=== seq_expect_gen ===
==> seq_expect_gen/gates.png <==
Scale bar: 20 µm.
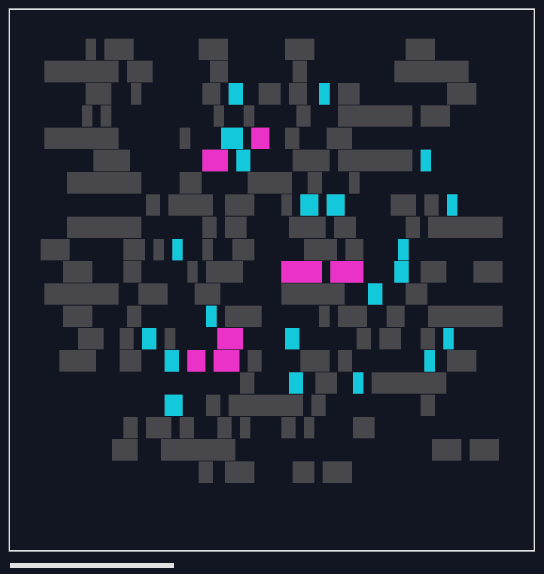

`src/rtl/seq_chk_pkg.sv`:
```
// Shared definitions for the sequence stream checker.
//   - state_e      : checker FSM states
//   - Def*         : default sequence shape (2..8 step 1, 10..16 step 2, 24,48 doubling)
//   - sat_inc()    : saturating increment for counters up to 32 bits wide
package seq_chk_pkg;

  typedef enum logic [2:0] {
    StIdle,
    StInc,
    StStp,
    StDbl,
    StDone
  } state_e;

  localparam int unsigned DefW        = 8;
  localparam int unsigned DefInit     = 2;
  localparam int unsigned DefIncEnd   = 8;
  localparam int unsigned DefStep     = 2;
  localparam int unsigned DefStepEnd  = 16;
  localparam int unsigned DefDblStart = 24;
  localparam int unsigned DefDblCount = 2;
  localparam int unsigned DefEcw      = 16;

  // Increment val, sticking at the all-ones value of a width-bit counter.
  function automatic logic [31:0] sat_inc(input logic [31:0] val, input int unsigned width);
    logic [31:0] max_val;
    max_val = (width >= 32) ? 32'hFFFF_FFFF : ((32'd1 << width) - 32'd1);
    return (val >= max_val) ? max_val : val + 32'd1;
  endfunction

endpackage

```
`src/rtl/seq_expect_gen.sv`:
```
// Expected-value generator: walks the three-segment sequence (+1, +STEP, doubling)
// one step per accepted sample.
//   clk, rst        : clock, async active-low reset
//   start           : (re)arm; loads INIT and the doubling-sample budget
//   in_valid        : a sample is presented this cycle
//   exp_data        : value expected for the next accepted sample
//   state           : current FSM state
//   advance         : the presented sample is accepted (compare and step this cycle)
module seq_expect_gen
  import seq_chk_pkg::*;
#(
  parameter int unsigned W         = DefW,
  parameter int unsigned INIT      = DefInit,
  parameter int unsigned INC_END   = DefIncEnd,
  parameter int unsigned STEP      = DefStep,
  parameter int unsigned STEP_END  = DefStepEnd,
  parameter int unsigned DBL_START = DefDblStart,
  parameter int unsigned DBL_COUNT = DefDblCount
) (
  input  logic         clk,
  input  logic         rst,
  input  logic         start,
  input  logic         in_valid,
  output logic [W-1:0] exp_data,
  output state_e       state,
  output logic         advance
);

  localparam int unsigned DLW = (DBL_COUNT < 2) ? 1 : $clog2(DBL_COUNT + 1);

  state_e           state_q, state_d;
  logic [W-1:0]     exp_q, exp_d;
  logic [DLW-1:0]   dbl_left_q, dbl_left_d;

  always_ff @(posedge clk or negedge rst) begin
    if (!rst) begin
      state_q    <= StIdle;
      exp_q      <= '0;
      dbl_left_q <= '0;
    end else begin
      state_q    <= state_d;
      exp_q      <= exp_d;
      dbl_left_q <= dbl_left_d;
    end
  end

  // A start in the same cycle as a sample wins; that sample is dropped.
  assign advance = in_valid && !start && (state_q inside {StInc, StStp, StDbl});

  always_comb begin
    state_d    = state_q;
    exp_d      = exp_q;
    dbl_left_d = dbl_left_q;
    if (start) begin
      state_d    = StInc;
      exp_d      = W'(INIT);
      dbl_left_d = DLW'(DBL_COUNT);
    end else if (advance) begin
      unique case (state_q)
        StInc: begin
          if (exp_q == W'(INC_END)) begin
            state_d = StStp;
            exp_d   = W'(INC_END + STEP);
          end else begin
            exp_d = exp_q + W'(1);
          end
        end
        StStp: begin
          if (exp_q == W'(STEP_END)) begin
            state_d = StDbl;
            exp_d   = W'(DBL_START);
          end else begin
            exp_d = exp_q + W'(STEP);
          end
        end
        StDbl: begin
          dbl_left_d = dbl_left_q - DLW'(1);
          // Last doubling sample: exp_data freezes at the final value.
          if (dbl_left_q == DLW'(1)) begin
            state_d = StDone;
          end else begin
            exp_d = exp_q << 1;
          end
        end
        default: ;
      endcase
    end
  end

  assign exp_data = exp_q;
  assign state    = state_q;

endmodule

```
`config.mk`:
```
export PLATFORM = sky130hd
export DESIGN_NAME = seq_expect_gen
export DESIGN_NICKNAME = d
export VERILOG_FILES = /design/src/rtl/seq_chk_pkg.sv /design/src/rtl/seq_expect_gen.sv
export SDC_FILE = /design/constraint.sdc
export NUM_CORES = 1
export LEC_CHECK = 0
export CAP_MARGIN = 20
export CELL_PAD_IN_SITES_DETAIL_PLACEMENT = 1
export CELL_PAD_IN_SITES_GLOBAL_PLACEMENT = 2
export CORE_AREA = 3 3 61 63
export CTS_CLUSTER_SIZE = 16
export DETAILED_ROUTE_END_ITERATION = 12
export DIE_AREA = 0 0 64 66
export HOLD_SLACK_MARGIN = 0.05
export PLACE_DENSITY_LB_ADDON = 0.12
export SYNTH_ARGS = -nofsm -noshare
export SYNTH_HDL_FRONTEND = slang
export SYNTH_SLANG_ARGS = --single-unit
export TNS_END_PERCENT = 30
```
`constraint.sdc`:
```
create_clock -name clk -period 3.3 [get_ports clk]
set_input_delay 0.495 -clock clk [delete_from_list [all_inputs] [get_ports clk]]
set_output_delay 0.495 -clock clk [all_outputs]
set_load 0.03 [all_outputs]
```
=== im_loader ===
### src/rtl/im_loader_pkg.sv
`default_nettype none
// ============================================================================
// Module      : im_loader_pkg
// Description : Shared constants and state encoding for the instruction
//               memory loader.
// Revision    : 1.0 - initial release
// ============================================================================
package im_loader_pkg;

    // Default instruction memory word-address width (1024 words)
    localparam int IM_ADDR_W = 10;

    // Instruction width and the number of host bytes that make one word
    localparam int INSTR_W        = 32;
    localparam int BYTES_PER_WORD = INSTR_W / 8;

    // Loader control states
    typedef enum logic [1:0] {
        ST_IDLE  = 2'd0,
        ST_RECV  = 2'd1,
        ST_WRITE = 2'd2,
        ST_DONE  = 2'd3
    } state_t;

endpackage
`default_nettype wire

### src/rtl/im_loader_byte_packer.sv
`default_nettype none
// ============================================================================
// Module      : im_loader_byte_packer
// Description : Packs accepted host bytes big-endian into a 32-bit word.
//               Flags the handshake that completes a word and exposes the
//               completed word combinationally on that same cycle.
// Revision    : 1.0 - initial release
// ============================================================================
module im_loader_byte_packer
    import im_loader_pkg::*;
(
    input  logic               clk,
    input  logic               rst,
    input  logic               i_clear,
    input  logic               i_accept,
    input  logic [7:0]         i_byte_data,
    output logic [INSTR_W-1:0] o_next_word,
    output logic               o_word_full
);

    logic [INSTR_W-1:0] r_shift;
    logic [1:0]         r_byte_idx;

    // Shift in each accepted byte at the low end so the first byte ends up
    // as the most-significant byte; clear discards any partial word.
    always_ff @(posedge clk) begin
        if (rst || i_clear) begin
            r_shift    <= '0;
            r_byte_idx <= 2'd0;
        end else if (i_accept) begin
            r_shift    <= o_next_word;
            r_byte_idx <= r_byte_idx + 2'd1;
        end
    end

    // The word including the byte being accepted right now
    assign o_next_word = {r_shift[INSTR_W-9:0], i_byte_data};

    // The fourth byte of a word is on the bus and being taken this cycle
    assign o_word_full = i_accept && (r_byte_idx == 2'(BYTES_PER_WORD - 1));

endmodule
`default_nettype wire

### src/rtl/im_loader.sv
`default_nettype none
// ============================================================================
// Module      : im_loader
// Description : Writer side of the instruction memory. Receives a host byte
//               stream, packs it big-endian into instructions and writes
//               them to consecutive word addresses while holding the CPU in
//               reset.
// Revision    : 1.0 - initial release
// ============================================================================
module im_loader
    import im_loader_pkg::*;
#(
    parameter int ADDR_W = IM_ADDR_W,
    parameter int CNT_W  = ADDR_W + 1
) (
    input  logic               clk,
    input  logic               rst,
    input  logic               start,
    input  logic [CNT_W-1:0]   word_count,
    input  logic               byte_valid,
    input  logic [7:0]         byte_data,
    output logic               byte_ready,
    output logic               im_we,
    output logic [ADDR_W+1:0]  im_addr,
    output logic [INSTR_W-1:0] im_din,
    output logic               busy,
    output logic               cpu_hold,
    output logic               done,
    output logic               err
);

    // Memory depth, one bit wider than word_count so the compare is exact
    localparam logic [CNT_W:0] c_depth = {{CNT_W{1'b0}}, 1'b1} << ADDR_W;

    state_t              r_state;
    state_t              w_state_next;
    logic [CNT_W-1:0]    r_count;
    logic [ADDR_W-1:0]   r_word_ptr;
    logic [ADDR_W+1:0]   r_im_addr;
    logic [INSTR_W-1:0]  r_im_din;
    logic                r_err;

    logic                w_accept;
    logic                w_clear;
    logic                w_word_full;
    logic [INSTR_W-1:0]  w_next_word;
    logic                w_over;
    logic [CNT_W-1:0]    w_ptr_next;
    logic                w_start_ok;
    logic                w_start_err;

    assign w_accept   = byte_valid && byte_ready;
    // Packer only holds a partial word while receiving
    assign w_clear    = (r_state != ST_RECV);
    assign w_over     = ({1'b0, word_count} > c_depth);
    // Compared at count width so a full-depth load terminates before wrap
    assign w_ptr_next = CNT_W'(r_word_ptr) + CNT_W'(1);

    im_loader_byte_packer u_packer (
        .clk         (clk),
        .rst         (rst),
        .i_clear     (w_clear),
        .i_accept    (w_accept),
        .i_byte_data (byte_data),
        .o_next_word (w_next_word),
        .o_word_full (w_word_full)
    );

    // State register
    always_ff @(posedge clk) begin
        if (rst) begin
            r_state <= ST_IDLE;
        end else begin
            r_state <= w_state_next;
        end
    end

    // Next-state decode and control outputs
    always_comb begin
        w_state_next = r_state;
        byte_ready   = 1'b0;
        im_we        = 1'b0;
        busy         = 1'b0;
        done         = 1'b0;
        w_start_ok   = 1'b0;
        w_start_err  = 1'b0;
        case (r_state)
            ST_IDLE: begin
                if (start) begin
                    if (word_count == '0) begin
                        w_state_next = ST_DONE;
                    end else if (w_over) begin
                        w_start_err = 1'b1;
                    end else begin
                        w_start_ok   = 1'b1;
                        w_state_next = ST_RECV;
                    end
                end
            end
            ST_RECV: begin
                byte_ready = 1'b1;
                busy       = 1'b1;
                if (w_word_full) begin
                    w_state_next = ST_WRITE;
                end
            end
            ST_WRITE: begin
                im_we = 1'b1;
                busy  = 1'b1;
                if (w_ptr_next == r_count) begin
                    w_state_next = ST_DONE;
                end else begin
                    w_state_next = ST_RECV;
                end
            end
            ST_DONE: begin
                done         = 1'b1;
                busy         = 1'b1;
                w_state_next = ST_IDLE;
            end
            default: begin
                w_state_next = ST_IDLE;
            end
        endcase
    end

    // Load bookkeeping and the write-port data/address registers. The
    // address and data are captured on the completing byte so they are
    // valid during the write cycle and then simply hold.
    always_ff @(posedge clk) begin
        if (rst) begin
            r_count    <= '0;
            r_word_ptr <= '0;
            r_im_addr  <= '0;
            r_im_din   <= '0;
        end else begin
            if (w_start_ok) begin
                r_count    <= word_count;
                r_word_ptr <= '0;
            end
            if (w_word_full) begin
                r_im_din  <= w_next_word;
                r_im_addr <= {r_word_ptr, 2'b00};
            end
            if (r_state == ST_WRITE) begin
                r_word_ptr <= r_word_ptr + ADDR_W'(1);
            end
        end
    end

    // Sticky oversize-request flag, cleared only by reset
    always_ff @(posedge clk) begin
        if (rst) begin
            r_err <= 1'b0;
        end else if (w_start_err) begin
            r_err <= 1'b1;
        end
    end

    assign im_addr  = r_im_addr;
    assign im_din   = r_im_din;
    assign err      = r_err;
    assign cpu_hold = busy;

endmodule
`default_nettype wire

### config.mk
export PLATFORM = sky130hd
export DESIGN_NAME = im_loader
export DESIGN_NICKNAME = d
export VERILOG_FILES = /design/src/rtl/im_loader_pkg.sv /design/src/rtl/im_loader_byte_packer.sv /design/src/rtl/im_loader.sv
export SDC_FILE = /design/constraint.sdc
export NUM_CORES = 1
export LEC_CHECK = 0
export ABC_AREA = 1
export CAP_MARGIN = 20
export CORE_UTILIZATION = 49
export CTS_CLUSTER_SIZE = 16
export DETAILED_ROUTE_END_ITERATION = 16
export PLACE_DENSITY_LB_ADDON = 0.25
export SETUP_SLACK_MARGIN = 0.1
export SYNTH_ARGS = -nofsm -noshare
export SYNTH_HDL_FRONTEND = slang
export SYNTH_HIERARCHICAL = 1
export SYNTH_SLANG_ARGS = --single-unit
### constraint.sdc
create_clock -name clk -period 4.36 [get_ports clk]
set_clock_uncertainty 0.2 [all_clocks]
set_input_delay 1.308 -clock clk [delete_from_list [all_inputs] [get_ports clk]]
set_output_delay 1.308 -clock clk [all_outputs]
set_load 0.005 [all_outputs]
==> im_loader/port_trees.png <==
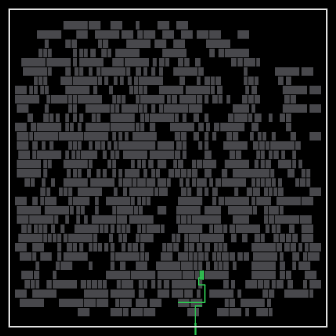
Key: cpu_hold = green [bits 1, direction output, edge south, end cells 1, buffers 1, wire 25.2 µm]
# port buffers: 70
I/O pins: 73

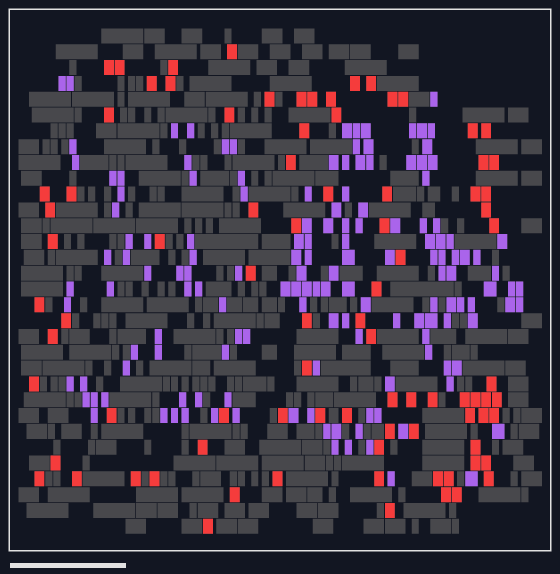
(im_loader/gates.png)
Scale bar: 20 µm.
Key: nand cells = purple [cells 149]; aoi and oai cells = red [cells 86, where all over the die]
logic share of the area: 0.350
most frequent logic cell in the layout: nor2_1
Non-Filler Instances: 747

==> flow_summary.json, im_loader <==
{
  "seq_cell_count": 92,
  "ant_nets": 0,
  "critPathMaxStageDelay_ns": 0.61,
  "slew_violations": 0,
  "ys_sh_simple": 0.301,
  "layout.area.comb_mm2": 0.00174,
  "cts_buffers": 9,
  "reg2reg_depth": 11,
  "ys_sh_xor": 0.0102,
  "min_from": "u_packer/r_shift[23]$_SDFFE_PP0P_",
  "comb_cells": 391,
  "cts_resized": 0,
  "gr-usage-met3": 0.0558,
  "whs_ns": 0.277,
  "die_area_mm2": 0.00862,
  "grt_overflow": 0,
  "critical_path_class": "input pin to register",
  "hold_depth": 2,
  "p_comb_mw": 0.152,
  "power_density_mw_per_mm2": 342,
  "fin_crit_sh": 0.734,
  "r2r_start": "r_state[0]$_SDFFE_PP0P_",
  "h-tree-depth": 3,
  "outcome": "finished clean",
  "largest_reg_flops": 32,
  "cap_violations": 0,
  "pre_cts_ws_ns": 0.804,
  "p_sw_mw": 0.422,
  "rsz0062_at_grt": "false",
  "startpoint_type": "input pin"
}
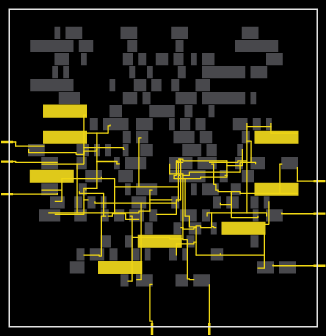
(seq_expect_gen/port_trees.png)
Key: exp_data = yellow [bits 8, direction output, edge 3 west, 3 east, 2 south, end cells 8, buffers 8, wire 617 µm]

About seq_expect_gen/gates.png:
Key: and/or cells = magenta [cells 7, where centre]; nand cells = cyan [cells 21]

==> flow_summary.json, seq_expect_gen <==
{
  "outcome": "finished clean",
  "place.gp.congestion": 0.782,
  "top_cell_area_share": 0.298,
  "hold_violations": 0,
  "sh_seq_area": 0.257,
  "max_freq_ghz": 0.348,
  "synth_top_cell_by_area": "dfrtp_1",
  "rsz0062_at_grt": "false",
  "drive_above_1_share": 0.102,
  "drt-initial-drc-count": 69,
  "tightest_slew_ns": 0.964,
  "crit_required_ns": 2.80,
  "busiest_layer": "met2",
  "finalSetupViolations": 0,
  "nNonClkInverters": 7,
  "whs_ns": 0.504,
  "switching_share": 0.502,
  "slew_headroom": 0.354,
  "clockRootBuffer": "clkbuf_4",
  "fin_crit_sh": 0.870,
  "p_clk_mw": 0.103,
  "syn_avg_cell_area_um2": 8.66,
  "clk_path_buf_depth": 2,
  "hpwl_um": 2310,
  "place_inst": 179
}

==> layout pictures side by side <==
The metal 3 layer.
Scale bar: 20 µm.
image #1
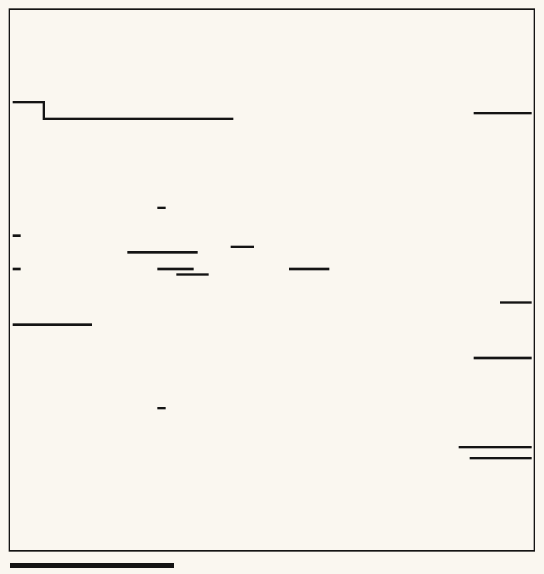
image #2
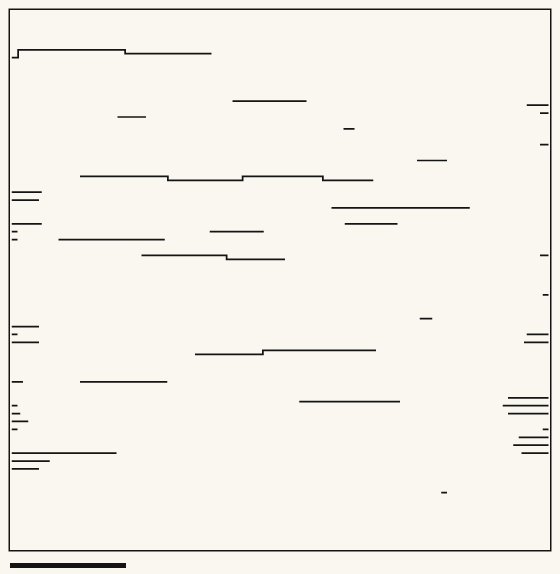
im_loader -> image #2
seq_expect_gen -> image #1
Of these, largest die: image #2


=== multicycle_ctrl_fsm ===
==> multicycle_ctrl_fsm/placed.png <==
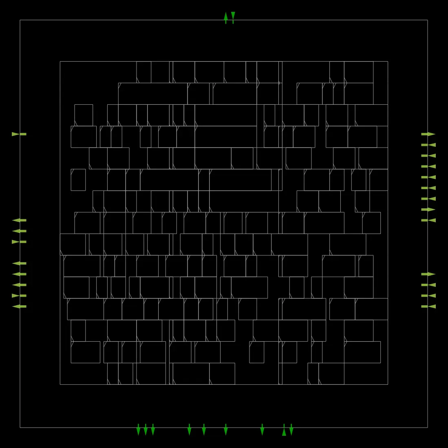

### config.mk
export PLATFORM = sky130hd
export DESIGN_NAME = multicycle_ctrl_fsm
export DESIGN_NICKNAME = d
export VERILOG_FILES = /design/src/rtl/multicycle_ctrl_fsm.sv
export SDC_FILE = /design/constraint.sdc
export NUM_CORES = 1
export LEC_CHECK = 0
export CORE_MARGIN = 5
export CORE_UTILIZATION = 40
export DETAILED_ROUTE_END_ITERATION = 6
export PLACE_DENSITY = 0.79
export SKIP_LAST_GASP = 1
export SLEW_MARGIN = 20
export SYNTH_ARGS = -nofsm -noshare
export SYNTH_HDL_FRONTEND = slang
export SYNTH_SLANG_ARGS = --single-unit
### constraint.sdc
create_clock -name clk -period 2.5 [get_ports clk]
set_clock_uncertainty 0.05 [all_clocks]
set_input_delay 0.75 -clock clk [delete_from_list [all_inputs] [get_ports clk]]
set_output_delay 0.75 -clock clk [all_outputs]
set_load 0.01 [all_outputs]
### src/rtl/multicycle_ctrl_fsm.sv
// Multicycle RV32I main control FSM.
// Sequences fetch/decode/execute/memory/writeback over a shared ALU and memory.
module multicycle_ctrl_fsm #(
  parameter logic [3:0] RESET_STATE = 4'd0,
  parameter bit         WAIT_MEM    = 1'b1
) (
  input  logic       clk,
  input  logic       reset,
  input  logic [6:0] opcode,
  input  logic [2:0] funct3,
  input  logic       funct7b5,
  input  logic       zero,
  input  logic       mem_ready,
  output logic       pc_write,
  output logic       adr_src,
  output logic       mem_write,
  output logic       ir_write,
  output logic [1:0] result_src,
  output logic [1:0] alu_src_a,
  output logic [1:0] alu_src_b,
  output logic [2:0] alu_control,
  output logic [1:0] imm_src,
  output logic       reg_write,
  output logic       illegal,
  output logic       instr_retired
);

  localparam logic [3:0] S_FETCH    = 4'd0;
  localparam logic [3:0] S_DECODE   = 4'd1;
  localparam logic [3:0] S_MEMADR   = 4'd2;
  localparam logic [3:0] S_MEMREAD  = 4'd3;
  localparam logic [3:0] S_MEMWB    = 4'd4;
  localparam logic [3:0] S_MEMWRITE = 4'd5;
  localparam logic [3:0] S_EXECR    = 4'd6;
  localparam logic [3:0] S_EXECI    = 4'd7;
  localparam logic [3:0] S_ALUWB    = 4'd8;
  localparam logic [3:0] S_BEQ      = 4'd9;
  localparam logic [3:0] S_JAL      = 4'd10;
  localparam logic [3:0] S_ILLEGAL  = 4'd11;

  localparam logic [6:0] OP_LW  = 7'b0000011;
  localparam logic [6:0] OP_SW  = 7'b0100011;
  localparam logic [6:0] OP_R   = 7'b0110011;
  localparam logic [6:0] OP_I   = 7'b0010011;
  localparam logic [6:0] OP_BEQ = 7'b1100011;
  localparam logic [6:0] OP_JAL = 7'b1101111;

  logic [3:0] r_state;
  logic       r_illegal;
  logic [3:0] w_next;
  logic       w_rdy;
  logic       w_f3_ok;
  logic [2:0] w_alu_fn;

  assign w_rdy   = WAIT_MEM ? mem_ready : 1'b1;
  assign w_f3_ok = (funct3 == 3'b000) || (funct3 == 3'b010) ||
                   (funct3 == 3'b110) || (funct3 == 3'b111);
  assign illegal = r_illegal;

  // State register; illegal flag sticks until reset.
  always_ff @(posedge clk) begin
    if (reset) begin
      r_state   <= RESET_STATE;
      r_illegal <= 1'b0;
    end else begin
      r_state <= w_next;
      if (w_next == S_ILLEGAL)
        r_illegal <= 1'b1;
    end
  end

  // Next-state selection.
  always_comb begin
    w_next = r_state;
    case (r_state)
      S_FETCH:    if (w_rdy) w_next = S_DECODE;
      S_DECODE: begin
        case (opcode)
          OP_LW, OP_SW: w_next = S_MEMADR;
          OP_R:         w_next = S_EXECR;
          OP_I:         w_next = S_EXECI;
          OP_BEQ:       w_next = S_BEQ;
          OP_JAL:       w_next = S_JAL;
          default:      w_next = S_ILLEGAL;
        endcase
      end
      S_MEMADR:   w_next = opcode[5] ? S_MEMWRITE : S_MEMREAD;
      S_MEMREAD:  if (w_rdy) w_next = S_MEMWB;
      S_MEMWB:    w_next = S_FETCH;
      S_MEMWRITE: if (w_rdy) w_next = S_FETCH;
      S_EXECR,
      S_EXECI:    w_next = w_f3_ok ? S_ALUWB : S_ILLEGAL;
      S_ALUWB:    w_next = S_FETCH;
      S_BEQ:      w_next = S_FETCH;
      S_JAL:      w_next = S_ALUWB;
      S_ILLEGAL:  w_next = S_ILLEGAL;
      default:    w_next = S_FETCH;
    endcase
  end

  // ALU function for register/immediate ops; bit30 only means sub on R-type.
  always_comb begin
    w_alu_fn = 3'b000;
    case (funct3)
      3'b000:  w_alu_fn = (r_state == S_EXECR && funct7b5) ? 3'b001 : 3'b000;
      3'b010:  w_alu_fn = 3'b101;
      3'b110:  w_alu_fn = 3'b011;
      3'b111:  w_alu_fn = 3'b010;
      default: w_alu_fn = 3'b000;
    endcase
  end

  // Immediate format straight from the opcode.
  always_comb begin
    imm_src = 2'b00;
    case (opcode)
      OP_SW:   imm_src = 2'b01;
      OP_BEQ:  imm_src = 2'b10;
      OP_JAL:  imm_src = 2'b11;
      default: imm_src = 2'b00;
    endcase
  end

  // Moore output decode; reset masks every enable.
  always_comb begin
    pc_write      = 1'b0;
    adr_src       = 1'b0;
    mem_write     = 1'b0;
    ir_write      = 1'b0;
    result_src    = 2'b00;
    alu_src_a     = 2'b00;
    alu_src_b     = 2'b00;
    alu_control   = 3'b000;
    reg_write     = 1'b0;
    instr_retired = 1'b0;
    case (r_state)
      S_FETCH: begin
        alu_src_b  = 2'b10;
        result_src = 2'b10;
        ir_write   = w_rdy;
        pc_write   = w_rdy;
      end
      S_DECODE: begin
        alu_src_a = 2'b01;
        alu_src_b = 2'b01;
      end
      S_MEMADR: begin
        alu_src_a = 2'b10;
        alu_src_b = 2'b01;
      end
      S_MEMREAD: adr_src = 1'b1;
      S_MEMWB: begin
        result_src    = 2'b01;
        reg_write     = 1'b1;
        instr_retired = 1'b1;
      end
      S_MEMWRITE: begin
        adr_src       = 1'b1;
        mem_write     = 1'b1;
        instr_retired = w_rdy;
      end
      S_EXECR: begin
        alu_src_a   = 2'b10;
        alu_control = w_alu_fn;
      end
      S_EXECI: begin
        alu_src_a   = 2'b10;
        alu_src_b   = 2'b01;
        alu_control = w_alu_fn;
      end
      S_ALUWB: begin
        reg_write     = 1'b1;
        instr_retired = 1'b1;
      end
      S_BEQ: begin
        alu_src_a     = 2'b10;
        alu_control   = 3'b001;
        pc_write      = zero;
        instr_retired = 1'b1;
      end
      S_JAL: begin
        alu_src_a = 2'b01;
        alu_src_b = 2'b10;
        pc_write  = 1'b1;
      end
      default: ;
    endcase
    if (reset) begin
      pc_write      = 1'b0;
      mem_write     = 1'b0;
      ir_write      = 1'b0;
      reg_write     = 1'b0;
      instr_retired = 1'b0;
    end
  end

endmodule
=== byte_unstriping_rx ===
<file path="config.mk">
export PLATFORM = sky130hd
export DESIGN_NAME = byte_unstriping_rx
export DESIGN_NICKNAME = d
export VERILOG_FILES = /design/src/rtl/byte_striping_pkg.sv /design/src/rtl/unstripe_group_fifo.sv /design/src/rtl/byte_unstriping_rx.sv
export SDC_FILE = /design/constraint.sdc
export NUM_CORES = 1
export LEC_CHECK = 0
export CELL_PAD_IN_SITES_DETAIL_PLACEMENT = 0
export CELL_PAD_IN_SITES_GLOBAL_PLACEMENT = 1
export CORE_ASPECT_RATIO = 2
export CORE_UTILIZATION = 40
export DETAILED_ROUTE_END_ITERATION = 7
export PLACE_DENSITY = 0.81
export SYNTH_ARGS = -nofsm -noshare
export SYNTH_HDL_FRONTEND = slang
export SYNTH_SLANG_ARGS = --single-unit
</file>
<file path="constraint.sdc">
create_clock -name clk -period 3.8 [get_ports clk]
set_clock_uncertainty 0.05 [all_clocks]
set_input_delay 0.76 -clock clk [delete_from_list [all_inputs] [get_ports clk]]
set_output_delay 0.76 -clock clk [all_outputs]
set_load 0.01 [all_outputs]
</file>
<file path="src/rtl/byte_striping_pkg.sv">
// Definitions shared by the 4-lane byte striper (Tx) and unstriper (Rx):
// lane count, default byte width, lane index type and the emit FSM encoding.
package byte_striping_pkg;

    localparam int NUM_LANES  = 4;
    localparam int DEF_DATA_W = 8;
    localparam int LANE_IDX_W = 2;

    typedef logic [LANE_IDX_W-1:0] lane_idx_t;

    localparam lane_idx_t LAST_LANE = lane_idx_t'(NUM_LANES - 1);

    typedef enum logic {
        IDLE = 1'b0,
        EMIT = 1'b1
    } fsm_state_t;

endpackage

</file>
<file path="src/rtl/unstripe_group_fifo.sv">
// Synchronous FIFO holding whole lane groups (one entry = all lanes of a group).
// Exposes the head entry and the entry behind it so the reader can chain groups without a bubble.
module unstripe_group_fifo #(
    parameter int ENTRY_W = 32,
    parameter int DEPTH   = 2,
    parameter int CNT_W   = $clog2(DEPTH) + 1
) (
    input  logic               clk,
    input  logic               reset,
    input  logic               push,
    input  logic [ENTRY_W-1:0] wr_data,
    input  logic               pop,
    output logic [ENTRY_W-1:0] head,
    output logic [ENTRY_W-1:0] head_next,
    output logic               full,
    output logic               empty,
    output logic [CNT_W-1:0]   count
);

    localparam int PTR_W = $clog2(DEPTH);

    logic [ENTRY_W-1:0] mem [DEPTH];
    logic [PTR_W-1:0]   wr_ptr;
    logic [PTR_W-1:0]   rd_ptr;
    logic               do_push;
    logic               do_pop;

    assign do_push   = push & !full;
    assign do_pop    = pop & !empty;
    assign full      = (count == CNT_W'(DEPTH));
    assign empty     = (count == '0);
    assign head      = mem[rd_ptr];
    assign head_next = mem[rd_ptr + PTR_W'(1)];

    // Pointers wrap naturally because DEPTH is a power of two.
    always_ff @(posedge clk) begin
        if (reset) begin
            wr_ptr <= '0;
            rd_ptr <= '0;
            count  <= '0;
            for (int i = 0; i < DEPTH; i++) begin
                mem[i] <= '0;
            end
        end else begin
            if (do_push) begin
                mem[wr_ptr] <= wr_data;
                wr_ptr      <= wr_ptr + PTR_W'(1);
            end
            if (do_pop) begin
                rd_ptr <= rd_ptr + PTR_W'(1);
            end
            case ({do_push, do_pop})
                2'b10:   count <= count + CNT_W'(1);
                2'b01:   count <= count - CNT_W'(1);
                default: count <= count;
            endcase
        end
    end

endmodule

</file>
<file path="src/rtl/byte_unstriping_rx.sv">
// Rx byte unstriper: buffers 4-lane groups and re-serialises them lane 0..3 onto one byte stream.
// Define BYTE_UNSTRIPE_CNT_EN to add the byte_cnt / drop_cnt statistics outputs.
module byte_unstriping_rx
    import byte_striping_pkg::*;
#(
    parameter int DATA_W    = DEF_DATA_W,
    parameter int GRP_DEPTH = 2
) (
    input  logic                 clk,
    input  logic                 reset,
    input  logic [NUM_LANES-1:0] lane_valid,
    input  logic [DATA_W-1:0]    data_in0,
    input  logic [DATA_W-1:0]    data_in1,
    input  logic [DATA_W-1:0]    data_in2,
    input  logic [DATA_W-1:0]    data_in3,
    output logic                 in_ready,
    output logic [DATA_W-1:0]    data_out,
    output logic                 valid_out,
    input  logic                 out_ready,
    output logic                 skew_err,
    output fsm_state_t           fsm_state
`ifdef BYTE_UNSTRIPE_CNT_EN
    ,
    output logic [15:0]          byte_cnt,
    output logic [7:0]           drop_cnt
`endif
);

    localparam int ENTRY_W = NUM_LANES * DATA_W;
    localparam int CNT_W   = $clog2(GRP_DEPTH) + 1;

    // Handshake: a byte transfers on any rising edge where valid_out & out_ready;
    // a group transfers where lane_valid is all ones & in_ready.

    fsm_state_t         state;
    fsm_state_t         state_nxt;
    lane_idx_t          lane_idx;
    lane_idx_t          lane_nxt;
    logic               valid_nxt;
    logic [DATA_W-1:0]  data_nxt;

    logic               full;
    logic               empty;
    logic               push;
    logic               pop;
    logic [ENTRY_W-1:0] head;
    logic [ENTRY_W-1:0] head_next;
    logic [ENTRY_W-1:0] wr_entry;
    logic [CNT_W-1:0]   count;

    logic               full_group;
    logic               partial;
    logic               hs;
    logic               more;

    function automatic logic [DATA_W-1:0] pick(input logic [ENTRY_W-1:0] entry, input lane_idx_t idx);
        return entry[int'(idx)*DATA_W +: DATA_W];
    endfunction

    assign full_group = (lane_valid == {NUM_LANES{1'b1}});
    assign partial    = (lane_valid != '0) && !full_group;
    assign in_ready   = !full;
    assign push       = full_group & in_ready;
    assign wr_entry   = {data_in3, data_in2, data_in1, data_in0};
    assign hs         = valid_out & out_ready;
    assign more       = (count > CNT_W'(1));
    assign fsm_state  = state;

    unstripe_group_fifo #(
        .ENTRY_W (ENTRY_W),
        .DEPTH   (GRP_DEPTH),
        .CNT_W   (CNT_W)
    ) u_fifo (
        .clk       (clk),
        .reset     (reset),
        .push      (push),
        .wr_data   (wr_entry),
        .pop       (pop),
        .head      (head),
        .head_next (head_next),
        .full      (full),
        .empty     (empty),
        .count     (count)
    );

    always_ff @(posedge clk) begin
        if (reset) begin
            state     <= IDLE;
            lane_idx  <= '0;
            valid_out <= 1'b0;
            data_out  <= '0;
            skew_err  <= 1'b0;
        end else begin
            state     <= state_nxt;
            lane_idx  <= lane_nxt;
            valid_out <= valid_nxt;
            data_out  <= data_nxt;
            if (partial) begin
                skew_err <= 1'b1;
            end
        end
    end

    always_comb begin
        state_nxt = state;
        case (state)
            IDLE: if (!empty) state_nxt = EMIT;
            EMIT: if (hs && lane_idx == LAST_LANE && !more) state_nxt = IDLE;
            default: state_nxt = IDLE;
        endcase
    end

    // The byte following the last lane comes from head_next, since the pop has not landed yet.
    always_comb begin
        valid_nxt = valid_out;
        data_nxt  = data_out;
        lane_nxt  = lane_idx;
        pop       = 1'b0;
        case (state)
            IDLE: begin
                valid_nxt = 1'b0;
                if (!empty) begin
                    valid_nxt = 1'b1;
                    lane_nxt  = '0;
                    data_nxt  = pick(head, '0);
                end
            end
            EMIT: begin
                if (hs) begin
                    if (lane_idx == LAST_LANE) begin
                        pop      = 1'b1;
                        lane_nxt = '0;
                        if (more) begin
                            valid_nxt = 1'b1;
                            data_nxt  = pick(head_next, '0);
                        end else begin
                            valid_nxt = 1'b0;
                        end
                    end else begin
                        lane_nxt = lane_idx + lane_idx_t'(1);
                        data_nxt = pick(head, lane_idx + lane_idx_t'(1));
                    end
                end
            end
            default: begin
                valid_nxt = 1'b0;
            end
        endcase
    end

`ifdef BYTE_UNSTRIPE_CNT_EN
    always_ff @(posedge clk) begin
        if (reset) begin
            byte_cnt <= '0;
            drop_cnt <= '0;
        end else begin
            if (hs && byte_cnt != 16'hFFFF) begin
                byte_cnt <= byte_cnt + 16'd1;
            end
            if (partial && drop_cnt != 8'hFF) begin
                drop_cnt <= drop_cnt + 8'd1;
            end
        end
    end
`endif

endmodule

</file>
=== product_accumulator ===
File: src/rtl/product_accumulator.sv
// Sums COUNT unsigned products per batch and presents the sum with an overflow flag.
// Optional build macro SATURATE_EN clamps the running sum at all-ones instead of wrapping.
module product_accumulator #(
    parameter int PROD_W = 8,
    parameter int ACC_W  = 16,
    parameter int COUNT  = 4
) (
    input  logic              clk,
    input  logic              rst_n,
    input  logic              clear,
    input  logic              in_valid,
    output logic              in_ready,
    input  logic [PROD_W-1:0] in_product,
    output logic              out_valid,
    input  logic              out_ready,
    output logic [ACC_W-1:0]  out_sum,
    output logic              out_ovf
);

    localparam int CNT_W = $clog2(COUNT + 1);
`ifdef SATURATE_EN
    localparam bit SAT_MODE = 1'b1;
`else
    localparam bit SAT_MODE = 1'b0;
`endif

    typedef enum logic {ACCUM = 1'b0, HOLD = 1'b1} state_t;

    state_t             state_q, state_d;
    logic [ACC_W-1:0]   acc_q, acc_d;
    logic [CNT_W-1:0]   cnt_q, cnt_d;
    logic               ovf_q, ovf_d;
    logic [ACC_W-1:0]   sum_q, sum_d;
    logic               out_ovf_q, out_ovf_d;

    logic               accept;
    logic               last;
    logic [ACC_W:0]     add_full;
    logic [ACC_W-1:0]   add_res;
    logic               add_ovf;

    // One extra bit on top of the accumulator captures the carry out.
    function automatic logic [ACC_W:0] add_ext(input logic [ACC_W-1:0] acc,
                                               input logic [PROD_W-1:0] prod);
        return {1'b0, acc} + {{(ACC_W + 1 - PROD_W){1'b0}}, prod};
    endfunction

    function automatic logic [ACC_W-1:0] sat_sum(input logic [ACC_W-1:0] sum,
                                                 input logic carry);
        return (SAT_MODE && carry) ? {ACC_W{1'b1}} : sum;
    endfunction

    assign add_full = add_ext(acc_q, in_product);
    assign add_res  = sat_sum(add_full[ACC_W-1:0], add_full[ACC_W]);
    assign add_ovf  = ovf_q | add_full[ACC_W];
    assign accept   = in_valid && (state_q == ACCUM);
    assign last     = (cnt_q == CNT_W'(COUNT - 1));

    always_ff @(posedge clk or negedge rst_n) begin
        if (!rst_n) begin
            state_q <= ACCUM;
        end else begin
            state_q <= state_d;
        end
    end

    always_ff @(posedge clk or negedge rst_n) begin
        if (!rst_n) begin
            acc_q     <= '0;
            cnt_q     <= '0;
            ovf_q     <= 1'b0;
            sum_q     <= '0;
            out_ovf_q <= 1'b0;
        end else begin
            acc_q     <= acc_d;
            cnt_q     <= cnt_d;
            ovf_q     <= ovf_d;
            sum_q     <= sum_d;
            out_ovf_q <= out_ovf_d;
        end
    end

    // Clear overrides everything, including an accept or a result handoff in the same cycle.
    always_comb begin
        state_d   = state_q;
        acc_d     = acc_q;
        cnt_d     = cnt_q;
        ovf_d     = ovf_q;
        sum_d     = sum_q;
        out_ovf_d = out_ovf_q;
        if (clear) begin
            state_d = ACCUM;
            acc_d   = '0;
            cnt_d   = '0;
            ovf_d   = 1'b0;
        end else begin
            case (state_q)
                ACCUM: begin
                    if (accept) begin
                        if (last) begin
                            sum_d     = add_res;
                            out_ovf_d = add_ovf;
                            acc_d     = '0;
                            cnt_d     = '0;
                            ovf_d     = 1'b0;
                            state_d   = HOLD;
                        end else begin
                            acc_d = add_res;
                            cnt_d = cnt_q + CNT_W'(1);
                            ovf_d = add_ovf;
                        end
                    end
                end
                HOLD: begin
                    if (out_ready) begin
                        state_d = ACCUM;
                    end
                end
                default: state_d = ACCUM;
            endcase
        end
    end

    // in_ready is gated by rst_n so every output reads 0 while reset is held.
    always_comb begin
        in_ready  = rst_n && (state_q == ACCUM);
        out_valid = (state_q == HOLD);
        out_sum   = sum_q;
        out_ovf   = out_ovf_q;
    end

endmodule
File: config.mk
export PLATFORM = sky130hd
export DESIGN_NAME = product_accumulator
export DESIGN_NICKNAME = d
export VERILOG_FILES = /design/src/rtl/product_accumulator.sv
export SDC_FILE = /design/constraint.sdc
export NUM_CORES = 1
export LEC_CHECK = 0
export ABC_AREA = 0
export CORE_UTILIZATION = 30
export DETAILED_ROUTE_END_ITERATION = 8
export PLACE_DENSITY = 0.58
export SKIP_LAST_GASP = 1
export SLEW_MARGIN = 40
export SYNTH_ARGS = -nofsm -noshare
export SYNTH_HDL_FRONTEND = slang
export SYNTH_SLANG_ARGS = --single-unit
export TNS_END_PERCENT = 20
File: constraint.sdc
create_clock -name clk -period 6.8 [get_ports clk]
set_input_delay 0.68 -clock clk [delete_from_list [all_inputs] [get_ports clk]]
set_output_delay 0.68 -clock clk [all_outputs]
set_load 0.01 [all_outputs]

==> notes/layouts.md <==
Pictures saved along the way, in no particular order.

Wires at chosen ports, followed through buffers.
Plate I
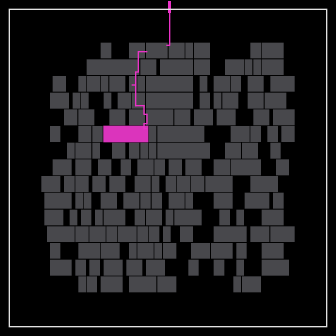
Plate II
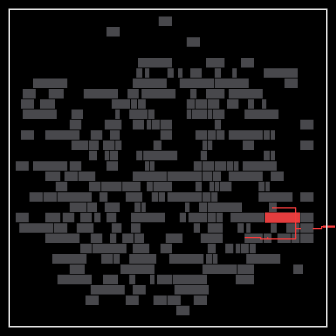
Plate III
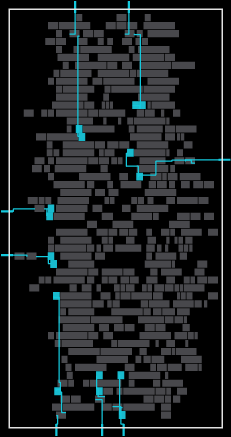
Plate II -> product_accumulator
Plate III -> byte_unstriping_rx
Plate I -> multicycle_ctrl_fsm
- fewest cells: Plate I
- most cells: Plate III

==> product_accumulator/m3.png <==
Scale bar: 20 µm.
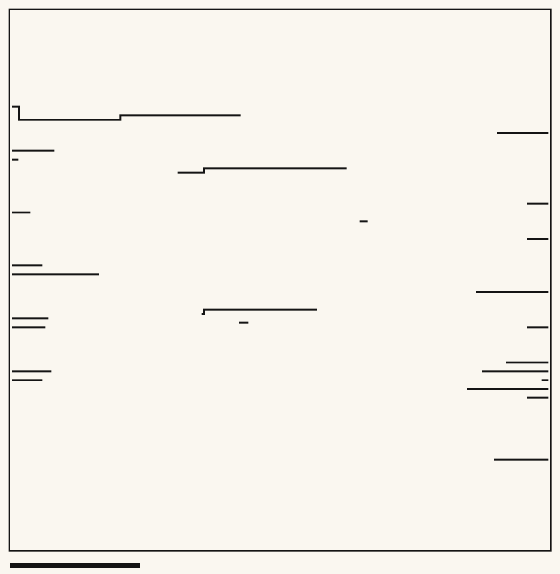
The layer holds 5.0% of the routed length. The layer carries 199 µm of wire.

==> flow_summary.json, product_accumulator <==
{
  "outcome": "finished clean",
  "max_freq_ghz": 0.366,
  "buffer_area_frac": 0.130,
  "fp_util": 0.312,
  "drt-initial-drc-count": 83,
  "port_buffers": 31,
  "path_delay_family": "AND-OR/OR-AND gates",
  "ant_nets": 0,
  "p_clk_mw": 0.162,
  "highest_layer": "met4",
  "cap_violations": 0,
  "met3WireLength_um": 199,
  "fin_crit_sh": 0.401,
  "syn_to_final_growth_pct": 23.7,
  "hold_violations": 0,
  "pg_seq_mw": 0.265,
  "place.gp.congestion": 0.741,
  "clkSinkCount": 38,
  "compound_area_frac": 0.190,
  "taps": 77,
  "warnings": 26,
  "p_total_mw": 0.569,
  "wl_um": 3980,
  "signal_buffers": 32,
  "path_buffers": 1,
  "finalNonFillerCells": 291,
  "netlist_area_mm2": 0.00198,
  "hpwl_um": 2740
}
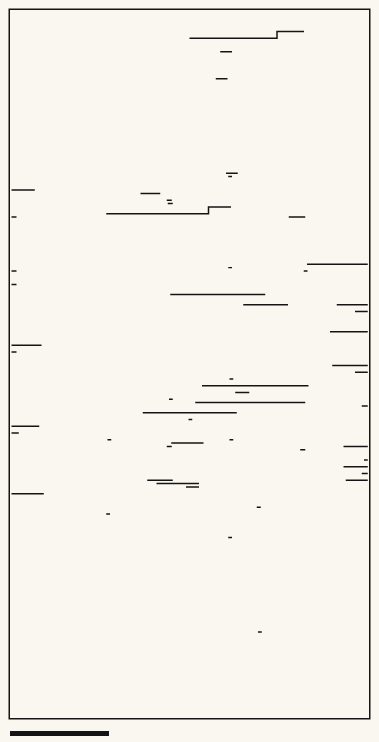
(byte_unstriping_rx/m3.png)
Scale bar: 20 µm.
The layer carries 260 µm of wire. The layer holds 3.1% of the routed length. The wires run mostly horizontal. 35 nets have wire on it.

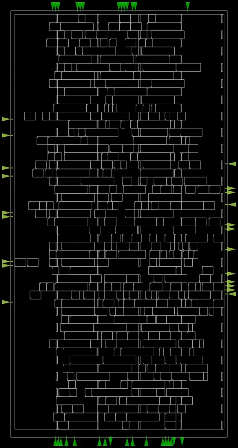
(byte_unstriping_rx/placed.png)
core area: 0.00970 mm²
Non-Filler Instances: 502

==> flow_summary.json, byte_unstriping_rx <==
{
  "ys_cells": 319,
  "ys_seq_share": 0.576,
  "grt_max_degree": 33,
  "cp_max_fo": 19,
  "finalSetupViolations": 0,
  "final_util": 0.507,
  "h-tree-depth": 3,
  "hold_end": "data_out[6]$_SDFFE_PP0P_",
  "path_cells": "ha_1 -> nor2b_1 -> a22oi_1 -> a31oi_1 -> o2bb2ai_1",
  "ys_chip_area_mm2": 0.00396,
  "outcome": "finished clean",
  "grt_overflow": 0,
  "ios": 51,
  "critical_path_class": "register to register",
  "largest_reg_flops": 64,
  "nFillCells": 875,
  "synth_cells": 319,
  "port_buffers": 50,
  "synthMuxAreaShare": 0.125,
  "max_freq_ghz": 0.379,
  "top_cell_area_share": 0.485,
  "crit_slowest_cell": "ha_1",
  "numSynthFlops": 82,
  "fa_ha_area_frac": 0.0158,
  "synth_top_flop_cell": "edfxtp_1",
  "tns_ns": 0,
  "setup_slack_ns": 1.16,
  "cts_resized": 0,
  "comb_share": 0.319
}
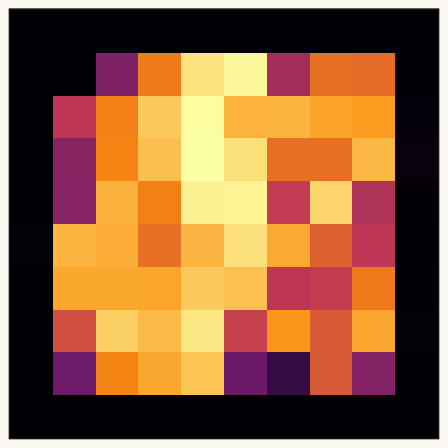
(multicycle_ctrl_fsm/util_map.png)
10 x 10 tiles, from black (low) to pale yellow (high), 0 to 100% covered.
The mean over all tiles is 45%. The fullest tile reaches 100%. 33% of the tiles are over 75% full. The densest ninth of the die: centre. 36% of the tiles are nearly empty. The emptiest ninth of the die: north-west.

About multicycle_ctrl_fsm/placed.png:
core area: 0.00169 mm²
fin util: 0.717
tap cells: 17
filler instances: 145
Non-Filler Instances: 176

==> flow_summary.json, multicycle_ctrl_fsm <==
{
  "p_total_mw": 0.981,
  "outcome": "finished clean",
  "path_cells": "clkdlybuf4s50_1 -> a21oi_1 -> o32ai_1 -> buf_2",
  "drcViolationCount": 0,
  "n_antenna_cell": 0,
  "final_nets": 175,
  "ys_sh_simple": 0.431,
  "fp_util": 0.407,
  "hold_depth": 2,
  "clkSinkCount": 5,
  "max_freq_ghz": 0.410,
  "row_count": 15,
  "mostFrequentLayoutCell": "buf_4",
  "fp_nets": 120,
  "cts_tree": "done",
  "hold_class": "register to register",
  "irDropWorstVdd_uv": 588,
  "period_needed_ns": 2.44,
  "clk_path_buf_depth": 2,
  "drt-initial-drc-count": 12,
  "reg2reg_slack_ns": 0.68,
  "num-clock-buffers": 4,
  "layout.area.comb_um2": 557,
  "cts_buffers": 3,
  "place.gp.congestion": 0.810
}

=== branch_resolver ===
==> branch_resolver/util_map.png <==
12 x 12 tiles, from black (low) to pale yellow (high), 0 to 100% covered.
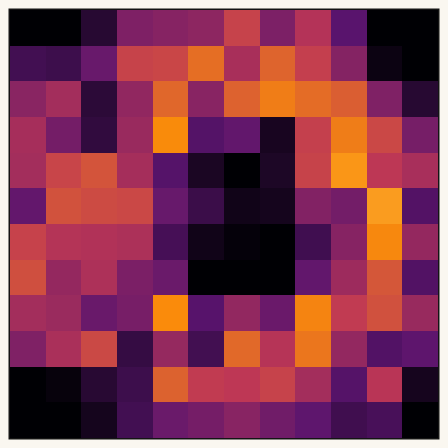

===== src/rtl/br_pkg.sv =====
// Shared types for the EX-stage branch resolver: default address width,
// slot-state enum and the record held by the single EX slot.
package br_pkg;

  localparam int BR_ADDR_W = 32;

  typedef enum logic {
    EMPTY   = 1'b0,
    PENDING = 1'b1
  } slot_state_e;

  // Slot fields are sized by the package default; the top casts to and from
  // its own ADDR_W, so widths up to BR_ADDR_W are supported.
  typedef struct packed {
    logic                 pred;
    logic [BR_ADDR_W-1:0] pc4;
    logic [BR_ADDR_W-1:0] target;
  } br_slot_t;

endpackage


===== src/rtl/branch_stats.sv =====
// Saturating resolved-branch and misprediction counters for the branch
// resolver; only instantiated when BRANCH_STATS_EN is defined.
module branch_stats #(
  parameter int CNT_W = 16
) (
  input  logic             clk_i,
  input  logic             rst_n,
  input  logic             branch_i,
  input  logic             flush_i,
  output logic [CNT_W-1:0] br_cnt_o,
  output logic [CNT_W-1:0] mis_cnt_o
);

  always_ff @(posedge clk_i or negedge rst_n) begin
    if (!rst_n) begin
      br_cnt_o  <= '0;
      mis_cnt_o <= '0;
    end else begin
      if (branch_i && (br_cnt_o != '1)) br_cnt_o <= br_cnt_o + 1'b1;
      if (flush_i && (mis_cnt_o != '1)) mis_cnt_o <= mis_cnt_o + 1'b1;
    end
  end

endmodule


===== src/rtl/branch_resolver.sv =====
// EX-stage conditional-branch resolver: one-entry slot, misprediction flush
// and redirect. Optional statistics counters under macro BRANCH_STATS_EN.
module branch_resolver
  import br_pkg::*;
#(
  parameter int ADDR_W = BR_ADDR_W,
  parameter int CNT_W  = 16
) (
  input  logic              clk_i,
  input  logic              rst_n,
  input  logic              stall_i,
  input  logic              id_branch_i,
  input  logic              id_predict_i,
  input  logic [ADDR_W-1:0] id_pc4_i,
  input  logic [ADDR_W-1:0] id_target_i,
  input  logic              ex_zero_i,
  output logic              Branch_o,
  output logic              result_o,
  output logic              flush_o,
`ifdef BRANCH_STATS_EN
  output logic [ADDR_W-1:0] redirect_pc_o,
  output logic [CNT_W-1:0]  br_cnt_o,
  output logic [CNT_W-1:0]  mis_cnt_o
`else
  output logic [ADDR_W-1:0] redirect_pc_o
`endif
);

  slot_state_e state_q, state_d;
  br_slot_t    slot_q, slot_d;

  // NOTE: sequential state uses non-blocking assignments and an asynchronous
  // reset so a mid-cycle rst_n drop empties the slot without a clock edge.
  always_ff @(posedge clk_i or negedge rst_n) begin
    if (!rst_n) begin
      state_q <= EMPTY;
      slot_q  <= '0;
    end else begin
      state_q <= state_d;
      slot_q  <= slot_d;
    end
  end

  // A wrong-path ID branch (flush this cycle) or a held ID stage yields a bubble.
  // NOTE: every always_comb output gets a default first so no latch is inferred.
  always_comb begin
    state_d = EMPTY;
    slot_d  = slot_q;
    if (id_branch_i && !stall_i && !flush_o) begin
      state_d       = PENDING;
      slot_d.pred   = id_predict_i;
      slot_d.pc4    = BR_ADDR_W'(id_pc4_i);
      slot_d.target = BR_ADDR_W'(id_target_i);
    end
  end

  always_comb begin
    Branch_o      = 1'b0;
    result_o      = 1'b0;
    flush_o       = 1'b0;
    redirect_pc_o = '0;
    if (state_q == PENDING) begin
      Branch_o      = 1'b1;
      result_o      = ex_zero_i;
      flush_o       = (slot_q.pred != ex_zero_i);
      redirect_pc_o = ex_zero_i ? ADDR_W'(slot_q.target) : ADDR_W'(slot_q.pc4);
    end
  end

`ifdef BRANCH_STATS_EN
  branch_stats #(
    .CNT_W (CNT_W)
  ) u_stats (
    .clk_i     (clk_i),
    .rst_n     (rst_n),
    .branch_i  (Branch_o),
    .flush_i   (flush_o),
    .br_cnt_o  (br_cnt_o),
    .mis_cnt_o (mis_cnt_o)
  );
`endif

endmodule


===== config.mk =====
export PLATFORM = sky130hd
export DESIGN_NAME = branch_resolver
export DESIGN_NICKNAME = d
export VERILOG_FILES = /design/src/rtl/br_pkg.sv /design/src/rtl/branch_stats.sv /design/src/rtl/branch_resolver.sv
export SDC_FILE = /design/constraint.sdc
export NUM_CORES = 1
export LEC_CHECK = 0
export CORE_MARGIN = 1
export CORE_UTILIZATION = 25
export DETAILED_ROUTE_END_ITERATION = 16
export PLACE_DENSITY = 0.51
export SLEW_MARGIN = 25
export SYNTH_ARGS = -nofsm -noshare
export SYNTH_HDL_FRONTEND = slang
export SYNTH_SLANG_ARGS = --single-unit

===== constraint.sdc =====
create_clock -name clk_i -period 2.1 [get_ports clk_i]
set_input_delay 0.315 -clock clk_i [delete_from_list [all_inputs] [get_ports clk_i]]
set_output_delay 0.315 -clock clk_i [all_outputs]
set_load 0.03 [all_outputs]

=== bsg_chip_link_reset_seq ===
`src/rtl/bsg_chip_pkg.sv`:
```
// Shared chip-level definitions for the link reset sequencer: phase
// encoding, default hold length and the per-phase reset decode.
package bsg_chip_pkg;

    // Cycles each link reset phase lasts by default.
    localparam int sdr_reset_hold_cycles_gp = 16;

    typedef enum logic [2:0] {
        SEQ_IDLE       = 3'd0,
        SEQ_ASSERT     = 3'd1,
        SEQ_TOKEN      = 3'd2,
        SEQ_DOWNLINK   = 3'd3,
        SEQ_UPLINK     = 3'd4,
        SEQ_DOWNSTREAM = 3'd5,
        SEQ_DONE       = 3'd6
    } bsg_chip_link_reset_seq_state_e;

    // One bit per link reset; 1 = held in reset.
    typedef struct packed {
        logic token;
        logic downlink;
        logic uplink;
        logic downstream;
        logic noc;
    } link_resets_s;

    localparam link_resets_s all_resets_asserted_lp = '{1'b1, 1'b1, 1'b1, 1'b1, 1'b1};

    // Resets are released one at a time, token first, noc last.
    function automatic link_resets_s decode_resets(input bsg_chip_link_reset_seq_state_e s);
        link_resets_s r;
        r = all_resets_asserted_lp;
        case (s)
            SEQ_TOKEN: begin
                r.token = 1'b0;
            end
            SEQ_DOWNLINK: begin
                r.token    = 1'b0;
                r.downlink = 1'b0;
            end
            SEQ_UPLINK: begin
                r.token    = 1'b0;
                r.downlink = 1'b0;
                r.uplink   = 1'b0;
            end
            SEQ_DOWNSTREAM: begin
                r.token      = 1'b0;
                r.downlink   = 1'b0;
                r.uplink     = 1'b0;
                r.downstream = 1'b0;
            end
            SEQ_DONE: begin
                r = '0;
            end
            default: begin
                r = all_resets_asserted_lp;
            end
        endcase
        return r;
    endfunction

    // True in the phases that are timed by the hold counter.
    function automatic logic is_timed_phase(input bsg_chip_link_reset_seq_state_e s);
        return (s == SEQ_ASSERT) || (s == SEQ_TOKEN) || (s == SEQ_DOWNLINK) ||
               (s == SEQ_UPLINK) || (s == SEQ_DOWNSTREAM);
    endfunction

endpackage

```
`src/rtl/bsg_counter_clear_up.sv`:
```
// Up counter with synchronous clear. When clear and up coincide the
// counter loads the up value, so a cleared counter can start counting
// on the same edge.
module bsg_counter_clear_up #(
    parameter int width_p    = 4,
    parameter int init_val_p = 0
) (
    input  logic               clk_i,
    input  logic               reset_i,
    input  logic               clear_i,
    input  logic               up_i,
    output logic [width_p-1:0] count_o
);

    logic [width_p-1:0] count_r;

    // Count register: reset wins, then clear, then increment.
    always_ff @(posedge clk_i) begin
        if (reset_i) begin
            count_r <= width_p'(init_val_p);
        end else if (clear_i) begin
            count_r <= width_p'(up_i);
        end else begin
            count_r <= count_r + width_p'(up_i);
        end
    end

    assign count_o = count_r;

endmodule

```
`src/rtl/bsg_chip_link_reset_seq.sv`:
```
// Sequences the bsg_link_sdr resets out of reset one phase at a time:
// token, downlink, uplink, downstream, then noc. Every output is a flop
// loaded with the decode of the next state, so outputs always match the
// current state without lag or glitches. Outputs are in the core clock
// domain; consumers in other domains synchronize them.
//
// start_i is a one-cycle request sampled on the rising edge; there is no
// ready, and a request in any state other than IDLE restarts the
// sequence from ASSERT.
module bsg_chip_link_reset_seq
    import bsg_chip_pkg::*;
#(
    parameter int hold_cycles_p     = sdr_reset_hold_cycles_gp,
    parameter int seq_count_width_p = 8
) (
    input  logic                           clk_i,
    input  logic                           reset_i,
    input  logic                           start_i,
    output logic                           token_reset_o,
    output logic                           downlink_reset_o,
    output logic                           uplink_reset_o,
    output logic                           downstream_reset_o,
    output logic                           noc_reset_o,
    output logic                           busy_o,
    output logic                           done_o,
    output logic [seq_count_width_p-1:0]   seq_count_o,
    output bsg_chip_link_reset_seq_state_e state_o
);

    localparam int cnt_width_lp = $clog2(hold_cycles_p + 1);
    localparam logic [cnt_width_lp-1:0] last_cnt_lp = cnt_width_lp'(hold_cycles_p - 1);

    bsg_chip_link_reset_seq_state_e state_r, state_n;
    logic [cnt_width_lp-1:0]        hold_cnt;
    logic                           phase_end;
    logic                           restart;
    logic                           cnt_clear;
    logic                           cnt_up;

    link_resets_s                   resets_r;
    logic                           busy_r;
    logic                           done_r;
    logic [seq_count_width_p-1:0]   seq_count_r;

    assign phase_end = (hold_cnt == last_cnt_lp);
    assign restart   = start_i && (state_r != SEQ_IDLE);

    // Counter restarts on every phase change and on a restart request,
    // and only runs inside timed phases, so it never wraps within a phase.
    assign cnt_clear = (state_n != state_r) || restart;
    assign cnt_up    = !cnt_clear && is_timed_phase(state_r);

    bsg_counter_clear_up #(
        .width_p    (cnt_width_lp),
        .init_val_p (0)
    ) hold_counter (
        .clk_i   (clk_i),
        .reset_i (reset_i),
        .clear_i (cnt_clear),
        .up_i    (cnt_up),
        .count_o (hold_cnt)
    );

    // State register.
    always_ff @(posedge clk_i) begin
        if (reset_i) begin
            state_r <= SEQ_IDLE;
        end else begin
            state_r <= state_n;
        end
    end

    // Next-state logic: start always goes to ASSERT, timed phases advance
    // after their last counted cycle.
    always_comb begin
        state_n = state_r;
        case (state_r)
            SEQ_IDLE: begin
                if (start_i) state_n = SEQ_ASSERT;
            end
            SEQ_ASSERT: begin
                if (start_i)        state_n = SEQ_ASSERT;
                else if (phase_end) state_n = SEQ_TOKEN;
            end
            SEQ_TOKEN: begin
                if (start_i)        state_n = SEQ_ASSERT;
                else if (phase_end) state_n = SEQ_DOWNLINK;
            end
            SEQ_DOWNLINK: begin
                if (start_i)        state_n = SEQ_ASSERT;
                else if (phase_end) state_n = SEQ_UPLINK;
            end
            SEQ_UPLINK: begin
                if (start_i)        state_n = SEQ_ASSERT;
                else if (phase_end) state_n = SEQ_DOWNSTREAM;
            end
            SEQ_DOWNSTREAM: begin
                if (start_i)        state_n = SEQ_ASSERT;
                else if (phase_end) state_n = SEQ_DONE;
            end
            SEQ_DONE: begin
                if (start_i) state_n = SEQ_ASSERT;
            end
            default: begin
                state_n = SEQ_IDLE;
            end
        endcase
    end

    // Output flops load the decode of the next state so they change on
    // the same edge as the state itself.
    always_ff @(posedge clk_i) begin
        if (reset_i) begin
            resets_r <= all_resets_asserted_lp;
            busy_r   <= 1'b0;
            done_r   <= 1'b0;
        end else begin
            resets_r <= decode_resets(state_n);
            busy_r   <= is_timed_phase(state_n);
            done_r   <= (state_n == SEQ_DONE);
        end
    end

    // Completed-sequence counter; a restart never reaches DONE through
    // this transition, so it leaves the count alone.
    always_ff @(posedge clk_i) begin
        if (reset_i) begin
            seq_count_r <= '0;
        end else if ((state_r == SEQ_DOWNSTREAM) && (state_n == SEQ_DONE)) begin
            seq_count_r <= seq_count_r + 1'b1;
        end
    end

    assign token_reset_o      = resets_r.token;
    assign downlink_reset_o   = resets_r.downlink;
    assign uplink_reset_o     = resets_r.uplink;
    assign downstream_reset_o = resets_r.downstream;
    assign noc_reset_o        = resets_r.noc;
    assign busy_o             = busy_r;
    assign done_o             = done_r;
    assign seq_count_o        = seq_count_r;
    assign state_o            = state_r;

endmodule

```
`config.mk`:
```
export PLATFORM = sky130hd
export DESIGN_NAME = bsg_chip_link_reset_seq
export DESIGN_NICKNAME = d
export VERILOG_FILES = /design/src/rtl/bsg_chip_pkg.sv /design/src/rtl/bsg_counter_clear_up.sv /design/src/rtl/bsg_chip_link_reset_seq.sv
export SDC_FILE = /design/constraint.sdc
export NUM_CORES = 1
export LEC_CHECK = 0
export ABC_AREA = 1
export CAP_MARGIN = 20
export CORE_MARGIN = 2
export CORE_UTILIZATION = 40
export CTS_BUF_LIST = sky130_fd_sc_hd__clkbuf_8
export DETAILED_ROUTE_END_ITERATION = 6
export MAX_ROUTING_LAYER = met4
export SYNTH_ARGS = -nofsm -noshare
export SYNTH_HDL_FRONTEND = slang
export SYNTH_HIERARCHICAL = 1
export SYNTH_SLANG_ARGS = --single-unit
export TNS_END_PERCENT = 5
```
`constraint.sdc`:
```
create_clock -name clk_i -period 2.2 [get_ports clk_i]
set_input_delay 0.33 -clock clk_i [delete_from_list [all_inputs] [get_ports clk_i]]
set_output_delay 0.33 -clock clk_i [all_outputs]
set_load 0.02 [all_outputs]
```
=== mips32_prog_loader ===
## src/rtl/mips32_pkg.sv

```systemverilog
// Shared definitions for the mips32 core and its bring-up loader:
// loader phase encoding, opcode field values and the halt instruction word.
package mips32_pkg;

  typedef enum logic [2:0] {
    S_IDLE     = 3'd0,
    S_REG_INIT = 3'd1,
    S_LOAD     = 3'd2,
    S_RUN      = 3'd3,
    S_DONE     = 3'd4
  } state_t;

  localparam logic [5:0] OP_ADD  = 6'h00;
  localparam logic [5:0] OP_SUB  = 6'h01;
  localparam logic [5:0] OP_ADDI = 6'h04;
  localparam logic [5:0] OP_LW   = 6'h06;
  localparam logic [5:0] OP_SW   = 6'h07;
  localparam logic [5:0] OP_BR   = 6'h08;

  // Opcode 6'h3F is unused by the core, so this word can never be a real instruction.
  localparam logic [31:0] HALT_WORD = 32'hFC00_0000;

endpackage

```

## src/rtl/mips32_run_monitor.sv

```systemverilog
// RUN-phase supervisor: cycle and retire counters plus the halt / timeout
// compares that tell the loader when to stop the core.
module mips32_run_monitor #(
  parameter int DATA_W = 32,
  parameter int CNT_W  = 16
) (
  input  logic              clk,
  input  logic              rst_n,
  input  logic              clear,
  input  logic              run,
  input  logic [DATA_W-1:0] core_pc,
  input  logic [DATA_W-1:0] wb_out,
  input  logic [DATA_W-1:0] halt_pc,
  input  logic [CNT_W-1:0]  max_cycles,
  output logic [CNT_W-1:0]  cycle_count,
  output logic [CNT_W-1:0]  retire_count,
  output logic              halt_hit,
  output logic              timeout_hit
);

  logic [DATA_W-1:0] wb_prev_reg;
  logic              sampled_reg;
  logic [CNT_W-1:0]  cycle_next;

  // The timeout compares against the count this cycle will produce, so a
  // run stopped by timeout reports exactly max_cycles.
  always_comb begin
    cycle_next  = (&cycle_count) ? cycle_count : cycle_count + CNT_W'(1);
    halt_hit    = run && (core_pc == halt_pc);
    timeout_hit = run && (max_cycles != '0) && (cycle_next == max_cycles);
  end

  always_ff @(posedge clk or negedge rst_n) begin
    if (!rst_n) begin
      cycle_count  <= '0;
      retire_count <= '0;
      wb_prev_reg  <= '0;
      sampled_reg  <= 1'b0;
    end else if (clear) begin
      cycle_count  <= '0;
      retire_count <= '0;
      wb_prev_reg  <= '0;
      sampled_reg  <= 1'b0;
    end else if (run) begin
      cycle_count <= cycle_next;
      wb_prev_reg <= wb_out;
      sampled_reg <= 1'b1;
      // The first RUN cycle only captures wb_out; nothing to compare against yet.
      if (sampled_reg && (wb_out != wb_prev_reg) && !(&retire_count))
        retire_count <= retire_count + CNT_W'(1);
    end else begin
      sampled_reg <= 1'b0;
    end
  end

endmodule

```

## src/rtl/mips32_prog_loader.sv

```systemverilog
// Bring-up sequencer for the mips32 core: seeds REG[k]=k, streams a program
// into instruction memory, then runs the core until halt PC or timeout.
module mips32_prog_loader
  import mips32_pkg::*;
#(
  parameter int DATA_W    = 32,
  parameter int ADDR_W    = 10,
  parameter int NUM_REGS  = 32,
  parameter int INIT_REGS = 1,
  parameter int CNT_W     = 16
) (
  input  logic                        clk,
  input  logic                        rst_n,
  input  logic                        start,
  input  logic                        ld_valid,
  output logic                        ld_ready,
  input  logic [ADDR_W-1:0]           ld_addr,
  input  logic [DATA_W-1:0]           ld_data,
  input  logic                        ld_last,
  input  logic [DATA_W-1:0]           halt_pc,
  input  logic [CNT_W-1:0]            max_cycles,
  input  logic [DATA_W-1:0]           core_pc,
  input  logic [DATA_W-1:0]           wb_out,
  output logic                        reg_we,
  output logic [$clog2(NUM_REGS)-1:0] reg_waddr,
  output logic [DATA_W-1:0]           reg_wdata,
  output logic                        mem_we,
  output logic [ADDR_W-1:0]           mem_waddr,
  output logic [DATA_W-1:0]           mem_wdata,
  output logic                        core_run,
  output logic                        busy,
  output logic                        done,
  output logic                        timeout,
  output logic [CNT_W-1:0]            cycle_count,
  output logic [CNT_W-1:0]            load_count,
  output logic [CNT_W-1:0]            retire_count
);

  localparam int              RA_W     = $clog2(NUM_REGS);
  localparam logic [RA_W-1:0] LAST_REG = RA_W'(NUM_REGS - 1);

  state_t state_reg;
  logic   last_pending_reg;
  logic   start_ok;
  logic   run_phase;
  logic   halt_hit;
  logic   timeout_hit;

  assign start_ok  = start && ((state_reg == S_IDLE) || (state_reg == S_DONE));
  assign run_phase = (state_reg == S_RUN);

  mips32_run_monitor #(
    .DATA_W(DATA_W),
    .CNT_W (CNT_W)
  ) u_run_monitor (
    .clk         (clk),
    .rst_n       (rst_n),
    .clear       (start_ok),
    .run         (run_phase),
    .core_pc     (core_pc),
    .wb_out      (wb_out),
    .halt_pc     (halt_pc),
    .max_cycles  (max_cycles),
    .cycle_count (cycle_count),
    .retire_count(retire_count),
    .halt_hit    (halt_hit),
    .timeout_hit (timeout_hit)
  );

  always_ff @(posedge clk or negedge rst_n) begin
    if (!rst_n) begin
      state_reg        <= S_IDLE;
      last_pending_reg <= 1'b0;
      ld_ready         <= 1'b0;
      reg_we           <= 1'b0;
      reg_waddr        <= '0;
      reg_wdata        <= '0;
      mem_we           <= 1'b0;
      mem_waddr        <= '0;
      mem_wdata        <= '0;
      core_run         <= 1'b0;
      busy             <= 1'b0;
      done             <= 1'b0;
      timeout          <= 1'b0;
      load_count       <= '0;
    end else begin
      mem_we <= 1'b0;
      case (state_reg)
        S_IDLE, S_DONE: begin
          if (start_ok) begin
            done             <= 1'b0;
            timeout          <= 1'b0;
            load_count       <= '0;
            last_pending_reg <= 1'b0;
            busy             <= 1'b1;
            if (INIT_REGS != 0) begin
              state_reg <= S_REG_INIT;
              reg_we    <= 1'b1;
              reg_waddr <= '0;
              reg_wdata <= '0;
            end else begin
              state_reg <= S_LOAD;
              ld_ready  <= 1'b1;
            end
          end
        end
        S_REG_INIT: begin
          if (reg_waddr == LAST_REG) begin
            reg_we    <= 1'b0;
            state_reg <= S_LOAD;
            ld_ready  <= 1'b1;
          end else begin
            reg_waddr <= reg_waddr + RA_W'(1);
            reg_wdata <= DATA_W'(reg_waddr) + DATA_W'(1);
          end
        end
        S_LOAD: begin
          // After the last handshake, wait out its write cycle before releasing the core.
          if (last_pending_reg) begin
            last_pending_reg <= 1'b0;
            state_reg        <= S_RUN;
            core_run         <= 1'b1;
          end else if (ld_valid && ld_ready) begin
            mem_we    <= 1'b1;
            mem_waddr <= ld_addr;
            mem_wdata <= ld_data;
            if (!(&load_count))
              load_count <= load_count + CNT_W'(1);
            if (ld_last) begin
              ld_ready         <= 1'b0;
              last_pending_reg <= 1'b1;
            end
          end
        end
        S_RUN: begin
          if (halt_hit || timeout_hit) begin
            state_reg <= S_DONE;
            core_run  <= 1'b0;
            busy      <= 1'b0;
            done      <= 1'b1;
            timeout   <= !halt_hit;
          end
        end
        default: state_reg <= S_IDLE;
      endcase
    end
  end

endmodule

```

## config.mk

```make
export PLATFORM = sky130hd
export DESIGN_NAME = mips32_prog_loader
export DESIGN_NICKNAME = d
export VERILOG_FILES = /design/src/rtl/mips32_pkg.sv /design/src/rtl/mips32_run_monitor.sv /design/src/rtl/mips32_prog_loader.sv
export SDC_FILE = /design/constraint.sdc
export NUM_CORES = 1
export LEC_CHECK = 0
export CORE_MARGIN = 2
export CORE_UTILIZATION = 48
export CTS_CLUSTER_DIAMETER = 120
export DETAILED_ROUTE_END_ITERATION = 7
export GPL_TIMING_DRIVEN = 0
export PLACE_DENSITY = 0.86
export SLEW_MARGIN = 20
export SYNTH_ARGS = -nofsm -noshare
export SYNTH_HDL_FRONTEND = slang
export SYNTH_SLANG_ARGS = --single-unit
```

## constraint.sdc

```tcl
create_clock -name clk -period 4.8 [get_ports clk]
set_input_delay 0.96 -clock clk [delete_from_list [all_inputs] [get_ports clk]]
set_output_delay 0.96 -clock clk [all_outputs]
set_load 0.02 [all_outputs]
```

=== spill_rate_sequencer ===
**config.mk**
```make
export PLATFORM = sky130hd
export DESIGN_NAME = spill_rate_sequencer
export DESIGN_NICKNAME = d
export VERILOG_FILES = /design/src/rtl/spill_rate_sequencer.sv
export SDC_FILE = /design/constraint.sdc
export NUM_CORES = 1
export LEC_CHECK = 0
export ABC_CLOCK_PERIOD_IN_PS = 9100
export CAP_MARGIN = 30
export CORE_ASPECT_RATIO = 1.2
export CORE_UTILIZATION = 35
export DETAILED_ROUTE_END_ITERATION = 10
export MAX_ROUTING_LAYER = met4
export PLACE_DENSITY_LB_ADDON = 0.3
export SLEW_MARGIN = 20
export SYNTH_ARGS = -nofsm -noshare
export SYNTH_HDL_FRONTEND = slang
export SYNTH_SLANG_ARGS = --single-unit
export TNS_END_PERCENT = 100
```
**constraint.sdc**
```tcl
create_clock -name clk -period 9.1 [get_ports clk]
set_input_delay 2.73 -clock clk [delete_from_list [all_inputs] [get_ports clk]]
set_output_delay 2.73 -clock clk [all_outputs]
set_load 0.05 [all_outputs]
```
**src/rtl/spill_rate_sequencer.sv**
```systemverilog
// Per-spill controller for the trigger-rate counter bank: debounces the spill gate,
// clears and enables the counters, snapshots them at spill end and streams them out.
module spill_rate_sequencer #(
  parameter int NCH      = 4,
  parameter int CW       = 32,
  parameter int MIN_LIVE = 4
) (
  input  logic              clk,
  input  logic              rst,
  input  logic              live,
  input  logic [NCH*CW-1:0] cnt_val,
  output logic              cnt_clr,
  output logic              cnt_en,
  output logic              out_valid,
  input  logic              out_ready,
  output logic [CW-1:0]     out_data,
  output logic [3:0]        out_chan,
  output logic              out_last,
  output logic [15:0]       spill_id,
  output logic              busy,
  output logic              ovr,
  input  logic              ovr_clr
);

  localparam int              DW       = (MIN_LIVE > 1) ? $clog2(MIN_LIVE) : 1;
  localparam logic [DW-1:0]   DEB_TOP  = DW'(MIN_LIVE - 1);
  localparam logic [3:0]      LAST_IDX = 4'(NCH - 1);

  typedef enum logic [2:0] {
    ST_IDLE  = 3'd0,
    ST_CLEAR = 3'd1,
    ST_RUN   = 3'd2,
    ST_LATCH = 3'd3,
    ST_SEND  = 3'd4
  } state_t;

  state_t            state_r;
  state_t            state_next_s;
  logic              live_meta_r;
  logic              live_sync_r;
  logic [DW-1:0]     deb_r;
  logic              level_s;
  logic              deb_hit_s;
  logic              hs_s;
  logic              ovr_set_s;
  logic [3:0]        idx_r;
  logic [3:0]        idx_inc_s;
  logic [NCH*CW-1:0] shadow_r;
  logic              cnt_clr_r;
  logic              cnt_en_r;
  logic              out_valid_r;
  logic [CW-1:0]     out_data_r;
  logic              out_last_r;
  logic [15:0]       spill_id_r;
  logic              busy_r;
  logic              ovr_r;

  // Two-flop synchronizer for the asynchronous spill gate
  always_ff @(posedge clk or posedge rst) begin
    if (rst) begin
      live_meta_r <= 1'b0;
      live_sync_r <= 1'b0;
    end else begin
      live_meta_r <= live;
      live_sync_r <= live_meta_r;
    end
  end

  // State register
  always_ff @(posedge clk or posedge rst) begin
    if (rst) begin
      state_r <= ST_IDLE;
    end else begin
      state_r <= state_next_s;
    end
  end

  // Awaited gate level, edge acceptance and next-state selection
  always_comb begin
    level_s      = 1'b1;
    state_next_s = state_r;
    hs_s         = 1'b0;
    idx_inc_s    = idx_r + 4'd1;

    case (state_r)
      ST_RUN:  level_s = 1'b0;
      default: level_s = 1'b1;
    endcase

    deb_hit_s = (live_sync_r == level_s) && (deb_r == DEB_TOP);
    ovr_set_s = (state_r == ST_SEND) && deb_hit_s;

    case (state_r)
      ST_IDLE: begin
        if (deb_hit_s) begin
          state_next_s = ST_CLEAR;
        end else begin
          state_next_s = ST_IDLE;
        end
      end
      ST_CLEAR: state_next_s = ST_RUN;
      ST_RUN: begin
        if (deb_hit_s) begin
          state_next_s = ST_LATCH;
        end else begin
          state_next_s = ST_RUN;
        end
      end
      ST_LATCH: state_next_s = ST_SEND;
      ST_SEND: begin
        hs_s = out_valid_r & out_ready;
        if (hs_s && out_last_r) begin
          state_next_s = ST_IDLE;
        end else begin
          state_next_s = ST_SEND;
        end
      end
      default: state_next_s = ST_IDLE;
    endcase
  end

  // Debounce counter; saturates so a long high in SEND keeps re-flagging overrun
  always_ff @(posedge clk or posedge rst) begin
    if (rst) begin
      deb_r <= '0;
    end else if (state_next_s != state_r) begin
      deb_r <= '0;
    end else if (live_sync_r != level_s) begin
      deb_r <= '0;
    end else if (deb_r != DEB_TOP) begin
      deb_r <= deb_r + DW'(1);
    end else begin
      deb_r <= deb_r;
    end
  end

  // Control outputs, registered from the next state so they line up with it
  always_ff @(posedge clk or posedge rst) begin
    if (rst) begin
      cnt_clr_r   <= 1'b0;
      cnt_en_r    <= 1'b0;
      out_valid_r <= 1'b0;
      busy_r      <= 1'b0;
      spill_id_r  <= 16'd0;
      ovr_r       <= 1'b0;
    end else begin
      cnt_clr_r   <= (state_next_s == ST_CLEAR);
      cnt_en_r    <= (state_next_s == ST_RUN) & live_meta_r;
      out_valid_r <= (state_next_s == ST_SEND);
      busy_r      <= (state_next_s != ST_IDLE);
      if (state_r == ST_CLEAR) begin
        spill_id_r <= spill_id_r + 16'd1;
      end else begin
        spill_id_r <= spill_id_r;
      end
      if (ovr_set_s) begin
        ovr_r <= 1'b1;
      end else if (ovr_clr) begin
        ovr_r <= 1'b0;
      end else begin
        ovr_r <= ovr_r;
      end
    end
  end

  // Snapshot and readout word; channel 0 comes straight from the counters at LATCH
  always_ff @(posedge clk or posedge rst) begin
    if (rst) begin
      shadow_r   <= '0;
      idx_r      <= 4'd0;
      out_data_r <= '0;
      out_last_r <= 1'b0;
    end else begin
      case (state_r)
        ST_LATCH: begin
          shadow_r   <= cnt_val;
          idx_r      <= 4'd0;
          out_data_r <= cnt_val[CW-1:0];
          out_last_r <= (LAST_IDX == 4'd0);
        end
        ST_SEND: begin
          if (hs_s && out_last_r) begin
            idx_r      <= 4'd0;
            out_data_r <= '0;
            out_last_r <= 1'b0;
          end else if (hs_s) begin
            idx_r      <= idx_inc_s;
            out_data_r <= shadow_r[32'(idx_inc_s) * CW +: CW];
            out_last_r <= (idx_inc_s == LAST_IDX);
          end else begin
            idx_r      <= idx_r;
            out_data_r <= out_data_r;
            out_last_r <= out_last_r;
          end
        end
        default: begin
          idx_r      <= idx_r;
          out_data_r <= out_data_r;
          out_last_r <= out_last_r;
        end
      endcase
    end
  end

  assign cnt_clr   = cnt_clr_r;
  assign cnt_en    = cnt_en_r;
  assign out_valid = out_valid_r;
  assign out_data  = out_data_r;
  assign out_chan  = idx_r;
  assign out_last  = out_last_r;
  assign spill_id  = spill_id_r;
  assign busy      = busy_r;
  assign ovr       = ovr_r;

endmodule

```
==> mips32_prog_loader/placed.png <==
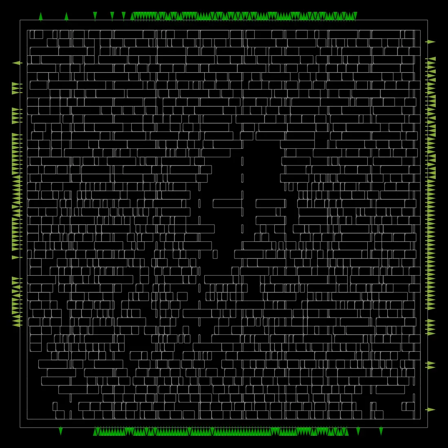
seq_cells: 140
fin util: 0.722
tap cells: 216
num rows: 46

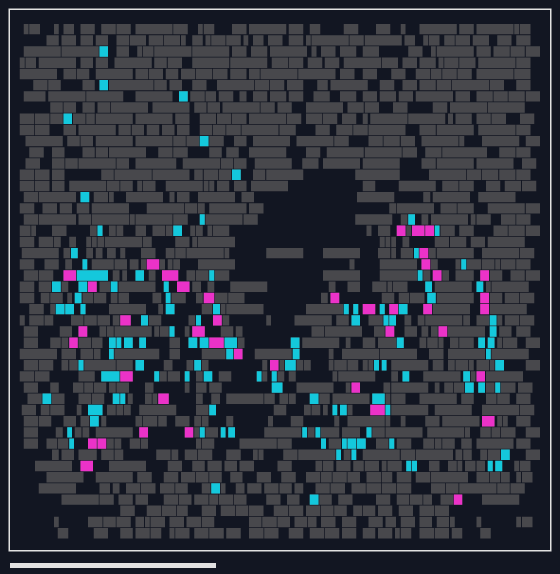
(mips32_prog_loader/gates.png)
Scale bar: 50 µm.
Key: and/or cells = magenta [cells 41]; nand cells = cyan [cells 113]

==> flow_summary.json, mips32_prog_loader <==
{
  "intPower_mw": 3.61,
  "numSynthFlops": 140,
  "cp_max_fo": 10,
  "viasPerCell": 5.55,
  "cp-endpoint": "u_run_monitor.retire_count[14]$_DFFE_PN0P_",
  "highest_layer": "met4",
  "synthDistinctLibCells": 58,
  "comb_cells": 561,
  "syn_avg_cell_area_um2": 10.2,
  "outcome": "finished clean",
  "nFillCells": 1157,
  "arrival_ns": 3.91,
  "wl_um": 23300,
  "grtUsageMet1": 0.338,
  "final_cell_mix": "clkdlybuf4s50_1 (264), dfrtp_1 (140), xor2_1 (48)",
  "met3WireLength_um": 1650,
  "first_pass_iters": 5,
  "die_h_um": 131,
  "busiest_layer": "met2",
  "max_freq_ghz": 0.278,
  "crit_slowest_cell": "a21oi_1"
}
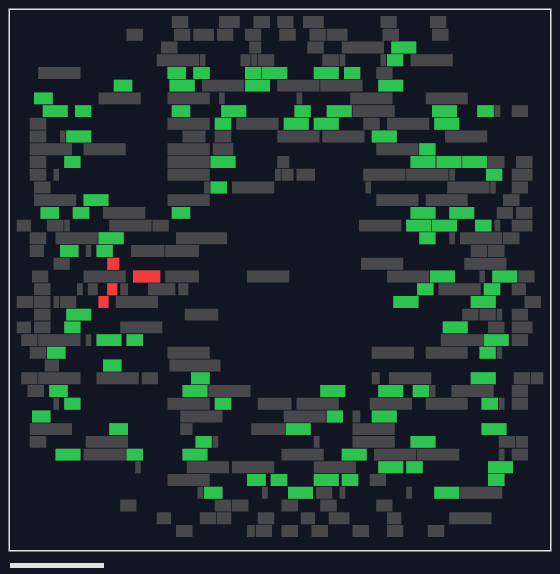
(branch_resolver/gates.png)
Scale bar: 20 µm.
Key: aoi and oai cells = red [cells 4, where west]; mux cells = green [cells 96, where all over the die]
most frequent logic cell in the layout: clkdlybuf4s50_1
logic share of the area: 0.297

About branch_resolver/util_map.png:
The mean over all tiles is 34%. The emptiest ninth of the die: centre. 1.4% of the tiles are over 75% full. The fullest tile reaches 78%. 11% of the tiles are nearly empty.

==> flow_summary.json, branch_resolver <==
{
  "outcome": "finished clean",
  "synthTopLogicFamily": "multiplexers",
  "p_clk_mw": 1.61,
  "slew_headroom": 0.419,
  "path_cells": "inv_1 -> buf_4 -> nor2_1 -> clkdlybuf4s50_1",
  "fin_crit_sh": 0.964,
  "power_frac_clock": 0.383,
  "first_pass_iters": 4,
  "skew_ns": 0.00497,
  "fa_ha_area_frac": 0,
  "worstSetupStartpoint": "state_q$_DFF_PN0_",
  "synth_cells": 219,
  "p_total_mw": 4.20,
  "switching_share": 0.248,
  "ys_chip_area_mm2": 0.00322
}
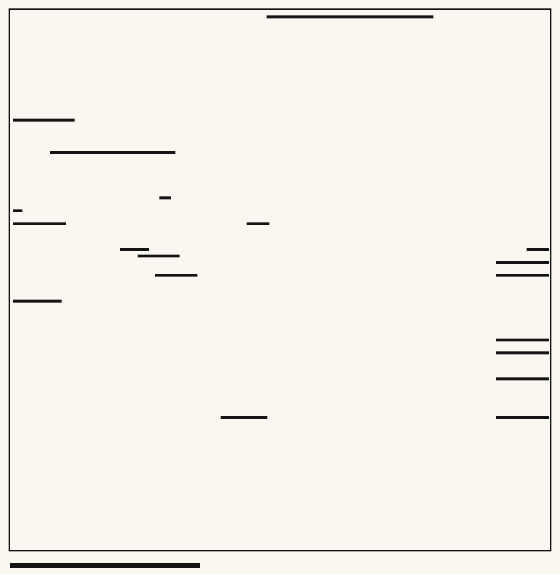
(bsg_chip_link_reset_seq/m3.png)
Scale bar: 20 µm.
The wires run mostly horizontal. The longest straight run is 17.2 µm. The layer holds 4.7% of the routed length. 18 nets have wire on it.
met3 GRT Util: 0.0323
via count: 1041
routed wire length: 2130 µm

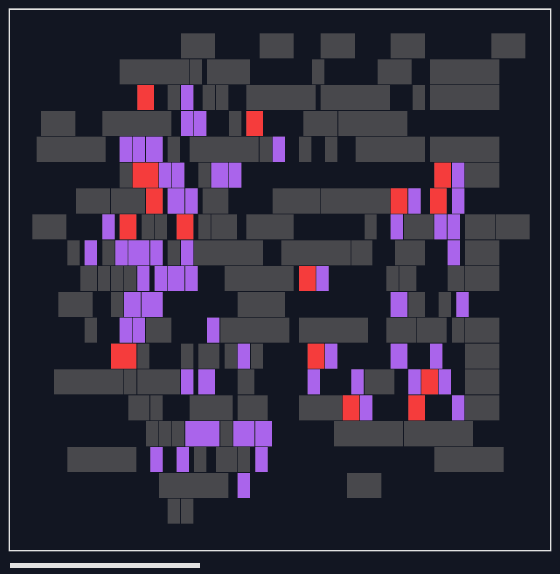
(bsg_chip_link_reset_seq/gates.png)
Scale bar: 20 µm.
Key: aoi and oai cells = red [cells 15]; nand cells = purple [cells 57]
most frequent logic cell in the layout: nand2_1
logic share of the area: 0.392
Non-Filler Instances: 215

==> flow_summary.json, bsg_chip_link_reset_seq <==
{
  "synth_cells": 159,
  "topCellsByArea": "dfxtp_1 (41%), nand2_1 (15%), inv_1 (7.4%), nor2_1 (6.4%), xor2_1 (4.7%)",
  "ys_seq_share": 0.413,
  "highest_layer": "met4",
  "ys_chip_area_mm2": 0.00112,
  "met1_length_um": 1010,
  "worstSetupStartpoint": "state_o[2]$_SDFF_PP0_",
  "first_global_vias": 892,
  "crit_slowest_cell": "dfxtp_1",
  "die_h_um": 56.8,
  "clkSinkCount": 23,
  "sh_seq_area": 0.326,
  "busiest_layer": "met2",
  "startpoint_type": "register",
  "nNonClkInverters": 24,
  "outcome": "finished clean",
  "wl_per_cell_um": 9.92,
  "largest_reg_flops": 8,
  "pg_seq_mw": 0.430,
  "netlist_top_cells_count": "nand2_1 (44), dfxtp_1 (23), inv_1 (22)",
  "first_pass_iters": 4,
  "met2WireLength_um": 997,
  "min_from": "seq_count_o[7]$_SDFFE_PP0P_",
  "hold_class": "register to register",
  "critPathMaxStageDelay_ns": 0.48,
  "reg2reg_depth": 14
}
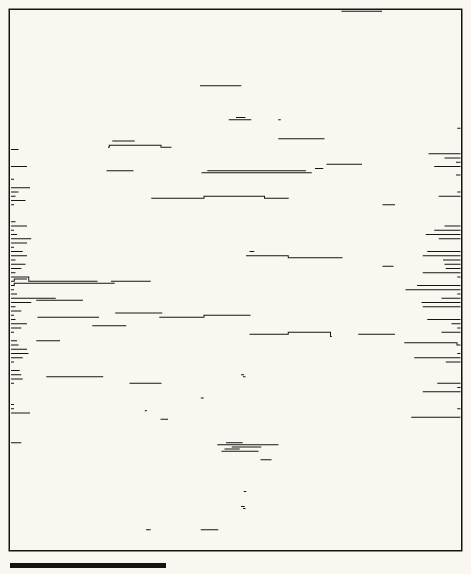
(spill_rate_sequencer/m3.png)
Scale bar: 50 µm.
The wires run mostly horizontal. The layer carries 959 µm of wire. 111 nets have wire on it. The layer holds 4.5% of the routed length. The longest straight run is 35.0 µm.
via count: 6508
met3 GRT Util: 0.0318
routed wire length: 21300 µm

==> flow_summary.json, spill_rate_sequencer <==
{
  "ys_sh_simple": 0.242,
  "p_comb_frac": 0.364,
  "rsz0062_at_grt": "false",
  "crit_slowest_cell": "clkdlybuf4s50_1",
  "slew_violations": 0,
  "met2WireLength_um": 10500,
  "place.gp.congestion": 0.803,
  "cp.depth": 1,
  "path_clk_slew_ns": 0.07,
  "synth-edff-count": 0,
  "power_frac_clock": 0.246,
  "met1_length_um": 9420,
  "reg2reg_slack_ns": 6.33,
  "placed_cell_area_mm2": 0.0107,
  "ys_sh_xor": 0.0196,
  "fin_crit_sh": 0.500,
  "cp-endpoint": "out_last",
  "failed_checks": "design-rule violations",
  "drcViolationCount": 1,
  "cts_buffers": 17,
  "outcome": "finished, violations left",
  "slew_headroom": 0.471,
  "topCellsByArea": "dfrtp_1 (57%), nand2_1 (19%), mux4_2 (8.5%), nand3_1 (2.7%), a22oi_2 (2.6%)",
  "highest_layer": "met4"
}

=== hazard_stall_ctrl_flat ===
==> hazard_stall_ctrl_flat/port_trees.png <==
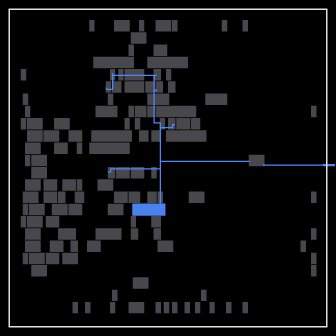

### config.mk
export PLATFORM = sky130hd
export DESIGN_NAME = hazard_stall_ctrl_flat
export DESIGN_NICKNAME = d
export VERILOG_FILES = /design/src/rtl/hazard_stall_ctrl_if.sv /design/src/rtl/hazard_stall_ctrl.sv /design/src/flat_wrapper.sv
export SDC_FILE = /design/constraint.sdc
export NUM_CORES = 1
export LEC_CHECK = 0
export CELL_PAD_IN_SITES_DETAIL_PLACEMENT = 0
export CELL_PAD_IN_SITES_GLOBAL_PLACEMENT = 2
export CORE_MARGIN = 2
export CORE_UTILIZATION = 18
export CTS_CLUSTER_DIAMETER = 200
export DETAILED_ROUTE_END_ITERATION = 16
export PLACE_DENSITY = 0.82
export SETUP_SLACK_MARGIN = 0.4
export SKIP_LAST_GASP = 1
export SLEW_MARGIN = 5
export SYNTH_ARGS = -nofsm -noshare
export SYNTH_HDL_FRONTEND = slang
export SYNTH_SLANG_ARGS = --single-unit
### constraint.sdc
create_clock -name clk -period 5.3 [get_ports clk]
set_input_delay 1.06 -clock clk [delete_from_list [all_inputs] [get_ports clk]]
set_output_delay 1.06 -clock clk [all_outputs]
set_load 0.02 [all_outputs]
### src/rtl/hazard_stall_ctrl_if.sv
// Control-path bundle between the pipeline datapath and hazard_stall_ctrl.
// master drives the ID/EX observations; slave (the controller) drives pipeline enables.
interface hazard_stall_ctrl_if;
   logic [4:0]  id_rs1;
   logic [4:0]  id_rs2;
   logic        ex_mem_read;
   logic [4:0]  ex_rd;
   logic        branch_taken;
   logic        mul_start;
   logic        pc_write;
   logic        ifid_write;
   logic        ifid_flush;
   logic        idex_write;
   logic        idex_bubble;
   logic        exmem_bubble;
   logic        mul_done;
   logic [15:0] stall_cycles;
   logic [15:0] flush_count;

   modport master (
      output id_rs1, id_rs2, ex_mem_read, ex_rd, branch_taken, mul_start,
      input  pc_write, ifid_write, ifid_flush, idex_write, idex_bubble,
             exmem_bubble, mul_done, stall_cycles, flush_count
   );

   modport slave (
      input  id_rs1, id_rs2, ex_mem_read, ex_rd, branch_taken, mul_start,
      output pc_write, ifid_write, ifid_flush, idex_write, idex_bubble,
             exmem_bubble, mul_done, stall_cycles, flush_count
   );
endinterface

### src/rtl/hazard_stall_ctrl.sv
// Load-use stall, branch flush and multiply freeze sequencing for the 5-stage core.
// Optional performance counters are built only when HAZARD_PERF_EN is defined.
//
// state      | meaning
// RUN        | normal issue; detects multiply, load-use hazard, taken branch
// LOAD_STALL | one bubble cycle after a load-use stall
// MUL_WAIT   | front frozen while the multiplier finishes; cnt = freeze cycles left
module hazard_stall_ctrl #(
   parameter int MUL_LAT = 4,
   parameter int CNT_W   = 4
) (
   input  logic               clk,
   input  logic               rst,
   hazard_stall_ctrl_if.slave bus
);

   typedef enum logic [1:0] {
      RUN        = 2'd0,
      LOAD_STALL = 2'd1,
      MUL_WAIT   = 2'd2
   } state_t;

   localparam int              LOAD_INT = (MUL_LAT > 1) ? (MUL_LAT - 2) : 0;
   localparam logic [CNT_W-1:0] CNT_LOAD = LOAD_INT[CNT_W-1:0];

   state_t           state, state_nxt;
   logic [CNT_W-1:0] cnt, cnt_nxt;
   logic             hazard;
   logic             pc_write, ifid_write, ifid_flush, idex_write;
   logic             idex_bubble, exmem_bubble, mul_done;

   assign hazard = bus.ex_mem_read && (bus.ex_rd != 5'd0) &&
                   ((bus.ex_rd == bus.id_rs1) || (bus.ex_rd == bus.id_rs2));

   always_ff @(posedge clk or posedge rst) begin
      if (rst) begin
         state <= RUN;
         cnt   <= '0;
      end else begin
         state <= state_nxt;
         cnt   <= cnt_nxt;
      end
   end

   // Outputs are forced idle while reset is held, regardless of inputs.
   always_comb begin
      state_nxt    = state;
      cnt_nxt      = cnt;
      pc_write     = 1'b1;
      ifid_write   = 1'b1;
      ifid_flush   = 1'b0;
      idex_write   = 1'b1;
      idex_bubble  = 1'b0;
      exmem_bubble = 1'b0;
      mul_done     = 1'b0;
      if (!rst) begin
         unique case (state)
            RUN: begin
               if (bus.mul_start) begin
                  if (MUL_LAT == 1) begin
                     mul_done = 1'b1;
                  end else begin
                     pc_write     = 1'b0;
                     ifid_write   = 1'b0;
                     idex_write   = 1'b0;
                     exmem_bubble = 1'b1;
                     cnt_nxt      = CNT_LOAD;
                     state_nxt    = MUL_WAIT;
                  end
               end else if (hazard) begin
                  // branch is held off; it re-resolves once the load data arrives
                  pc_write    = 1'b0;
                  ifid_write  = 1'b0;
                  idex_bubble = 1'b1;
                  state_nxt   = LOAD_STALL;
               end else if (bus.branch_taken) begin
                  ifid_flush = 1'b1;
               end
            end
            LOAD_STALL: begin
               ifid_flush = bus.branch_taken;
               state_nxt  = RUN;
            end
            MUL_WAIT: begin
               if (cnt != '0) begin
                  pc_write     = 1'b0;
                  ifid_write   = 1'b0;
                  idex_write   = 1'b0;
                  exmem_bubble = 1'b1;
                  cnt_nxt      = cnt - {{(CNT_W-1){1'b0}}, 1'b1};
               end else begin
                  mul_done  = 1'b1;
                  state_nxt = RUN;
               end
            end
            default: state_nxt = RUN;
         endcase
      end
   end

   assign bus.pc_write     = pc_write;
   assign bus.ifid_write   = ifid_write;
   assign bus.ifid_flush   = ifid_flush;
   assign bus.idex_write   = idex_write;
   assign bus.idex_bubble  = idex_bubble;
   assign bus.exmem_bubble = exmem_bubble;
   assign bus.mul_done     = mul_done;

`ifdef HAZARD_PERF_EN
   logic [15:0] stall_cnt, flush_cnt;

   always_ff @(posedge clk or posedge rst) begin
      if (rst) begin
         stall_cnt <= '0;
         flush_cnt <= '0;
      end else begin
         if (!pc_write && (stall_cnt != 16'hFFFF))
            stall_cnt <= stall_cnt + 16'd1;
         if (ifid_flush && (flush_cnt != 16'hFFFF))
            flush_cnt <= flush_cnt + 16'd1;
      end
   end

   assign bus.stall_cycles = stall_cnt;
   assign bus.flush_count  = flush_cnt;
`else
   assign bus.stall_cycles = '0;
   assign bus.flush_count  = '0;
`endif

endmodule
### src/flat_wrapper.sv
// flat-port wrapper written by rule: the top's interface ports become plain ports
module hazard_stall_ctrl_flat 
#(
   parameter int MUL_LAT = 4,
   parameter int CNT_W   = 4
)
  (clk, rst, bus_id_rs1, bus_id_rs2, bus_ex_mem_read, bus_ex_rd, bus_branch_taken, bus_mul_start, bus_pc_write, bus_ifid_write, bus_ifid_flush, bus_idex_write, bus_idex_bubble, bus_exmem_bubble, bus_mul_done, bus_stall_cycles, bus_flush_count);
  hazard_stall_ctrl_if bus_i ();
  input  logic clk;
  input  logic rst;
  input wire logic [$bits(bus_i.id_rs1)-1:0] bus_id_rs1;
  input wire logic [$bits(bus_i.id_rs2)-1:0] bus_id_rs2;
  input wire logic [$bits(bus_i.ex_mem_read)-1:0] bus_ex_mem_read;
  input wire logic [$bits(bus_i.ex_rd)-1:0] bus_ex_rd;
  input wire logic [$bits(bus_i.branch_taken)-1:0] bus_branch_taken;
  input wire logic [$bits(bus_i.mul_start)-1:0] bus_mul_start;
  output wire logic [$bits(bus_i.pc_write)-1:0] bus_pc_write;
  output wire logic [$bits(bus_i.ifid_write)-1:0] bus_ifid_write;
  output wire logic [$bits(bus_i.ifid_flush)-1:0] bus_ifid_flush;
  output wire logic [$bits(bus_i.idex_write)-1:0] bus_idex_write;
  output wire logic [$bits(bus_i.idex_bubble)-1:0] bus_idex_bubble;
  output wire logic [$bits(bus_i.exmem_bubble)-1:0] bus_exmem_bubble;
  output wire logic [$bits(bus_i.mul_done)-1:0] bus_mul_done;
  output wire logic [$bits(bus_i.stall_cycles)-1:0] bus_stall_cycles;
  output wire logic [$bits(bus_i.flush_count)-1:0] bus_flush_count;
  assign bus_i.id_rs1 = bus_id_rs1;
  assign bus_i.id_rs2 = bus_id_rs2;
  assign bus_i.ex_mem_read = bus_ex_mem_read;
  assign bus_i.ex_rd = bus_ex_rd;
  assign bus_i.branch_taken = bus_branch_taken;
  assign bus_i.mul_start = bus_mul_start;
  assign bus_pc_write = bus_i.pc_write;
  assign bus_ifid_write = bus_i.ifid_write;
  assign bus_ifid_flush = bus_i.ifid_flush;
  assign bus_idex_write = bus_i.idex_write;
  assign bus_idex_bubble = bus_i.idex_bubble;
  assign bus_exmem_bubble = bus_i.exmem_bubble;
  assign bus_mul_done = bus_i.mul_done;
  assign bus_stall_cycles = bus_i.stall_cycles;
  assign bus_flush_count = bus_i.flush_count;
  hazard_stall_ctrl #(.MUL_LAT(MUL_LAT), .CNT_W(CNT_W)) u_core (.clk(clk), .rst(rst), .bus(bus_i));
endmodule
=== uart_report_rx ===
==> config.mk <==
export PLATFORM = sky130hd
export DESIGN_NAME = uart_report_rx
export DESIGN_NICKNAME = d
export VERILOG_FILES = /design/src/rtl/uart_report_rx_pkg.sv /design/src/rtl/uart_rx.sv /design/src/rtl/uart_report_rx.sv
export SDC_FILE = /design/constraint.sdc
export NUM_CORES = 1
export LEC_CHECK = 0
export CELL_PAD_IN_SITES_DETAIL_PLACEMENT = 0
export CELL_PAD_IN_SITES_GLOBAL_PLACEMENT = 1
export CORE_ASPECT_RATIO = 0.9
export CORE_MARGIN = 2
export CORE_UTILIZATION = 40
export CTS_BUF_LIST = sky130_fd_sc_hd__clkbuf_4 sky130_fd_sc_hd__clkbuf_8
export DETAILED_ROUTE_END_ITERATION = 8
export GPL_TIMING_DRIVEN = 0
export PLACE_DENSITY = 0.81
export SLEW_MARGIN = 20
export SYNTH_ARGS = -nofsm -noshare
export SYNTH_HDL_FRONTEND = slang
export SYNTH_SLANG_ARGS = --single-unit
==> constraint.sdc <==
create_clock -name clk -period 10.8 [get_ports clk]
set_input_delay 2.7 -clock clk [delete_from_list [all_inputs] [get_ports clk]]
set_output_delay 2.7 -clock clk [all_outputs]
set_load 0.1 [all_outputs]
==> src/rtl/uart_report_rx_pkg.sv <==
// Shared constants and character helpers for the UART report receiver and its line parser.
package uart_report_rx_pkg;

  localparam logic [7:0] CR = 8'h0D;
  localparam logic [7:0] LF = 8'h0A;
  localparam logic [7:0] SP = 8'h20;

  localparam int unsigned HDR_LEN    = 17;
  localparam int unsigned CFG_LEN    = 31;
  localparam int unsigned REP_LEN    = 61;
  localparam int unsigned HEX_IN     = 3;
  localparam int unsigned HEX_EM     = 15;
  localparam int unsigned HEX_FT     = 27;
  localparam int unsigned HEX_IV     = 39;
  localparam int unsigned HEX_ST     = 51;
  localparam int unsigned HEX_DIGITS = 8;
  localparam logic [2:0]  NO_FIELD   = 3'd7;

  typedef enum logic [1:0] {RxIdle, RxStart, RxData, RxStop} rx_state_e;
  typedef enum logic [2:0] {PStart, PRep, PHdr, PCfg, PSkip} parse_state_e;

  function automatic logic is_hex(input logic [7:0] c);
    return (c >= "0" && c <= "9") || (c >= "A" && c <= "F");
  endfunction

  function automatic logic [3:0] hex_nibble(input logic [7:0] c);
    return (c <= "9") ? c[3:0] : c[3:0] + 4'd9;
  endfunction

  // Which counter field a report position feeds; NO_FIELD for fixed template bytes.
  function automatic logic [2:0] rep_field(input int unsigned i);
    if (i >= HEX_IN && i < HEX_IN + HEX_DIGITS) return 3'd0;
    if (i >= HEX_EM && i < HEX_EM + HEX_DIGITS) return 3'd1;
    if (i >= HEX_FT && i < HEX_FT + HEX_DIGITS) return 3'd2;
    if (i >= HEX_IV && i < HEX_IV + HEX_DIGITS) return 3'd3;
    if (i >= HEX_ST && i < HEX_ST + HEX_DIGITS) return 3'd4;
    return NO_FIELD;
  endfunction

  function automatic logic [7:0] rep_char(input int unsigned i);
    case (i)
      0: return "I";   1: return "N";   2: return "=";
      11: return SP;   12: return "E";  13: return "M";  14: return "=";
      23: return SP;   24: return "F";  25: return "T";  26: return "=";
      35: return SP;   36: return "I";  37: return "V";  38: return "=";
      47: return SP;   48: return "S";  49: return "T";  50: return "=";
      59: return CR;   60: return LF;
      default: return 8'h00;
    endcase
  endfunction

  function automatic logic [7:0] hdr_char(input int unsigned i);
    case (i)
      0: return "A";   1: return "T";   2: return "O";   3: return "M";
      4: return "i";   5: return "K";   6: return SP;    7: return "U";
      8: return "A";   9: return "R";   10: return "T";  11: return SP;
      12: return "M";  13: return "V";  14: return "P";  15: return CR;
      16: return LF;
      default: return 8'h00;
    endcase
  endfunction

  function automatic logic [7:0] cfg_char(input int unsigned i);
    case (i)
      0: return "C";   1: return "F";   2: return "G";
      default: return SP;
    endcase
  endfunction

endpackage

==> src/rtl/uart_rx.sv <==
// 8N1 UART receiver: 2-flop synchroniser, mid-bit sampling, registered byte and frame-error pulses.
module uart_rx
  import uart_report_rx_pkg::*;
#(
  parameter int unsigned CLKS_PER_BIT = 16
) (
  input  logic       clk,
  input  logic       rst_n,
  input  logic       rx_i,
  output logic       byte_valid_o,
  output logic [7:0] byte_data_o,
  output logic       err_frame_o
);

  localparam int unsigned CntW = $clog2(CLKS_PER_BIT);
  localparam logic [CntW-1:0] HalfLast = CntW'(CLKS_PER_BIT / 2 - 1);
  localparam logic [CntW-1:0] BitLast  = CntW'(CLKS_PER_BIT - 1);

  logic            rx_meta_q, rx_sync_q;
  rx_state_e       state_q;
  logic [CntW-1:0] cnt_q;
  logic [2:0]      bit_q;
  logic [7:0]      shift_q;
  logic            byte_valid_q, err_frame_q;
  logic [7:0]      byte_data_q;

  always_ff @(posedge clk or negedge rst_n) begin
    if (!rst_n) begin
      rx_meta_q <= 1'b1;
      rx_sync_q <= 1'b1;
    end else begin
      rx_meta_q <= rx_i;
      rx_sync_q <= rx_meta_q;
    end
  end

  always_ff @(posedge clk or negedge rst_n) begin
    if (!rst_n) begin
      state_q      <= RxIdle;
      cnt_q        <= '0;
      bit_q        <= '0;
      shift_q      <= '0;
      byte_valid_q <= 1'b0;
      byte_data_q  <= '0;
      err_frame_q  <= 1'b0;
    end else begin
      byte_valid_q <= 1'b0;
      err_frame_q  <= 1'b0;
      unique case (state_q)
        RxIdle: begin
          cnt_q <= '0;
          if (!rx_sync_q) state_q <= RxStart;
        end
        RxStart: begin
          if (cnt_q == HalfLast) begin
            cnt_q   <= '0;
            bit_q   <= '0;
            state_q <= rx_sync_q ? RxIdle : RxData;
          end else begin
            cnt_q <= cnt_q + 1'b1;
          end
        end
        RxData: begin
          if (cnt_q == BitLast) begin
            cnt_q   <= '0;
            shift_q <= {rx_sync_q, shift_q[7:1]};
            bit_q   <= bit_q + 1'b1;
            if (bit_q == 3'd7) state_q <= RxStop;
          end else begin
            cnt_q <= cnt_q + 1'b1;
          end
        end
        RxStop: begin
          if (cnt_q == BitLast) begin
            // Back to idle straight after the stop sample so an early next start is caught.
            cnt_q        <= '0;
            state_q      <= RxIdle;
            byte_valid_q <= rx_sync_q;
            err_frame_q  <= !rx_sync_q;
            if (rx_sync_q) byte_data_q <= shift_q;
          end else begin
            cnt_q <= cnt_q + 1'b1;
          end
        end
        default: state_q <= RxIdle;
      endcase
    end
  end

  assign byte_valid_o = byte_valid_q;
  assign byte_data_o  = byte_data_q;
  assign err_frame_o  = err_frame_q;

endmodule

==> src/rtl/uart_report_rx.sv <==
// UART report monitor: parses header, CFG and counter report lines into a committed snapshot.
module uart_report_rx
  import uart_report_rx_pkg::*;
#(
  parameter int unsigned CLKS_PER_BIT = 16,
  parameter int unsigned MAX_LINE     = 64
) (
  input  logic        clk,
  input  logic        rst_n,
  input  logic        rx_i,
  output logic        byte_valid,
  output logic [7:0]  byte_data,
  output logic        rep_valid,
  output logic [31:0] rep_in,
  output logic [31:0] rep_em,
  output logic [31:0] rep_ft,
  output logic [31:0] rep_iv,
  output logic [31:0] rep_st,
  output logic        hdr_seen,
  output logic        cfg_seen,
  output logic        err_frame,
  output logic        err_parse,
  output logic [15:0] cnt_lines_ok,
  output logic [15:0] cnt_errors
);

  localparam int unsigned IdxW = $clog2(MAX_LINE + 1);
  localparam logic [IdxW-1:0] IdxMax = IdxW'(MAX_LINE);

  uart_rx #(.CLKS_PER_BIT(CLKS_PER_BIT)) u_uart_rx (
    .clk         (clk),
    .rst_n       (rst_n),
    .rx_i        (rx_i),
    .byte_valid_o(byte_valid),
    .byte_data_o (byte_data),
    .err_frame_o (err_frame)
  );

  parse_state_e    ps_q;
  logic [IdxW-1:0] idx_q;
  logic            cr_q;
  logic [31:0]     shadow_q [5];
  logic [31:0]     rep_q    [5];
  logic            rep_valid_q, err_parse_q, hdr_seen_q, cfg_seen_q;
  logic [15:0]     lines_q, errors_q;

  logic [31:0] idx_w;
  logic [2:0]  rep_fld;
  logic        byte_bad, line_done;
  logic [16:0] err_sum;

  assign idx_w = 32'(idx_q);

  // Judges the current byte against the line type in progress.
  always_comb begin
    rep_fld   = rep_field(idx_w);
    byte_bad  = (idx_q == IdxMax);
    line_done = 1'b0;
    case (ps_q)
      PRep: begin
        byte_bad  |= (rep_fld == NO_FIELD) ? (byte_data != rep_char(idx_w)) : !is_hex(byte_data);
        line_done = (idx_w == REP_LEN - 1);
      end
      PHdr: begin
        byte_bad  |= (byte_data != hdr_char(idx_w));
        line_done = (idx_w == HDR_LEN - 1);
      end
      PCfg: begin
        if (idx_w < 4) begin
          byte_bad |= (byte_data != cfg_char(idx_w));
        end else if (cr_q) begin
          byte_bad  |= (byte_data != LF);
          line_done = 1'b1;
        end else begin
          byte_bad |= !((byte_data >= 8'h20 && byte_data <= 8'h7E) || byte_data == CR);
        end
      end
      default: ;
    endcase
  end

  always_ff @(posedge clk or negedge rst_n) begin
    if (!rst_n) begin
      ps_q        <= PStart;
      idx_q       <= '0;
      cr_q        <= 1'b0;
      rep_valid_q <= 1'b0;
      err_parse_q <= 1'b0;
      hdr_seen_q  <= 1'b0;
      cfg_seen_q  <= 1'b0;
      lines_q     <= '0;
      for (int k = 0; k < 5; k++) begin
        shadow_q[k] <= '0;
        rep_q[k]    <= '0;
      end
    end else begin
      rep_valid_q <= 1'b0;
      err_parse_q <= 1'b0;
      if (err_frame && (ps_q == PRep || ps_q == PHdr || ps_q == PCfg)) begin
        ps_q <= PSkip;
      end else if (byte_valid) begin
        if (idx_q != IdxMax) idx_q <= idx_q + 1'b1;
        case (ps_q)
          PStart: begin
            idx_q <= IdxW'(1);
            cr_q  <= 1'b0;
            case (byte_data)
              "I":     ps_q <= PRep;
              "A":     ps_q <= PHdr;
              "C":     ps_q <= PCfg;
              LF:      idx_q <= '0;
              default: begin
                err_parse_q <= 1'b1;
                ps_q        <= PSkip;
              end
            endcase
          end
          PRep, PHdr, PCfg: begin
            if (byte_bad) begin
              // A bad LF still ends the line, so the next line is parsed rather than skipped.
              err_parse_q <= 1'b1;
              idx_q       <= '0;
              ps_q        <= (byte_data == LF) ? PStart : PSkip;
            end else if (line_done) begin
              idx_q <= '0;
              ps_q  <= PStart;
              if (ps_q == PRep) begin
                rep_q       <= shadow_q;
                rep_valid_q <= 1'b1;
                if (lines_q != 16'hFFFF) lines_q <= lines_q + 1'b1;
              end
              if (ps_q == PHdr) hdr_seen_q <= 1'b1;
              if (ps_q == PCfg) cfg_seen_q <= 1'b1;
            end else begin
              if (ps_q == PRep && rep_fld != NO_FIELD) begin
                shadow_q[rep_fld] <= {shadow_q[rep_fld][27:0], hex_nibble(byte_data)};
              end
              if (ps_q == PCfg && byte_data == CR) cr_q <= 1'b1;
            end
          end
          default: begin
            if (byte_data == LF) begin
              idx_q <= '0;
              ps_q  <= PStart;
            end
          end
        endcase
      end
    end
  end

  assign err_sum = {1'b0, errors_q} + 17'(err_frame) + 17'(err_parse_q);

  always_ff @(posedge clk or negedge rst_n) begin
    if (!rst_n) errors_q <= '0;
    else        errors_q <= err_sum[16] ? 16'hFFFF : err_sum[15:0];
  end

  assign rep_valid    = rep_valid_q;
  assign rep_in       = rep_q[0];
  assign rep_em       = rep_q[1];
  assign rep_ft       = rep_q[2];
  assign rep_iv       = rep_q[3];
  assign rep_st       = rep_q[4];
  assign hdr_seen     = hdr_seen_q;
  assign cfg_seen     = cfg_seen_q;
  assign err_parse    = err_parse_q;
  assign cnt_lines_ok = lines_q;
  assign cnt_errors   = errors_q;

endmodule

==> hazard_stall_ctrl_flat/util_map.png <==
7 x 7 tiles, from black (low) to pale yellow (high), 0 to 100% covered.
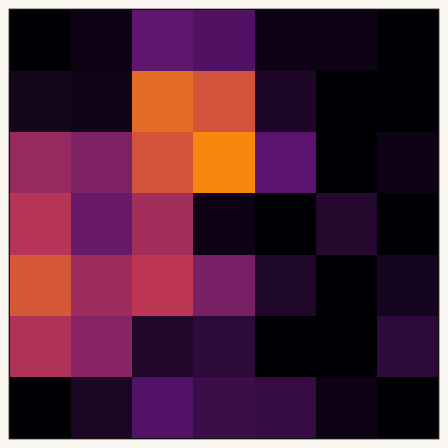
The emptiest ninth of the die: north-east. The fullest tile reaches 74%. 25% of the tiles are nearly empty. The densest ninth of the die: west. The mean over all tiles is 20%.

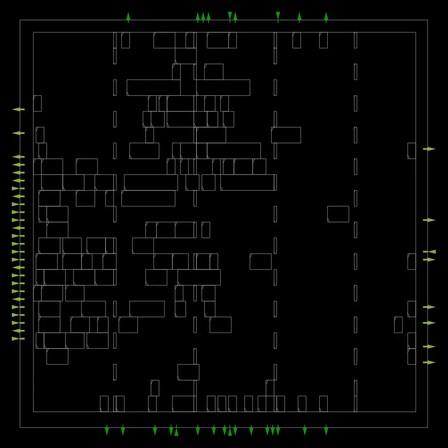
(hazard_stall_ctrl_flat/placed.png)
seq_cells: 6
num rows: 24
fin util: 0.238
tap cells: 52
Non-Filler Instances: 175

Notes on hazard_stall_ctrl_flat/port_trees.png above:
Key: bus_exmem_bubble = blue [bits 1, direction output, edge east, end cells 1, buffers 1, wire 96.7 µm]
# port buffers: 26
I/O pins: 59

==> flow_summary.json, hazard_stall_ctrl_flat <==
{
  "drive_above_1_share": 0.0732,
  "cts_resized": 0,
  "synth_top_cell_by_area": "buf_4",
  "critPathMaxStageDelay_ns": 0.65,
  "p_sw_mw": 0.112,
  "first_pass_iters": 4,
  "outcome": "finished clean",
  "startpoint_type": "input pin",
  "crit_top_cell": "clkdlybuf4s50_1",
  "final_cell_mix": "conb_1 (32), clkdlybuf4s50_1 (26), xnor2_1 (10)",
  "cp_max_fo": 4,
  "met3WireLength_um": 152,
  "ys_cells": 96,
  "arrival_ns": 3.23,
  "top_power_group": "combinational cells",
  "period_needed_ns": 4.29,
  "cap_violations": 0,
  "grt_pass1_wl_um": 2420,
  "largestClassByArea": "combinational gates",
  "n_antenna_cell": 0,
  "viasPerCell": 3.52,
  "p_clk_mw": 0.0686,
  "die_h_um": 70.1,
  "seq_area_um2": 150,
  "synthDistinctLibCells": 26,
  "path_buffers": 2,
  "setup_slack_ns": 1.01
}
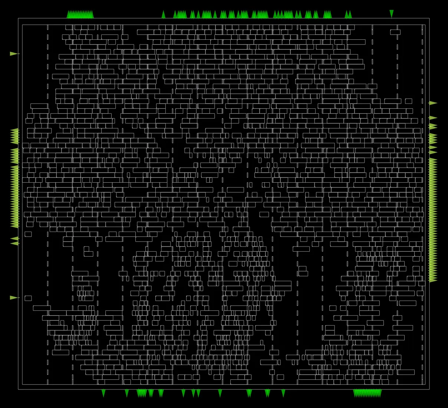
(uart_report_rx/placed.png)
tap cells: 600
filler instances: 3944

==> flow_summary.json, uart_report_rx <==
{
  "gr-usage-met3": 0.0581,
  "cts_resized": 0,
  "drive_above_1_share": 0.307,
  "path_clk_slew_ns": 0.06,
  "power_density_mw_per_mm2": 138,
  "place_inst": 2206,
  "ys_sh_simple": 0.0821,
  "ant_nets": 0,
  "die_w_um": 227,
  "outcome": "finished clean",
  "p_total_mw": 3.09,
  "cp.depth": 13,
  "grt_max_degree": 102,
  "largestClassByArea": "sequential cells",
  "switching_share": 0.229
}

=== display_scheduler_flat ===
==> display_scheduler_flat/m3.png <==
Scale bar: 20 µm.
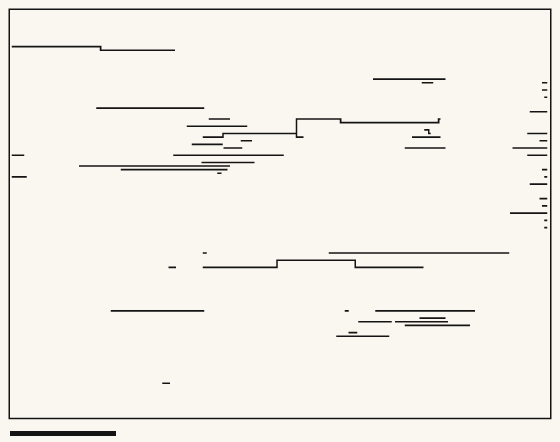

File: src/rtl/display_scheduler_if.sv
// Bundle between the SECDED decoder/segment encoders and the display scheduler.
interface display_scheduler_if;
  logic       dato_valido;
  logic [6:0] siete_seg;
  logic [6:0] error;
  logic       swi;
  logic       error_simple;
  logic       error_doble;
  logic       no_error;
  logic [6:0] seg;
  logic [1:0] anodo;
  logic [1:0] modo;
  logic       led_error;

  modport master (
    output dato_valido, siete_seg, error, swi, error_simple, error_doble, no_error,
    input  seg, anodo, modo, led_error
  );

  modport slave (
    input  dato_valido, siete_seg, error, swi, error_simple, error_doble, no_error,
    output seg, anodo, modo, led_error
  );
endinterface

File: src/rtl/display_scheduler.sv
// Two-digit seven-segment scheduler for the SECDED decoder: captures results on a
// strobe, picks a display mode by error priority, scans both digits, debounces the
// user switch and blinks the display on a double error.
module display_scheduler #(
  parameter int unsigned REFRESH_CYCLES  = 50000,
  parameter int unsigned DEBOUNCE_CYCLES = 100000,
  parameter int unsigned BLINK_CYCLES    = 12500000
) (
  input logic                clk,
  input logic                rst,
  display_scheduler_if.slave bus
);

  localparam int unsigned SCAN_W  = (REFRESH_CYCLES  > 1) ? $clog2(REFRESH_CYCLES)  : 1;
  localparam int unsigned DB_W    = (DEBOUNCE_CYCLES > 1) ? $clog2(DEBOUNCE_CYCLES) : 1;
  localparam int unsigned BLINK_W = (BLINK_CYCLES    > 1) ? $clog2(BLINK_CYCLES)    : 1;
  localparam logic [6:0]  SEG_BLANK = 7'h7F;

  typedef enum logic [1:0] {
    INICIO = 2'b00,
    DATO   = 2'b01,
    SWITCH = 2'b10,
    ALERTA = 2'b11
  } state_t;

  state_t             state;
  state_t             next_state;

  logic [6:0]         cap_seg;
  logic [6:0]         cap_err;
  logic               cap_simple;
  logic               cap_doble;
  logic               cap_none;
  logic               cap_seen;

  logic               swi_meta;
  logic               swi_sync;
  logic               swi_db;
  logic [DB_W-1:0]    db_cnt;

  logic [SCAN_W-1:0]  scan_cnt;
  logic               digit_sel;

  logic [BLINK_W-1:0] blink_cnt;
  logic               blink_off;

  logic [6:0]         seg_c;
  logic [1:0]         anodo_c;
  logic [6:0]         seg_q;
  logic [1:0]         anodo_q;
  logic               led_q;

  // Latch decoder results and flags on the strobe; remember that one arrived.
  always_ff @(posedge clk or posedge rst) begin
    if (rst) begin
      cap_seg    <= '0;
      cap_err    <= '0;
      cap_simple <= 1'b0;
      cap_doble  <= 1'b0;
      cap_none   <= 1'b0;
      cap_seen   <= 1'b0;
    end else if (bus.dato_valido) begin
      cap_seg    <= bus.siete_seg;
      cap_err    <= bus.error;
      cap_simple <= bus.error_simple;
      cap_doble  <= bus.error_doble;
      cap_none   <= bus.no_error;
      cap_seen   <= 1'b1;
    end
  end

  // Synchronize the raw switch, then accept a new level only after it stays stable.
  always_ff @(posedge clk or posedge rst) begin
    if (rst) begin
      swi_meta <= 1'b0;
      swi_sync <= 1'b0;
      swi_db   <= 1'b0;
      db_cnt   <= '0;
    end else begin
      swi_meta <= bus.swi;
      swi_sync <= swi_meta;
      if (swi_sync == swi_db) begin
        db_cnt <= '0;
      end else if (db_cnt == DB_W'(DEBOUNCE_CYCLES - 1)) begin
        swi_db <= swi_sync;
        db_cnt <= '0;
      end else begin
        db_cnt <= db_cnt + DB_W'(1);
      end
    end
  end

  // Digit scan: each digit holds for REFRESH_CYCLES, digit 0 first after reset.
  always_ff @(posedge clk or posedge rst) begin
    if (rst) begin
      scan_cnt  <= '0;
      digit_sel <= 1'b0;
    end else if (scan_cnt == SCAN_W'(REFRESH_CYCLES - 1)) begin
      scan_cnt  <= '0;
      digit_sel <= ~digit_sel;
    end else begin
      scan_cnt  <= scan_cnt + SCAN_W'(1);
    end
  end

  // Blink phase timer; held cleared outside ALERTA so each alert starts in the on phase.
  always_ff @(posedge clk or posedge rst) begin
    if (rst) begin
      blink_cnt <= '0;
      blink_off <= 1'b0;
    end else if (state != ALERTA) begin
      blink_cnt <= '0;
      blink_off <= 1'b0;
    end else if (blink_cnt == BLINK_W'(BLINK_CYCLES - 1)) begin
      blink_cnt <= '0;
      blink_off <= ~blink_off;
    end else begin
      blink_cnt <= blink_cnt + BLINK_W'(1);
    end
  end

  // State register.
  always_ff @(posedge clk or posedge rst) begin
    if (rst) begin
      state <= INICIO;
    end else begin
      state <= next_state;
    end
  end

  // Mode selection by captured-flag priority: double > single/none > invalid combination.
  always_comb begin
    next_state = INICIO;
    if (!cap_seen) begin
      next_state = INICIO;
    end else if (cap_doble) begin
      next_state = ALERTA;
    end else if (cap_simple || cap_none) begin
      next_state = DATO;
    end else begin
      next_state = SWITCH;
    end
  end

  // Segment/anode pattern for the current mode and digit slot.
  always_comb begin
    seg_c   = SEG_BLANK;
    anodo_c = 2'b11;
    case (state)
      DATO: begin
        if (!digit_sel) begin
          seg_c   = cap_seg;
          anodo_c = 2'b10;
        end else if (swi_db) begin
          seg_c   = cap_err;
          anodo_c = 2'b01;
        end
      end
      SWITCH: begin
        seg_c   = swi_db ? cap_err : cap_seg;
        anodo_c = digit_sel ? 2'b01 : 2'b10;
      end
      ALERTA: begin
        if (!blink_off) begin
          seg_c   = cap_err;
          anodo_c = digit_sel ? 2'b01 : 2'b10;
        end
      end
      default: begin
        seg_c   = SEG_BLANK;
        anodo_c = 2'b11;
      end
    endcase
  end

  // Register the pin outputs; reset blanks the display immediately.
  always_ff @(posedge clk or posedge rst) begin
    if (rst) begin
      seg_q   <= SEG_BLANK;
      anodo_q <= 2'b11;
      led_q   <= 1'b0;
    end else begin
      seg_q   <= seg_c;
      anodo_q <= anodo_c;
      led_q   <= cap_simple | cap_doble;
    end
  end

  assign bus.seg       = seg_q;
  assign bus.anodo     = anodo_q;
  assign bus.modo      = state;
  assign bus.led_error = led_q;

endmodule

File: src/flat_wrapper.sv
// flat-port wrapper written by rule: the top's interface ports become plain ports
module display_scheduler_flat 
#(
  parameter int unsigned REFRESH_CYCLES  = 50000,
  parameter int unsigned DEBOUNCE_CYCLES = 100000,
  parameter int unsigned BLINK_CYCLES    = 12500000
)
  (clk, rst, bus_dato_valido, bus_siete_seg, bus_error, bus_swi, bus_error_simple, bus_error_doble, bus_no_error, bus_seg, bus_anodo, bus_modo, bus_led_error);
  display_scheduler_if bus_i ();
  input logic clk;
  input logic rst;
  input wire logic [$bits(bus_i.dato_valido)-1:0] bus_dato_valido;
  input wire logic [$bits(bus_i.siete_seg)-1:0] bus_siete_seg;
  input wire logic [$bits(bus_i.error)-1:0] bus_error;
  input wire logic [$bits(bus_i.swi)-1:0] bus_swi;
  input wire logic [$bits(bus_i.error_simple)-1:0] bus_error_simple;
  input wire logic [$bits(bus_i.error_doble)-1:0] bus_error_doble;
  input wire logic [$bits(bus_i.no_error)-1:0] bus_no_error;
  output wire logic [$bits(bus_i.seg)-1:0] bus_seg;
  output wire logic [$bits(bus_i.anodo)-1:0] bus_anodo;
  output wire logic [$bits(bus_i.modo)-1:0] bus_modo;
  output wire logic [$bits(bus_i.led_error)-1:0] bus_led_error;
  assign bus_i.dato_valido = bus_dato_valido;
  assign bus_i.siete_seg = bus_siete_seg;
  assign bus_i.error = bus_error;
  assign bus_i.swi = bus_swi;
  assign bus_i.error_simple = bus_error_simple;
  assign bus_i.error_doble = bus_error_doble;
  assign bus_i.no_error = bus_no_error;
  assign bus_seg = bus_i.seg;
  assign bus_anodo = bus_i.anodo;
  assign bus_modo = bus_i.modo;
  assign bus_led_error = bus_i.led_error;
  display_scheduler #(.REFRESH_CYCLES(REFRESH_CYCLES), .DEBOUNCE_CYCLES(DEBOUNCE_CYCLES), .BLINK_CYCLES(BLINK_CYCLES)) u_core (.clk(clk), .rst(rst), .bus(bus_i));
endmodule
File: config.mk
export PLATFORM = sky130hd
export DESIGN_NAME = display_scheduler_flat
export DESIGN_NICKNAME = d
export VERILOG_FILES = /design/src/rtl/display_scheduler_if.sv /design/src/rtl/display_scheduler.sv /design/src/flat_wrapper.sv
export SDC_FILE = /design/constraint.sdc
export NUM_CORES = 1
export LEC_CHECK = 0
export CAP_MARGIN = 5
export CORE_ASPECT_RATIO = 0.75
export CORE_UTILIZATION = 58
export DETAILED_ROUTE_END_ITERATION = 10
export GPL_TIMING_DRIVEN = 0
export PLACE_DENSITY = 0.79
export SYNTH_ARGS = -nofsm -noshare
export SYNTH_HDL_FRONTEND = slang
export SYNTH_SLANG_ARGS = --single-unit
export TNS_END_PERCENT = 1
File: constraint.sdc
create_clock -name clk -period 3.43 [get_ports clk]
set_clock_uncertainty 0.1 [all_clocks]
set_input_delay 0.5145 -clock clk [delete_from_list [all_inputs] [get_ports clk]]
set_output_delay 0.5145 -clock clk [all_outputs]
set_load 0.01 [all_outputs]
=== tx_serial_8e1_uc ===
<file path="src/rtl/tx_serial_8e1_uc_pkg.sv">
// rtl/tx_serial_8e1_uc_pkg.sv - shared state codes and frame constants for the 8E1 transmitter
package tx_serial_8e1_uc_pkg;

  localparam logic [2:0] INICIAL     = 3'b000;
  localparam logic [2:0] PREPARACAO  = 3'b001;
  localparam logic [2:0] ESPERA      = 3'b010;
  localparam logic [2:0] TRANSMISSAO = 3'b011;
  localparam logic [2:0] FINAL       = 3'b100;

  localparam int FRAME_BITS           = 12;
  localparam int CLKS_PER_BIT_DEFAULT = 434;

endpackage

</file>
<file path="src/rtl/contador_m.sv">
// rtl/contador_m.sv - modulo-M counter with synchronous clear; fim marks the terminal count
module contador_m #(
  parameter int M = 434,
  parameter int N = $clog2(M)
) (
  input  logic clock,
  input  logic reset,
  input  logic zera_s,
  input  logic conta,
  output logic fim
);

  localparam logic [N-1:0] TOP = N'(M - 1);

  logic [N-1:0] q_q;
  logic [N-1:0] q_d;

  always_comb begin
    q_d = q_q;
    if (zera_s) begin
      q_d = '0;
    end else if (conta) begin
      q_d = (q_q == TOP) ? '0 : q_q + N'(1);
    end
  end

  always_ff @(posedge clock or negedge reset) begin
    if (!reset) begin
      q_q <= '0;
    end else begin
      q_q <= q_d;
    end
  end

  assign fim = (q_q == TOP);

endmodule

</file>
<file path="src/rtl/tx_serial_8e1_uc.sv">
// rtl/tx_serial_8e1_uc.sv - 8E1 transmitter control unit; TX_SERIAL_UC_DEBUG_EN adds db_estado
module tx_serial_8e1_uc
  import tx_serial_8e1_uc_pkg::*;
#(
  parameter int CLKS_PER_BIT = CLKS_PER_BIT_DEFAULT,
  parameter int TICK_W       = $clog2(CLKS_PER_BIT)
) (
  input  logic       clock,
  input  logic       reset,
  input  logic       partida,
  input  logic       fim,
  output logic       zera,
  output logic       carrega,
  output logic       desloca,
  output logic       conta,
  output logic       pronto,
`ifdef TX_SERIAL_UC_DEBUG_EN
  output logic       ocupado,
  output logic [3:0] db_estado
`else
  output logic       ocupado
`endif
);

  logic [2:0] estado_q;
  logic [2:0] estado_d;
  logic       tick;
  logic       tick_zera;

  // The bit-period counter is held at zero while idle and while loading,
  // so the first bit period always starts fresh from the load cycle.
  assign tick_zera = (estado_q == INICIAL) || (estado_q == PREPARACAO);

  contador_m #(
    .M(CLKS_PER_BIT),
    .N(TICK_W)
  ) u_tick (
    .clock (clock),
    .reset (reset),
    .zera_s(tick_zera),
    .conta (1'b1),
    .fim   (tick)
  );

  always_comb begin
    estado_d = INICIAL;
    case (estado_q)
      INICIAL:     estado_d = partida ? PREPARACAO : INICIAL;
      PREPARACAO:  estado_d = ESPERA;
      ESPERA:      estado_d = tick ? TRANSMISSAO : ESPERA;
      TRANSMISSAO: estado_d = fim ? FINAL : ESPERA;
      FINAL:       estado_d = INICIAL;
      default:     estado_d = INICIAL;
    endcase
  end

  always_ff @(posedge clock or negedge reset) begin
    if (!reset) begin
      estado_q <= INICIAL;
    end else begin
      estado_q <= estado_d;
    end
  end

  always_comb begin
    zera    = 1'b0;
    carrega = 1'b0;
    desloca = 1'b0;
    conta   = 1'b0;
    pronto  = 1'b0;
    ocupado = 1'b0;
    case (estado_q)
      PREPARACAO: begin
        zera    = 1'b1;
        carrega = 1'b1;
        ocupado = 1'b1;
      end
      ESPERA: begin
        ocupado = 1'b1;
      end
      TRANSMISSAO: begin
        desloca = 1'b1;
        conta   = 1'b1;
        ocupado = 1'b1;
      end
      FINAL: begin
        pronto  = 1'b1;
        ocupado = 1'b1;
      end
      default: begin
        ocupado = 1'b0;
      end
    endcase
  end

`ifdef TX_SERIAL_UC_DEBUG_EN
  assign db_estado = {1'b0, estado_q};
`endif

endmodule
</file>
<file path="config.mk">
export PLATFORM = sky130hd
export DESIGN_NAME = tx_serial_8e1_uc
export DESIGN_NICKNAME = d
export VERILOG_FILES = /design/src/rtl/tx_serial_8e1_uc_pkg.sv /design/src/rtl/contador_m.sv /design/src/rtl/tx_serial_8e1_uc.sv
export SDC_FILE = /design/constraint.sdc
export NUM_CORES = 1
export LEC_CHECK = 0
export ABC_AREA = 1
export CAP_MARGIN = 20
export CORE_MARGIN = 2
export CORE_UTILIZATION = 24
export DETAILED_ROUTE_END_ITERATION = 8
export HOLD_SLACK_MARGIN = 0.06
export PLACE_DENSITY_LB_ADDON = 0.2
export REMOVE_ABC_BUFFERS = 1
export SETUP_SLACK_MARGIN = 0.4
export SLEW_MARGIN = 20
export SYNTH_ARGS = -nofsm -noshare
export SYNTH_HDL_FRONTEND = slang
export SYNTH_SLANG_ARGS = --single-unit
export TNS_END_PERCENT = 30
</file>
<file path="constraint.sdc">
create_clock -name clock -period 2.6 [get_ports clock]
set_input_delay 0.52 -clock clock [delete_from_list [all_inputs] [get_ports clock]]
set_output_delay 0.52 -clock clock [all_outputs]
set_load 0.01 [all_outputs]
</file>
=== uart_rx_deframer ===
===== config.mk =====
export PLATFORM = sky130hd
export DESIGN_NAME = uart_rx_deframer
export DESIGN_NICKNAME = d
export VERILOG_FILES = /design/src/rtl/uart_pkg.sv /design/src/rtl/uart_baud_tick.sv /design/src/rtl/uart_rx_deframer.sv
export SDC_FILE = /design/constraint.sdc
export NUM_CORES = 1
export LEC_CHECK = 0
export ABC_AREA = 1
export CAP_MARGIN = 20
export CELL_PAD_IN_SITES_DETAIL_PLACEMENT = 0
export CELL_PAD_IN_SITES_GLOBAL_PLACEMENT = 1
export CORE_ASPECT_RATIO = 0.5
export CORE_UTILIZATION = 39
export CTS_CLUSTER_SIZE = 20
export DETAILED_ROUTE_END_ITERATION = 6
export PLACE_DENSITY = 0.8
export SETUP_SLACK_MARGIN = 0.05
export SLEW_MARGIN = 0
export SYNTH_ARGS = -nofsm -noshare
export SYNTH_HDL_FRONTEND = slang
export SYNTH_SLANG_ARGS = --single-unit

===== constraint.sdc =====
create_clock -name Clk -period 1.8 [get_ports Clk]
set_input_delay 0.27 -clock Clk [delete_from_list [all_inputs] [get_ports Clk]]
set_output_delay 0.27 -clock Clk [all_outputs]
set_load 0.005 [all_outputs]

===== src/rtl/uart_pkg.sv =====
// Shared UART definitions: receiver states, oversampling constants and the parity helper.
package uart_pkg;

  typedef enum logic [2:0] {
    IDLE,
    START,
    DATA,
    PARITY,
    STOP,
    WAIT_HIGH
  } rx_state_e;

  localparam int unsigned OVERSAMPLE = 16;
  localparam int unsigned MID_SAMPLE = 8;
  localparam int unsigned DATA_BITS  = 8;

  localparam logic [3:0] SAMP_LAST = 4'(OVERSAMPLE - 1);
  localparam logic [3:0] MID_LAST  = 4'(MID_SAMPLE - 1);
  localparam logic [2:0] BIT_LAST  = 3'(DATA_BITS - 1);

  // True when data plus received parity bit do not give the requested parity.
  function automatic logic parity_error(input logic [7:0] data, input logic pbit,
                                        input logic odd);
    return ((^data) ^ pbit) != odd;
  endfunction

endpackage


===== src/rtl/uart_baud_tick.sv =====
// Oversample tick generator: down-counter from div to 0, reloaded on tick or on request.
module uart_baud_tick #(
  parameter int W = 16
) (
  input  logic         clk,
  input  logic         rst,
  input  logic [W-1:0] div,
  input  logic         reload,
  output logic         tick
);

  logic [W-1:0] cnt;

  assign tick = (cnt == '0);

  always_ff @(posedge clk) begin
    if (rst) begin
      cnt <= '0;
    end else if (reload || tick) begin
      cnt <= div;
    end else begin
      cnt <= cnt - W'(1);
    end
  end

endmodule


===== src/rtl/uart_rx_deframer.sv =====
// UART receive deframer: synchronises RxD, oversamples 16x, checks parity/stop
// and hands each byte with its error flags to a valid/ready consumer.
module uart_rx_deframer
  import uart_pkg::*;
#(
  parameter int CLK_DIV_W   = 16,
  parameter int SYNC_STAGES = 2
) (
  input  logic                 Clk,
  input  logic                 Rst,
  input  logic [CLK_DIV_W-1:0] BaudDiv,
  input  logic                 ParityEn,
  input  logic                 ParityOdd,
  input  logic                 RxD,
  output logic [7:0]           RxData,
  output logic                 RxValid,
  input  logic                 RxReady,
  output logic                 ParityErr,
  output logic                 FrameErr,
  output logic                 Overrun
);

  logic [SYNC_STAGES-1:0] sync_r;
  logic                   rxs;
  rx_state_e              state;
  logic [3:0]             samp;
  logic [2:0]             bit_idx;
  logic [7:0]             shift;
  logic                   par_err;
  logic                   tick;
  logic                   reload;

  // Sync flops reset high so a line held low after reset looks like a fresh start edge.
  always_ff @(posedge Clk) begin
    if (Rst) begin
      sync_r <= '1;
    end else begin
      sync_r <= {sync_r[SYNC_STAGES-2:0], RxD};
    end
  end

  assign rxs    = sync_r[SYNC_STAGES-1];
  assign reload = (state == IDLE) && !rxs;

  uart_baud_tick #(.W(CLK_DIV_W)) u_tick (
    .clk    (Clk),
    .rst    (Rst),
    .div    (BaudDiv),
    .reload (reload),
    .tick   (tick)
  );

  always_ff @(posedge Clk) begin
    if (Rst) begin
      state     <= IDLE;
      samp      <= 4'd0;
      bit_idx   <= 3'd0;
      shift     <= 8'h00;
      par_err   <= 1'b0;
      RxData    <= 8'h00;
      RxValid   <= 1'b0;
      ParityErr <= 1'b0;
      FrameErr  <= 1'b0;
      Overrun   <= 1'b0;
    end else begin
      Overrun <= 1'b0;
      if (RxValid && RxReady) begin
        RxValid <= 1'b0;
      end
      case (state)
        IDLE: begin
          if (!rxs) begin
            samp  <= 4'd0;
            state <= START;
          end
        end
        START: begin
          if (tick) begin
            if (samp == MID_LAST) begin
              samp    <= 4'd0;
              bit_idx <= 3'd0;
              par_err <= 1'b0;
              state   <= rxs ? IDLE : DATA;
            end else begin
              samp <= samp + 4'd1;
            end
          end
        end
        DATA: begin
          if (tick) begin
            samp <= samp + 4'd1;
            if (samp == SAMP_LAST) begin
              shift <= {rxs, shift[7:1]};
              if (bit_idx == BIT_LAST) begin
                state <= ParityEn ? PARITY : STOP;
              end else begin
                bit_idx <= bit_idx + 3'd1;
              end
            end
          end
        end
        PARITY: begin
          if (tick) begin
            samp <= samp + 4'd1;
            if (samp == SAMP_LAST) begin
              par_err <= parity_error(shift, rxs, ParityOdd);
              state   <= STOP;
            end
          end
        end
        STOP: begin
          if (tick) begin
            samp <= samp + 4'd1;
            if (samp == SAMP_LAST) begin
              // A held byte that is not being taken this cycle wins; the new one is dropped.
              if (!RxValid || RxReady) begin
                RxData    <= shift;
                ParityErr <= ParityEn & par_err;
                FrameErr  <= !rxs;
                RxValid   <= 1'b1;
              end else begin
                Overrun <= 1'b1;
              end
              state <= rxs ? IDLE : WAIT_HIGH;
            end
          end
        end
        WAIT_HIGH: begin
          if (rxs) begin
            state <= IDLE;
          end
        end
        default: begin
          state <= IDLE;
        end
      endcase
    end
  end

endmodule



==> gallery <==
Wires at chosen ports, followed through buffers.
picture 1
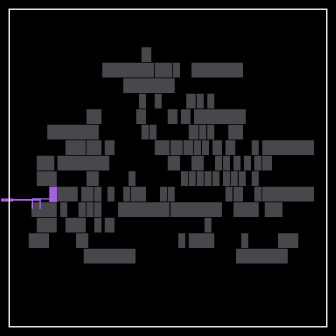
picture 2
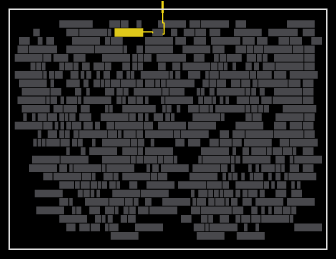
picture 3
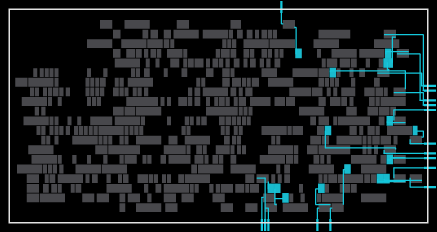
tx_serial_8e1_uc is picture 1.
display_scheduler_flat is picture 2.
uart_rx_deframer is picture 3.
- fewest cells: picture 1

==> display_scheduler_flat/util_map.png <==
10 x 8 tiles, from black (low) to pale yellow (high), 0 to 100% covered.
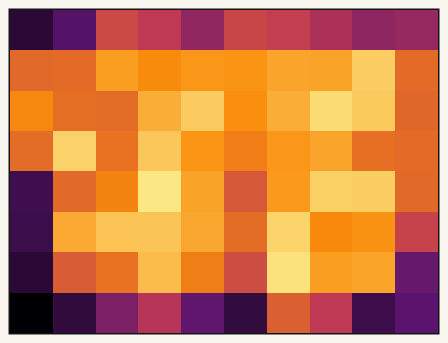
The emptiest ninth of the die: south-west. 40% of the tiles are over 75% full. The fullest tile reaches 95%. The mean over all tiles is 63%. 1.3% of the tiles are nearly empty.
fp_density: 0.615
core area: 0.00699 mm²
fin util: 0.717

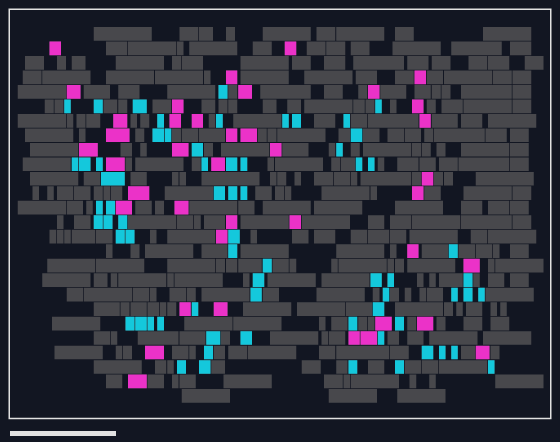
(display_scheduler_flat/gates.png)
Scale bar: 20 µm.
Key: and/or cells = magenta [cells 40]; nand cells = cyan [cells 67]

About display_scheduler_flat/m3.png:
The layer carries 430 µm of wire. The wires run mostly horizontal. The longest straight run is 33.6 µm. 42 nets have wire on it. The layer holds 4.9% of the routed length.

==> flow_summary.json, display_scheduler_flat <==
{
  "async_flop_share": 1.00,
  "cts_resized": 0,
  "leakage_nw": 1.98,
  "antenna_found_initial": 0,
  "final_cell_mix": "dfrtp_1 (83), nor2_1 (41), clkdlybuf4s50_1 (31)",
  "p_sw_mw": 0.541,
  "use_met2": 0.388,
  "buffer_area_frac": 0.0781,
  "power_frac_clock": 0.385,
  "ys_sh_xor": 0.0774,
  "highest_layer": "met4",
  "slew_violations": 0,
  "comb_share": 0.377,
  "outcome": "finished clean",
  "comb_cells": 289,
  "startpoint_type": "register",
  "cp-endpoint": "u_core.blink_cnt[7]$_DFF_PP0_",
  "min_from": "u_core.swi_meta$_DFF_PP0_",
  "clkSinkCount": 92,
  "row_count": 26,
  "period_needed_ns": 2.49
}
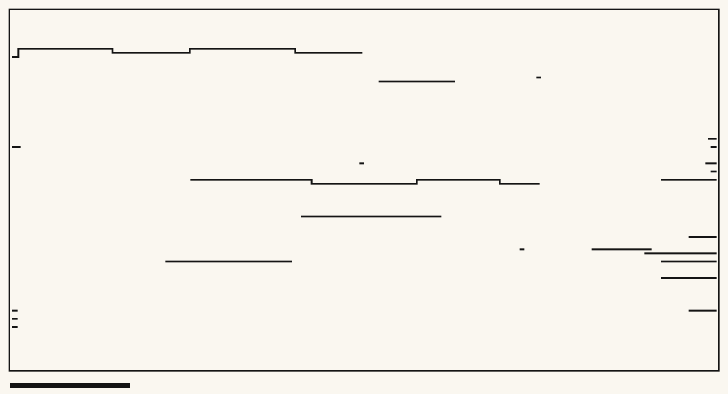
(uart_rx_deframer/m3.png)
Scale bar: 20 µm.
The wires run mostly horizontal. The longest straight run is 23.0 µm.

==> flow_summary.json, uart_rx_deframer <==
{
  "cap_violations": 0,
  "switching_share": 0.429,
  "first_global_vias": 2225,
  "cts_tree": "done",
  "clkSinkCount": 49,
  "cts_hold_buffers": 0,
  "drt-initial-drc-count": 133,
  "path_clk_slew_ns": 0.07,
  "whs_ns": 0.412,
  "largestClassByArea": "combinational gates",
  "placed_cell_area_mm2": 0.00304,
  "met1_length_um": 2900,
  "top_cell_area_share": 0.376,
  "synthMuxAreaShare": 0,
  "outcome": "finished clean",
  "synthDistinctLibCells": 30,
  "grtUsageMet1": 0.198,
  "topCellsByArea": "dfxtp_1 (38%), nand2_1 (12%), nor2_1 (12%), inv_1 (5.8%), o21ai_0 (4.6%)",
  "pre_cts_ws_ns": 0.0492,
  "fa_ha_area_frac": 0.0192,
  "warnings": 27,
  "arrival_ns": 1.90,
  "grt_util_all_layers": 0.175,
  "hold_depth": 1,
  "p_comb_mw": 2.12,
  "busiest_layer": "met2",
  "grt_overflow": 0,
  "p_clk_mw": 0.975,
  "syn_to_final_growth_pct": 26.2,
  "design_area_mm2": 0.00329
}
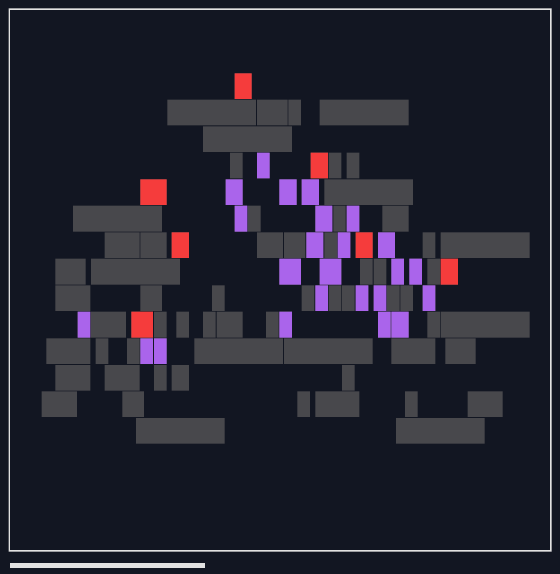
(tx_serial_8e1_uc/gates.png)
Scale bar: 20 µm.
Key: aoi and oai cells = red [cells 7]; nand cells = purple [cells 24]

==> flow_summary.json, tx_serial_8e1_uc <==
{
  "comb_share": 0.362,
  "p_sw_mw": 0.0665,
  "startpoint_type": "register",
  "yosysMostFrequentCell": "nor2_1",
  "gr-usage-met3": 0.0492,
  "path_delay_family": "buffers and inverters",
  "endpoint_kind": "output pin",
  "nFillCells": 270,
  "grt_util_all_layers": 0.0946,
  "setup_slack_ns": 0.417,
  "hold_end": "u_tick.q_q[0]$_DFF_PN0_",
  "placed_cell_area_um2": 747,
  "outcome": "finished clean",
  "p_clk_mw": 0.116,
  "wl_per_cell_um": 10.7,
  "fp_util": 0.254
}

=== byte_serializer_flat ===
**config.mk**
```make
export PLATFORM = sky130hd
export DESIGN_NAME = byte_serializer_flat
export DESIGN_NICKNAME = d
export VERILOG_FILES = /design/src/rtl/byte_stream_pkg.sv /design/src/rtl/byte_serializer_if.sv /design/src/rtl/byte_serializer.sv /design/src/flat_wrapper.sv
export SDC_FILE = /design/constraint.sdc
export NUM_CORES = 1
export LEC_CHECK = 0
export CAP_MARGIN = 10
export CORE_UTILIZATION = 46
export CTS_BUF_LIST = sky130_fd_sc_hd__clkbuf_8
export DETAILED_ROUTE_END_ITERATION = 10
export MAX_ROUTING_LAYER = met4
export PLACE_DENSITY = 0.85
export SLEW_MARGIN = 20
export SYNTH_ARGS = -nofsm -noshare
export SYNTH_HDL_FRONTEND = slang
export SYNTH_SLANG_ARGS = --single-unit
```
**constraint.sdc**
```tcl
create_clock -name clk -period 2.13 [get_ports clk]
set_clock_uncertainty 0.2 [all_clocks]
set_input_delay 0.426 -clock clk [delete_from_list [all_inputs] [get_ports clk]]
set_output_delay 0.426 -clock clk [all_outputs]
set_load 0.03 [all_outputs]
```
**src/rtl/byte_stream_pkg.sv**
```systemverilog
// Shared definitions for the byte serializer/deserializer pair over an 8-bit link.
package byte_stream_pkg;

    localparam int BYTE_W = 8;

    typedef enum logic [0:0] {
        IDLE = 1'b0,
        SEND = 1'b1
    } state_e;

    // Index counters need at least one bit even when a block is a single byte.
    function automatic int clog2_min1(input int n);
        return (n <= 1) ? 1 : $clog2(n);
    endfunction

endpackage

```
**src/rtl/byte_serializer_if.sv**
```systemverilog
// Word-in / byte-out ready-valid bundle; master drives the producer and consumer side, slave is the serializer.
interface byte_serializer_if #(
    parameter int blockSize = 2
);

    logic                                      inValid;
    logic                                      inReady;
    logic [byte_stream_pkg::BYTE_W*blockSize-1:0] inData;
    logic                                      outValid;
    logic                                      outReady;
    logic [byte_stream_pkg::BYTE_W-1:0]        outData;
    logic                                      outLast;

    modport master (
        output inValid, inData, outReady,
        input  inReady, outValid, outData, outLast
    );

    modport slave (
        input  inValid, inData, outReady,
        output inReady, outValid, outData, outLast
    );

endinterface

```
**src/rtl/byte_serializer.sv**
```systemverilog
// Little-endian word-to-byte serializer (LSB first) with ready/valid on both sides.
// Define BYTE_SERIALIZER_PREFETCH_EN for a one-word holding register and a registered inReady.
module byte_serializer
    import byte_stream_pkg::*;
#(
    parameter int blockSize = 2
) (
    input  logic             clk,
    input  logic             reset,
    byte_serializer_if.slave bus
);

    localparam int              IdxW    = clog2_min1(blockSize);
    localparam int              WordW   = BYTE_W * blockSize;
    localparam logic [IdxW-1:0] LastIdx = IdxW'(blockSize - 1);
    localparam logic [0:0]      StIdle  = IDLE;
    localparam logic [0:0]      StSend  = SEND;

    logic [0:0]       state_q, state_d;
    logic [IdxW-1:0]  index_q, index_d;
    logic [WordW-1:0] shiftReg_q, shiftReg_d;
    logic             inReady;
    logic             inXfer, outXfer, lastXfer, loadWord;
    logic [WordW-1:0] loadData;

    assign outXfer  = (state_q == StSend) & bus.outReady;
    assign lastXfer = outXfer & (index_q == LastIdx);
    assign inXfer   = bus.inValid & inReady;

`ifdef BYTE_SERIALIZER_PREFETCH_EN
    logic             holdValid_q, holdValid_d;
    logic [WordW-1:0] hold_q, hold_d;
    logic             captureHold;

    // inReady depends only on the hold flag, so no path from outReady reaches it.
    assign inReady     = reset & ~holdValid_q;
    assign captureHold = inXfer & (state_q == StSend) & ~lastXfer;
    assign loadWord    = (inXfer & ~captureHold) | (lastXfer & holdValid_q);
    assign loadData    = holdValid_q ? hold_q : bus.inData;

    always_comb begin
        holdValid_d = holdValid_q;
        hold_d      = hold_q;
        if (captureHold) begin
            holdValid_d = 1'b1;
            hold_d      = bus.inData;
        end else if (lastXfer) begin
            holdValid_d = 1'b0;
        end
    end

    always_ff @(posedge clk or negedge reset) begin
        if (!reset) begin
            holdValid_q <= 1'b0;
            hold_q      <= '0;
        end else begin
            holdValid_q <= holdValid_d;
            hold_q      <= hold_d;
        end
    end
`else
    // A new word is taken when idle or as the final byte leaves, giving gap-free streaming.
    assign inReady  = reset & ((state_q == StIdle) | lastXfer);
    assign loadWord = inXfer;
    assign loadData = bus.inData;
`endif

    always_comb begin
        state_d    = state_q;
        index_d    = index_q;
        shiftReg_d = shiftReg_q;
        if (loadWord) begin
            shiftReg_d = loadData;
            index_d    = '0;
            state_d    = StSend;
        end else if (lastXfer) begin
            state_d = StIdle;
        end else if (outXfer) begin
            shiftReg_d = shiftReg_q >> BYTE_W;
            index_d    = index_q + IdxW'(1);
        end
    end

    always_ff @(posedge clk or negedge reset) begin
        if (!reset) begin
            state_q    <= StIdle;
            index_q    <= '0;
            shiftReg_q <= '0;
        end else begin
            state_q    <= state_d;
            index_q    <= index_d;
            shiftReg_q <= shiftReg_d;
        end
    end

    assign bus.inReady  = inReady;
    assign bus.outValid = (state_q == StSend);
    assign bus.outData  = shiftReg_q[BYTE_W-1:0];
    assign bus.outLast  = (state_q == StSend) & (index_q == LastIdx);

endmodule

```
**src/flat_wrapper.sv**
```systemverilog
// flat-port wrapper written by rule: the top's interface ports become plain ports
module byte_serializer_flat import byte_stream_pkg::*;
#(
    parameter int blockSize = 2
)
  (clk, reset, bus_inValid, bus_inData, bus_outReady, bus_inReady, bus_outValid, bus_outData, bus_outLast);
  byte_serializer_if #(.blockSize(blockSize)) bus_i ();
  input  logic clk;
  input  logic reset;
  input wire logic [$bits(bus_i.inValid)-1:0] bus_inValid;
  input wire logic [$bits(bus_i.inData)-1:0] bus_inData;
  input wire logic [$bits(bus_i.outReady)-1:0] bus_outReady;
  output wire logic [$bits(bus_i.inReady)-1:0] bus_inReady;
  output wire logic [$bits(bus_i.outValid)-1:0] bus_outValid;
  output wire logic [$bits(bus_i.outData)-1:0] bus_outData;
  output wire logic [$bits(bus_i.outLast)-1:0] bus_outLast;
  assign bus_i.inValid = bus_inValid;
  assign bus_i.inData = bus_inData;
  assign bus_i.outReady = bus_outReady;
  assign bus_inReady = bus_i.inReady;
  assign bus_outValid = bus_i.outValid;
  assign bus_outData = bus_i.outData;
  assign bus_outLast = bus_i.outLast;
  byte_serializer #(.blockSize(blockSize)) u_core (.clk(clk), .reset(reset), .bus(bus_i));
endmodule
```
=== db_tx_engine ===
==> src/rtl/db_tx_engine.sv <==
// db_tx_engine: sends a single doorbell request beat on the HELLO ireq stream,
// then waits for the matching iresp (by transaction ID) or a timeout.
// Optional macro DB_TX_RETRY_EN: on timeout, resend the same tid/info up to
// C_MAX_RETRY times before reporting an error. Without it, the first timeout
// reports an error.
module db_tx_engine #(
    parameter logic [15:0] C_SRIO_DEV_ID  = 16'hF201,
    parameter logic [15:0] C_SRIO_DEST_ID = 16'h7801,
    parameter logic [1:0]  C_PRIO         = 2'b01,
    parameter logic [31:0] C_TIMEOUT      = 32'd1000000,
    parameter int unsigned C_MAX_RETRY    = 3
) (
    input  logic        aclk,
    input  logic        areset,

    input  logic        db_req_valid,
    output logic        db_req_ready,
    input  logic [15:0] db_req_info,
    output logic        db_done,
    output logic        db_err,
    output logic        db_busy,

    output logic        m_axis_ireq_tvalid,
    input  logic        m_axis_ireq_tready,
    output logic [63:0] m_axis_ireq_tdata,
    output logic [7:0]  m_axis_ireq_tkeep,
    output logic        m_axis_ireq_tlast,
    output logic [31:0] m_axis_ireq_tuser,

    input  logic        s_axis_iresp_tvalid,
    output logic        s_axis_iresp_tready,
    input  logic [63:0] s_axis_iresp_tdata,
    input  logic [7:0]  s_axis_iresp_tkeep,
    input  logic        s_axis_iresp_tlast,
    input  logic [31:0] s_axis_iresp_tuser
);

    typedef enum logic [1:0] {IDLE, SEND, WAIT} state_t;

    localparam logic [31:0] TIMEOUT_LAST = C_TIMEOUT - 32'd1;
    localparam logic [7:0]  TYPE_DONE    = 8'hD0;

    state_t      state;
    logic [7:0]  tid;
    logic [31:0] wait_cnt;

`ifdef DB_TX_RETRY_EN
    localparam int unsigned RETRY_W = (C_MAX_RETRY > 0) ? $clog2(C_MAX_RETRY + 1) : 1;
    localparam logic [RETRY_W-1:0] RETRY_LAST = RETRY_W'(C_MAX_RETRY);
    logic [RETRY_W-1:0] retry_cnt;
`endif

    logic resp_match;
    logic timeout_hit;
    logic unused_iresp;

    assign resp_match  = s_axis_iresp_tvalid && s_axis_iresp_tready &&
                         (s_axis_iresp_tdata[63:56] == tid);
    assign timeout_hit = (wait_cnt == TIMEOUT_LAST);

    // Response fields that carry no meaning for a doorbell are ignored.
    assign unused_iresp = ^{s_axis_iresp_tdata[47:0], s_axis_iresp_tkeep,
                            s_axis_iresp_tlast, s_axis_iresp_tuser};

    // Request FSM: all outputs are registered and updated alongside the state.
    always_ff @(posedge aclk) begin
        if (areset) begin
            state               <= IDLE;
            tid                 <= '0;
            wait_cnt            <= '0;
`ifdef DB_TX_RETRY_EN
            retry_cnt           <= '0;
`endif
            db_req_ready        <= 1'b0;
            db_done             <= 1'b0;
            db_err              <= 1'b0;
            db_busy             <= 1'b0;
            m_axis_ireq_tvalid  <= 1'b0;
            m_axis_ireq_tdata   <= '0;
            m_axis_ireq_tkeep   <= '0;
            m_axis_ireq_tlast   <= 1'b0;
            m_axis_ireq_tuser   <= '0;
            s_axis_iresp_tready <= 1'b0;
        end else begin
            db_done             <= 1'b0;
            db_err              <= 1'b0;
            s_axis_iresp_tready <= 1'b1;

            case (state)
                IDLE: begin
                    db_req_ready <= 1'b1;
                    db_busy      <= 1'b0;
                    if (db_req_valid && db_req_ready) begin
                        m_axis_ireq_tvalid <= 1'b1;
                        m_axis_ireq_tdata  <= {tid, 8'hA0, 1'b0, C_PRIO, 1'b0, 12'h000,
                                               db_req_info, 16'h0000};
                        m_axis_ireq_tkeep  <= 8'hFF;
                        m_axis_ireq_tlast  <= 1'b1;
                        m_axis_ireq_tuser  <= {C_SRIO_DEV_ID, C_SRIO_DEST_ID};
`ifdef DB_TX_RETRY_EN
                        retry_cnt          <= '0;
`endif
                        db_req_ready       <= 1'b0;
                        db_busy            <= 1'b1;
                        state              <= SEND;
                    end
                end

                SEND: begin
                    if (m_axis_ireq_tready) begin
                        m_axis_ireq_tvalid <= 1'b0;
                        wait_cnt           <= '0;
                        state              <= WAIT;
                    end
                end

                WAIT: begin
                    // A matching response wins over a timeout landing in the same cycle.
                    if (resp_match) begin
                        if (s_axis_iresp_tdata[55:48] == TYPE_DONE) begin
                            db_done <= 1'b1;
                        end else begin
                            db_err  <= 1'b1;
                        end
                        tid          <= tid + 8'd1;
                        db_req_ready <= 1'b1;
                        db_busy      <= 1'b0;
                        state        <= IDLE;
                    end else if (timeout_hit) begin
`ifdef DB_TX_RETRY_EN
                        if (retry_cnt < RETRY_LAST) begin
                            // The held ireq beat still carries the original tid/info.
                            retry_cnt          <= retry_cnt + RETRY_W'(1);
                            m_axis_ireq_tvalid <= 1'b1;
                            state              <= SEND;
                        end else begin
                            db_err       <= 1'b1;
                            tid          <= tid + 8'd1;
                            db_req_ready <= 1'b1;
                            db_busy      <= 1'b0;
                            state        <= IDLE;
                        end
`else
                        db_err       <= 1'b1;
                        tid          <= tid + 8'd1;
                        db_req_ready <= 1'b1;
                        db_busy      <= 1'b0;
                        state        <= IDLE;
`endif
                    end else begin
                        wait_cnt <= wait_cnt + 32'd1;
                    end
                end

                default: state <= IDLE;
            endcase
        end
    end

endmodule

==> config.mk <==
export PLATFORM = sky130hd
export DESIGN_NAME = db_tx_engine
export DESIGN_NICKNAME = d
export VERILOG_FILES = /design/src/rtl/db_tx_engine.sv
export SDC_FILE = /design/constraint.sdc
export NUM_CORES = 1
export LEC_CHECK = 0
export CELL_PAD_IN_SITES_DETAIL_PLACEMENT = 0
export CELL_PAD_IN_SITES_GLOBAL_PLACEMENT = 1
export CORE_ASPECT_RATIO = 0.8
export CORE_MARGIN = 4
export CORE_UTILIZATION = 28
export DETAILED_ROUTE_END_ITERATION = 8
export PLACE_DENSITY = 0.95
export SKIP_CTS_REPAIR_TIMING = 1
export SLEW_MARGIN = 10
export SYNTH_ARGS = -nofsm -noshare
export SYNTH_HDL_FRONTEND = slang
export SYNTH_SLANG_ARGS = --single-unit
==> constraint.sdc <==
create_clock -name aclk -period 4 [get_ports aclk]
set_clock_uncertainty 0.2 [all_clocks]
set_input_delay 0.4 -clock aclk [delete_from_list [all_inputs] [get_ports aclk]]
set_output_delay 0.4 -clock aclk [all_outputs]
set_load 0.05 [all_outputs]
=== p_step_driver ===
<file path="config.mk">
export PLATFORM = sky130hd
export DESIGN_NAME = p_step_driver
export DESIGN_NICKNAME = d
export VERILOG_FILES = /design/src/rtl/p_step_driver_pkg.sv /design/src/rtl/p_step_driver_pulser.sv /design/src/rtl/p_step_driver.sv
export SDC_FILE = /design/constraint.sdc
export NUM_CORES = 1
export LEC_CHECK = 0
export CAP_MARGIN = 40
export CORE_MARGIN = 3
export CORE_UTILIZATION = 47
export CTS_BUF_LIST = sky130_fd_sc_hd__clkbuf_2
export DETAILED_ROUTE_END_ITERATION = 10
export GPL_TIMING_DRIVEN = 0
export PLACE_DENSITY_LB_ADDON = 0.25
export SYNTH_ARGS = -nofsm -noshare
export SYNTH_HDL_FRONTEND = slang
export SYNTH_SLANG_ARGS = --single-unit
</file>
<file path="constraint.sdc">
create_clock -name i_clk -period 2.65 [get_ports i_clk]
set_input_delay 0.53 -clock i_clk [delete_from_list [all_inputs] [get_ports i_clk]]
set_output_delay 0.53 -clock i_clk [all_outputs]
set_load 0.1 [all_outputs]
</file>
<file path="src/rtl/p_step_driver_pkg.sv">
// Shared definitions for the project-harness step driver: command and
// state encodings plus the bit layout of the packed harness words.
package p_step_pkg;

  localparam int IW_W = 18;
  localparam int OW_W = 24;

  localparam int IW_CLK     = 0;
  localparam int IW_RSTN    = 1;
  localparam int IW_UI_LSB  = 2;
  localparam int IW_UI_MSB  = 9;
  localparam int IW_UIO_LSB = 10;
  localparam int IW_UIO_MSB = 17;

  localparam int OW_UO_LSB      = 0;
  localparam int OW_UO_MSB      = 7;
  localparam int OW_UIO_OUT_LSB = 8;
  localparam int OW_UIO_OUT_MSB = 15;
  localparam int OW_UIO_OE_LSB  = 16;
  localparam int OW_UIO_OE_MSB  = 23;

  typedef enum logic [1:0] {
    OP_RESET  = 2'b00,
    OP_STEP   = 2'b01,
    OP_POKE   = 2'b10,
    OP_SAMPLE = 2'b11
  } op_e;

  typedef enum logic [2:0] {
    S_IDLE,
    S_RST_HI,
    S_RST_LO,
    S_RST_REL,
    S_STP_HI,
    S_STP_LO,
    S_POKE,
    S_RESP
  } state_e;

  // Builds the packed harness input word from its individual fields.
  function automatic logic [IW_W-1:0] packIw(input logic [7:0] uio,
                                             input logic [7:0] ui,
                                             input logic       rstn,
                                             input logic       clk);
    logic [IW_W-1:0] w;
    w = '0;
    w[IW_CLK]                 = clk;
    w[IW_RSTN]                = rstn;
    w[IW_UI_MSB:IW_UI_LSB]    = ui;
    w[IW_UIO_MSB:IW_UIO_LSB]  = uio;
    return w;
  endfunction

endpackage

</file>
<file path="src/rtl/p_step_driver_pulser.sv">
// Pulse generator shared by RESET and STEP: loads a pulse count on start,
// alternates HI/LO phases, and flags the final LO phase so the caller can
// leave its pulse loop.
module p_step_pulser
  import p_step_pkg::*;
(
  input  logic       i_clk,
  input  logic       i_rst,
  input  logic       i_start,
  input  logic [7:0] i_count,
  output logic       o_hi,
  output logic       o_done
);

  logic [7:0] r_cnt;
  logic       r_hi;

  // Phase/count register. An idle pulser sits in LO with a zero count; a
  // start with a nonzero count opens the first HI phase on the next cycle,
  // and each LO phase either re-enters HI or, at count 1, finishes.
  always_ff @(posedge i_clk or posedge i_rst) begin
    if (i_rst) begin
      r_cnt <= '0;
      r_hi  <= 1'b0;
    end else if (i_start) begin
      r_cnt <= i_count;
      r_hi  <= (i_count != 8'd0);
    end else if (r_hi) begin
      r_hi <= 1'b0;
    end else if (r_cnt == 8'd1) begin
      r_cnt <= '0;
    end else if (r_cnt != 8'd0) begin
      r_cnt <= r_cnt - 8'd1;
      r_hi  <= 1'b1;
    end
  end

  assign o_hi   = r_hi;
  assign o_done = !r_hi && (r_cnt == 8'd1);

endmodule

</file>
<file path="src/rtl/p_step_driver.sv">
// Sequencer that steps one formal project harness: builds the packed
// harness input word, issues derived project-clock pulses, and returns one
// sampled output word per command.
module p_step_driver
  import p_step_pkg::*;
#(
  parameter int RST_CYCLES = 4
) (
  input  logic            i_clk,
  input  logic            i_rst,
  input  logic            i_cmd_valid,
  output logic            o_cmd_ready,
  input  logic [1:0]      i_cmd_op,
  input  logic [7:0]      i_cmd_count,
  input  logic [7:0]      i_cmd_ui,
  input  logic [7:0]      i_cmd_uio,
  output logic [IW_W-1:0] o_iw,
  input  logic [OW_W-1:0] i_ow,
  output logic            o_rsp_valid,
  input  logic            i_rsp_ready,
  output logic [OW_W-1:0] o_rsp_data,
  output logic [15:0]     o_cyc_count,
  output logic            o_busy
);

  localparam logic [7:0] RST_CNT = 8'(RST_CYCLES);

  state_e          r_state;
  state_e          w_stateNext;
  op_e             w_op;
  logic            w_accept;
  logic            w_start;
  logic [7:0]      w_startCount;
  logic            w_pokeLoad;
  logic            w_rstLow;
  logic            w_rstRelease;
  logic            w_capture;
  logic            w_pulseHi;
  logic            w_pulseDone;
  logic [OW_W-1:0] w_owFields;
  logic [15:0]     w_cycNext;

  logic [7:0]      r_ui;
  logic [7:0]      r_uio;
  logic            r_rstn;
  logic            r_rspValid;
  logic [OW_W-1:0] r_rspData;
  logic [15:0]     r_cycCount;

  assign w_op        = op_e'(i_cmd_op);
  assign o_cmd_ready = (r_state == S_IDLE) && !r_rspValid;
  assign w_accept    = i_cmd_valid && o_cmd_ready;

  p_step_pulser u_pulser (
    .i_clk   (i_clk),
    .i_rst   (i_rst),
    .i_start (w_start),
    .i_count (w_startCount),
    .o_hi    (w_pulseHi),
    .o_done  (w_pulseDone)
  );

  // Next-state and per-transition strobes. Every strobe marks an event on
  // the edge that ends this cycle (entering a state), which is what lets the
  // registered outputs line up with the state they belong to.
  always_comb begin
    w_stateNext  = r_state;
    w_start      = 1'b0;
    w_startCount = i_cmd_count;
    w_pokeLoad   = 1'b0;
    w_rstLow     = 1'b0;
    w_rstRelease = 1'b0;
    w_capture    = 1'b0;
    case (r_state)
      S_IDLE: begin
        if (w_accept) begin
          case (w_op)
            OP_RESET: begin
              w_stateNext  = S_RST_HI;
              w_start      = 1'b1;
              w_startCount = RST_CNT;
              w_rstLow     = 1'b1;
            end
            OP_STEP: begin
              if (i_cmd_count == 8'd0) begin
                w_stateNext = S_RESP;
                w_capture   = 1'b1;
              end else begin
                w_stateNext = S_STP_HI;
                w_start     = 1'b1;
              end
            end
            OP_POKE: begin
              w_stateNext = S_POKE;
              w_pokeLoad  = 1'b1;
            end
            default: begin
              w_stateNext = S_RESP;
              w_capture   = 1'b1;
            end
          endcase
        end
      end
      S_RST_HI: w_stateNext = S_RST_LO;
      S_RST_LO: begin
        if (w_pulseDone) begin
          w_stateNext  = S_RST_REL;
          w_rstRelease = 1'b1;
        end else begin
          w_stateNext = S_RST_HI;
        end
      end
      S_RST_REL: begin
        w_stateNext = S_RESP;
        w_capture   = 1'b1;
      end
      S_STP_HI: w_stateNext = S_STP_LO;
      S_STP_LO: begin
        if (w_pulseDone) begin
          w_stateNext = S_RESP;
          w_capture   = 1'b1;
        end else begin
          w_stateNext = S_STP_HI;
        end
      end
      S_POKE: begin
        w_stateNext = S_RESP;
        w_capture   = 1'b1;
      end
      S_RESP: begin
        if (i_rsp_ready) w_stateNext = S_IDLE;
      end
      default: w_stateNext = S_IDLE;
    endcase
  end

  // The pulse count advances on every entry into STP_HI and is cleared as
  // the reset sequence releases rst_n; it wraps freely at 16 bits.
  assign w_cycNext = w_rstRelease                ? 16'd0 :
                     (w_stateNext == S_STP_HI)   ? r_cycCount + 16'd1 :
                                                   r_cycCount;

  // The harness output is reassembled by named field so its layout is
  // defined only in the package.
  assign w_owFields = {i_ow[OW_UIO_OE_MSB:OW_UIO_OE_LSB],
                       i_ow[OW_UIO_OUT_MSB:OW_UIO_OUT_LSB],
                       i_ow[OW_UO_MSB:OW_UO_LSB]};

  // State, harness input fields, response and pulse counter registers.
  always_ff @(posedge i_clk or posedge i_rst) begin
    if (i_rst) begin
      r_state    <= S_IDLE;
      r_ui       <= '0;
      r_uio      <= '0;
      r_rstn     <= 1'b0;
      r_rspValid <= 1'b0;
      r_rspData  <= '0;
      r_cycCount <= '0;
    end else begin
      r_state    <= w_stateNext;
      r_cycCount <= w_cycNext;
      if (w_pokeLoad) begin
        r_ui  <= i_cmd_ui;
        r_uio <= i_cmd_uio;
      end
      if (w_rstLow) begin
        r_rstn <= 1'b0;
      end else if (w_rstRelease) begin
        r_rstn <= 1'b1;
      end
      if (w_capture) begin
        r_rspValid <= 1'b1;
        r_rspData  <= w_owFields;
      end else if ((r_state == S_RESP) && i_rsp_ready) begin
        r_rspValid <= 1'b0;
      end
    end
  end

  assign o_iw        = packIw(r_uio, r_ui, r_rstn, w_pulseHi);
  assign o_rsp_valid = r_rspValid;
  assign o_rsp_data  = r_rspData;
  assign o_cyc_count = r_cycCount;
  assign o_busy      = (r_state != S_IDLE);

endmodule

</file>
==> p_step_driver/port_trees.png <==
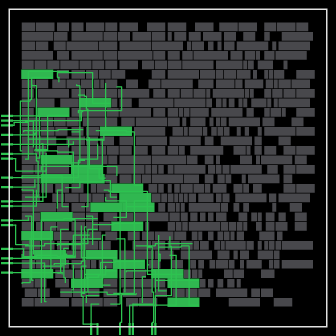
Key: o_rsp_data = green [bits 24, direction output, edge 17 west, 7 south, end cells 24, buffers 48, wire 1560 µm]
I/O pins: 115
# port buffers: 114

==> flow_summary.json, p_step_driver <==
{
  "outcome": "finished clean",
  "hold_violations": 0,
  "numSynthFlops": 70,
  "async_flop_share": 1.00,
  "clk_latency_ns": 0.53,
  "slew_headroom": 0.555,
  "die_area_mm2": 0.00819,
  "die_w_um": 90.5,
  "reg2reg_depth": 6,
  "ys_chip_area_mm2": 0.00336,
  "cts_hold_buffers": 0,
  "syn_to_final_growth_pct": 74.2,
  "n_antenna_cell": 0,
  "slew_violations": 0,
  "crit_slowest_cell": "or3_1",
  "grt_util_all_layers": 0.282,
  "sh_seq_area": 0.300,
  "reg2reg_slack_ns": 0.18,
  "synth_top_cell_by_area": "dfrtp_1",
  "compound_area_frac": 0.0786,
  "clkSinkCount": 70,
  "yosysWarningCount": 0
}
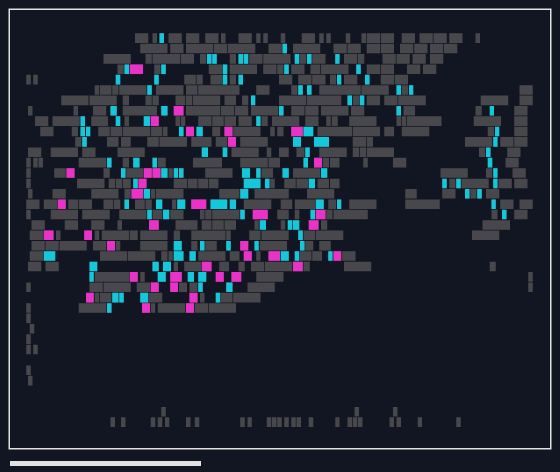
(db_tx_engine/gates.png)
Scale bar: 50 µm.
Key: and/or cells = magenta [cells 38]; nand cells = cyan [cells 118]

==> flow_summary.json, db_tx_engine <==
{
  "first_global_vias": 3058,
  "setup_slack_ns": 1.21,
  "ios": 237,
  "drive_above_1_share": 0.0726,
  "cts_tree": "done",
  "largest_reg_flops": 32,
  "ys_sh_simple": 0.264,
  "grt_pass1_wl_um": 15500,
  "synth_cells": 485,
  "pre_cts_ws_ns": 1.03,
  "cp-endpoint": "wait_cnt[28]$_SDFFE_PP0P_",
  "synthTopLogicFamily": "simple AND/OR/NAND/NOR gates",
  "period_needed_ns": 2.79,
  "h-tree-depth": 3,
  "hold_end": "m_axis_ireq_tdata[26]$_SDFFE_PP0P_",
  "whs_ns": 0.254,
  "seq_cell_count": 73,
  "critPathMaxStageDelay_ns": 0.68,
  "outcome": "finished clean",
  "first_pass_iters": 5,
  "design_area_mm2": 0.00501,
  "topCellsByArea": "dfxtp_1 (37%), buf_4 (15%), nand2_1 (7.4%), a21oi_1 (4.3%), nand3_1 (2.6%)",
  "nNonClkInverters": 5,
  "final_util": 0.364,
  "clk_latency_ns": 0.34,
  "compound_area_frac": 0.149,
  "synthDistinctLibCells": 52
}
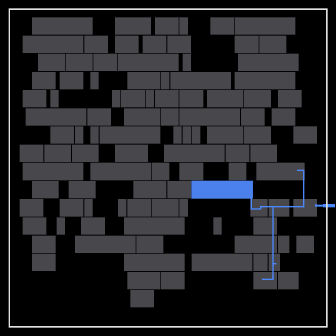
(byte_serializer_flat/port_trees.png)
Key: bus_outValid = blue [bits 1, direction output, edge east, end cells 1, buffers 1, wire 30.7 µm]

==> flow_summary.json, byte_serializer_flat <==
{
  "place.gp.congestion": 0.663,
  "numSynthFlops": 18,
  "r2r_end": "u_core.shiftReg_q[2]$_DFFE_PN0P_",
  "finalNonFillerCells": 130,
  "outcome": "finished clean",
  "first_global_vias": 603,
  "rsz0062_at_grt": "false",
  "met1_length_um": 607,
  "synth_top_flop_cell": "dfrtp_1",
  "mostFrequentLayoutCell": "clkdlybuf4s50_1",
  "endpoint_kind": "output pin",
  "hpwl_um": 1230,
  "largest_reg_flops": 16,
  "netlist_top_cells_count": "dfrtp_1 (18), mux2_2 (12), nand2_1 (9)",
  "final_cell_mix": "clkdlybuf4s50_1 (27), dfrtp_1 (18), mux2_2 (12)",
  "nFillCells": 162,
  "drcViolationCount": 0,
  "async_flop_share": 1.00,
  "cts_hold_buffers": 0,
  "fp_util": 0.486,
  "syn_to_final_growth_pct": 34.4,
  "clock_tree_area_fraction": 0.0434,
  "reg2reg_slack_ns": 0.51,
  "reg2reg_depth": 3,
  "grt_util_all_layers": 0.159,
  "clk_path_buf_depth": 2
}

=== seg7_frame_capture ===
==> seg7_frame_capture/gates.png <==
Scale bar: 20 µm.
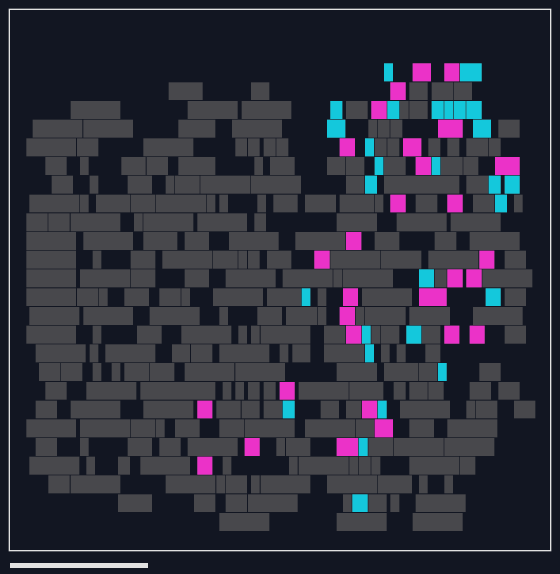

File: config.mk
export PLATFORM = sky130hd
export DESIGN_NAME = seg7_frame_capture
export DESIGN_NICKNAME = d
export VERILOG_FILES = /design/src/rtl/seg7_frame_capture.sv
export SDC_FILE = /design/constraint.sdc
export NUM_CORES = 1
export LEC_CHECK = 0
export CORE_MARGIN = 2
export CORE_UTILIZATION = 55
export DETAILED_ROUTE_END_ITERATION = 8
export DONT_BUFFER_PORTS = 1
export PLACE_DENSITY = 0.8
export SYNTH_ARGS = -nofsm -noshare
export SYNTH_HDL_FRONTEND = slang
export SYNTH_SLANG_ARGS = --single-unit
File: constraint.sdc
create_clock -name Clk -period 3.3 [get_ports Clk]
set_clock_uncertainty 0.15 [all_clocks]
set_input_delay 0.66 -clock Clk [delete_from_list [all_inputs] [get_ports Clk]]
set_output_delay 0.66 -clock Clk [all_outputs]
set_load 0.01 [all_outputs]
File: src/rtl/seg7_frame_capture.sv
// Snoops a multiplexed active-low seven-segment bus, decodes each stable digit
// back to hex and publishes one NUM_DIGITS-nibble frame on a valid/ready port.
module seg7_frame_capture #(
    parameter int unsigned NUM_DIGITS    = 4,
    parameter int unsigned STABLE_CYCLES = 4
) (
    input  logic                    Clk,
    input  logic                    Reset_n,
    input  logic [6:0]              seg,
    input  logic [NUM_DIGITS-1:0]   dig_en,
    output logic [4*NUM_DIGITS-1:0] word_out,
    output logic                    word_valid,
    input  logic                    word_ready,
    output logic [NUM_DIGITS-1:0]   digit_err,
    output logic [NUM_DIGITS-1:0]   blank,
    output logic                    overrun
);

    localparam int unsigned CNT_W  = 8;
    localparam int unsigned SMP_W  = 7 + NUM_DIGITS;
    localparam int unsigned WORD_W = 4 * NUM_DIGITS;
    localparam logic [CNT_W-1:0] CNT_MAX = CNT_W'(STABLE_CYCLES);

    typedef enum logic {
        COLLECT = 1'b0,
        HOLD    = 1'b1
    } state_t;

    state_t state, state_n;

    logic [SMP_W-1:0]      smp;
    logic [CNT_W-1:0]      cnt, cnt_n;
    logic                  match, onehot, commit;
    logic [3:0]            dec_nib;
    logic                  dec_err, dec_blank;
    logic [WORD_W-1:0]     slot_word, slot_word_n;
    logic [NUM_DIGITS-1:0] slot_err, slot_err_n;
    logic [NUM_DIGITS-1:0] slot_blank, slot_blank_n;
    logic [NUM_DIGITS-1:0] seen, seen_acc, seen_n, wr;
    logic                  complete, handshake, load_frame, set_overrun;

    // Run-length tracking of the raw {seg, dig_en} bus value
    assign match  = ({seg, dig_en} == smp);
    assign onehot = (dig_en != '0) && ((dig_en & (dig_en - NUM_DIGITS'(1))) == '0);

    always_comb begin
        cnt_n = cnt;
        if (!match) begin
            cnt_n = CNT_W'(1);
        end else if (cnt >= CNT_MAX) begin
            cnt_n = CNT_MAX;
        end else begin
            cnt_n = cnt + CNT_W'(1);
        end
    end

    // Only the edge where the run reaches the threshold commits, so one commit per run
    assign commit = match && onehot && (cnt == (CNT_MAX - CNT_W'(1)));

    // Inverse of the encoder table; seg bit6..bit0 = g..a
    always_comb begin
        dec_nib   = 4'h0;
        dec_err   = 1'b0;
        dec_blank = 1'b0;
        case (seg)
            7'b1000000: dec_nib = 4'h0;
            7'b1111001: dec_nib = 4'h1;
            7'b0100100: dec_nib = 4'h2;
            7'b0110000: dec_nib = 4'h3;
            7'b0011001: dec_nib = 4'h4;
            7'b0010010: dec_nib = 4'h5;
            7'b0000010: dec_nib = 4'h6;
            7'b1111000: dec_nib = 4'h7;
            7'b0000000: dec_nib = 4'h8;
            7'b0011000: dec_nib = 4'h9;
            7'b0001000: dec_nib = 4'hA;
            7'b0000011: dec_nib = 4'hB;
            7'b1000110: dec_nib = 4'hC;
            7'b0100001: dec_nib = 4'hD;
            7'b0000110: dec_nib = 4'hE;
            7'b0001110: dec_nib = 4'hF;
            7'b1111111: dec_blank = 1'b1;
            default:    dec_err   = 1'b1;
        endcase
    end

    // Per-digit slot write on commit
    for (genvar g = 0; g < NUM_DIGITS; g++) begin : g_slot
        assign wr[g]                  = commit & dig_en[g];
        assign slot_word_n[4*g +: 4]  = wr[g] ? dec_nib   : slot_word[4*g +: 4];
        assign slot_err_n[g]          = wr[g] ? dec_err   : slot_err[g];
        assign slot_blank_n[g]        = wr[g] ? dec_blank : slot_blank[g];
    end

    assign seen_acc = seen | wr;
    assign complete = commit & (&seen_acc);
    assign seen_n   = complete ? '0 : seen_acc;

    always_ff @(posedge Clk) begin
        if (!Reset_n) begin
            smp        <= '0;
            cnt        <= '0;
            slot_word  <= '0;
            slot_err   <= '0;
            slot_blank <= '0;
            seen       <= '0;
        end else begin
            smp        <= {seg, dig_en};
            cnt        <= cnt_n;
            slot_word  <= slot_word_n;
            slot_err   <= slot_err_n;
            slot_blank <= slot_blank_n;
            seen       <= seen_n;
        end
    end

    assign handshake = word_valid & word_ready;

    always_ff @(posedge Clk) begin
        if (!Reset_n) begin
            state <= COLLECT;
        end else begin
            state <= state_n;
        end
    end

    // Publish control; collection keeps running while a frame is held
    always_comb begin
        state_n     = state;
        load_frame  = 1'b0;
        set_overrun = 1'b0;
        case (state)
            COLLECT: begin
                if (complete) begin
                    load_frame = 1'b1;
                    state_n    = HOLD;
                end
            end
            HOLD: begin
                if (handshake && complete) begin
                    load_frame = 1'b1;
                end else if (handshake) begin
                    state_n = COLLECT;
                end else if (complete) begin
                    set_overrun = 1'b1;
                end
            end
            default: state_n = COLLECT;
        endcase
    end

    always_ff @(posedge Clk) begin
        if (!Reset_n) begin
            word_out   <= '0;
            word_valid <= 1'b0;
            digit_err  <= '0;
            blank      <= '0;
            overrun    <= 1'b0;
        end else begin
            word_valid <= (state_n == HOLD);
            if (load_frame) begin
                word_out  <= slot_word_n;
                digit_err <= slot_err_n;
                blank     <= slot_blank_n;
            end
            if (set_overrun) begin
                overrun <= 1'b1;
            end
        end
    end

endmodule
=== alu_issue_stage ===
==> config.mk <==
export PLATFORM = sky130hd
export DESIGN_NAME = alu_issue_stage
export DESIGN_NICKNAME = d
export VERILOG_FILES = /design/src/rtl/alu_issue_stage.sv
export SDC_FILE = /design/constraint.sdc
export NUM_CORES = 1
export LEC_CHECK = 0
export ABC_AREA = 1
export CAP_MARGIN = 20
export CORE_ASPECT_RATIO = 0.6
export CORE_UTILIZATION = 35
export DETAILED_ROUTE_END_ITERATION = 8
export PLACE_DENSITY = 0.59
export SYNTH_ARGS = -nofsm -noshare
export SYNTH_HDL_FRONTEND = slang
export SYNTH_SLANG_ARGS = --single-unit
export TNS_END_PERCENT = 30
==> constraint.sdc <==
create_clock -name clk -period 2.2 [get_ports clk]
set_clock_uncertainty 0.15 [all_clocks]
set_input_delay 0.33 -clock clk [delete_from_list [all_inputs] [get_ports clk]]
set_output_delay 0.33 -clock clk [all_outputs]
set_load 0.01 [all_outputs]
==> src/rtl/alu_issue_stage.sv <==
// Two-stage issue/writeback controller in front of a 4-bit combinational ALU.
// Holds a 4x4 register file, stalls one cycle on a RAW hazard against execute.
module alu_issue_stage #(
    parameter int NREG  = 4,
    parameter int CNT_W = 8
) (
    input  logic             clk,
    input  logic             reset,
    input  logic             in_valid,
    output logic             in_ready,
    input  logic             in_imm,
    input  logic [1:0]       in_op,
    input  logic [1:0]       in_rd,
    input  logic [1:0]       in_rs1,
    input  logic [1:0]       in_rs2,
    input  logic [3:0]       in_data,
    output logic [3:0]       alu_a,
    output logic [3:0]       alu_b,
    output logic [1:0]       alu_select,
    input  logic [3:0]       alu_out,
    input  logic             alu_zero,
    input  logic             alu_carry,
    input  logic             alu_sign,
    input  logic             alu_parity,
    input  logic             alu_overflow,
    output logic             wb_valid,
    output logic [1:0]       wb_rd,
    output logic [3:0]       wb_data,
    output logic [4:0]       flags,
    output logic [CNT_W-1:0] retire_cnt
);

    logic [3:0] rf [NREG];

    logic       ex_valid;
    logic       ex_imm;
    logic [1:0] ex_rd;
    logic [3:0] ex_data;

    logic       hazard;
    logic       accept;
    logic [3:0] rs1_val;
    logic [3:0] rs2_val;
    logic [3:0] wb_value;
    logic [4:0] alu_flags;

    assign rs1_val = rf[in_rs1];
    assign rs2_val = rf[in_rs2];

    // Immediate loads read no registers, so they can never hit the hazard.
    assign hazard   = ex_valid && !in_imm && ((in_rs1 == ex_rd) || (in_rs2 == ex_rd));
    assign in_ready = !reset && !hazard;
    assign accept   = in_valid && in_ready;

    assign wb_value  = ex_imm ? ex_data : alu_out;
    assign alu_flags = {alu_overflow, alu_parity, alu_sign, alu_carry, alu_zero};

    always_ff @(posedge clk) begin
        if (reset) begin
            for (int i = 0; i < NREG; i++) begin
                rf[i] <= '0;
            end
            ex_valid   <= 1'b0;
            ex_imm     <= 1'b0;
            ex_rd      <= '0;
            ex_data    <= '0;
            alu_a      <= '0;
            alu_b      <= '0;
            alu_select <= '0;
            wb_valid   <= 1'b0;
            wb_rd      <= '0;
            wb_data    <= '0;
            flags      <= '0;
            retire_cnt <= '0;
        end else begin
            ex_valid <= accept;
            if (accept) begin
                ex_imm     <= in_imm;
                ex_rd      <= in_rd;
                ex_data    <= in_data;
                alu_a      <= rs1_val;
                alu_b      <= rs2_val;
                alu_select <= in_op;
            end

            // Retirement of whatever sat in execute during this cycle.
            wb_valid <= ex_valid;
            if (ex_valid) begin
                rf[ex_rd]  <= wb_value;
                wb_rd      <= ex_rd;
                wb_data    <= wb_value;
                retire_cnt <= retire_cnt + CNT_W'(1);
                if (!ex_imm) begin
                    flags <= alu_flags;
                end
            end
        end
    end

endmodule

=== collide_sweep_ctrl ===
### config.mk
export PLATFORM = sky130hd
export DESIGN_NAME = collide_sweep_ctrl
export DESIGN_NICKNAME = d
export VERILOG_FILES = /design/src/rtl/lbm_pkg.sv /design/src/rtl/collide_pipe_regs.sv /design/src/rtl/collide_sweep_ctrl.sv
export SDC_FILE = /design/constraint.sdc
export NUM_CORES = 1
export LEC_CHECK = 0
export ABC_CLOCK_PERIOD_IN_PS = 13600
export CELL_PAD_IN_SITES_DETAIL_PLACEMENT = 0
export CELL_PAD_IN_SITES_GLOBAL_PLACEMENT = 1
export CORE_AREA = 2 2 268 270
export DETAILED_ROUTE_END_ITERATION = 10
export DIE_AREA = 0 0 270 272
export PLACE_DENSITY_LB_ADDON = 0.1
export SYNTH_ARGS = -nofsm -noshare
export SYNTH_HDL_FRONTEND = slang
export SYNTH_HIERARCHICAL = 1
export SYNTH_SLANG_ARGS = --single-unit
### constraint.sdc
create_clock -name clk -period 13.6 [get_ports clk]
set_clock_uncertainty 0.1 [all_clocks]
set_input_delay 1.36 -clock clk [delete_from_list [all_inputs] [get_ports clk]]
set_output_delay 1.36 -clock clk [all_outputs]
set_load 0.005 [all_outputs]
### src/rtl/lbm_pkg.sv
// Shared definitions for the LBM collide/sweep datapath: Q3.13 word format,
// D2Q9 direction packing and the sweep sequencer state encoding.
package lbm_pkg;

    // Q3.13 fixed point word
    localparam int FRAC_BITS = 13;
    localparam int WORD_W    = 16;

    // D2Q9 distributions, packed {nw,w,sw,s,se,e,ne,n,null} MSB first,
    // so direction d occupies bits [d*WORD_W +: WORD_W].
    localparam int DIR_COUNT = 9;
    localparam int F_W       = DIR_COUNT * WORD_W;

    localparam int DIR_NULL = 0;
    localparam int DIR_N    = 1;
    localparam int DIR_NE   = 2;
    localparam int DIR_E    = 3;
    localparam int DIR_SE   = 4;
    localparam int DIR_S    = 5;
    localparam int DIR_SW   = 6;
    localparam int DIR_W    = 7;
    localparam int DIR_NW   = 8;

    typedef enum logic [2:0] {
        IDLE,
        RUN,
        DRAIN,
        SYNC,
        DONE
    } sweep_state_e;

    // Extract one direction word from a packed distribution vector.
    function automatic logic [WORD_W-1:0] dir_word(input logic [F_W-1:0] f,
                                                   input int unsigned   dir);
        return f[dir*WORD_W +: WORD_W];
    endfunction

endpackage

### src/rtl/collide_pipe_regs.sv
// Stage-1/stage-2 pipeline registers between lattice read and write-back.
// Stage 1 carries the address of the cell whose distributions are on rd_data;
// stage 2 carries the address and the registered collider result to write.
// Nothing advances while hold is high.
module collide_pipe_regs
    import lbm_pkg::*;
#(
    parameter int ADDR_W = 11
) (
    input  logic              clk,
    input  logic              rst,
    input  logic              hold,
    input  logic              s0_vld_i,
    input  logic [ADDR_W-1:0] s0_addr_i,
    input  logic [F_W-1:0]    f_new_i,
    output logic              s1_vld_o,
    output logic              s2_vld_o,
    output logic [ADDR_W-1:0] s2_addr_o,
    output logic [F_W-1:0]    s2_data_o
);

    logic              s1_vld_q;
    logic [ADDR_W-1:0] s1_addr_q;
    logic              s2_vld_q;
    logic [ADDR_W-1:0] s2_addr_q;
    logic [F_W-1:0]    s2_data_q;

    // Advance both stages together unless frozen; payload only loads on valid.
    always_ff @(posedge clk or posedge rst) begin
        if (rst) begin
            s1_vld_q  <= 1'b0;
            s1_addr_q <= '0;
            s2_vld_q  <= 1'b0;
            s2_addr_q <= '0;
            // NOTE: this data register is reset (unlike a RAM) because it
            // drives wr_data directly and the port must read 0 in reset.
            s2_data_q <= '0;
        end else if (!hold) begin
            // NOTE: non-blocking assignments let every stage sample the
            // pre-edge value of the stage before it.
            s1_vld_q <= s0_vld_i;
            s2_vld_q <= s1_vld_q;
            if (s0_vld_i) begin
                s1_addr_q <= s0_addr_i;
            end
            if (s1_vld_q) begin
                s2_addr_q <= s1_addr_q;
                s2_data_q <= f_new_i;
            end
        end
    end

    assign s1_vld_o  = s1_vld_q;
    assign s2_vld_o  = s2_vld_q;
    assign s2_addr_o = s2_addr_q;
    assign s2_data_o = s2_data_q;

endmodule

### src/rtl/collide_sweep_ctrl.sv
// Collide sweep sequencer: streams every lattice cell through the
// combinational collider (read, collide, write back in place, one cell per
// cycle), then hands off to the streaming engine and repeats for num_steps.
// Optional macro COLLIDE_MASS_MON_EN adds the mass_sum rho accumulator.
module collide_sweep_ctrl
    import lbm_pkg::*;
#(
    parameter int GRID_W = 64,
    parameter int GRID_H = 32,
    parameter int ADDR_W = 11
) (
    input  logic              clk,
    input  logic              rst,
    input  logic              start,
    input  logic [15:0]       num_steps,
    input  logic [WORD_W-1:0] omega_in,
    input  logic              hold,
    output logic              sweep_done,
    input  logic              ext_ack,
    output logic              busy,
    output logic              done,
    output logic [15:0]       step_cnt,
    output logic              rd_en,
    output logic [ADDR_W-1:0] rd_addr,
    input  logic [F_W-1:0]    rd_data,
    output logic [F_W-1:0]    col_f,
    output logic [WORD_W-1:0] col_omega,
    input  logic [F_W-1:0]    col_f_new,
    input  logic [WORD_W-1:0] col_rho,
    output logic              wr_en,
    output logic [ADDR_W-1:0] wr_addr,
`ifdef COLLIDE_MASS_MON_EN
    output logic [31:0]       mass_sum,
`endif
    output logic [F_W-1:0]    wr_data
);

    localparam int                N_CELLS   = GRID_W * GRID_H;
    localparam logic [ADDR_W-1:0] LAST_ADDR = ADDR_W'(N_CELLS - 1);

    sweep_state_e      state_q, state_d;
    logic [ADDR_W-1:0] addr_q, addr_d;
    logic [15:0]       step_q, step_d;
    logic [15:0]       nsteps_q, nsteps_d;
    logic [WORD_W-1:0] omega_q, omega_d;

    logic              s1_vld;
    logic              s2_vld;
    logic [ADDR_W-1:0] s2_addr;
    logic [F_W-1:0]    s2_data;

    // Sequencer state, cell address, step counter and latched run settings.
    always_ff @(posedge clk or posedge rst) begin
        if (rst) begin
            state_q  <= IDLE;
            addr_q   <= '0;
            step_q   <= '0;
            nsteps_q <= '0;
            omega_q  <= '0;
        end else begin
            state_q  <= state_d;
            addr_q   <= addr_d;
            step_q   <= step_d;
            nsteps_q <= nsteps_d;
            omega_q  <= omega_d;
        end
    end

    // Next-state and strobe logic; hold freezes the sweep in RUN and DRAIN.
    always_comb begin
        // NOTE: every output of this block gets a default first so no path
        // leaves it unassigned and no latch is inferred.
        state_d    = state_q;
        addr_d     = addr_q;
        step_d     = step_q;
        nsteps_d   = nsteps_q;
        omega_d    = omega_q;
        rd_en      = 1'b0;
        sweep_done = 1'b0;
        done       = 1'b0;
        case (state_q)
            IDLE: begin
                if (start) begin
                    nsteps_d = num_steps;
                    omega_d  = omega_in;
                    step_d   = '0;
                    if (num_steps == 16'd0) begin
                        state_d = DONE;
                    end else begin
                        state_d = RUN;
                        addr_d  = '0;
                    end
                end
            end
            RUN: begin
                if (!hold) begin
                    rd_en = 1'b1;
                    if (addr_q == LAST_ADDR) begin
                        state_d = DRAIN;
                    end else begin
                        addr_d = addr_q + 1'b1;
                    end
                end
            end
            DRAIN: begin
                if (!hold && s2_vld && (s2_addr == LAST_ADDR)) begin
                    sweep_done = 1'b1;
                    step_d     = (step_q == 16'hFFFF) ? step_q : step_q + 16'd1;
                    state_d    = SYNC;
                end
            end
            SYNC: begin
                if (ext_ack) begin
                    if (step_q == nsteps_q) begin
                        state_d = DONE;
                    end else begin
                        state_d = RUN;
                        addr_d  = '0;
                    end
                end
            end
            DONE: begin
                done    = 1'b1;
                state_d = IDLE;
            end
            default: state_d = IDLE;
        endcase
    end

    collide_pipe_regs #(
        .ADDR_W (ADDR_W)
    ) u_pipe (
        .clk       (clk),
        .rst       (rst),
        .hold      (hold),
        .s0_vld_i  (rd_en),
        .s0_addr_i (addr_q),
        .f_new_i   (col_f_new),
        .s1_vld_o  (s1_vld),
        .s2_vld_o  (s2_vld),
        .s2_addr_o (s2_addr),
        .s2_data_o (s2_data)
    );

    assign busy      = (state_q != IDLE);
    assign step_cnt  = step_q;
    assign rd_addr   = addr_q;
    assign col_omega = omega_q;
    assign col_f     = s1_vld ? rd_data : '0;
    assign wr_en     = s2_vld & ~hold;
    assign wr_addr   = s2_addr;
    assign wr_data   = s2_data;

`ifdef COLLIDE_MASS_MON_EN
    logic        run_entry;
    logic [31:0] mass_q;

    assign run_entry = (state_q != RUN) && (state_d == RUN);

    // Accumulate sign-extended rho of each stage-1 cell; cleared on RUN entry.
    always_ff @(posedge clk or posedge rst) begin
        if (rst) begin
            mass_q <= '0;
        end else if (run_entry) begin
            mass_q <= '0;
        end else if (s1_vld && !hold) begin
            mass_q <= mass_q + {{(32-WORD_W){col_rho[WORD_W-1]}}, col_rho};
        end
    end

    assign mass_sum = mass_q;
`else
    logic unused_rho;
    assign unused_rho = ^col_rho;
`endif

endmodule
=== spu_dual_issue ===
## config.mk

```make
export PLATFORM = sky130hd
export DESIGN_NAME = spu_dual_issue
export DESIGN_NICKNAME = d
export VERILOG_FILES = /design/src/rtl/spu_issue_pkg.sv /design/src/rtl/spu_pair_check.sv /design/src/rtl/spu_dual_issue.sv
export SDC_FILE = /design/constraint.sdc
export NUM_CORES = 1
export LEC_CHECK = 0
export ABC_AREA = 1
export CAP_MARGIN = 15
export CORE_ASPECT_RATIO = 0.9
export CORE_UTILIZATION = 50
export DETAILED_ROUTE_END_ITERATION = 16
export PLACE_DENSITY = 0.9
export SKIP_LAST_GASP = 1
export SLEW_MARGIN = 20
export SYNTH_ARGS = -nofsm -noshare
export SYNTH_HDL_FRONTEND = slang
export SYNTH_SLANG_ARGS = --single-unit
```

## constraint.sdc

```tcl
create_clock -name clk -period 4.2 [get_ports clk]
set_input_delay 1.05 -clock clk [delete_from_list [all_inputs] [get_ports clk]]
set_output_delay 1.05 -clock clk [all_outputs]
set_load 0.1 [all_outputs]
```

## src/rtl/spu_issue_pkg.sv

```systemverilog
// rtl/spu_issue_pkg.sv - pipe/state types and opcode classification for spu_dual_issue
package spu_issue_pkg;

    typedef enum logic {EVEN = 1'b0, ODD = 1'b1} pipe_t;
    typedef enum logic {PAIR = 1'b0, SPLIT = 1'b1} issue_state_t;

    // Register fields of an instruction: ra, rb, rc plus a mask of which are read
    typedef struct packed {
        logic [6:0] ra;
        logic [6:0] rb;
        logic [6:0] rc;
        logic [2:0] used;
    } src_regs_t;

    // Encoding families recognised by the classifier
    typedef enum logic [1:0] {FMT_RRR, FMT_LOAD, FMT_STORE, FMT_RR} fmt_t;

    typedef struct packed {
        pipe_t pipe;
        logic  wr;
        fmt_t  fmt;
    } op_class_t;

    localparam logic [3:0] OP4_SHUFB = 4'hB;
    localparam logic [3:0] OP4_FMA   = 4'hE;
    localparam logic [7:0] OP8_LQD   = 8'h34;
    localparam logic [7:0] OP8_STQD  = 8'h24;

    // Opcode classification table; the 4-bit RRR opcodes are matched first,
    // then 8-bit RI10 loads/stores; anything else is treated as an even RR op
    function automatic op_class_t classify(input logic [31:0] instr);
        op_class_t c;
        if (instr[31:28] == OP4_SHUFB)     c = '{pipe: ODD,  wr: 1'b1, fmt: FMT_RRR};
        else if (instr[31:28] == OP4_FMA)  c = '{pipe: EVEN, wr: 1'b1, fmt: FMT_RRR};
        else if (instr[31:24] == OP8_LQD)  c = '{pipe: ODD,  wr: 1'b1, fmt: FMT_LOAD};
        else if (instr[31:24] == OP8_STQD) c = '{pipe: ODD,  wr: 1'b0, fmt: FMT_STORE};
        else                               c = '{pipe: EVEN, wr: 1'b1, fmt: FMT_RR};
        return c;
    endfunction

    function automatic pipe_t pipe_of(input logic [31:0] instr);
        op_class_t c;
        c = classify(instr);
        return c.pipe;
    endfunction

    function automatic logic writes_rt(input logic [31:0] instr);
        op_class_t c;
        c = classify(instr);
        return c.wr;
    endfunction

    // RRR places RT in the upper field; every other format keeps it in the low 7 bits
    function automatic logic [6:0] dst_reg(input logic [31:0] instr);
        op_class_t c;
        c = classify(instr);
        return (c.fmt == FMT_RRR) ? instr[27:21] : instr[6:0];
    endfunction

    // A store reads its RT field as data, reported in the rc slot
    function automatic src_regs_t src_regs(input logic [31:0] instr);
        op_class_t c;
        src_regs_t s;
        c = classify(instr);
        s.ra = instr[13:7];
        s.rb = instr[20:14];
        s.rc = instr[6:0];
        case (c.fmt)
            FMT_RRR:   s.used = 3'b111;
            FMT_LOAD:  s.used = 3'b001;
            FMT_STORE: s.used = 3'b101;
            default:   s.used = 3'b011;
        endcase
        return s;
    endfunction

endpackage

```

## src/rtl/spu_pair_check.sv

```systemverilog
// rtl/spu_pair_check.sv - pair legality check; SPU_DUAL_ISSUE_EN enables dual issue
module spu_pair_check
    import spu_issue_pkg::*;
#(
    parameter int INSTR_W = 32
) (
    input  logic [INSTR_W-1:0] instr0,
    input  logic [INSTR_W-1:0] instr1,
    output logic               dual_ok,
    output logic               pipe0,
    output logic               pipe1
);

`ifdef SPU_DUAL_ISSUE_EN
    localparam logic DUAL_EN = 1'b1;
`else
    localparam logic DUAL_EN = 1'b0;
`endif

    src_regs_t  src1;
    logic [6:0] dst0;
    logic       raw;
    logic       waw;

    // Hazard detection between the older and younger instruction of the pair
    always_comb begin
        src1  = src_regs(instr1);
        dst0  = dst_reg(instr0);
        pipe0 = pipe_of(instr0);
        pipe1 = pipe_of(instr1);
        raw   = writes_rt(instr0) &&
                ((src1.used[0] && (src1.ra == dst0)) ||
                 (src1.used[1] && (src1.rb == dst0)) ||
                 (src1.used[2] && (src1.rc == dst0)));
        waw   = writes_rt(instr0) && writes_rt(instr1) && (dst_reg(instr1) == dst0);
        dual_ok = DUAL_EN && (pipe0 == EVEN) && (pipe1 == ODD) && !raw && !waw;
    end

endmodule

```

## src/rtl/spu_dual_issue.sv

```systemverilog
// rtl/spu_dual_issue.sv - dual-issue router from fetch pair to ID1/ID2 (SPU_DUAL_ISSUE_EN)
module spu_dual_issue
    import spu_issue_pkg::*;
#(
    parameter int PC_W    = 32,
    parameter int INSTR_W = 32
) (
    input  logic               clk,
    input  logic               reset,
    input  logic [INSTR_W-1:0] instr0_IF,
    input  logic [INSTR_W-1:0] instr1_IF,
    input  logic [PC_W-1:0]    pc_IF,
    input  logic               valid_IF,
    output logic               ready_IF,
    input  logic               stall,
    input  logic               flush,
    output logic [INSTR_W-1:0] instr_ID1,
    output logic [INSTR_W-1:0] instr_ID2,
    output logic [PC_W-1:0]    pc_ID1,
    output logic [PC_W-1:0]    pc_ID2,
    output logic               valid_ID1,
    output logic               valid_ID2
);

    issue_state_t       state;
    issue_state_t       next_state;
    logic [INSTR_W-1:0] hold_instr;
    logic [PC_W-1:0]    hold_pc;
    pipe_t              hold_pipe;
    logic               dual_ok;
    logic               pipe0;
    logic               pipe1;
    logic               accept;

    spu_pair_check #(.INSTR_W(INSTR_W)) u_pair_check (
        .instr0  (instr0_IF),
        .instr1  (instr1_IF),
        .dual_ok (dual_ok),
        .pipe0   (pipe0),
        .pipe1   (pipe1)
    );

    assign ready_IF = (state == PAIR) && !stall && !flush && !reset;
    assign accept   = valid_IF && ready_IF;

    // State register
    always_ff @(posedge clk) begin
        if (reset) state <= PAIR;
        else       state <= next_state;
    end

    // Next state: a split pair spends one extra cycle in SPLIT
    always_comb begin
        next_state = state;
        if (flush) begin
            next_state = PAIR;
        end else if (!stall) begin
            case (state)
                PAIR:    if (accept && !dual_ok) next_state = SPLIT;
                SPLIT:   next_state = PAIR;
                default: next_state = PAIR;
            endcase
        end
    end

    // Output slots and hold register; unused slots are driven to all-zero
    always_ff @(posedge clk) begin
        if (reset || flush) begin
            valid_ID1  <= 1'b0;
            instr_ID1  <= '0;
            pc_ID1     <= '0;
            valid_ID2  <= 1'b0;
            instr_ID2  <= '0;
            pc_ID2     <= '0;
            hold_instr <= '0;
            hold_pc    <= '0;
            hold_pipe  <= EVEN;
        end else if (!stall) begin
            valid_ID1 <= 1'b0;
            instr_ID1 <= '0;
            pc_ID1    <= '0;
            valid_ID2 <= 1'b0;
            instr_ID2 <= '0;
            pc_ID2    <= '0;
            if (state == SPLIT) begin
                if (hold_pipe == ODD) begin
                    valid_ID2 <= 1'b1;
                    instr_ID2 <= hold_instr;
                    pc_ID2    <= hold_pc;
                end else begin
                    valid_ID1 <= 1'b1;
                    instr_ID1 <= hold_instr;
                    pc_ID1    <= hold_pc;
                end
            end else if (accept) begin
                if (dual_ok) begin
                    valid_ID1 <= 1'b1;
                    instr_ID1 <= instr0_IF;
                    pc_ID1    <= pc_IF;
                    valid_ID2 <= 1'b1;
                    instr_ID2 <= instr1_IF;
                    pc_ID2    <= pc_IF + PC_W'(4);
                end else begin
                    if (pipe_t'(pipe0) == ODD) begin
                        valid_ID2 <= 1'b1;
                        instr_ID2 <= instr0_IF;
                        pc_ID2    <= pc_IF;
                    end else begin
                        valid_ID1 <= 1'b1;
                        instr_ID1 <= instr0_IF;
                        pc_ID1    <= pc_IF;
                    end
                    hold_instr <= instr1_IF;
                    hold_pc    <= pc_IF + PC_W'(4);
                    hold_pipe  <= pipe_t'(pipe1);
                end
            end
        end
    end

endmodule
```

==> spu_dual_issue/util_map.png <==
14 x 13 tiles, from black (low) to pale yellow (high), 0 to 100% covered.
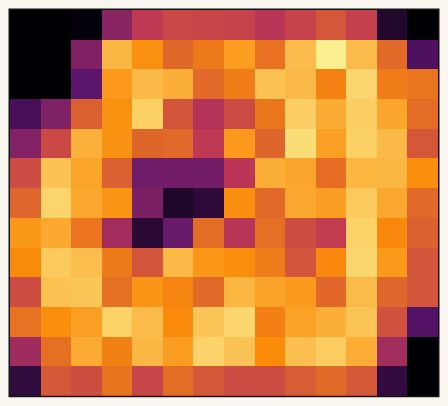
The fullest tile reaches 97%. 5.5% of the tiles are nearly empty. The mean over all tiles is 63%.

==> flow_summary.json, spu_dual_issue <==
{
  "outcome": "finished clean",
  "viasPerCell": 5.68,
  "wl_per_cell_um": 16.6,
  "tightest_slew_ns": 1.14,
  "synth_top_cell_by_area": "dfxtp_1",
  "grt_pass1_wl_um": 44100,
  "worstSetupStartpoint": "flush",
  "leakage_nw": 4.13,
  "layout.area.comb_mm2": 0.00410,
  "finalNonFillerCells": 1682,
  "top_cell_area_share": 0.443,
  "cp-endpoint": "ready_IF",
  "slew_headroom": 0.239,
  "final_cell_mix": "o21ai_0 (249), clkdlybuf4s50_1 (230), dfxtp_1 (196)",
  "startpoint_type": "input pin",
  "cts_tree": "done",
  "p_total_mw": 4.31,
  "hold_violations": 0,
  "n_antenna_cell": 0,
  "arrival_ns": 2.23,
  "ys_chip_area_mm2": 0.00885
}
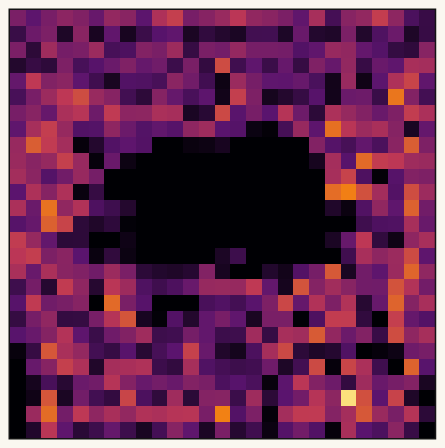
(collide_sweep_ctrl/util_map.png)
27 x 27 tiles, from black (low) to pale yellow (high), 0 to 100% covered.
The mean over all tiles is 25%. 0.10% of the tiles are over 75% full. 17% of the tiles are nearly empty. The fullest tile reaches 93%. The emptiest ninth of the die: centre.

==> flow_summary.json, collide_sweep_ctrl <==
{
  "topCellsByArea": "dfrtp_1 (53%), mux2_4 (19%), and2_1 (8.2%), mux2_2 (6.2%), xnor2_1 (1.8%)",
  "fp_util": 0.155,
  "ys_chip_area_mm2": 0.0110,
  "outcome": "finished clean",
  "slew_headroom": 0.233,
  "tns_ns": 0,
  "power_density_mw_per_mm2": 183,
  "grt_util_all_layers": 0.137,
  "met2WireLength_um": 22700,
  "ios": 688,
  "placed_cell_area_mm2": 0.0186,
  "tightest_slew_ns": 1.15,
  "cp-endpoint": "sweep_done",
  "ys_sh_xor": 0.0184,
  "whs_ns": 0.376,
  "synth_top_flop_cell": "dfrtp_1",
  "fa_ha_area_frac": 0.00228,
  "netlist_top_cells_count": "dfrtp_1 (230), and2_1 (144), mux2_4 (139)",
  "place_inst": 2393
}
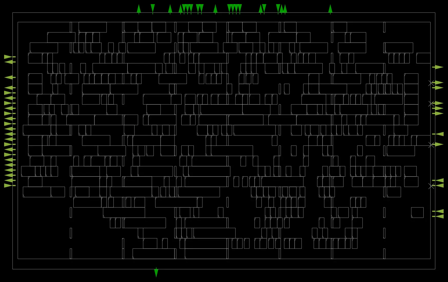
(alu_issue_stage/placed.png)
fin util: 0.504
tap cells: 87
seq_cells: 54

==> flow_summary.json, alu_issue_stage <==
{
  "clk_path_buf_depth": 2,
  "outcome": "finished, violations left",
  "yosysMostFrequentCell": "nand2_1",
  "whs_ns": 0.314,
  "ys_sh_simple": 0.363,
  "path_buffers": 4,
  "failed_checks": "design-rule violations",
  "met1_length_um": 3490,
  "p_sw_mw": 0.575,
  "comb_cells": 229,
  "reg2reg_depth": 11,
  "h-tree-depth": 2,
  "seq_area_mm2": 0.00124,
  "leakage_nw": 1.65,
  "slew_headroom": 0.744,
  "finalSetupViolations": 0,
  "place_inst": 508,
  "drcViolationCount": 4,
  "wl_um": 6560,
  "cts_hold_buffers": 0,
  "power_frac_clock": 0.347,
  "ios": 56,
  "synth_top_cell_by_area": "dfxtp_1",
  "synth-edff-count": 16,
  "ys_sh_xor": 0.00347,
  "hpwl_um": 4980
}
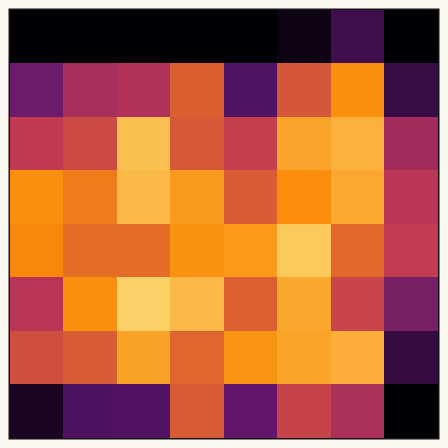
(seg7_frame_capture/util_map.png)
8 x 8 tiles, from black (low) to pale yellow (high), 0 to 100% covered.
The mean over all tiles is 52%. 31% of the tiles are over 75% full. The fullest tile reaches 90%. 11% of the tiles are nearly empty.
core area: 0.00544 mm²
fin util: 0.601
fp_density: 0.560

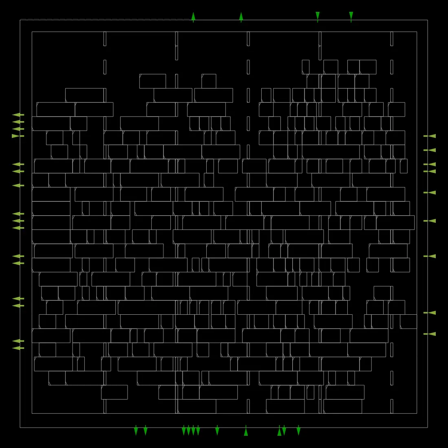
(seg7_frame_capture/placed.png)
flop share of the area: 0.447
filler instances: 484
num rows: 27
tap cells: 72
Non-Filler Instances: 378

Notes on seg7_frame_capture/gates.png above:
Key: nand cells = cyan [cells 28]; and/or cells = magenta [cells 29]

==> flow_summary.json, seg7_frame_capture <==
{
  "ys_chip_area_mm2": 0.00305,
  "p_comb_mw": 0.0729,
  "die_h_um": 78.4,
  "seq_cell_count": 73,
  "clkSinkCount": 73,
  "hold_end": "smp[8]$_SDFF_PN0_",
  "gr-usage-met3": 0.0770,
  "cts_resized": 0,
  "whs_ns": 0.285,
  "routed-via-count": 2156,
  "yosysMostFrequentCell": "dfxtp_1",
  "arrival_ns": 2.78,
  "syn_to_final_growth_pct": 7.31,
  "period_needed_ns": 2.65,
  "outcome": "finished clean",
  "drcViolationCount": 0,
  "ant_nets": 0,
  "nNonClkInverters": 9,
  "signal_buffers": 5,
  "path_cells": "nor4_1 -> nand2_1 -> or4_4 -> or3_1 -> mux2_4 -> o2bb2ai_2",
  "p_clk_mw": 0.735,
  "largest_registers": "slot_word x16, word_out x16, smp x11",
  "hold_depth": 1,
  "top_cell_area_share": 0.480,
  "grt_pass1_wl_um": 10100,
  "warnings": 28,
  "final_cell_mix": "dfxtp_1 (73), nor2_1 (34), mux2i_1 (23)",
  "power_density_mw_per_mm2": 522
}

## Gallery

The metal 3 layer.
panel A
Scale bar: 20 µm.
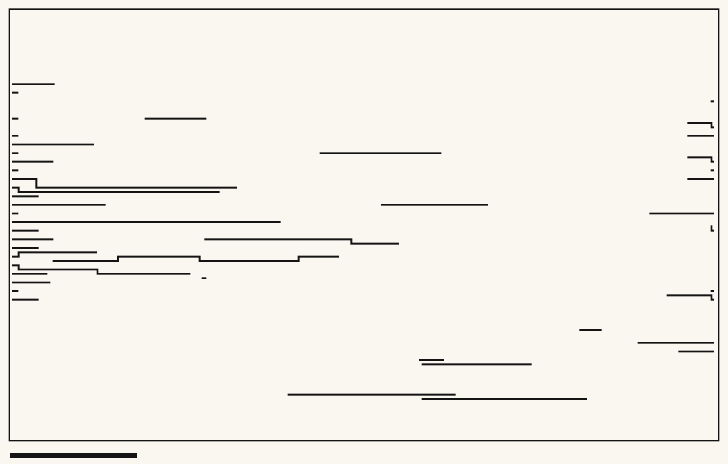
panel B
Scale bar: 50 µm.
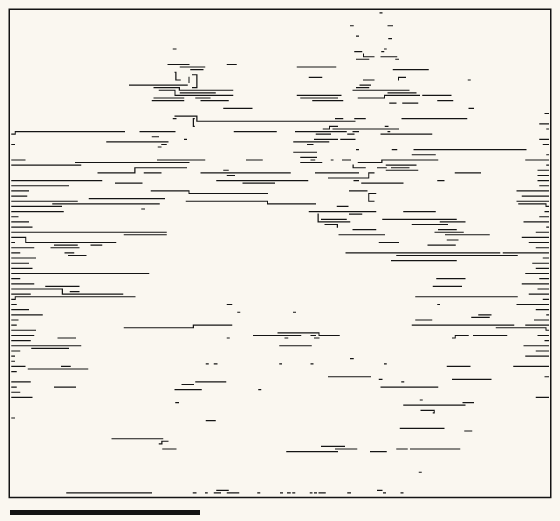
panel C
Scale bar: 20 µm.
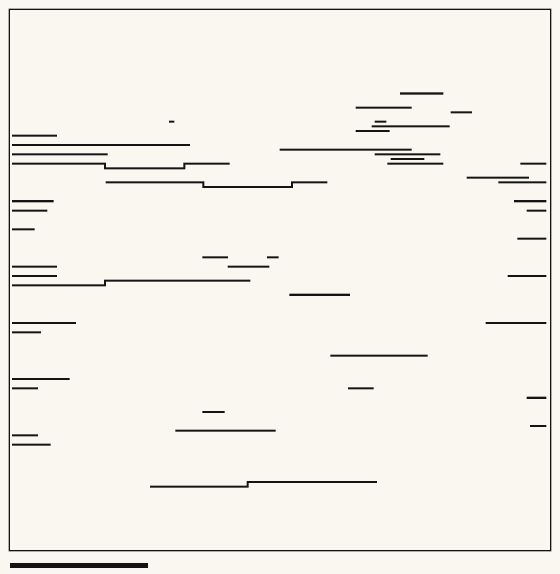
panel D
Scale bar: 100 µm.
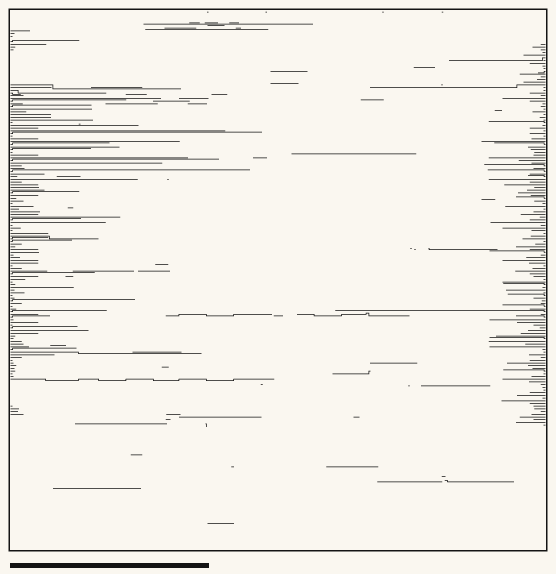
| picture | from |
|---|---|
| panel A | alu_issue_stage |
| panel D | collide_sweep_ctrl |
| panel C | seg7_frame_capture |
| panel B | spu_dual_issue |
The one with the smallest die is panel C.
The one with the largest die is panel D.

Key to panel A:
42 nets have wire on it. The layer holds 7.4% of the routed length. The wires run mostly horizontal.


=== smss32_inv_sbox_word_flat ===
==> smss32_inv_sbox_word_flat/port_trees.png <==
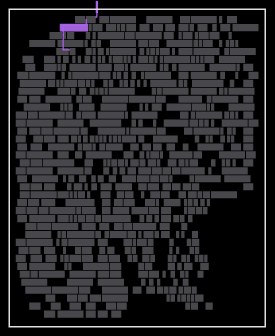

### src/rtl/smss32_gf_pkg.sv
// rtl/smss32_gf_pkg.sv - GF(2^6) tower/normal-basis helpers and FSM state type for the inverse SMSS32 S-box
package smss32_gf_pkg;

    localparam int LANE_W = 6;

    typedef logic [2:0] gf8_t;
    typedef logic [5:0] gf64_t;

    typedef enum logic [1:0] {
        IDLE = 2'd0,
        BUSY = 2'd1,
        DONE = 2'd2
    } state_t;

    // nu in t^2 + t + nu; trace one, so the tower polynomial is irreducible over GF(2^3)
    localparam gf8_t GF_NU = 3'b001;

    // GF(2^3) normal basis {b, b^2, b^4} with b^3 = b^2 + 1; bit i is the coefficient of b^(2^i)
    function automatic gf8_t gf8_add(gf8_t a, gf8_t b);
        return a ^ b;
    endfunction

    function automatic gf8_t gf8_mul(gf8_t a, gf8_t b);
        gf8_t c;
        c[0] = (a[0] & b[1]) ^ (a[1] & b[0]) ^ (a[1] & b[2]) ^ (a[2] & b[1]) ^ (a[2] & b[2]);
        c[1] = (a[0] & b[0]) ^ (a[0] & b[2]) ^ (a[2] & b[0]) ^ (a[1] & b[2]) ^ (a[2] & b[1]);
        c[2] = (a[0] & b[1]) ^ (a[1] & b[0]) ^ (a[0] & b[2]) ^ (a[2] & b[0]) ^ (a[1] & b[1]);
        return c;
    endfunction

    function automatic gf8_t gf8_sq(gf8_t a);
        return {a[1], a[0], a[2]};
    endfunction

    function automatic gf8_t gf8_fourth(gf8_t a);
        return {a[0], a[2], a[1]};
    endfunction

    // Tower element {hi, lo} = hi*g^8 + lo*g, with g + g^8 = 1 and g*g^8 = nu
    function automatic gf64_t gf64_mul(gf64_t a, gf64_t b);
        gf8_t e;
        e = gf8_mul(GF_NU, gf8_mul(gf8_add(a[5:3], a[2:0]), gf8_add(b[5:3], b[2:0])));
        return {gf8_mul(a[5:3], b[5:3]) ^ e, gf8_mul(a[2:0], b[2:0]) ^ e};
    endfunction

    function automatic gf64_t gf64_sq(gf64_t a);
        gf8_t e;
        e = gf8_mul(GF_NU, gf8_sq(gf8_add(a[5:3], a[2:0])));
        return {gf8_sq(a[5:3]) ^ e, gf8_sq(a[2:0]) ^ e};
    endfunction

    function automatic gf64_t gf64_frob(gf64_t a);
        return {a[2:0], a[5:3]};
    endfunction

    function automatic gf64_t l2inv(logic [5:0] x);
        gf64_t p;
        p[0] = x[0] ^ x[1] ^ x[4];
        p[1] = x[0] ^ x[2] ^ x[3] ^ x[4] ^ x[5];
        p[2] = x[0] ^ x[1] ^ x[2] ^ x[3] ^ x[4] ^ x[5];
        p[3] = x[1] ^ x[5];
        p[4] = x[1] ^ x[3] ^ x[5];
        p[5] = x[4] ^ x[5];
        return p;
    endfunction

    function automatic logic [5:0] l1inv(gf64_t w);
        logic [5:0] y;
        y[0] = w[0] ^ w[4] ^ w[5];
        y[1] = w[2] ^ w[3] ^ w[4] ^ w[5];
        y[2] = w[2] ^ w[3];
        y[3] = w[0] ^ w[1] ^ w[2] ^ w[3] ^ w[4] ^ w[5];
        y[4] = w[3] ^ w[5];
        y[5] = w[0] ^ w[2] ^ w[3] ^ w[4];
        return y;
    endfunction

endpackage

### src/rtl/smss32_inv_sbox_word_if.sv
// rtl/smss32_inv_sbox_word_if.sv - valid/ready word bus; lane_mask exists only with SMSS32_INV_LANE_MASK_EN
interface smss32_inv_sbox_word_if
    import smss32_gf_pkg::*;
#(
    parameter int LANES = 6
);
    logic                      in_valid;
    logic                      in_ready;
    logic [LANE_W*LANES-1:0]   in_data;
    logic                      out_valid;
    logic                      out_ready;
    logic [LANE_W*LANES-1:0]   out_data;
`ifdef SMSS32_INV_LANE_MASK_EN
    logic [LANES-1:0]          lane_mask;
`endif

    modport master (
        output in_valid,
        output in_data,
        output out_ready,
`ifdef SMSS32_INV_LANE_MASK_EN
        output lane_mask,
`endif
        input  in_ready,
        input  out_valid,
        input  out_data
    );

    modport slave (
        input  in_valid,
        input  in_data,
        input  out_ready,
`ifdef SMSS32_INV_LANE_MASK_EN
        input  lane_mask,
`endif
        output in_ready,
        output out_valid,
        output out_data
    );
endinterface

### src/rtl/smss32_inv_sbox_core.sv
// rtl/smss32_inv_sbox_core.sv - combinational 6-bit inverse SMSS32 S-box: L1inv((L2inv(x))^5)
module smss32_inv_sbox_core
    import smss32_gf_pkg::*;
(
    input  logic [LANE_W-1:0] x,
    output logic [LANE_W-1:0] y
);
    gf64_t w;
    gf64_t w4;
    gf64_t p5;

    // w^5 = (w^2)^2 * w: two linear squarings and a single tower multiply
    assign w  = l2inv(x);
    assign w4 = gf64_sq(gf64_sq(w));
    assign p5 = gf64_mul(w4, w);
    assign y  = l1inv(p5);
endmodule

### src/rtl/smss32_inv_sbox_word.sv
// rtl/smss32_inv_sbox_word.sv - LANES-lane inverse S-box word, one core per lane per cycle; option SMSS32_INV_LANE_MASK_EN
module smss32_inv_sbox_word
    import smss32_gf_pkg::*;
#(
    parameter int LANES = 6
) (
    input  logic                    clk,
    input  logic                    rst_n,
    smss32_inv_sbox_word_if.slave   bus
);
    localparam int W     = LANE_W * LANES;
    localparam int IDX_W = (LANES > 1) ? $clog2(LANES) : 1;

    state_t             state_q, state_d;
    logic [IDX_W-1:0]   idx_q, idx_d;
    logic [W-1:0]       hold_q, hold_d;
    logic [W-1:0]       out_data_q, out_data_d;
    logic               in_ready_q, in_ready_d;
    logic               out_valid_q, out_valid_d;
    logic [LANE_W-1:0]  lane_x;
    logic [LANE_W-1:0]  lane_y;
    logic [LANE_W-1:0]  lane_res;
`ifdef SMSS32_INV_LANE_MASK_EN
    logic [LANES-1:0]   mask_q, mask_d;
    logic               lane_skip;
`endif

    always_comb begin
        lane_x = '0;
`ifdef SMSS32_INV_LANE_MASK_EN
        lane_skip = 1'b0;
`endif
        for (int i = 0; i < LANES; i++) begin
            if (idx_q == IDX_W'(i)) begin
                lane_x = hold_q[i*LANE_W +: LANE_W];
`ifdef SMSS32_INV_LANE_MASK_EN
                lane_skip = mask_q[i];
`endif
            end
        end
    end

    smss32_inv_sbox_core u_core (
        .x (lane_x),
        .y (lane_y)
    );

`ifdef SMSS32_INV_LANE_MASK_EN
    assign lane_res = lane_skip ? lane_x : lane_y;
`else
    assign lane_res = lane_y;
`endif

    always_comb begin
        state_d     = state_q;
        idx_d       = idx_q;
        hold_d      = hold_q;
        out_data_d  = out_data_q;
        in_ready_d  = in_ready_q;
        out_valid_d = out_valid_q;
`ifdef SMSS32_INV_LANE_MASK_EN
        mask_d      = mask_q;
`endif
        case (state_q)
            IDLE: begin
                if (bus.in_valid && in_ready_q) begin
                    hold_d     = bus.in_data;
`ifdef SMSS32_INV_LANE_MASK_EN
                    mask_d     = bus.lane_mask;
`endif
                    idx_d      = '0;
                    in_ready_d = 1'b0;
                    state_d    = BUSY;
                end
            end
            BUSY: begin
                for (int i = 0; i < LANES; i++) begin
                    if (idx_q == IDX_W'(i)) begin
                        out_data_d[i*LANE_W +: LANE_W] = lane_res;
                    end
                end
                // idx parks on the last lane; the next accept reloads it
                if (idx_q == IDX_W'(LANES - 1)) begin
                    out_valid_d = 1'b1;
                    state_d     = DONE;
                end else begin
                    idx_d = idx_q + IDX_W'(1);
                end
            end
            DONE: begin
                if (bus.out_ready) begin
                    out_valid_d = 1'b0;
                    in_ready_d  = 1'b1;
                    state_d     = IDLE;
                end
            end
            default: begin
                out_valid_d = 1'b0;
                in_ready_d  = 1'b1;
                state_d     = IDLE;
            end
        endcase
    end

    always_ff @(posedge clk or negedge rst_n) begin
        if (!rst_n) begin
            state_q     <= IDLE;
            idx_q       <= '0;
            hold_q      <= '0;
            out_data_q  <= '0;
            in_ready_q  <= 1'b1;
            out_valid_q <= 1'b0;
`ifdef SMSS32_INV_LANE_MASK_EN
            mask_q      <= '0;
`endif
        end else begin
            state_q     <= state_d;
            idx_q       <= idx_d;
            hold_q      <= hold_d;
            out_data_q  <= out_data_d;
            in_ready_q  <= in_ready_d;
            out_valid_q <= out_valid_d;
`ifdef SMSS32_INV_LANE_MASK_EN
            mask_q      <= mask_d;
`endif
        end
    end

    assign bus.in_ready  = in_ready_q;
    assign bus.out_valid = out_valid_q;
    assign bus.out_data  = out_data_q;
endmodule

### src/flat_wrapper.sv
// flat-port wrapper written by rule: the top's interface ports become plain ports
module smss32_inv_sbox_word_flat import smss32_gf_pkg::*;
#(
    parameter int LANES = 6
)
  (clk, rst_n, bus_in_valid, bus_in_data, bus_out_ready, bus_in_ready, bus_out_valid, bus_out_data);
  smss32_inv_sbox_word_if #(.LANES(LANES)) bus_i ();
  input  logic clk;
  input  logic rst_n;
  input wire logic [$bits(bus_i.in_valid)-1:0] bus_in_valid;
  input wire logic [$bits(bus_i.in_data)-1:0] bus_in_data;
  input wire logic [$bits(bus_i.out_ready)-1:0] bus_out_ready;
  output wire logic [$bits(bus_i.in_ready)-1:0] bus_in_ready;
  output wire logic [$bits(bus_i.out_valid)-1:0] bus_out_valid;
  output wire logic [$bits(bus_i.out_data)-1:0] bus_out_data;
  assign bus_i.in_valid = bus_in_valid;
  assign bus_i.in_data = bus_in_data;
  assign bus_i.out_ready = bus_out_ready;
  assign bus_in_ready = bus_i.in_ready;
  assign bus_out_valid = bus_i.out_valid;
  assign bus_out_data = bus_i.out_data;
  smss32_inv_sbox_word #(.LANES(LANES)) u_core (.clk(clk), .rst_n(rst_n), .bus(bus_i));
endmodule
### config.mk
export PLATFORM = sky130hd
export DESIGN_NAME = smss32_inv_sbox_word_flat
export DESIGN_NICKNAME = d
export VERILOG_FILES = /design/src/rtl/smss32_gf_pkg.sv /design/src/rtl/smss32_inv_sbox_word_if.sv /design/src/rtl/smss32_inv_sbox_core.sv /design/src/rtl/smss32_inv_sbox_word.sv /design/src/flat_wrapper.sv
export SDC_FILE = /design/constraint.sdc
export NUM_CORES = 1
export LEC_CHECK = 0
export CAP_MARGIN = 40
export CORE_ASPECT_RATIO = 1.25
export CORE_MARGIN = 1.5
export CORE_UTILIZATION = 54
export DETAILED_ROUTE_END_ITERATION = 7
export GPL_TIMING_DRIVEN = 0
export PLACE_DENSITY = 0.81
export RECOVER_POWER = 50
export SLEW_MARGIN = 30
export SYNTH_ARGS = -nofsm -noshare
export SYNTH_HDL_FRONTEND = slang
export SYNTH_SLANG_ARGS = --single-unit
### constraint.sdc
create_clock -name clk -period 6.5 [get_ports clk]
set_clock_uncertainty 0.15 [all_clocks]
set_input_delay 0.65 -clock clk [delete_from_list [all_inputs] [get_ports clk]]
set_output_delay 0.65 -clock clk [all_outputs]
set_load 0.01 [all_outputs]
=== id_remap_table_flat ===
`src/rtl/id_remap_if.sv`:
```
// Alloc/free/response bundle between a requester and id_remap_table.
// master drives the requests; slave is the remap table.
interface id_remap_if #(
    parameter int ID_WIDTH = 4,
    parameter int UID_W    = 4
);
    logic                alloc_valid;
    logic [ID_WIDTH-1:0] alloc_orig_id;
    logic                alloc_ready;
    logic [UID_W-1:0]    alloc_uid;
    logic                free_valid;
    logic [UID_W-1:0]    free_uid;
    logic                rsp_valid;
    logic [ID_WIDTH-1:0] rsp_orig_id;
    logic                rsp_err;

    modport master (
        output alloc_valid, alloc_orig_id, free_valid, free_uid,
        input  alloc_ready, alloc_uid, rsp_valid, rsp_orig_id, rsp_err
    );

    modport slave (
        input  alloc_valid, alloc_orig_id, free_valid, free_uid,
        output alloc_ready, alloc_uid, rsp_valid, rsp_orig_id, rsp_err
    );
endinterface

```
`src/rtl/id_remap_table.sv`:
```
// Remaps original IDs onto {row,col} unique IDs; alloc ready/uid are combinational, free responds one cycle later.
// Optional free checking (rsp_err on non-valid slot) is enabled by the macro ID_REMAP_ERR_CHECK_EN.
module id_remap_table #(
    parameter int ID_WIDTH = 4,
    parameter int NUM_ROWS = 4,
    parameter int NUM_COLS = 4,
    localparam int ROW_W = (NUM_ROWS > 1) ? $clog2(NUM_ROWS) : 1,
    localparam int COL_W = (NUM_COLS > 1) ? $clog2(NUM_COLS) : 1,
    localparam int UID_W = ROW_W + COL_W,
    localparam int TOTAL = NUM_ROWS * NUM_COLS,
    localparam int CNT_W = $clog2(TOTAL + 1)
) (
    input  logic             clk,
    input  logic             rst,
    id_remap_if.slave        bus,
    output logic [CNT_W-1:0] outstanding,
    output logic             full,
    output logic             empty
);

    logic [NUM_ROWS-1:0][NUM_COLS-1:0] valid_q, valid_d;
    logic [NUM_ROWS-1:0][ID_WIDTH-1:0] tag_q, tag_d;
    logic [CNT_W-1:0]                  cnt_q;

    logic                hit_found, unbound_found, col_found, alloc_fire;
    logic [ROW_W-1:0]    hit_row, unbound_row, sel_row, free_row;
    logic [COL_W-1:0]    sel_col, free_col;
    logic                free_hit, free_eff;
    logic [ID_WIDTH-1:0] free_tag, rsp_id_d, rsp_id_q;
    logic                rsp_valid_q;

    // Row choice: a bound row with a matching tag wins, otherwise the lowest unbound row.
    always_comb begin
        hit_found     = 1'b0;
        hit_row       = '0;
        unbound_found = 1'b0;
        unbound_row   = '0;
        for (int r = 0; r < NUM_ROWS; r++) begin
            if (|valid_q[r]) begin
                if (!hit_found && tag_q[r] == bus.alloc_orig_id) begin
                    hit_found = 1'b1;
                    hit_row   = ROW_W'(r);
                end
            end else if (!unbound_found) begin
                unbound_found = 1'b1;
                unbound_row   = ROW_W'(r);
            end
        end
        sel_row   = hit_found ? hit_row : unbound_row;
        col_found = 1'b0;
        sel_col   = '0;
        for (int r = 0; r < NUM_ROWS; r++) begin
            for (int c = 0; c < NUM_COLS; c++) begin
                if (ROW_W'(r) == sel_row && !valid_q[r][c] && !col_found) begin
                    col_found = 1'b1;
                    sel_col   = COL_W'(c);
                end
            end
        end
    end

    // A full hit row stalls rather than spilling, so one original ID never spans two rows.
    assign bus.alloc_ready = !rst && (hit_found ? col_found : unbound_found);
    assign bus.alloc_uid   = {sel_row, sel_col};
    assign alloc_fire      = bus.alloc_valid && bus.alloc_ready;

    assign free_row = bus.free_uid[UID_W-1:COL_W];
    assign free_col = bus.free_uid[COL_W-1:0];

    // Out-of-range row/col never matches a loop index, so it reads as a non-valid slot.
    always_comb begin
        free_tag = '0;
        free_hit = 1'b0;
        for (int r = 0; r < NUM_ROWS; r++) begin
            if (ROW_W'(r) == free_row) begin
                free_tag = tag_q[r];
                for (int c = 0; c < NUM_COLS; c++) begin
                    if (COL_W'(c) == free_col) begin
                        free_hit = valid_q[r][c];
                    end
                end
            end
        end
    end

    assign free_eff = bus.free_valid && free_hit;

    // Alloc only targets non-valid slots and free only clears valid ones, so they never collide.
    always_comb begin
        valid_d = valid_q;
        tag_d   = tag_q;
        for (int r = 0; r < NUM_ROWS; r++) begin
            for (int c = 0; c < NUM_COLS; c++) begin
                if (free_eff && ROW_W'(r) == free_row && COL_W'(c) == free_col) begin
                    valid_d[r][c] = 1'b0;
                end
                if (alloc_fire && ROW_W'(r) == sel_row && COL_W'(c) == sel_col) begin
                    valid_d[r][c] = 1'b1;
                end
            end
            if (alloc_fire && !hit_found && ROW_W'(r) == sel_row) begin
                tag_d[r] = bus.alloc_orig_id;
            end
        end
    end

`ifdef ID_REMAP_ERR_CHECK_EN
    logic rsp_err_q;

    assign rsp_id_d = (bus.free_valid && free_hit) ? free_tag : '0;

    always_ff @(posedge clk) begin
        if (rst) begin
            rsp_err_q <= 1'b0;
        end else begin
            rsp_err_q <= bus.free_valid && !free_hit;
        end
    end

    assign bus.rsp_err = rsp_err_q && !rst;
`else
    assign rsp_id_d    = bus.free_valid ? free_tag : '0;
    assign bus.rsp_err = 1'b0;
`endif

    always_ff @(posedge clk) begin
        if (rst) begin
            valid_q     <= '0;
            tag_q       <= '0;
            cnt_q       <= '0;
            rsp_valid_q <= 1'b0;
            rsp_id_q    <= '0;
        end else begin
            valid_q     <= valid_d;
            tag_q       <= tag_d;
            cnt_q       <= cnt_q + CNT_W'(alloc_fire) - CNT_W'(free_eff);
            rsp_valid_q <= bus.free_valid;
            rsp_id_q    <= rsp_id_d;
        end
    end

    // Outputs are forced to their idle values for the whole time rst is high.
    assign bus.rsp_valid   = rsp_valid_q && !rst;
    assign bus.rsp_orig_id = rst ? '0 : rsp_id_q;
    assign outstanding     = rst ? '0 : cnt_q;
    assign full            = !rst && (cnt_q == CNT_W'(TOTAL));
    assign empty           = rst || (cnt_q == '0);

endmodule

```
`src/flat_wrapper.sv`:
```
// flat-port wrapper written by rule: the top's interface ports become plain ports
module id_remap_table_flat 
#(
    parameter int ID_WIDTH = 4,
    parameter int NUM_ROWS = 4,
    parameter int NUM_COLS = 4,
    localparam int ROW_W = (NUM_ROWS > 1) ? $clog2(NUM_ROWS) : 1,
    localparam int COL_W = (NUM_COLS > 1) ? $clog2(NUM_COLS) : 1,
    localparam int UID_W = ROW_W + COL_W,
    localparam int TOTAL = NUM_ROWS * NUM_COLS,
    localparam int CNT_W = $clog2(TOTAL + 1)
)
  (clk, rst, outstanding, full, empty, bus_alloc_valid, bus_alloc_orig_id, bus_free_valid, bus_free_uid, bus_alloc_ready, bus_alloc_uid, bus_rsp_valid, bus_rsp_orig_id, bus_rsp_err);
  id_remap_if #(.ID_WIDTH(ID_WIDTH), .UID_W(4)) bus_i ();
  input  logic clk;
  input  logic rst;
  output logic [CNT_W-1:0] outstanding;
  output logic full;
  output logic empty;
  input wire logic [$bits(bus_i.alloc_valid)-1:0] bus_alloc_valid;
  input wire logic [$bits(bus_i.alloc_orig_id)-1:0] bus_alloc_orig_id;
  input wire logic [$bits(bus_i.free_valid)-1:0] bus_free_valid;
  input wire logic [$bits(bus_i.free_uid)-1:0] bus_free_uid;
  output wire logic [$bits(bus_i.alloc_ready)-1:0] bus_alloc_ready;
  output wire logic [$bits(bus_i.alloc_uid)-1:0] bus_alloc_uid;
  output wire logic [$bits(bus_i.rsp_valid)-1:0] bus_rsp_valid;
  output wire logic [$bits(bus_i.rsp_orig_id)-1:0] bus_rsp_orig_id;
  output wire logic [$bits(bus_i.rsp_err)-1:0] bus_rsp_err;
  assign bus_i.alloc_valid = bus_alloc_valid;
  assign bus_i.alloc_orig_id = bus_alloc_orig_id;
  assign bus_i.free_valid = bus_free_valid;
  assign bus_i.free_uid = bus_free_uid;
  assign bus_alloc_ready = bus_i.alloc_ready;
  assign bus_alloc_uid = bus_i.alloc_uid;
  assign bus_rsp_valid = bus_i.rsp_valid;
  assign bus_rsp_orig_id = bus_i.rsp_orig_id;
  assign bus_rsp_err = bus_i.rsp_err;
  id_remap_table #(.ID_WIDTH(ID_WIDTH), .NUM_ROWS(NUM_ROWS), .NUM_COLS(NUM_COLS)) u_core (.clk(clk), .rst(rst), .bus(bus_i), .outstanding(outstanding), .full(full), .empty(empty));
endmodule
```
`config.mk`:
```
export PLATFORM = sky130hd
export DESIGN_NAME = id_remap_table_flat
export DESIGN_NICKNAME = d
export VERILOG_FILES = /design/src/rtl/id_remap_if.sv /design/src/rtl/id_remap_table.sv /design/src/flat_wrapper.sv
export SDC_FILE = /design/constraint.sdc
export NUM_CORES = 1
export LEC_CHECK = 0
export CAP_MARGIN = 20
export CORE_MARGIN = 2
export CORE_UTILIZATION = 55
export DETAILED_ROUTE_END_ITERATION = 10
export PLACE_DENSITY = 0.87
export REMOVE_ABC_BUFFERS = 1
export SLEW_MARGIN = 20
export SYNTH_ARGS = -nofsm -noshare
export SYNTH_HDL_FRONTEND = slang
export SYNTH_SLANG_ARGS = --single-unit
export TNS_END_PERCENT = 50
```
`constraint.sdc`:
```
create_clock -name clk -period 4.9 [get_ports clk]
set_input_delay 1.225 -clock clk [delete_from_list [all_inputs] [get_ports clk]]
set_output_delay 1.225 -clock clk [all_outputs]
set_load 0.005 [all_outputs]
```
==> id_remap_table_flat/port_trees.png <==
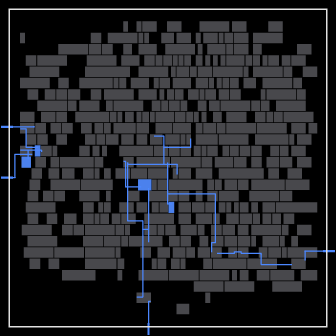
Key: bus_alloc_uid = blue [bits 4, direction output, edge 2 west, 1 east, 1 south, end cells 4, buffers 6, wire 198 µm]
# port buffers: 28
I/O pins: 30

==> flow_summary.json, id_remap_table_flat <==
{
  "outcome": "finished clean",
  "reg2reg_slack_ns": 1.41,
  "worstSetupStartpoint": "bus_alloc_orig_id[0]",
  "setup_slack_ns": 0.0917,
  "taps": 70,
  "ys_sh_xor": 0.0701,
  "comb_share": 0.524,
  "highest_layer": "met4",
  "placed_cell_area_mm2": 0.00333,
  "drcViolationCount": 0,
  "fa_ha_area_frac": 0.0333,
  "compound_area_frac": 0.214,
  "netlist_top_cells_count": "dfxtp_1 (42), nand2_1 (25), o31ai_1 (23)",
  "ant_nets": 0,
  "mostFrequentLayoutCell": "dfxtp_1",
  "crit_required_ns": 3.67,
  "crit_slowest_cell": "clkdlybuf4s50_1",
  "cp-endpoint": "bus_alloc_uid[0]",
  "synth_top_flop_cell": "dfxtp_1",
  "path_delay_family": "buffers and inverters",
  "synth_cells": 314,
  "critPathMaxStageDelay_ns": 0.49,
  "seq_cell_count": 42
}
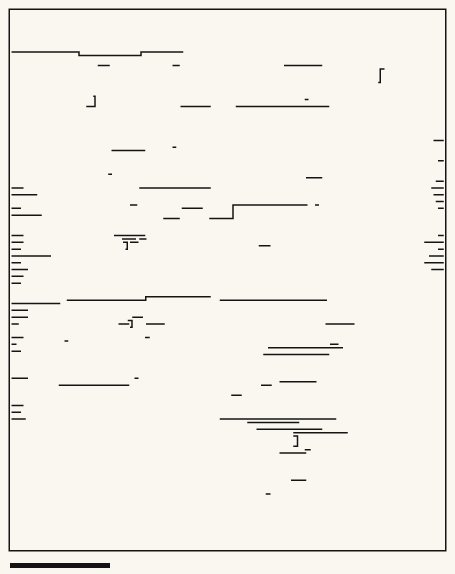
(smss32_inv_sbox_word_flat/m3.png)
Scale bar: 20 µm.
The layer carries 427 µm of wire. The longest straight run is 23.0 µm. The wires run mostly horizontal.
via count: 3855
routed wire length: 11400 µm
met3 GRT Util: 0.0473

## Picture notes: smss32_inv_sbox_word_flat/port_trees.png
Key: bus_in_ready = purple [bits 1, direction output, edge north, end cells 1, buffers 1, wire 23.5 µm]

==> flow_summary.json, smss32_inv_sbox_word_flat <==
{
  "cap_violations": 1,
  "ys_sh_simple": 0.138,
  "die_area_mm2": 0.00940,
  "startpoint_type": "register",
  "yosysMostFrequentCell": "dfrtp_1",
  "ys_seq_share": 0.415,
  "failed_checks": "max-capacitance violations, max-slew violations",
  "outcome": "finished, violations left",
  "path_delay_family": "XOR/XNOR gates",
  "first_global_vias": 3914,
  "comb_cells": 353,
  "fa_ha_area_frac": 0.0184,
  "slew_violations": 54,
  "busiest_layer": "met2",
  "design_area_mm2": 0.00593,
  "cp-endpoint": "u_core.bus.out_data[27]$_DFFE_PN0P_",
  "min_from": "u_core.bus.out_data[4]$_DFFE_PN0P_",
  "cts_tree": "done",
  "syn_to_final_growth_pct": 24.4,
  "synthTopLogicFamily": "AND-OR/OR-AND gates"
}

==> gallery <==
Cell area per tile.
shot_01.png
9 x 11 tiles, from black (low) to pale yellow (high), 0 to 100% covered.
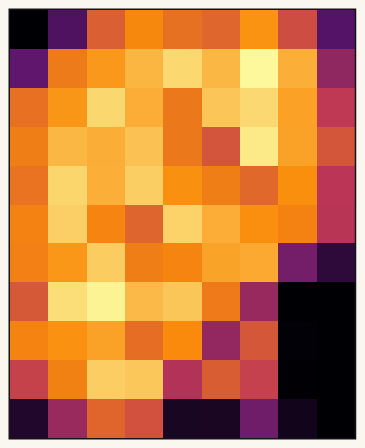
shot_02.png
8 x 8 tiles, from black (low) to pale yellow (high), 0 to 100% covered.
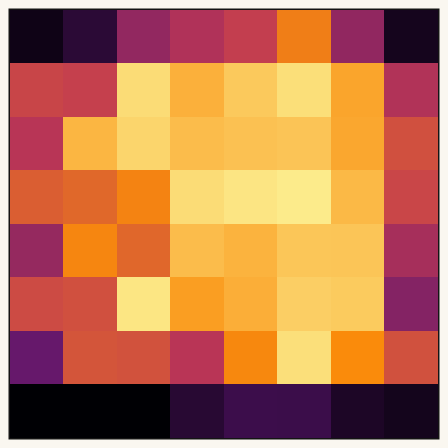
| picture | from |
|---|---|
| shot_01.png | smss32_inv_sbox_word_flat |
| shot_02.png | id_remap_table_flat |


=== sca_block_readout_seq_flat ===
==> sca_block_readout_seq_flat/gates.png <==
Scale bar: 20 µm.
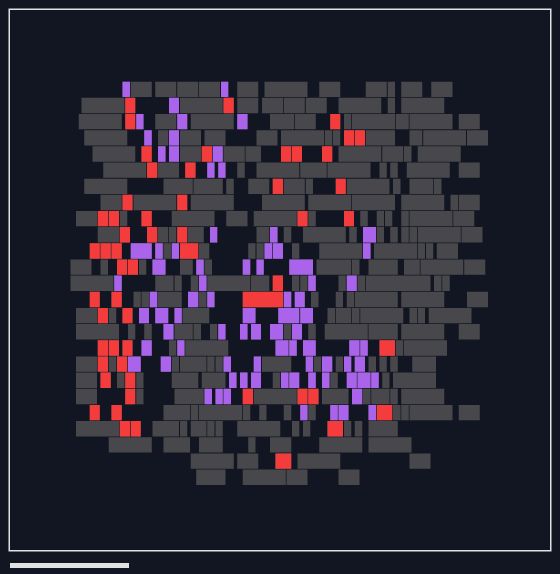

<file path="src/rtl/sca_block_readout_seq_if.sv">
// Request handshake between the trigger queue and the SCA block readout sequencer.
// The queue drives the master side; the sequencer is the slave and returns req_ready.
interface sca_block_readout_seq_if #(
  parameter int NSAMP = 8,
  parameter int BLKW  = 4,
  parameter int L1AW  = 6
);
  logic             req_valid;
  logic             req_ready;
  logic [BLKW-1:0]  req_blk;
  logic [NSAMP-1:0] req_l1p;
  logic             req_nodata;
  logic [L1AW-1:0]  req_l1anum;

  modport master (
    output req_valid, req_blk, req_l1p, req_nodata, req_l1anum,
    input  req_ready
  );

  modport slave (
    input  req_valid, req_blk, req_l1p, req_nodata, req_l1anum,
    output req_ready
  );
endinterface

</file>
<file path="src/rtl/sca_block_readout_seq.sv">
// SCA block readout sequencer: walks a sample bitmap, drives the ADC mux and emits FIFO strobes.
// Optional header word per block when RDOUT_HDR_EN is defined (adds the hdr output).
module sca_block_readout_seq #(
  parameter int NSAMP = 8,
  parameter int NCHAN = 16,
  parameter int BLKW  = 4,
  parameter int L1AW  = 6,
  parameter int PIPE  = 4
) (
  input  logic                             CLK,
  input  logic                             RST,
  sca_block_readout_seq_if.slave           req,
  input  logic                             hold,
  output logic                             rd_ena,
  output logic [BLKW+$clog2(NSAMP)-1:0]    adr,
  output logic [$clog2(NCHAN)-1:0]         ado,
  output logic                             push,
  output logic                             ndena,
  output logic                             lastword,
`ifdef RDOUT_HDR_EN
  output logic                             hdr,
`endif
  output logic [L1AW-1:0]                  l1anout,
  output logic                             busy,
  output logic                             blk_done,
  output logic [BLKW-1:0]                  sca_free_blk
);

  localparam int SW = $clog2(NSAMP);
  localparam int CW = $clog2(NCHAN);

  typedef enum logic [2:0] {
    ST_IDLE  = 3'd0,
    ST_SEEK  = 3'd1,
    ST_READ  = 3'd2,
    ST_PAD   = 3'd3,
    ST_DRAIN = 3'd4,
`ifdef RDOUT_HDR_EN
    ST_HDR   = 3'd6,
`endif
    ST_DONE  = 3'd5
  } state_t;

  state_t            state_r, state_s;
  logic [SW-1:0]     s_r, s_s;
  logic [CW-1:0]     chan_r, chan_s;
  logic [NSAMP-1:0]  rem_r, rem_s;
  logic [NSAMP-1:0]  sel_bit_s;
  logic [BLKW-1:0]   blk_r;
  logic              nodata_r;
  logic [L1AW-1:0]   l1anout_r;

  logic              req_ready_s;
  logic              accept_s;
  logic              rdpad_s;
  logic              smp_last_s;
  logic              stb_s;
  logic              last_s;
  logic              pend_s;

  logic [PIPE-1:0]   stb_pipe_r;
  logic [PIPE-1:0]   nd_pipe_r;
  logic [PIPE-1:0]   last_pipe_r;

  logic              rd_ena_r;
  logic [BLKW+SW-1:0] adr_r;
  logic [CW-1:0]     ado_r;
  logic              busy_r;
  logic              blk_done_r;
  logic [BLKW-1:0]   sca_free_blk_r;

  assign req_ready_s   = (state_r == ST_IDLE);
  assign req.req_ready = req_ready_s;
  assign accept_s      = req.req_valid && req_ready_s;

  assign sel_bit_s  = NSAMP'(1'b1) << s_r;
  assign rdpad_s    = (state_r == ST_READ) || (state_r == ST_PAD);
  // The final strobe is the last channel of the only sample still flagged.
  assign smp_last_s = rdpad_s && (&chan_r) && ((rem_r & ~sel_bit_s) == '0);

`ifdef RDOUT_HDR_EN
  logic hdr_s;
  logic [PIPE-1:0] hdr_pipe_r;
  assign hdr_s  = (state_r == ST_HDR);
  assign stb_s  = rdpad_s || hdr_s;
  assign last_s = smp_last_s || (hdr_s && (rem_r == '0));
`else
  assign stb_s  = rdpad_s;
  assign last_s = smp_last_s;
`endif

  // Strobes still travelling toward the output stage; the stage holding PUSH is excluded.
  assign pend_s = |(stb_pipe_r << 1'b1);

  // Next-state and datapath-next logic for the readout walk.
  always_comb begin
    state_s = state_r;
    s_s     = s_r;
    chan_s  = chan_r;
    rem_s   = rem_r;
    case (state_r)
      ST_IDLE: begin
        if (accept_s) begin
`ifdef RDOUT_HDR_EN
          state_s = ST_HDR;
`else
          state_s = ST_SEEK;
`endif
          s_s    = '0;
          chan_s = '0;
          rem_s  = req.req_l1p;
        end else begin
          state_s = ST_IDLE;
        end
      end
`ifdef RDOUT_HDR_EN
      ST_HDR: begin
        state_s = ST_SEEK;
      end
`endif
      ST_SEEK: begin
        if (rem_r == '0) begin
          state_s = ST_DRAIN;
        end else if ((rem_r & sel_bit_s) == '0) begin
          s_s = s_r + SW'(1'b1);
        end else if (hold) begin
          state_s = ST_SEEK;
        end else begin
          state_s = nodata_r ? ST_PAD : ST_READ;
          chan_s  = '0;
        end
      end
      ST_READ, ST_PAD: begin
        if (&chan_r) begin
          rem_s   = rem_r & ~sel_bit_s;
          s_s     = s_r + SW'(1'b1);
          chan_s  = '0;
          state_s = ST_SEEK;
        end else begin
          chan_s = chan_r + CW'(1'b1);
        end
      end
      ST_DRAIN: begin
        if (pend_s) begin
          state_s = ST_DRAIN;
        end else begin
          state_s = ST_DONE;
        end
      end
      ST_DONE: begin
        state_s = ST_IDLE;
      end
      default: begin
        state_s = ST_IDLE;
      end
    endcase
  end

  // State, captured request fields and registered mux/status outputs.
  always_ff @(posedge CLK) begin
    if (RST) begin
      state_r        <= ST_IDLE;
      s_r            <= '0;
      chan_r         <= '0;
      rem_r          <= '0;
      blk_r          <= '0;
      nodata_r       <= 1'b0;
      l1anout_r      <= '0;
      rd_ena_r       <= 1'b0;
      adr_r          <= '0;
      ado_r          <= '0;
      busy_r         <= 1'b0;
      blk_done_r     <= 1'b0;
      sca_free_blk_r <= '0;
    end else begin
      state_r <= state_s;
      s_r     <= s_s;
      chan_r  <= chan_s;
      rem_r   <= rem_s;
      if (accept_s) begin
        blk_r     <= req.req_blk;
        nodata_r  <= req.req_nodata;
        l1anout_r <= req.req_l1anum;
      end else begin
        blk_r     <= blk_r;
        nodata_r  <= nodata_r;
        l1anout_r <= l1anout_r;
      end
      rd_ena_r <= (state_s == ST_READ);
      if ((state_s == ST_READ) || (state_s == ST_PAD)) begin
        adr_r <= {blk_r, s_s};
        ado_r <= chan_s;
      end else begin
        adr_r <= '0;
        ado_r <= '0;
      end
      busy_r         <= (state_s != ST_IDLE);
      blk_done_r     <= (state_s == ST_DONE);
      sca_free_blk_r <= (state_s == ST_DONE) ? blk_r : '0;
    end
  end

  // Strobe pipeline: PUSH and its qualifiers emerge PIPE cycles after the strobe.
  always_ff @(posedge CLK) begin
    if (RST) begin
      stb_pipe_r  <= '0;
      nd_pipe_r   <= '0;
      last_pipe_r <= '0;
    end else begin
      stb_pipe_r  <= (stb_pipe_r << 1'b1)  | PIPE'(stb_s);
      nd_pipe_r   <= (nd_pipe_r << 1'b1)   | PIPE'(state_r == ST_PAD);
      last_pipe_r <= (last_pipe_r << 1'b1) | PIPE'(last_s);
    end
  end

`ifdef RDOUT_HDR_EN
  // Header marker travels alongside its strobe.
  always_ff @(posedge CLK) begin
    if (RST) begin
      hdr_pipe_r <= '0;
    end else begin
      hdr_pipe_r <= (hdr_pipe_r << 1'b1) | PIPE'(hdr_s);
    end
  end
  assign hdr = hdr_pipe_r[PIPE-1];
`endif

  assign push         = stb_pipe_r[PIPE-1];
  assign ndena        = nd_pipe_r[PIPE-1];
  assign lastword     = last_pipe_r[PIPE-1];
  assign rd_ena       = rd_ena_r;
  assign adr          = adr_r;
  assign ado          = ado_r;
  assign l1anout      = l1anout_r;
  assign busy         = busy_r;
  assign blk_done     = blk_done_r;
  assign sca_free_blk = sca_free_blk_r;

endmodule

</file>
<file path="src/flat_wrapper.sv">
// flat-port wrapper written by rule: the top's interface ports become plain ports
module sca_block_readout_seq_flat 
#(
  parameter int NSAMP = 8,
  parameter int NCHAN = 16,
  parameter int BLKW  = 4,
  parameter int L1AW  = 6,
  parameter int PIPE  = 4
)
  (CLK, RST, hold, rd_ena, adr, ado, push, ndena, lastword, l1anout, busy, blk_done, sca_free_blk, req_req_valid, req_req_blk, req_req_l1p, req_req_nodata, req_req_l1anum, req_req_ready);
  sca_block_readout_seq_if #(.NSAMP(NSAMP), .BLKW(BLKW), .L1AW(L1AW)) req_i ();
  input  logic CLK;
  input  logic RST;
  input  logic hold;
  output logic rd_ena;
  output logic [BLKW+$clog2(NSAMP)-1:0] adr;
  output logic [$clog2(NCHAN)-1:0] ado;
  output logic push;
  output logic ndena;
  output logic lastword;
  output logic [L1AW-1:0] l1anout;
  output logic busy;
  output logic blk_done;
  output logic [BLKW-1:0] sca_free_blk;
  input wire logic [$bits(req_i.req_valid)-1:0] req_req_valid;
  input wire logic [$bits(req_i.req_blk)-1:0] req_req_blk;
  input wire logic [$bits(req_i.req_l1p)-1:0] req_req_l1p;
  input wire logic [$bits(req_i.req_nodata)-1:0] req_req_nodata;
  input wire logic [$bits(req_i.req_l1anum)-1:0] req_req_l1anum;
  output wire logic [$bits(req_i.req_ready)-1:0] req_req_ready;
  assign req_i.req_valid = req_req_valid;
  assign req_i.req_blk = req_req_blk;
  assign req_i.req_l1p = req_req_l1p;
  assign req_i.req_nodata = req_req_nodata;
  assign req_i.req_l1anum = req_req_l1anum;
  assign req_req_ready = req_i.req_ready;
  sca_block_readout_seq #(.NSAMP(NSAMP), .NCHAN(NCHAN), .BLKW(BLKW), .L1AW(L1AW), .PIPE(PIPE)) u_core (.CLK(CLK), .RST(RST), .req(req_i), .hold(hold), .rd_ena(rd_ena), .adr(adr), .ado(ado), .push(push), .ndena(ndena), .lastword(lastword), .l1anout(l1anout), .busy(busy), .blk_done(blk_done), .sca_free_blk(sca_free_blk));
endmodule
</file>
<file path="config.mk">
export PLATFORM = sky130hd
export DESIGN_NAME = sca_block_readout_seq_flat
export DESIGN_NICKNAME = d
export VERILOG_FILES = /design/src/rtl/sca_block_readout_seq_if.sv /design/src/rtl/sca_block_readout_seq.sv /design/src/flat_wrapper.sv
export SDC_FILE = /design/constraint.sdc
export NUM_CORES = 1
export LEC_CHECK = 0
export ABC_AREA = 1
export CAP_MARGIN = 15
export CORE_MARGIN = 10
export CORE_UTILIZATION = 50
export DETAILED_ROUTE_END_ITERATION = 10
export PLACE_DENSITY = 0.78
export RECOVER_POWER = 50
export SETUP_SLACK_MARGIN = 0.02
export SLEW_MARGIN = 5
export SYNTH_ARGS = -nofsm -noshare
export SYNTH_HDL_FRONTEND = slang
export SYNTH_SLANG_ARGS = --single-unit
</file>
<file path="constraint.sdc">
create_clock -name CLK -period 2.3 [get_ports CLK]
set_input_delay 0.69 -clock CLK [delete_from_list [all_inputs] [get_ports CLK]]
set_output_delay 0.69 -clock CLK [all_outputs]
set_load 0.01 [all_outputs]
</file>
=== ternary_neuron_sign_flat ===
`config.mk`:
```
export PLATFORM = sky130hd
export DESIGN_NAME = ternary_neuron_sign_flat
export DESIGN_NICKNAME = d
export VERILOG_FILES = /design/src/rtl/ternary_neuron_sign_if.sv /design/src/rtl/ternary_neuron_sign.sv /design/src/flat_wrapper.sv
export SDC_FILE = /design/constraint.sdc
export NUM_CORES = 1
export LEC_CHECK = 0
export ABC_AREA = 1
export CORE_UTILIZATION = 50
export CTS_CLUSTER_SIZE = 28
export DETAILED_ROUTE_END_ITERATION = 12
export GPL_TIMING_DRIVEN = 1
export PLACE_DENSITY_LB_ADDON = 0.08
export SYNTH_ARGS = -nofsm -noshare
export SYNTH_HDL_FRONTEND = slang
export SYNTH_SLANG_ARGS = --single-unit
```
`constraint.sdc`:
```
create_clock -name clk -period 1.93 [get_ports clk]
set_clock_uncertainty 0.2 [all_clocks]
set_input_delay 0.386 -clock clk [delete_from_list [all_inputs] [get_ports clk]]
set_output_delay 0.386 -clock clk [all_outputs]
set_load 0.02 [all_outputs]
```
`src/rtl/ternary_neuron_sign_if.sv`:
```
// Handshake and data bundle between the layer controller and the ternary neuron.
//   start         : one-cycle pulse to begin a neuron computation
//   input_val     : ternary input for index mac_count_out (00=0, 01=+1, 11=-1, 10=0)
//   weight        : ternary weight for index mac_count_out
//   bias          : signed 4-bit bias, -8..+7
//   done          : one-cycle pulse, result valid
//   busy          : high from the cycle after start until done
//   result        : signed 7-bit saturated pre-activation sum
//   act_out       : ternary sign of result
//   mac_count_out : index of the input/weight pair consumed this cycle
interface ternary_neuron_sign_if;
  logic       start;
  logic [1:0] input_val;
  logic [1:0] weight;
  logic [3:0] bias;
  logic       done;
  logic       busy;
  logic [6:0] result;
  logic [1:0] act_out;
  logic [5:0] mac_count_out;

  modport master (
    output start, input_val, weight, bias,
    input  done, busy, result, act_out, mac_count_out
  );

  modport slave (
    input  start, input_val, weight, bias,
    output done, busy, result, act_out, mac_count_out
  );
endinterface

```
`src/rtl/ternary_neuron_sign.sv`:
```
// Sequential ternary multiply-accumulate neuron with sign activation.
// One input/weight pair is consumed per cycle at index mac_count_out; after
// N_INPUTS steps the bias is added, the sum is saturated to -64..+63 and
// held in result. act_out is the ternary sign of result.
// Ports:
//   clk   : rising-edge clock
//   rst_n : asynchronous active-low reset (aborts any computation)
//   bus   : controller handshake/data bundle (slave side)
module ternary_neuron_sign #(
  parameter int unsigned N_INPUTS = 64
) (
  input  logic                  clk,
  input  logic                  rst_n,
  ternary_neuron_sign_if.slave  bus
);

  typedef enum logic [1:0] {
    IDLE = 2'd0,
    MAC  = 2'd1,
    BIAS = 2'd2,
    DONE = 2'd3
  } state_t;

  localparam logic [5:0] LAST_IDX = 6'(N_INPUTS - 1);

  state_t            state;
  logic [5:0]        count;
  // Worst case -64-8 .. +64+7 fits in 8 signed bits.
  logic signed [7:0] acc;
  logic signed [6:0] result_q;
  logic              done_q;
  logic              busy_q;

  logic signed [7:0] prod;
  logic signed [7:0] bias_ext;
  logic signed [7:0] acc_biased;
  logic signed [6:0] sat_val;

  // Bit 0 marks a non-zero ternary value and bit 1 its sign, so 2'b10
  // naturally decodes as zero.
  always_comb begin
    prod = '0;
    if (bus.input_val[0] && bus.weight[0]) begin
      prod = (bus.input_val[1] ^ bus.weight[1]) ? -8'sd1 : 8'sd1;
    end
  end

  always_comb begin
    bias_ext   = {{4{bus.bias[3]}}, bus.bias};
    acc_biased = acc + bias_ext;
    if (acc_biased > 8'sd63) begin
      sat_val = 7'sd63;
    end else if (acc_biased < -8'sd64) begin
      sat_val = -7'sd64;
    end else begin
      sat_val = acc_biased[6:0];
    end
  end

  always_ff @(posedge clk or negedge rst_n) begin
    if (!rst_n) begin
      state    <= IDLE;
      acc      <= '0;
      count    <= '0;
      result_q <= '0;
      done_q   <= 1'b0;
      busy_q   <= 1'b0;
    end else begin
      done_q <= 1'b0;
      case (state)
        IDLE: begin
          if (bus.start) begin
            acc    <= '0;
            count  <= '0;
            busy_q <= 1'b1;
            state  <= MAC;
          end
        end
        MAC: begin
          acc <= acc + prod;
          if (count == LAST_IDX) begin
            count <= '0;
            state <= BIAS;
          end else begin
            count <= count + 6'd1;
          end
        end
        BIAS: begin
          acc      <= acc_biased;
          result_q <= sat_val;
          done_q   <= 1'b1;
          busy_q   <= 1'b0;
          state    <= DONE;
        end
        DONE: begin
          state <= IDLE;
        end
        default: begin
          state <= IDLE;
        end
      endcase
    end
  end

  // The parent indexes its ROM/pixels with this in the same cycle.
  assign bus.mac_count_out = (state == MAC) ? count : '0;
  assign bus.done          = done_q;
  assign bus.busy          = busy_q;
  assign bus.result        = result_q;
  assign bus.act_out       = result_q[6]  ? 2'b11 :
                             (|result_q)  ? 2'b01 : 2'b00;

endmodule

```
`src/flat_wrapper.sv`:
```
// flat-port wrapper written by rule: the top's interface ports become plain ports
module ternary_neuron_sign_flat 
#(
  parameter int unsigned N_INPUTS = 64
)
  (clk, rst_n, bus_start, bus_input_val, bus_weight, bus_bias, bus_done, bus_busy, bus_result, bus_act_out, bus_mac_count_out);
  ternary_neuron_sign_if bus_i ();
  input  logic clk;
  input  logic rst_n;
  input wire logic [$bits(bus_i.start)-1:0] bus_start;
  input wire logic [$bits(bus_i.input_val)-1:0] bus_input_val;
  input wire logic [$bits(bus_i.weight)-1:0] bus_weight;
  input wire logic [$bits(bus_i.bias)-1:0] bus_bias;
  output wire logic [$bits(bus_i.done)-1:0] bus_done;
  output wire logic [$bits(bus_i.busy)-1:0] bus_busy;
  output wire logic [$bits(bus_i.result)-1:0] bus_result;
  output wire logic [$bits(bus_i.act_out)-1:0] bus_act_out;
  output wire logic [$bits(bus_i.mac_count_out)-1:0] bus_mac_count_out;
  assign bus_i.start = bus_start;
  assign bus_i.input_val = bus_input_val;
  assign bus_i.weight = bus_weight;
  assign bus_i.bias = bus_bias;
  assign bus_done = bus_i.done;
  assign bus_busy = bus_i.busy;
  assign bus_result = bus_i.result;
  assign bus_act_out = bus_i.act_out;
  assign bus_mac_count_out = bus_i.mac_count_out;
  ternary_neuron_sign #(.N_INPUTS(N_INPUTS)) u_core (.clk(clk), .rst_n(rst_n), .bus(bus_i));
endmodule
```

==> layout pictures side by side <==
Cell area per tile.
(a)
7 x 7 tiles, from black (low) to pale yellow (high), 0 to 100% covered.
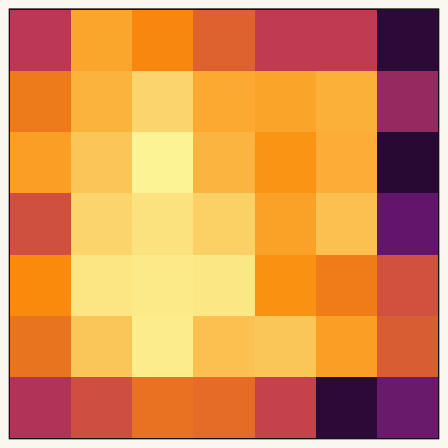
(b)
9 x 9 tiles, from black (low) to pale yellow (high), 0 to 100% covered.
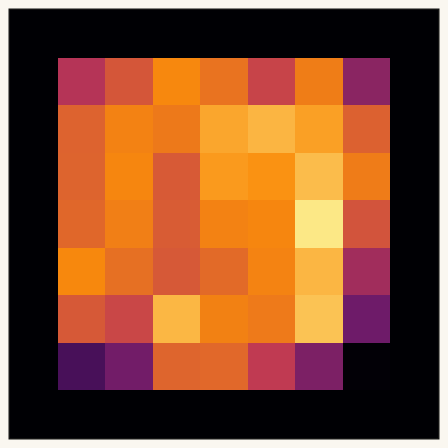
Of these, highest utilization: (a)
| picture | from |
|---|---|
| (a) | ternary_neuron_sign_flat |
| (b) | sca_block_readout_seq_flat |

Key to (a):
The mean over all tiles is 70%. The fullest tile reaches 97%. 53% of the tiles are over 75% full.

==> sca_block_readout_seq_flat/m3.png <==
Scale bar: 20 µm.
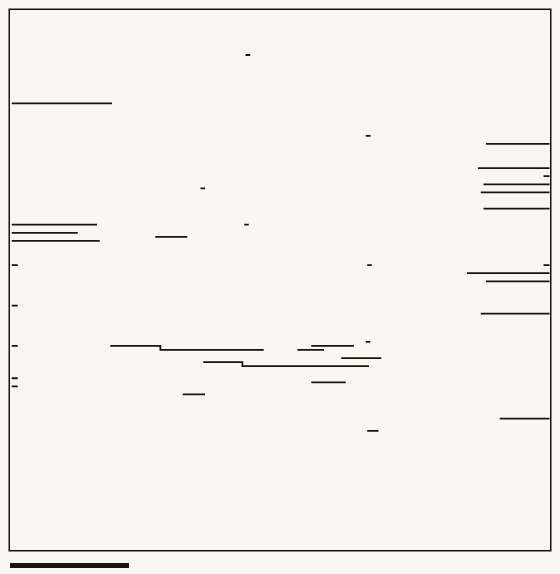
The layer holds 4.4% of the routed length. The wires run mostly horizontal. 27 nets have wire on it. The layer carries 248 µm of wire.
routed wire length: 5640 µm
met3 GRT Util: 0.0391
via count: 2138

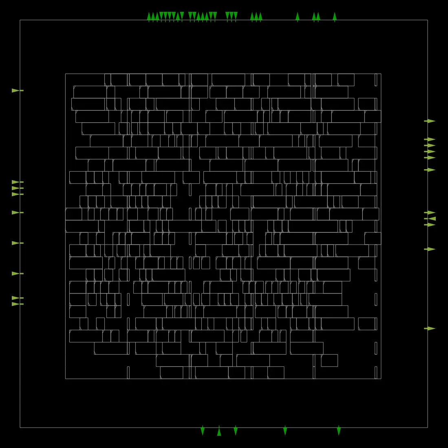
(sca_block_readout_seq_flat/placed.png)
num rows: 25
Non-Filler Instances: 449
fin util: 0.680
seq_cells: 59

About sca_block_readout_seq_flat/gates.png:
Key: nand cells = purple [cells 81]; aoi and oai cells = red [cells 56]
logic share of the area: 0.327
most frequent logic cell in the layout: dfxtp_1

==> flow_summary.json, sca_block_readout_seq_flat <==
{
  "die_area_mm2": 0.00826,
  "endpoint_kind": "output pin",
  "power_frac_clock": 0.344,
  "clockRootBuffer": "clkbuf_8",
  "setup_slack_ns": 0.353,
  "yosysMostFrequentCell": "dfxtp_1",
  "netlist_area_mm2": 0.00251,
  "viasPerCell": 4.76,
  "outcome": "finished clean",
  "leakage_nw": 1.44,
  "placed_cell_area_mm2": 0.00307,
  "hold_class": "register to register",
  "largest_reg_flops": 8,
  "synth_cells": 321,
  "worstSetupStartpoint": "u_core.l1anout[3]$_SDFFE_PP0P_",
  "arrival_ns": 1.26,
  "crit_slowest_cell": "clkdlybuf4s50_1",
  "met2WireLength_um": 2780,
  "power_density_mw_per_mm2": 833,
  "cp_max_fo": 2,
  "syn_to_final_growth_pct": 29.5
}
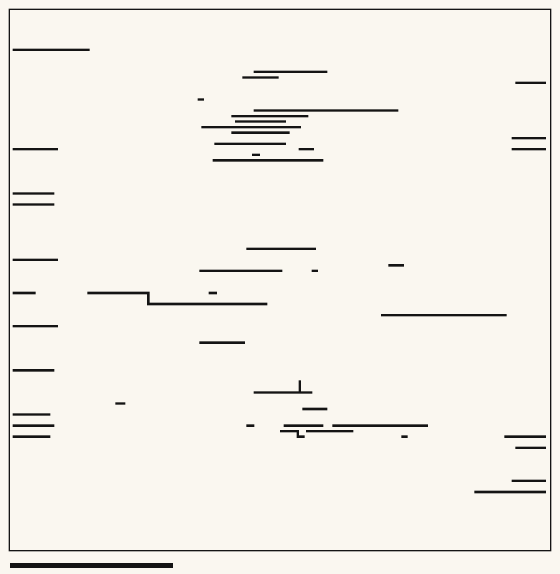
(ternary_neuron_sign_flat/m3.png)
Scale bar: 20 µm.
The longest straight run is 17.5 µm. 40 nets have wire on it. The wires run mostly horizontal. The layer holds 4.5% of the routed length.
via count: 2278
routed wire length: 6140 µm
met3 GRT Util: 0.0259

==> flow_summary.json, ternary_neuron_sign_flat <==
{
  "cts_resized": 55,
  "synthMuxAreaShare": 0,
  "final_cell_mix": "nand2_1 (84), buf_4 (55), inv_1 (41)",
  "port_buffers": 27,
  "failed_checks": "negative setup slack",
  "sh_seq_area": 0.200,
  "finalSetupViolations": 12,
  "fp_util": 0.519,
  "outcome": "finished, violations left",
  "drcViolationCount": 0,
  "taps": 50,
  "met3WireLength_um": 278,
  "setup_slack_ns": -0.216,
  "n_antenna_cell": 0,
  "syn_avg_cell_area_um2": 6.92,
  "switching_share": 0.474,
  "cap_violations": 0,
  "antenna_found_initial": 0,
  "power_frac_clock": 0.087,
  "post-cts-setup-buffers": 7,
  "place.gp.congestion": 0.865,
  "cts_hold_buffers": 0,
  "design_area_mm2": 0.00313,
  "clk_latency_ns": 0.28,
  "seq_cell_count": 25,
  "critical_path_class": "register to register"
}


==> notes/layouts.md <==
Pictures saved along the way, in no particular order.

Wires at chosen ports, followed through buffers.
image #1
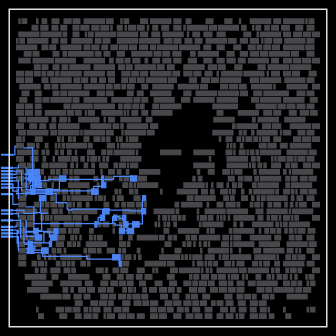
image #2
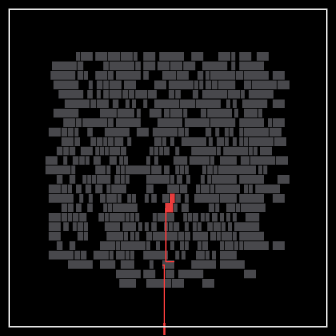
image #3
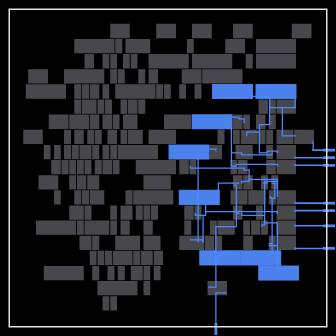
image #4
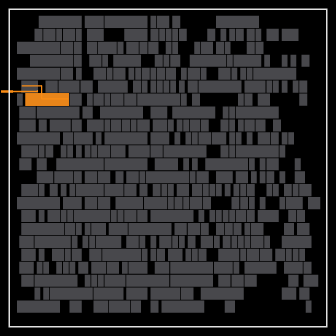
image #5
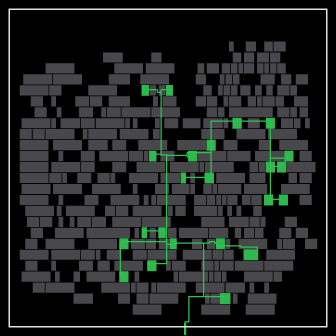
image #6
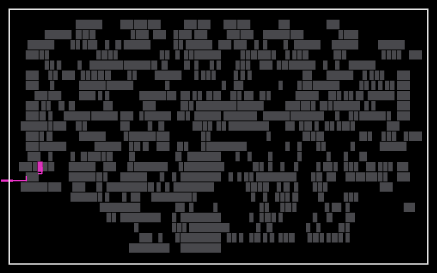
Image #2 is sca_block_readout_seq_flat.
Image #5 is seg7_frame_capture.
Image #3 is bsg_chip_link_reset_seq.
Image #1 is mips32_prog_loader.
Image #6 is alu_issue_stage.
Image #4 is ternary_neuron_sign_flat.
Of these, fewest cells: image #3

Key to image #5:
Key: Reset_n = green [bits 1, direction input, edge south, end cells 23, buffers 0, wire 223 µm]


## Gallery

The metal 3 layer.
shot_01.png
Scale bar: 20 µm.
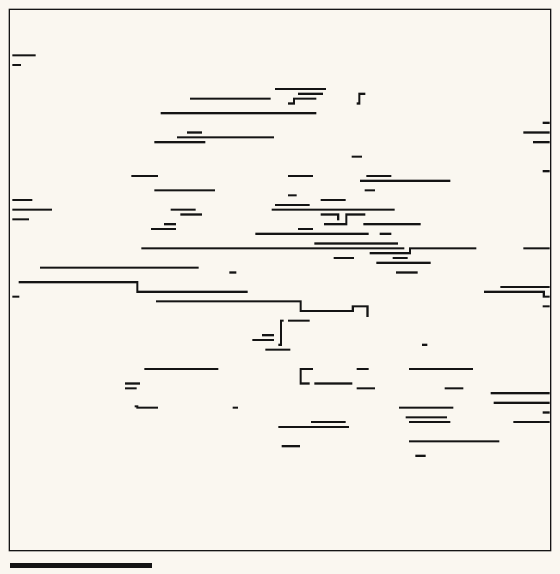
shot_02.png
Scale bar: 50 µm.
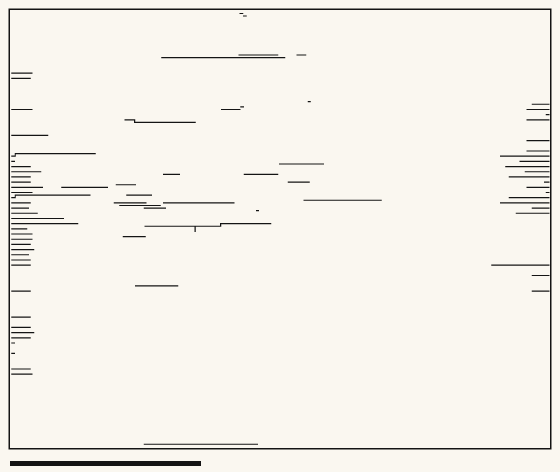
shot_03.png
Scale bar: 20 µm.
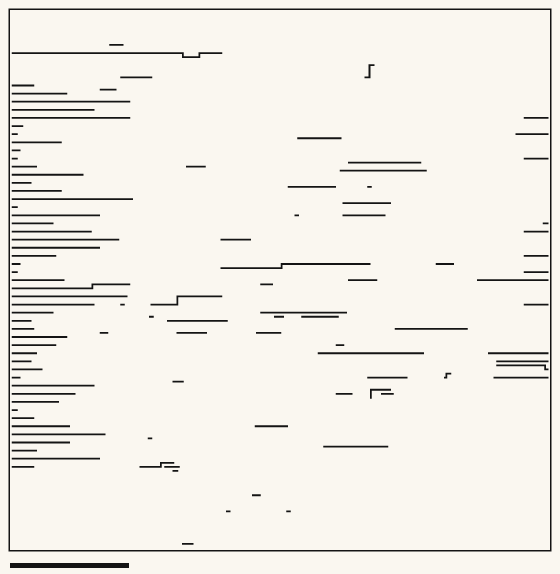
shot_04.png
Scale bar: 20 µm.
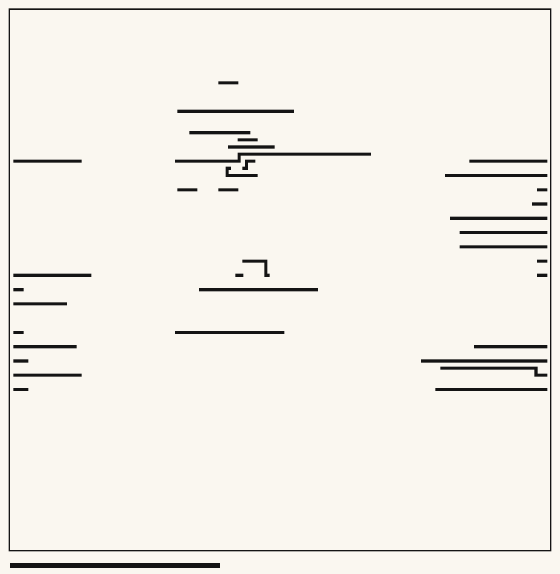
shot_05.png
Scale bar: 20 µm.
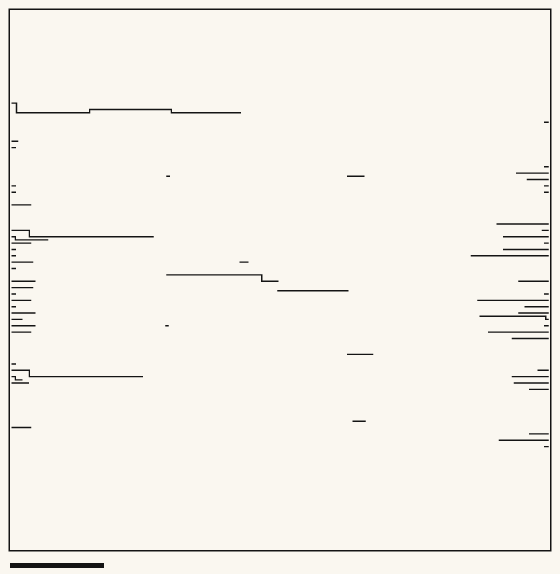
shot_06.png
Scale bar: 50 µm.
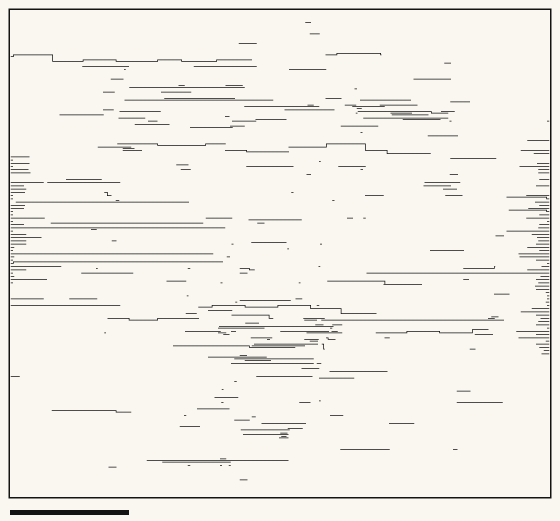
- smallest die: shot_04.png
- largest die: shot_06.png
- uart_report_rx = shot_06.png
- db_tx_engine = shot_02.png
- p_step_driver = shot_03.png
- id_remap_table_flat = shot_01.png
- multicycle_ctrl_fsm = shot_04.png
- branch_resolver = shot_05.png

Key to shot_06.png:
The layer holds 6.8% of the routed length. The wires run mostly horizontal. 203 nets have wire on it.

Power is estimated from default activity; no workload was simulated.
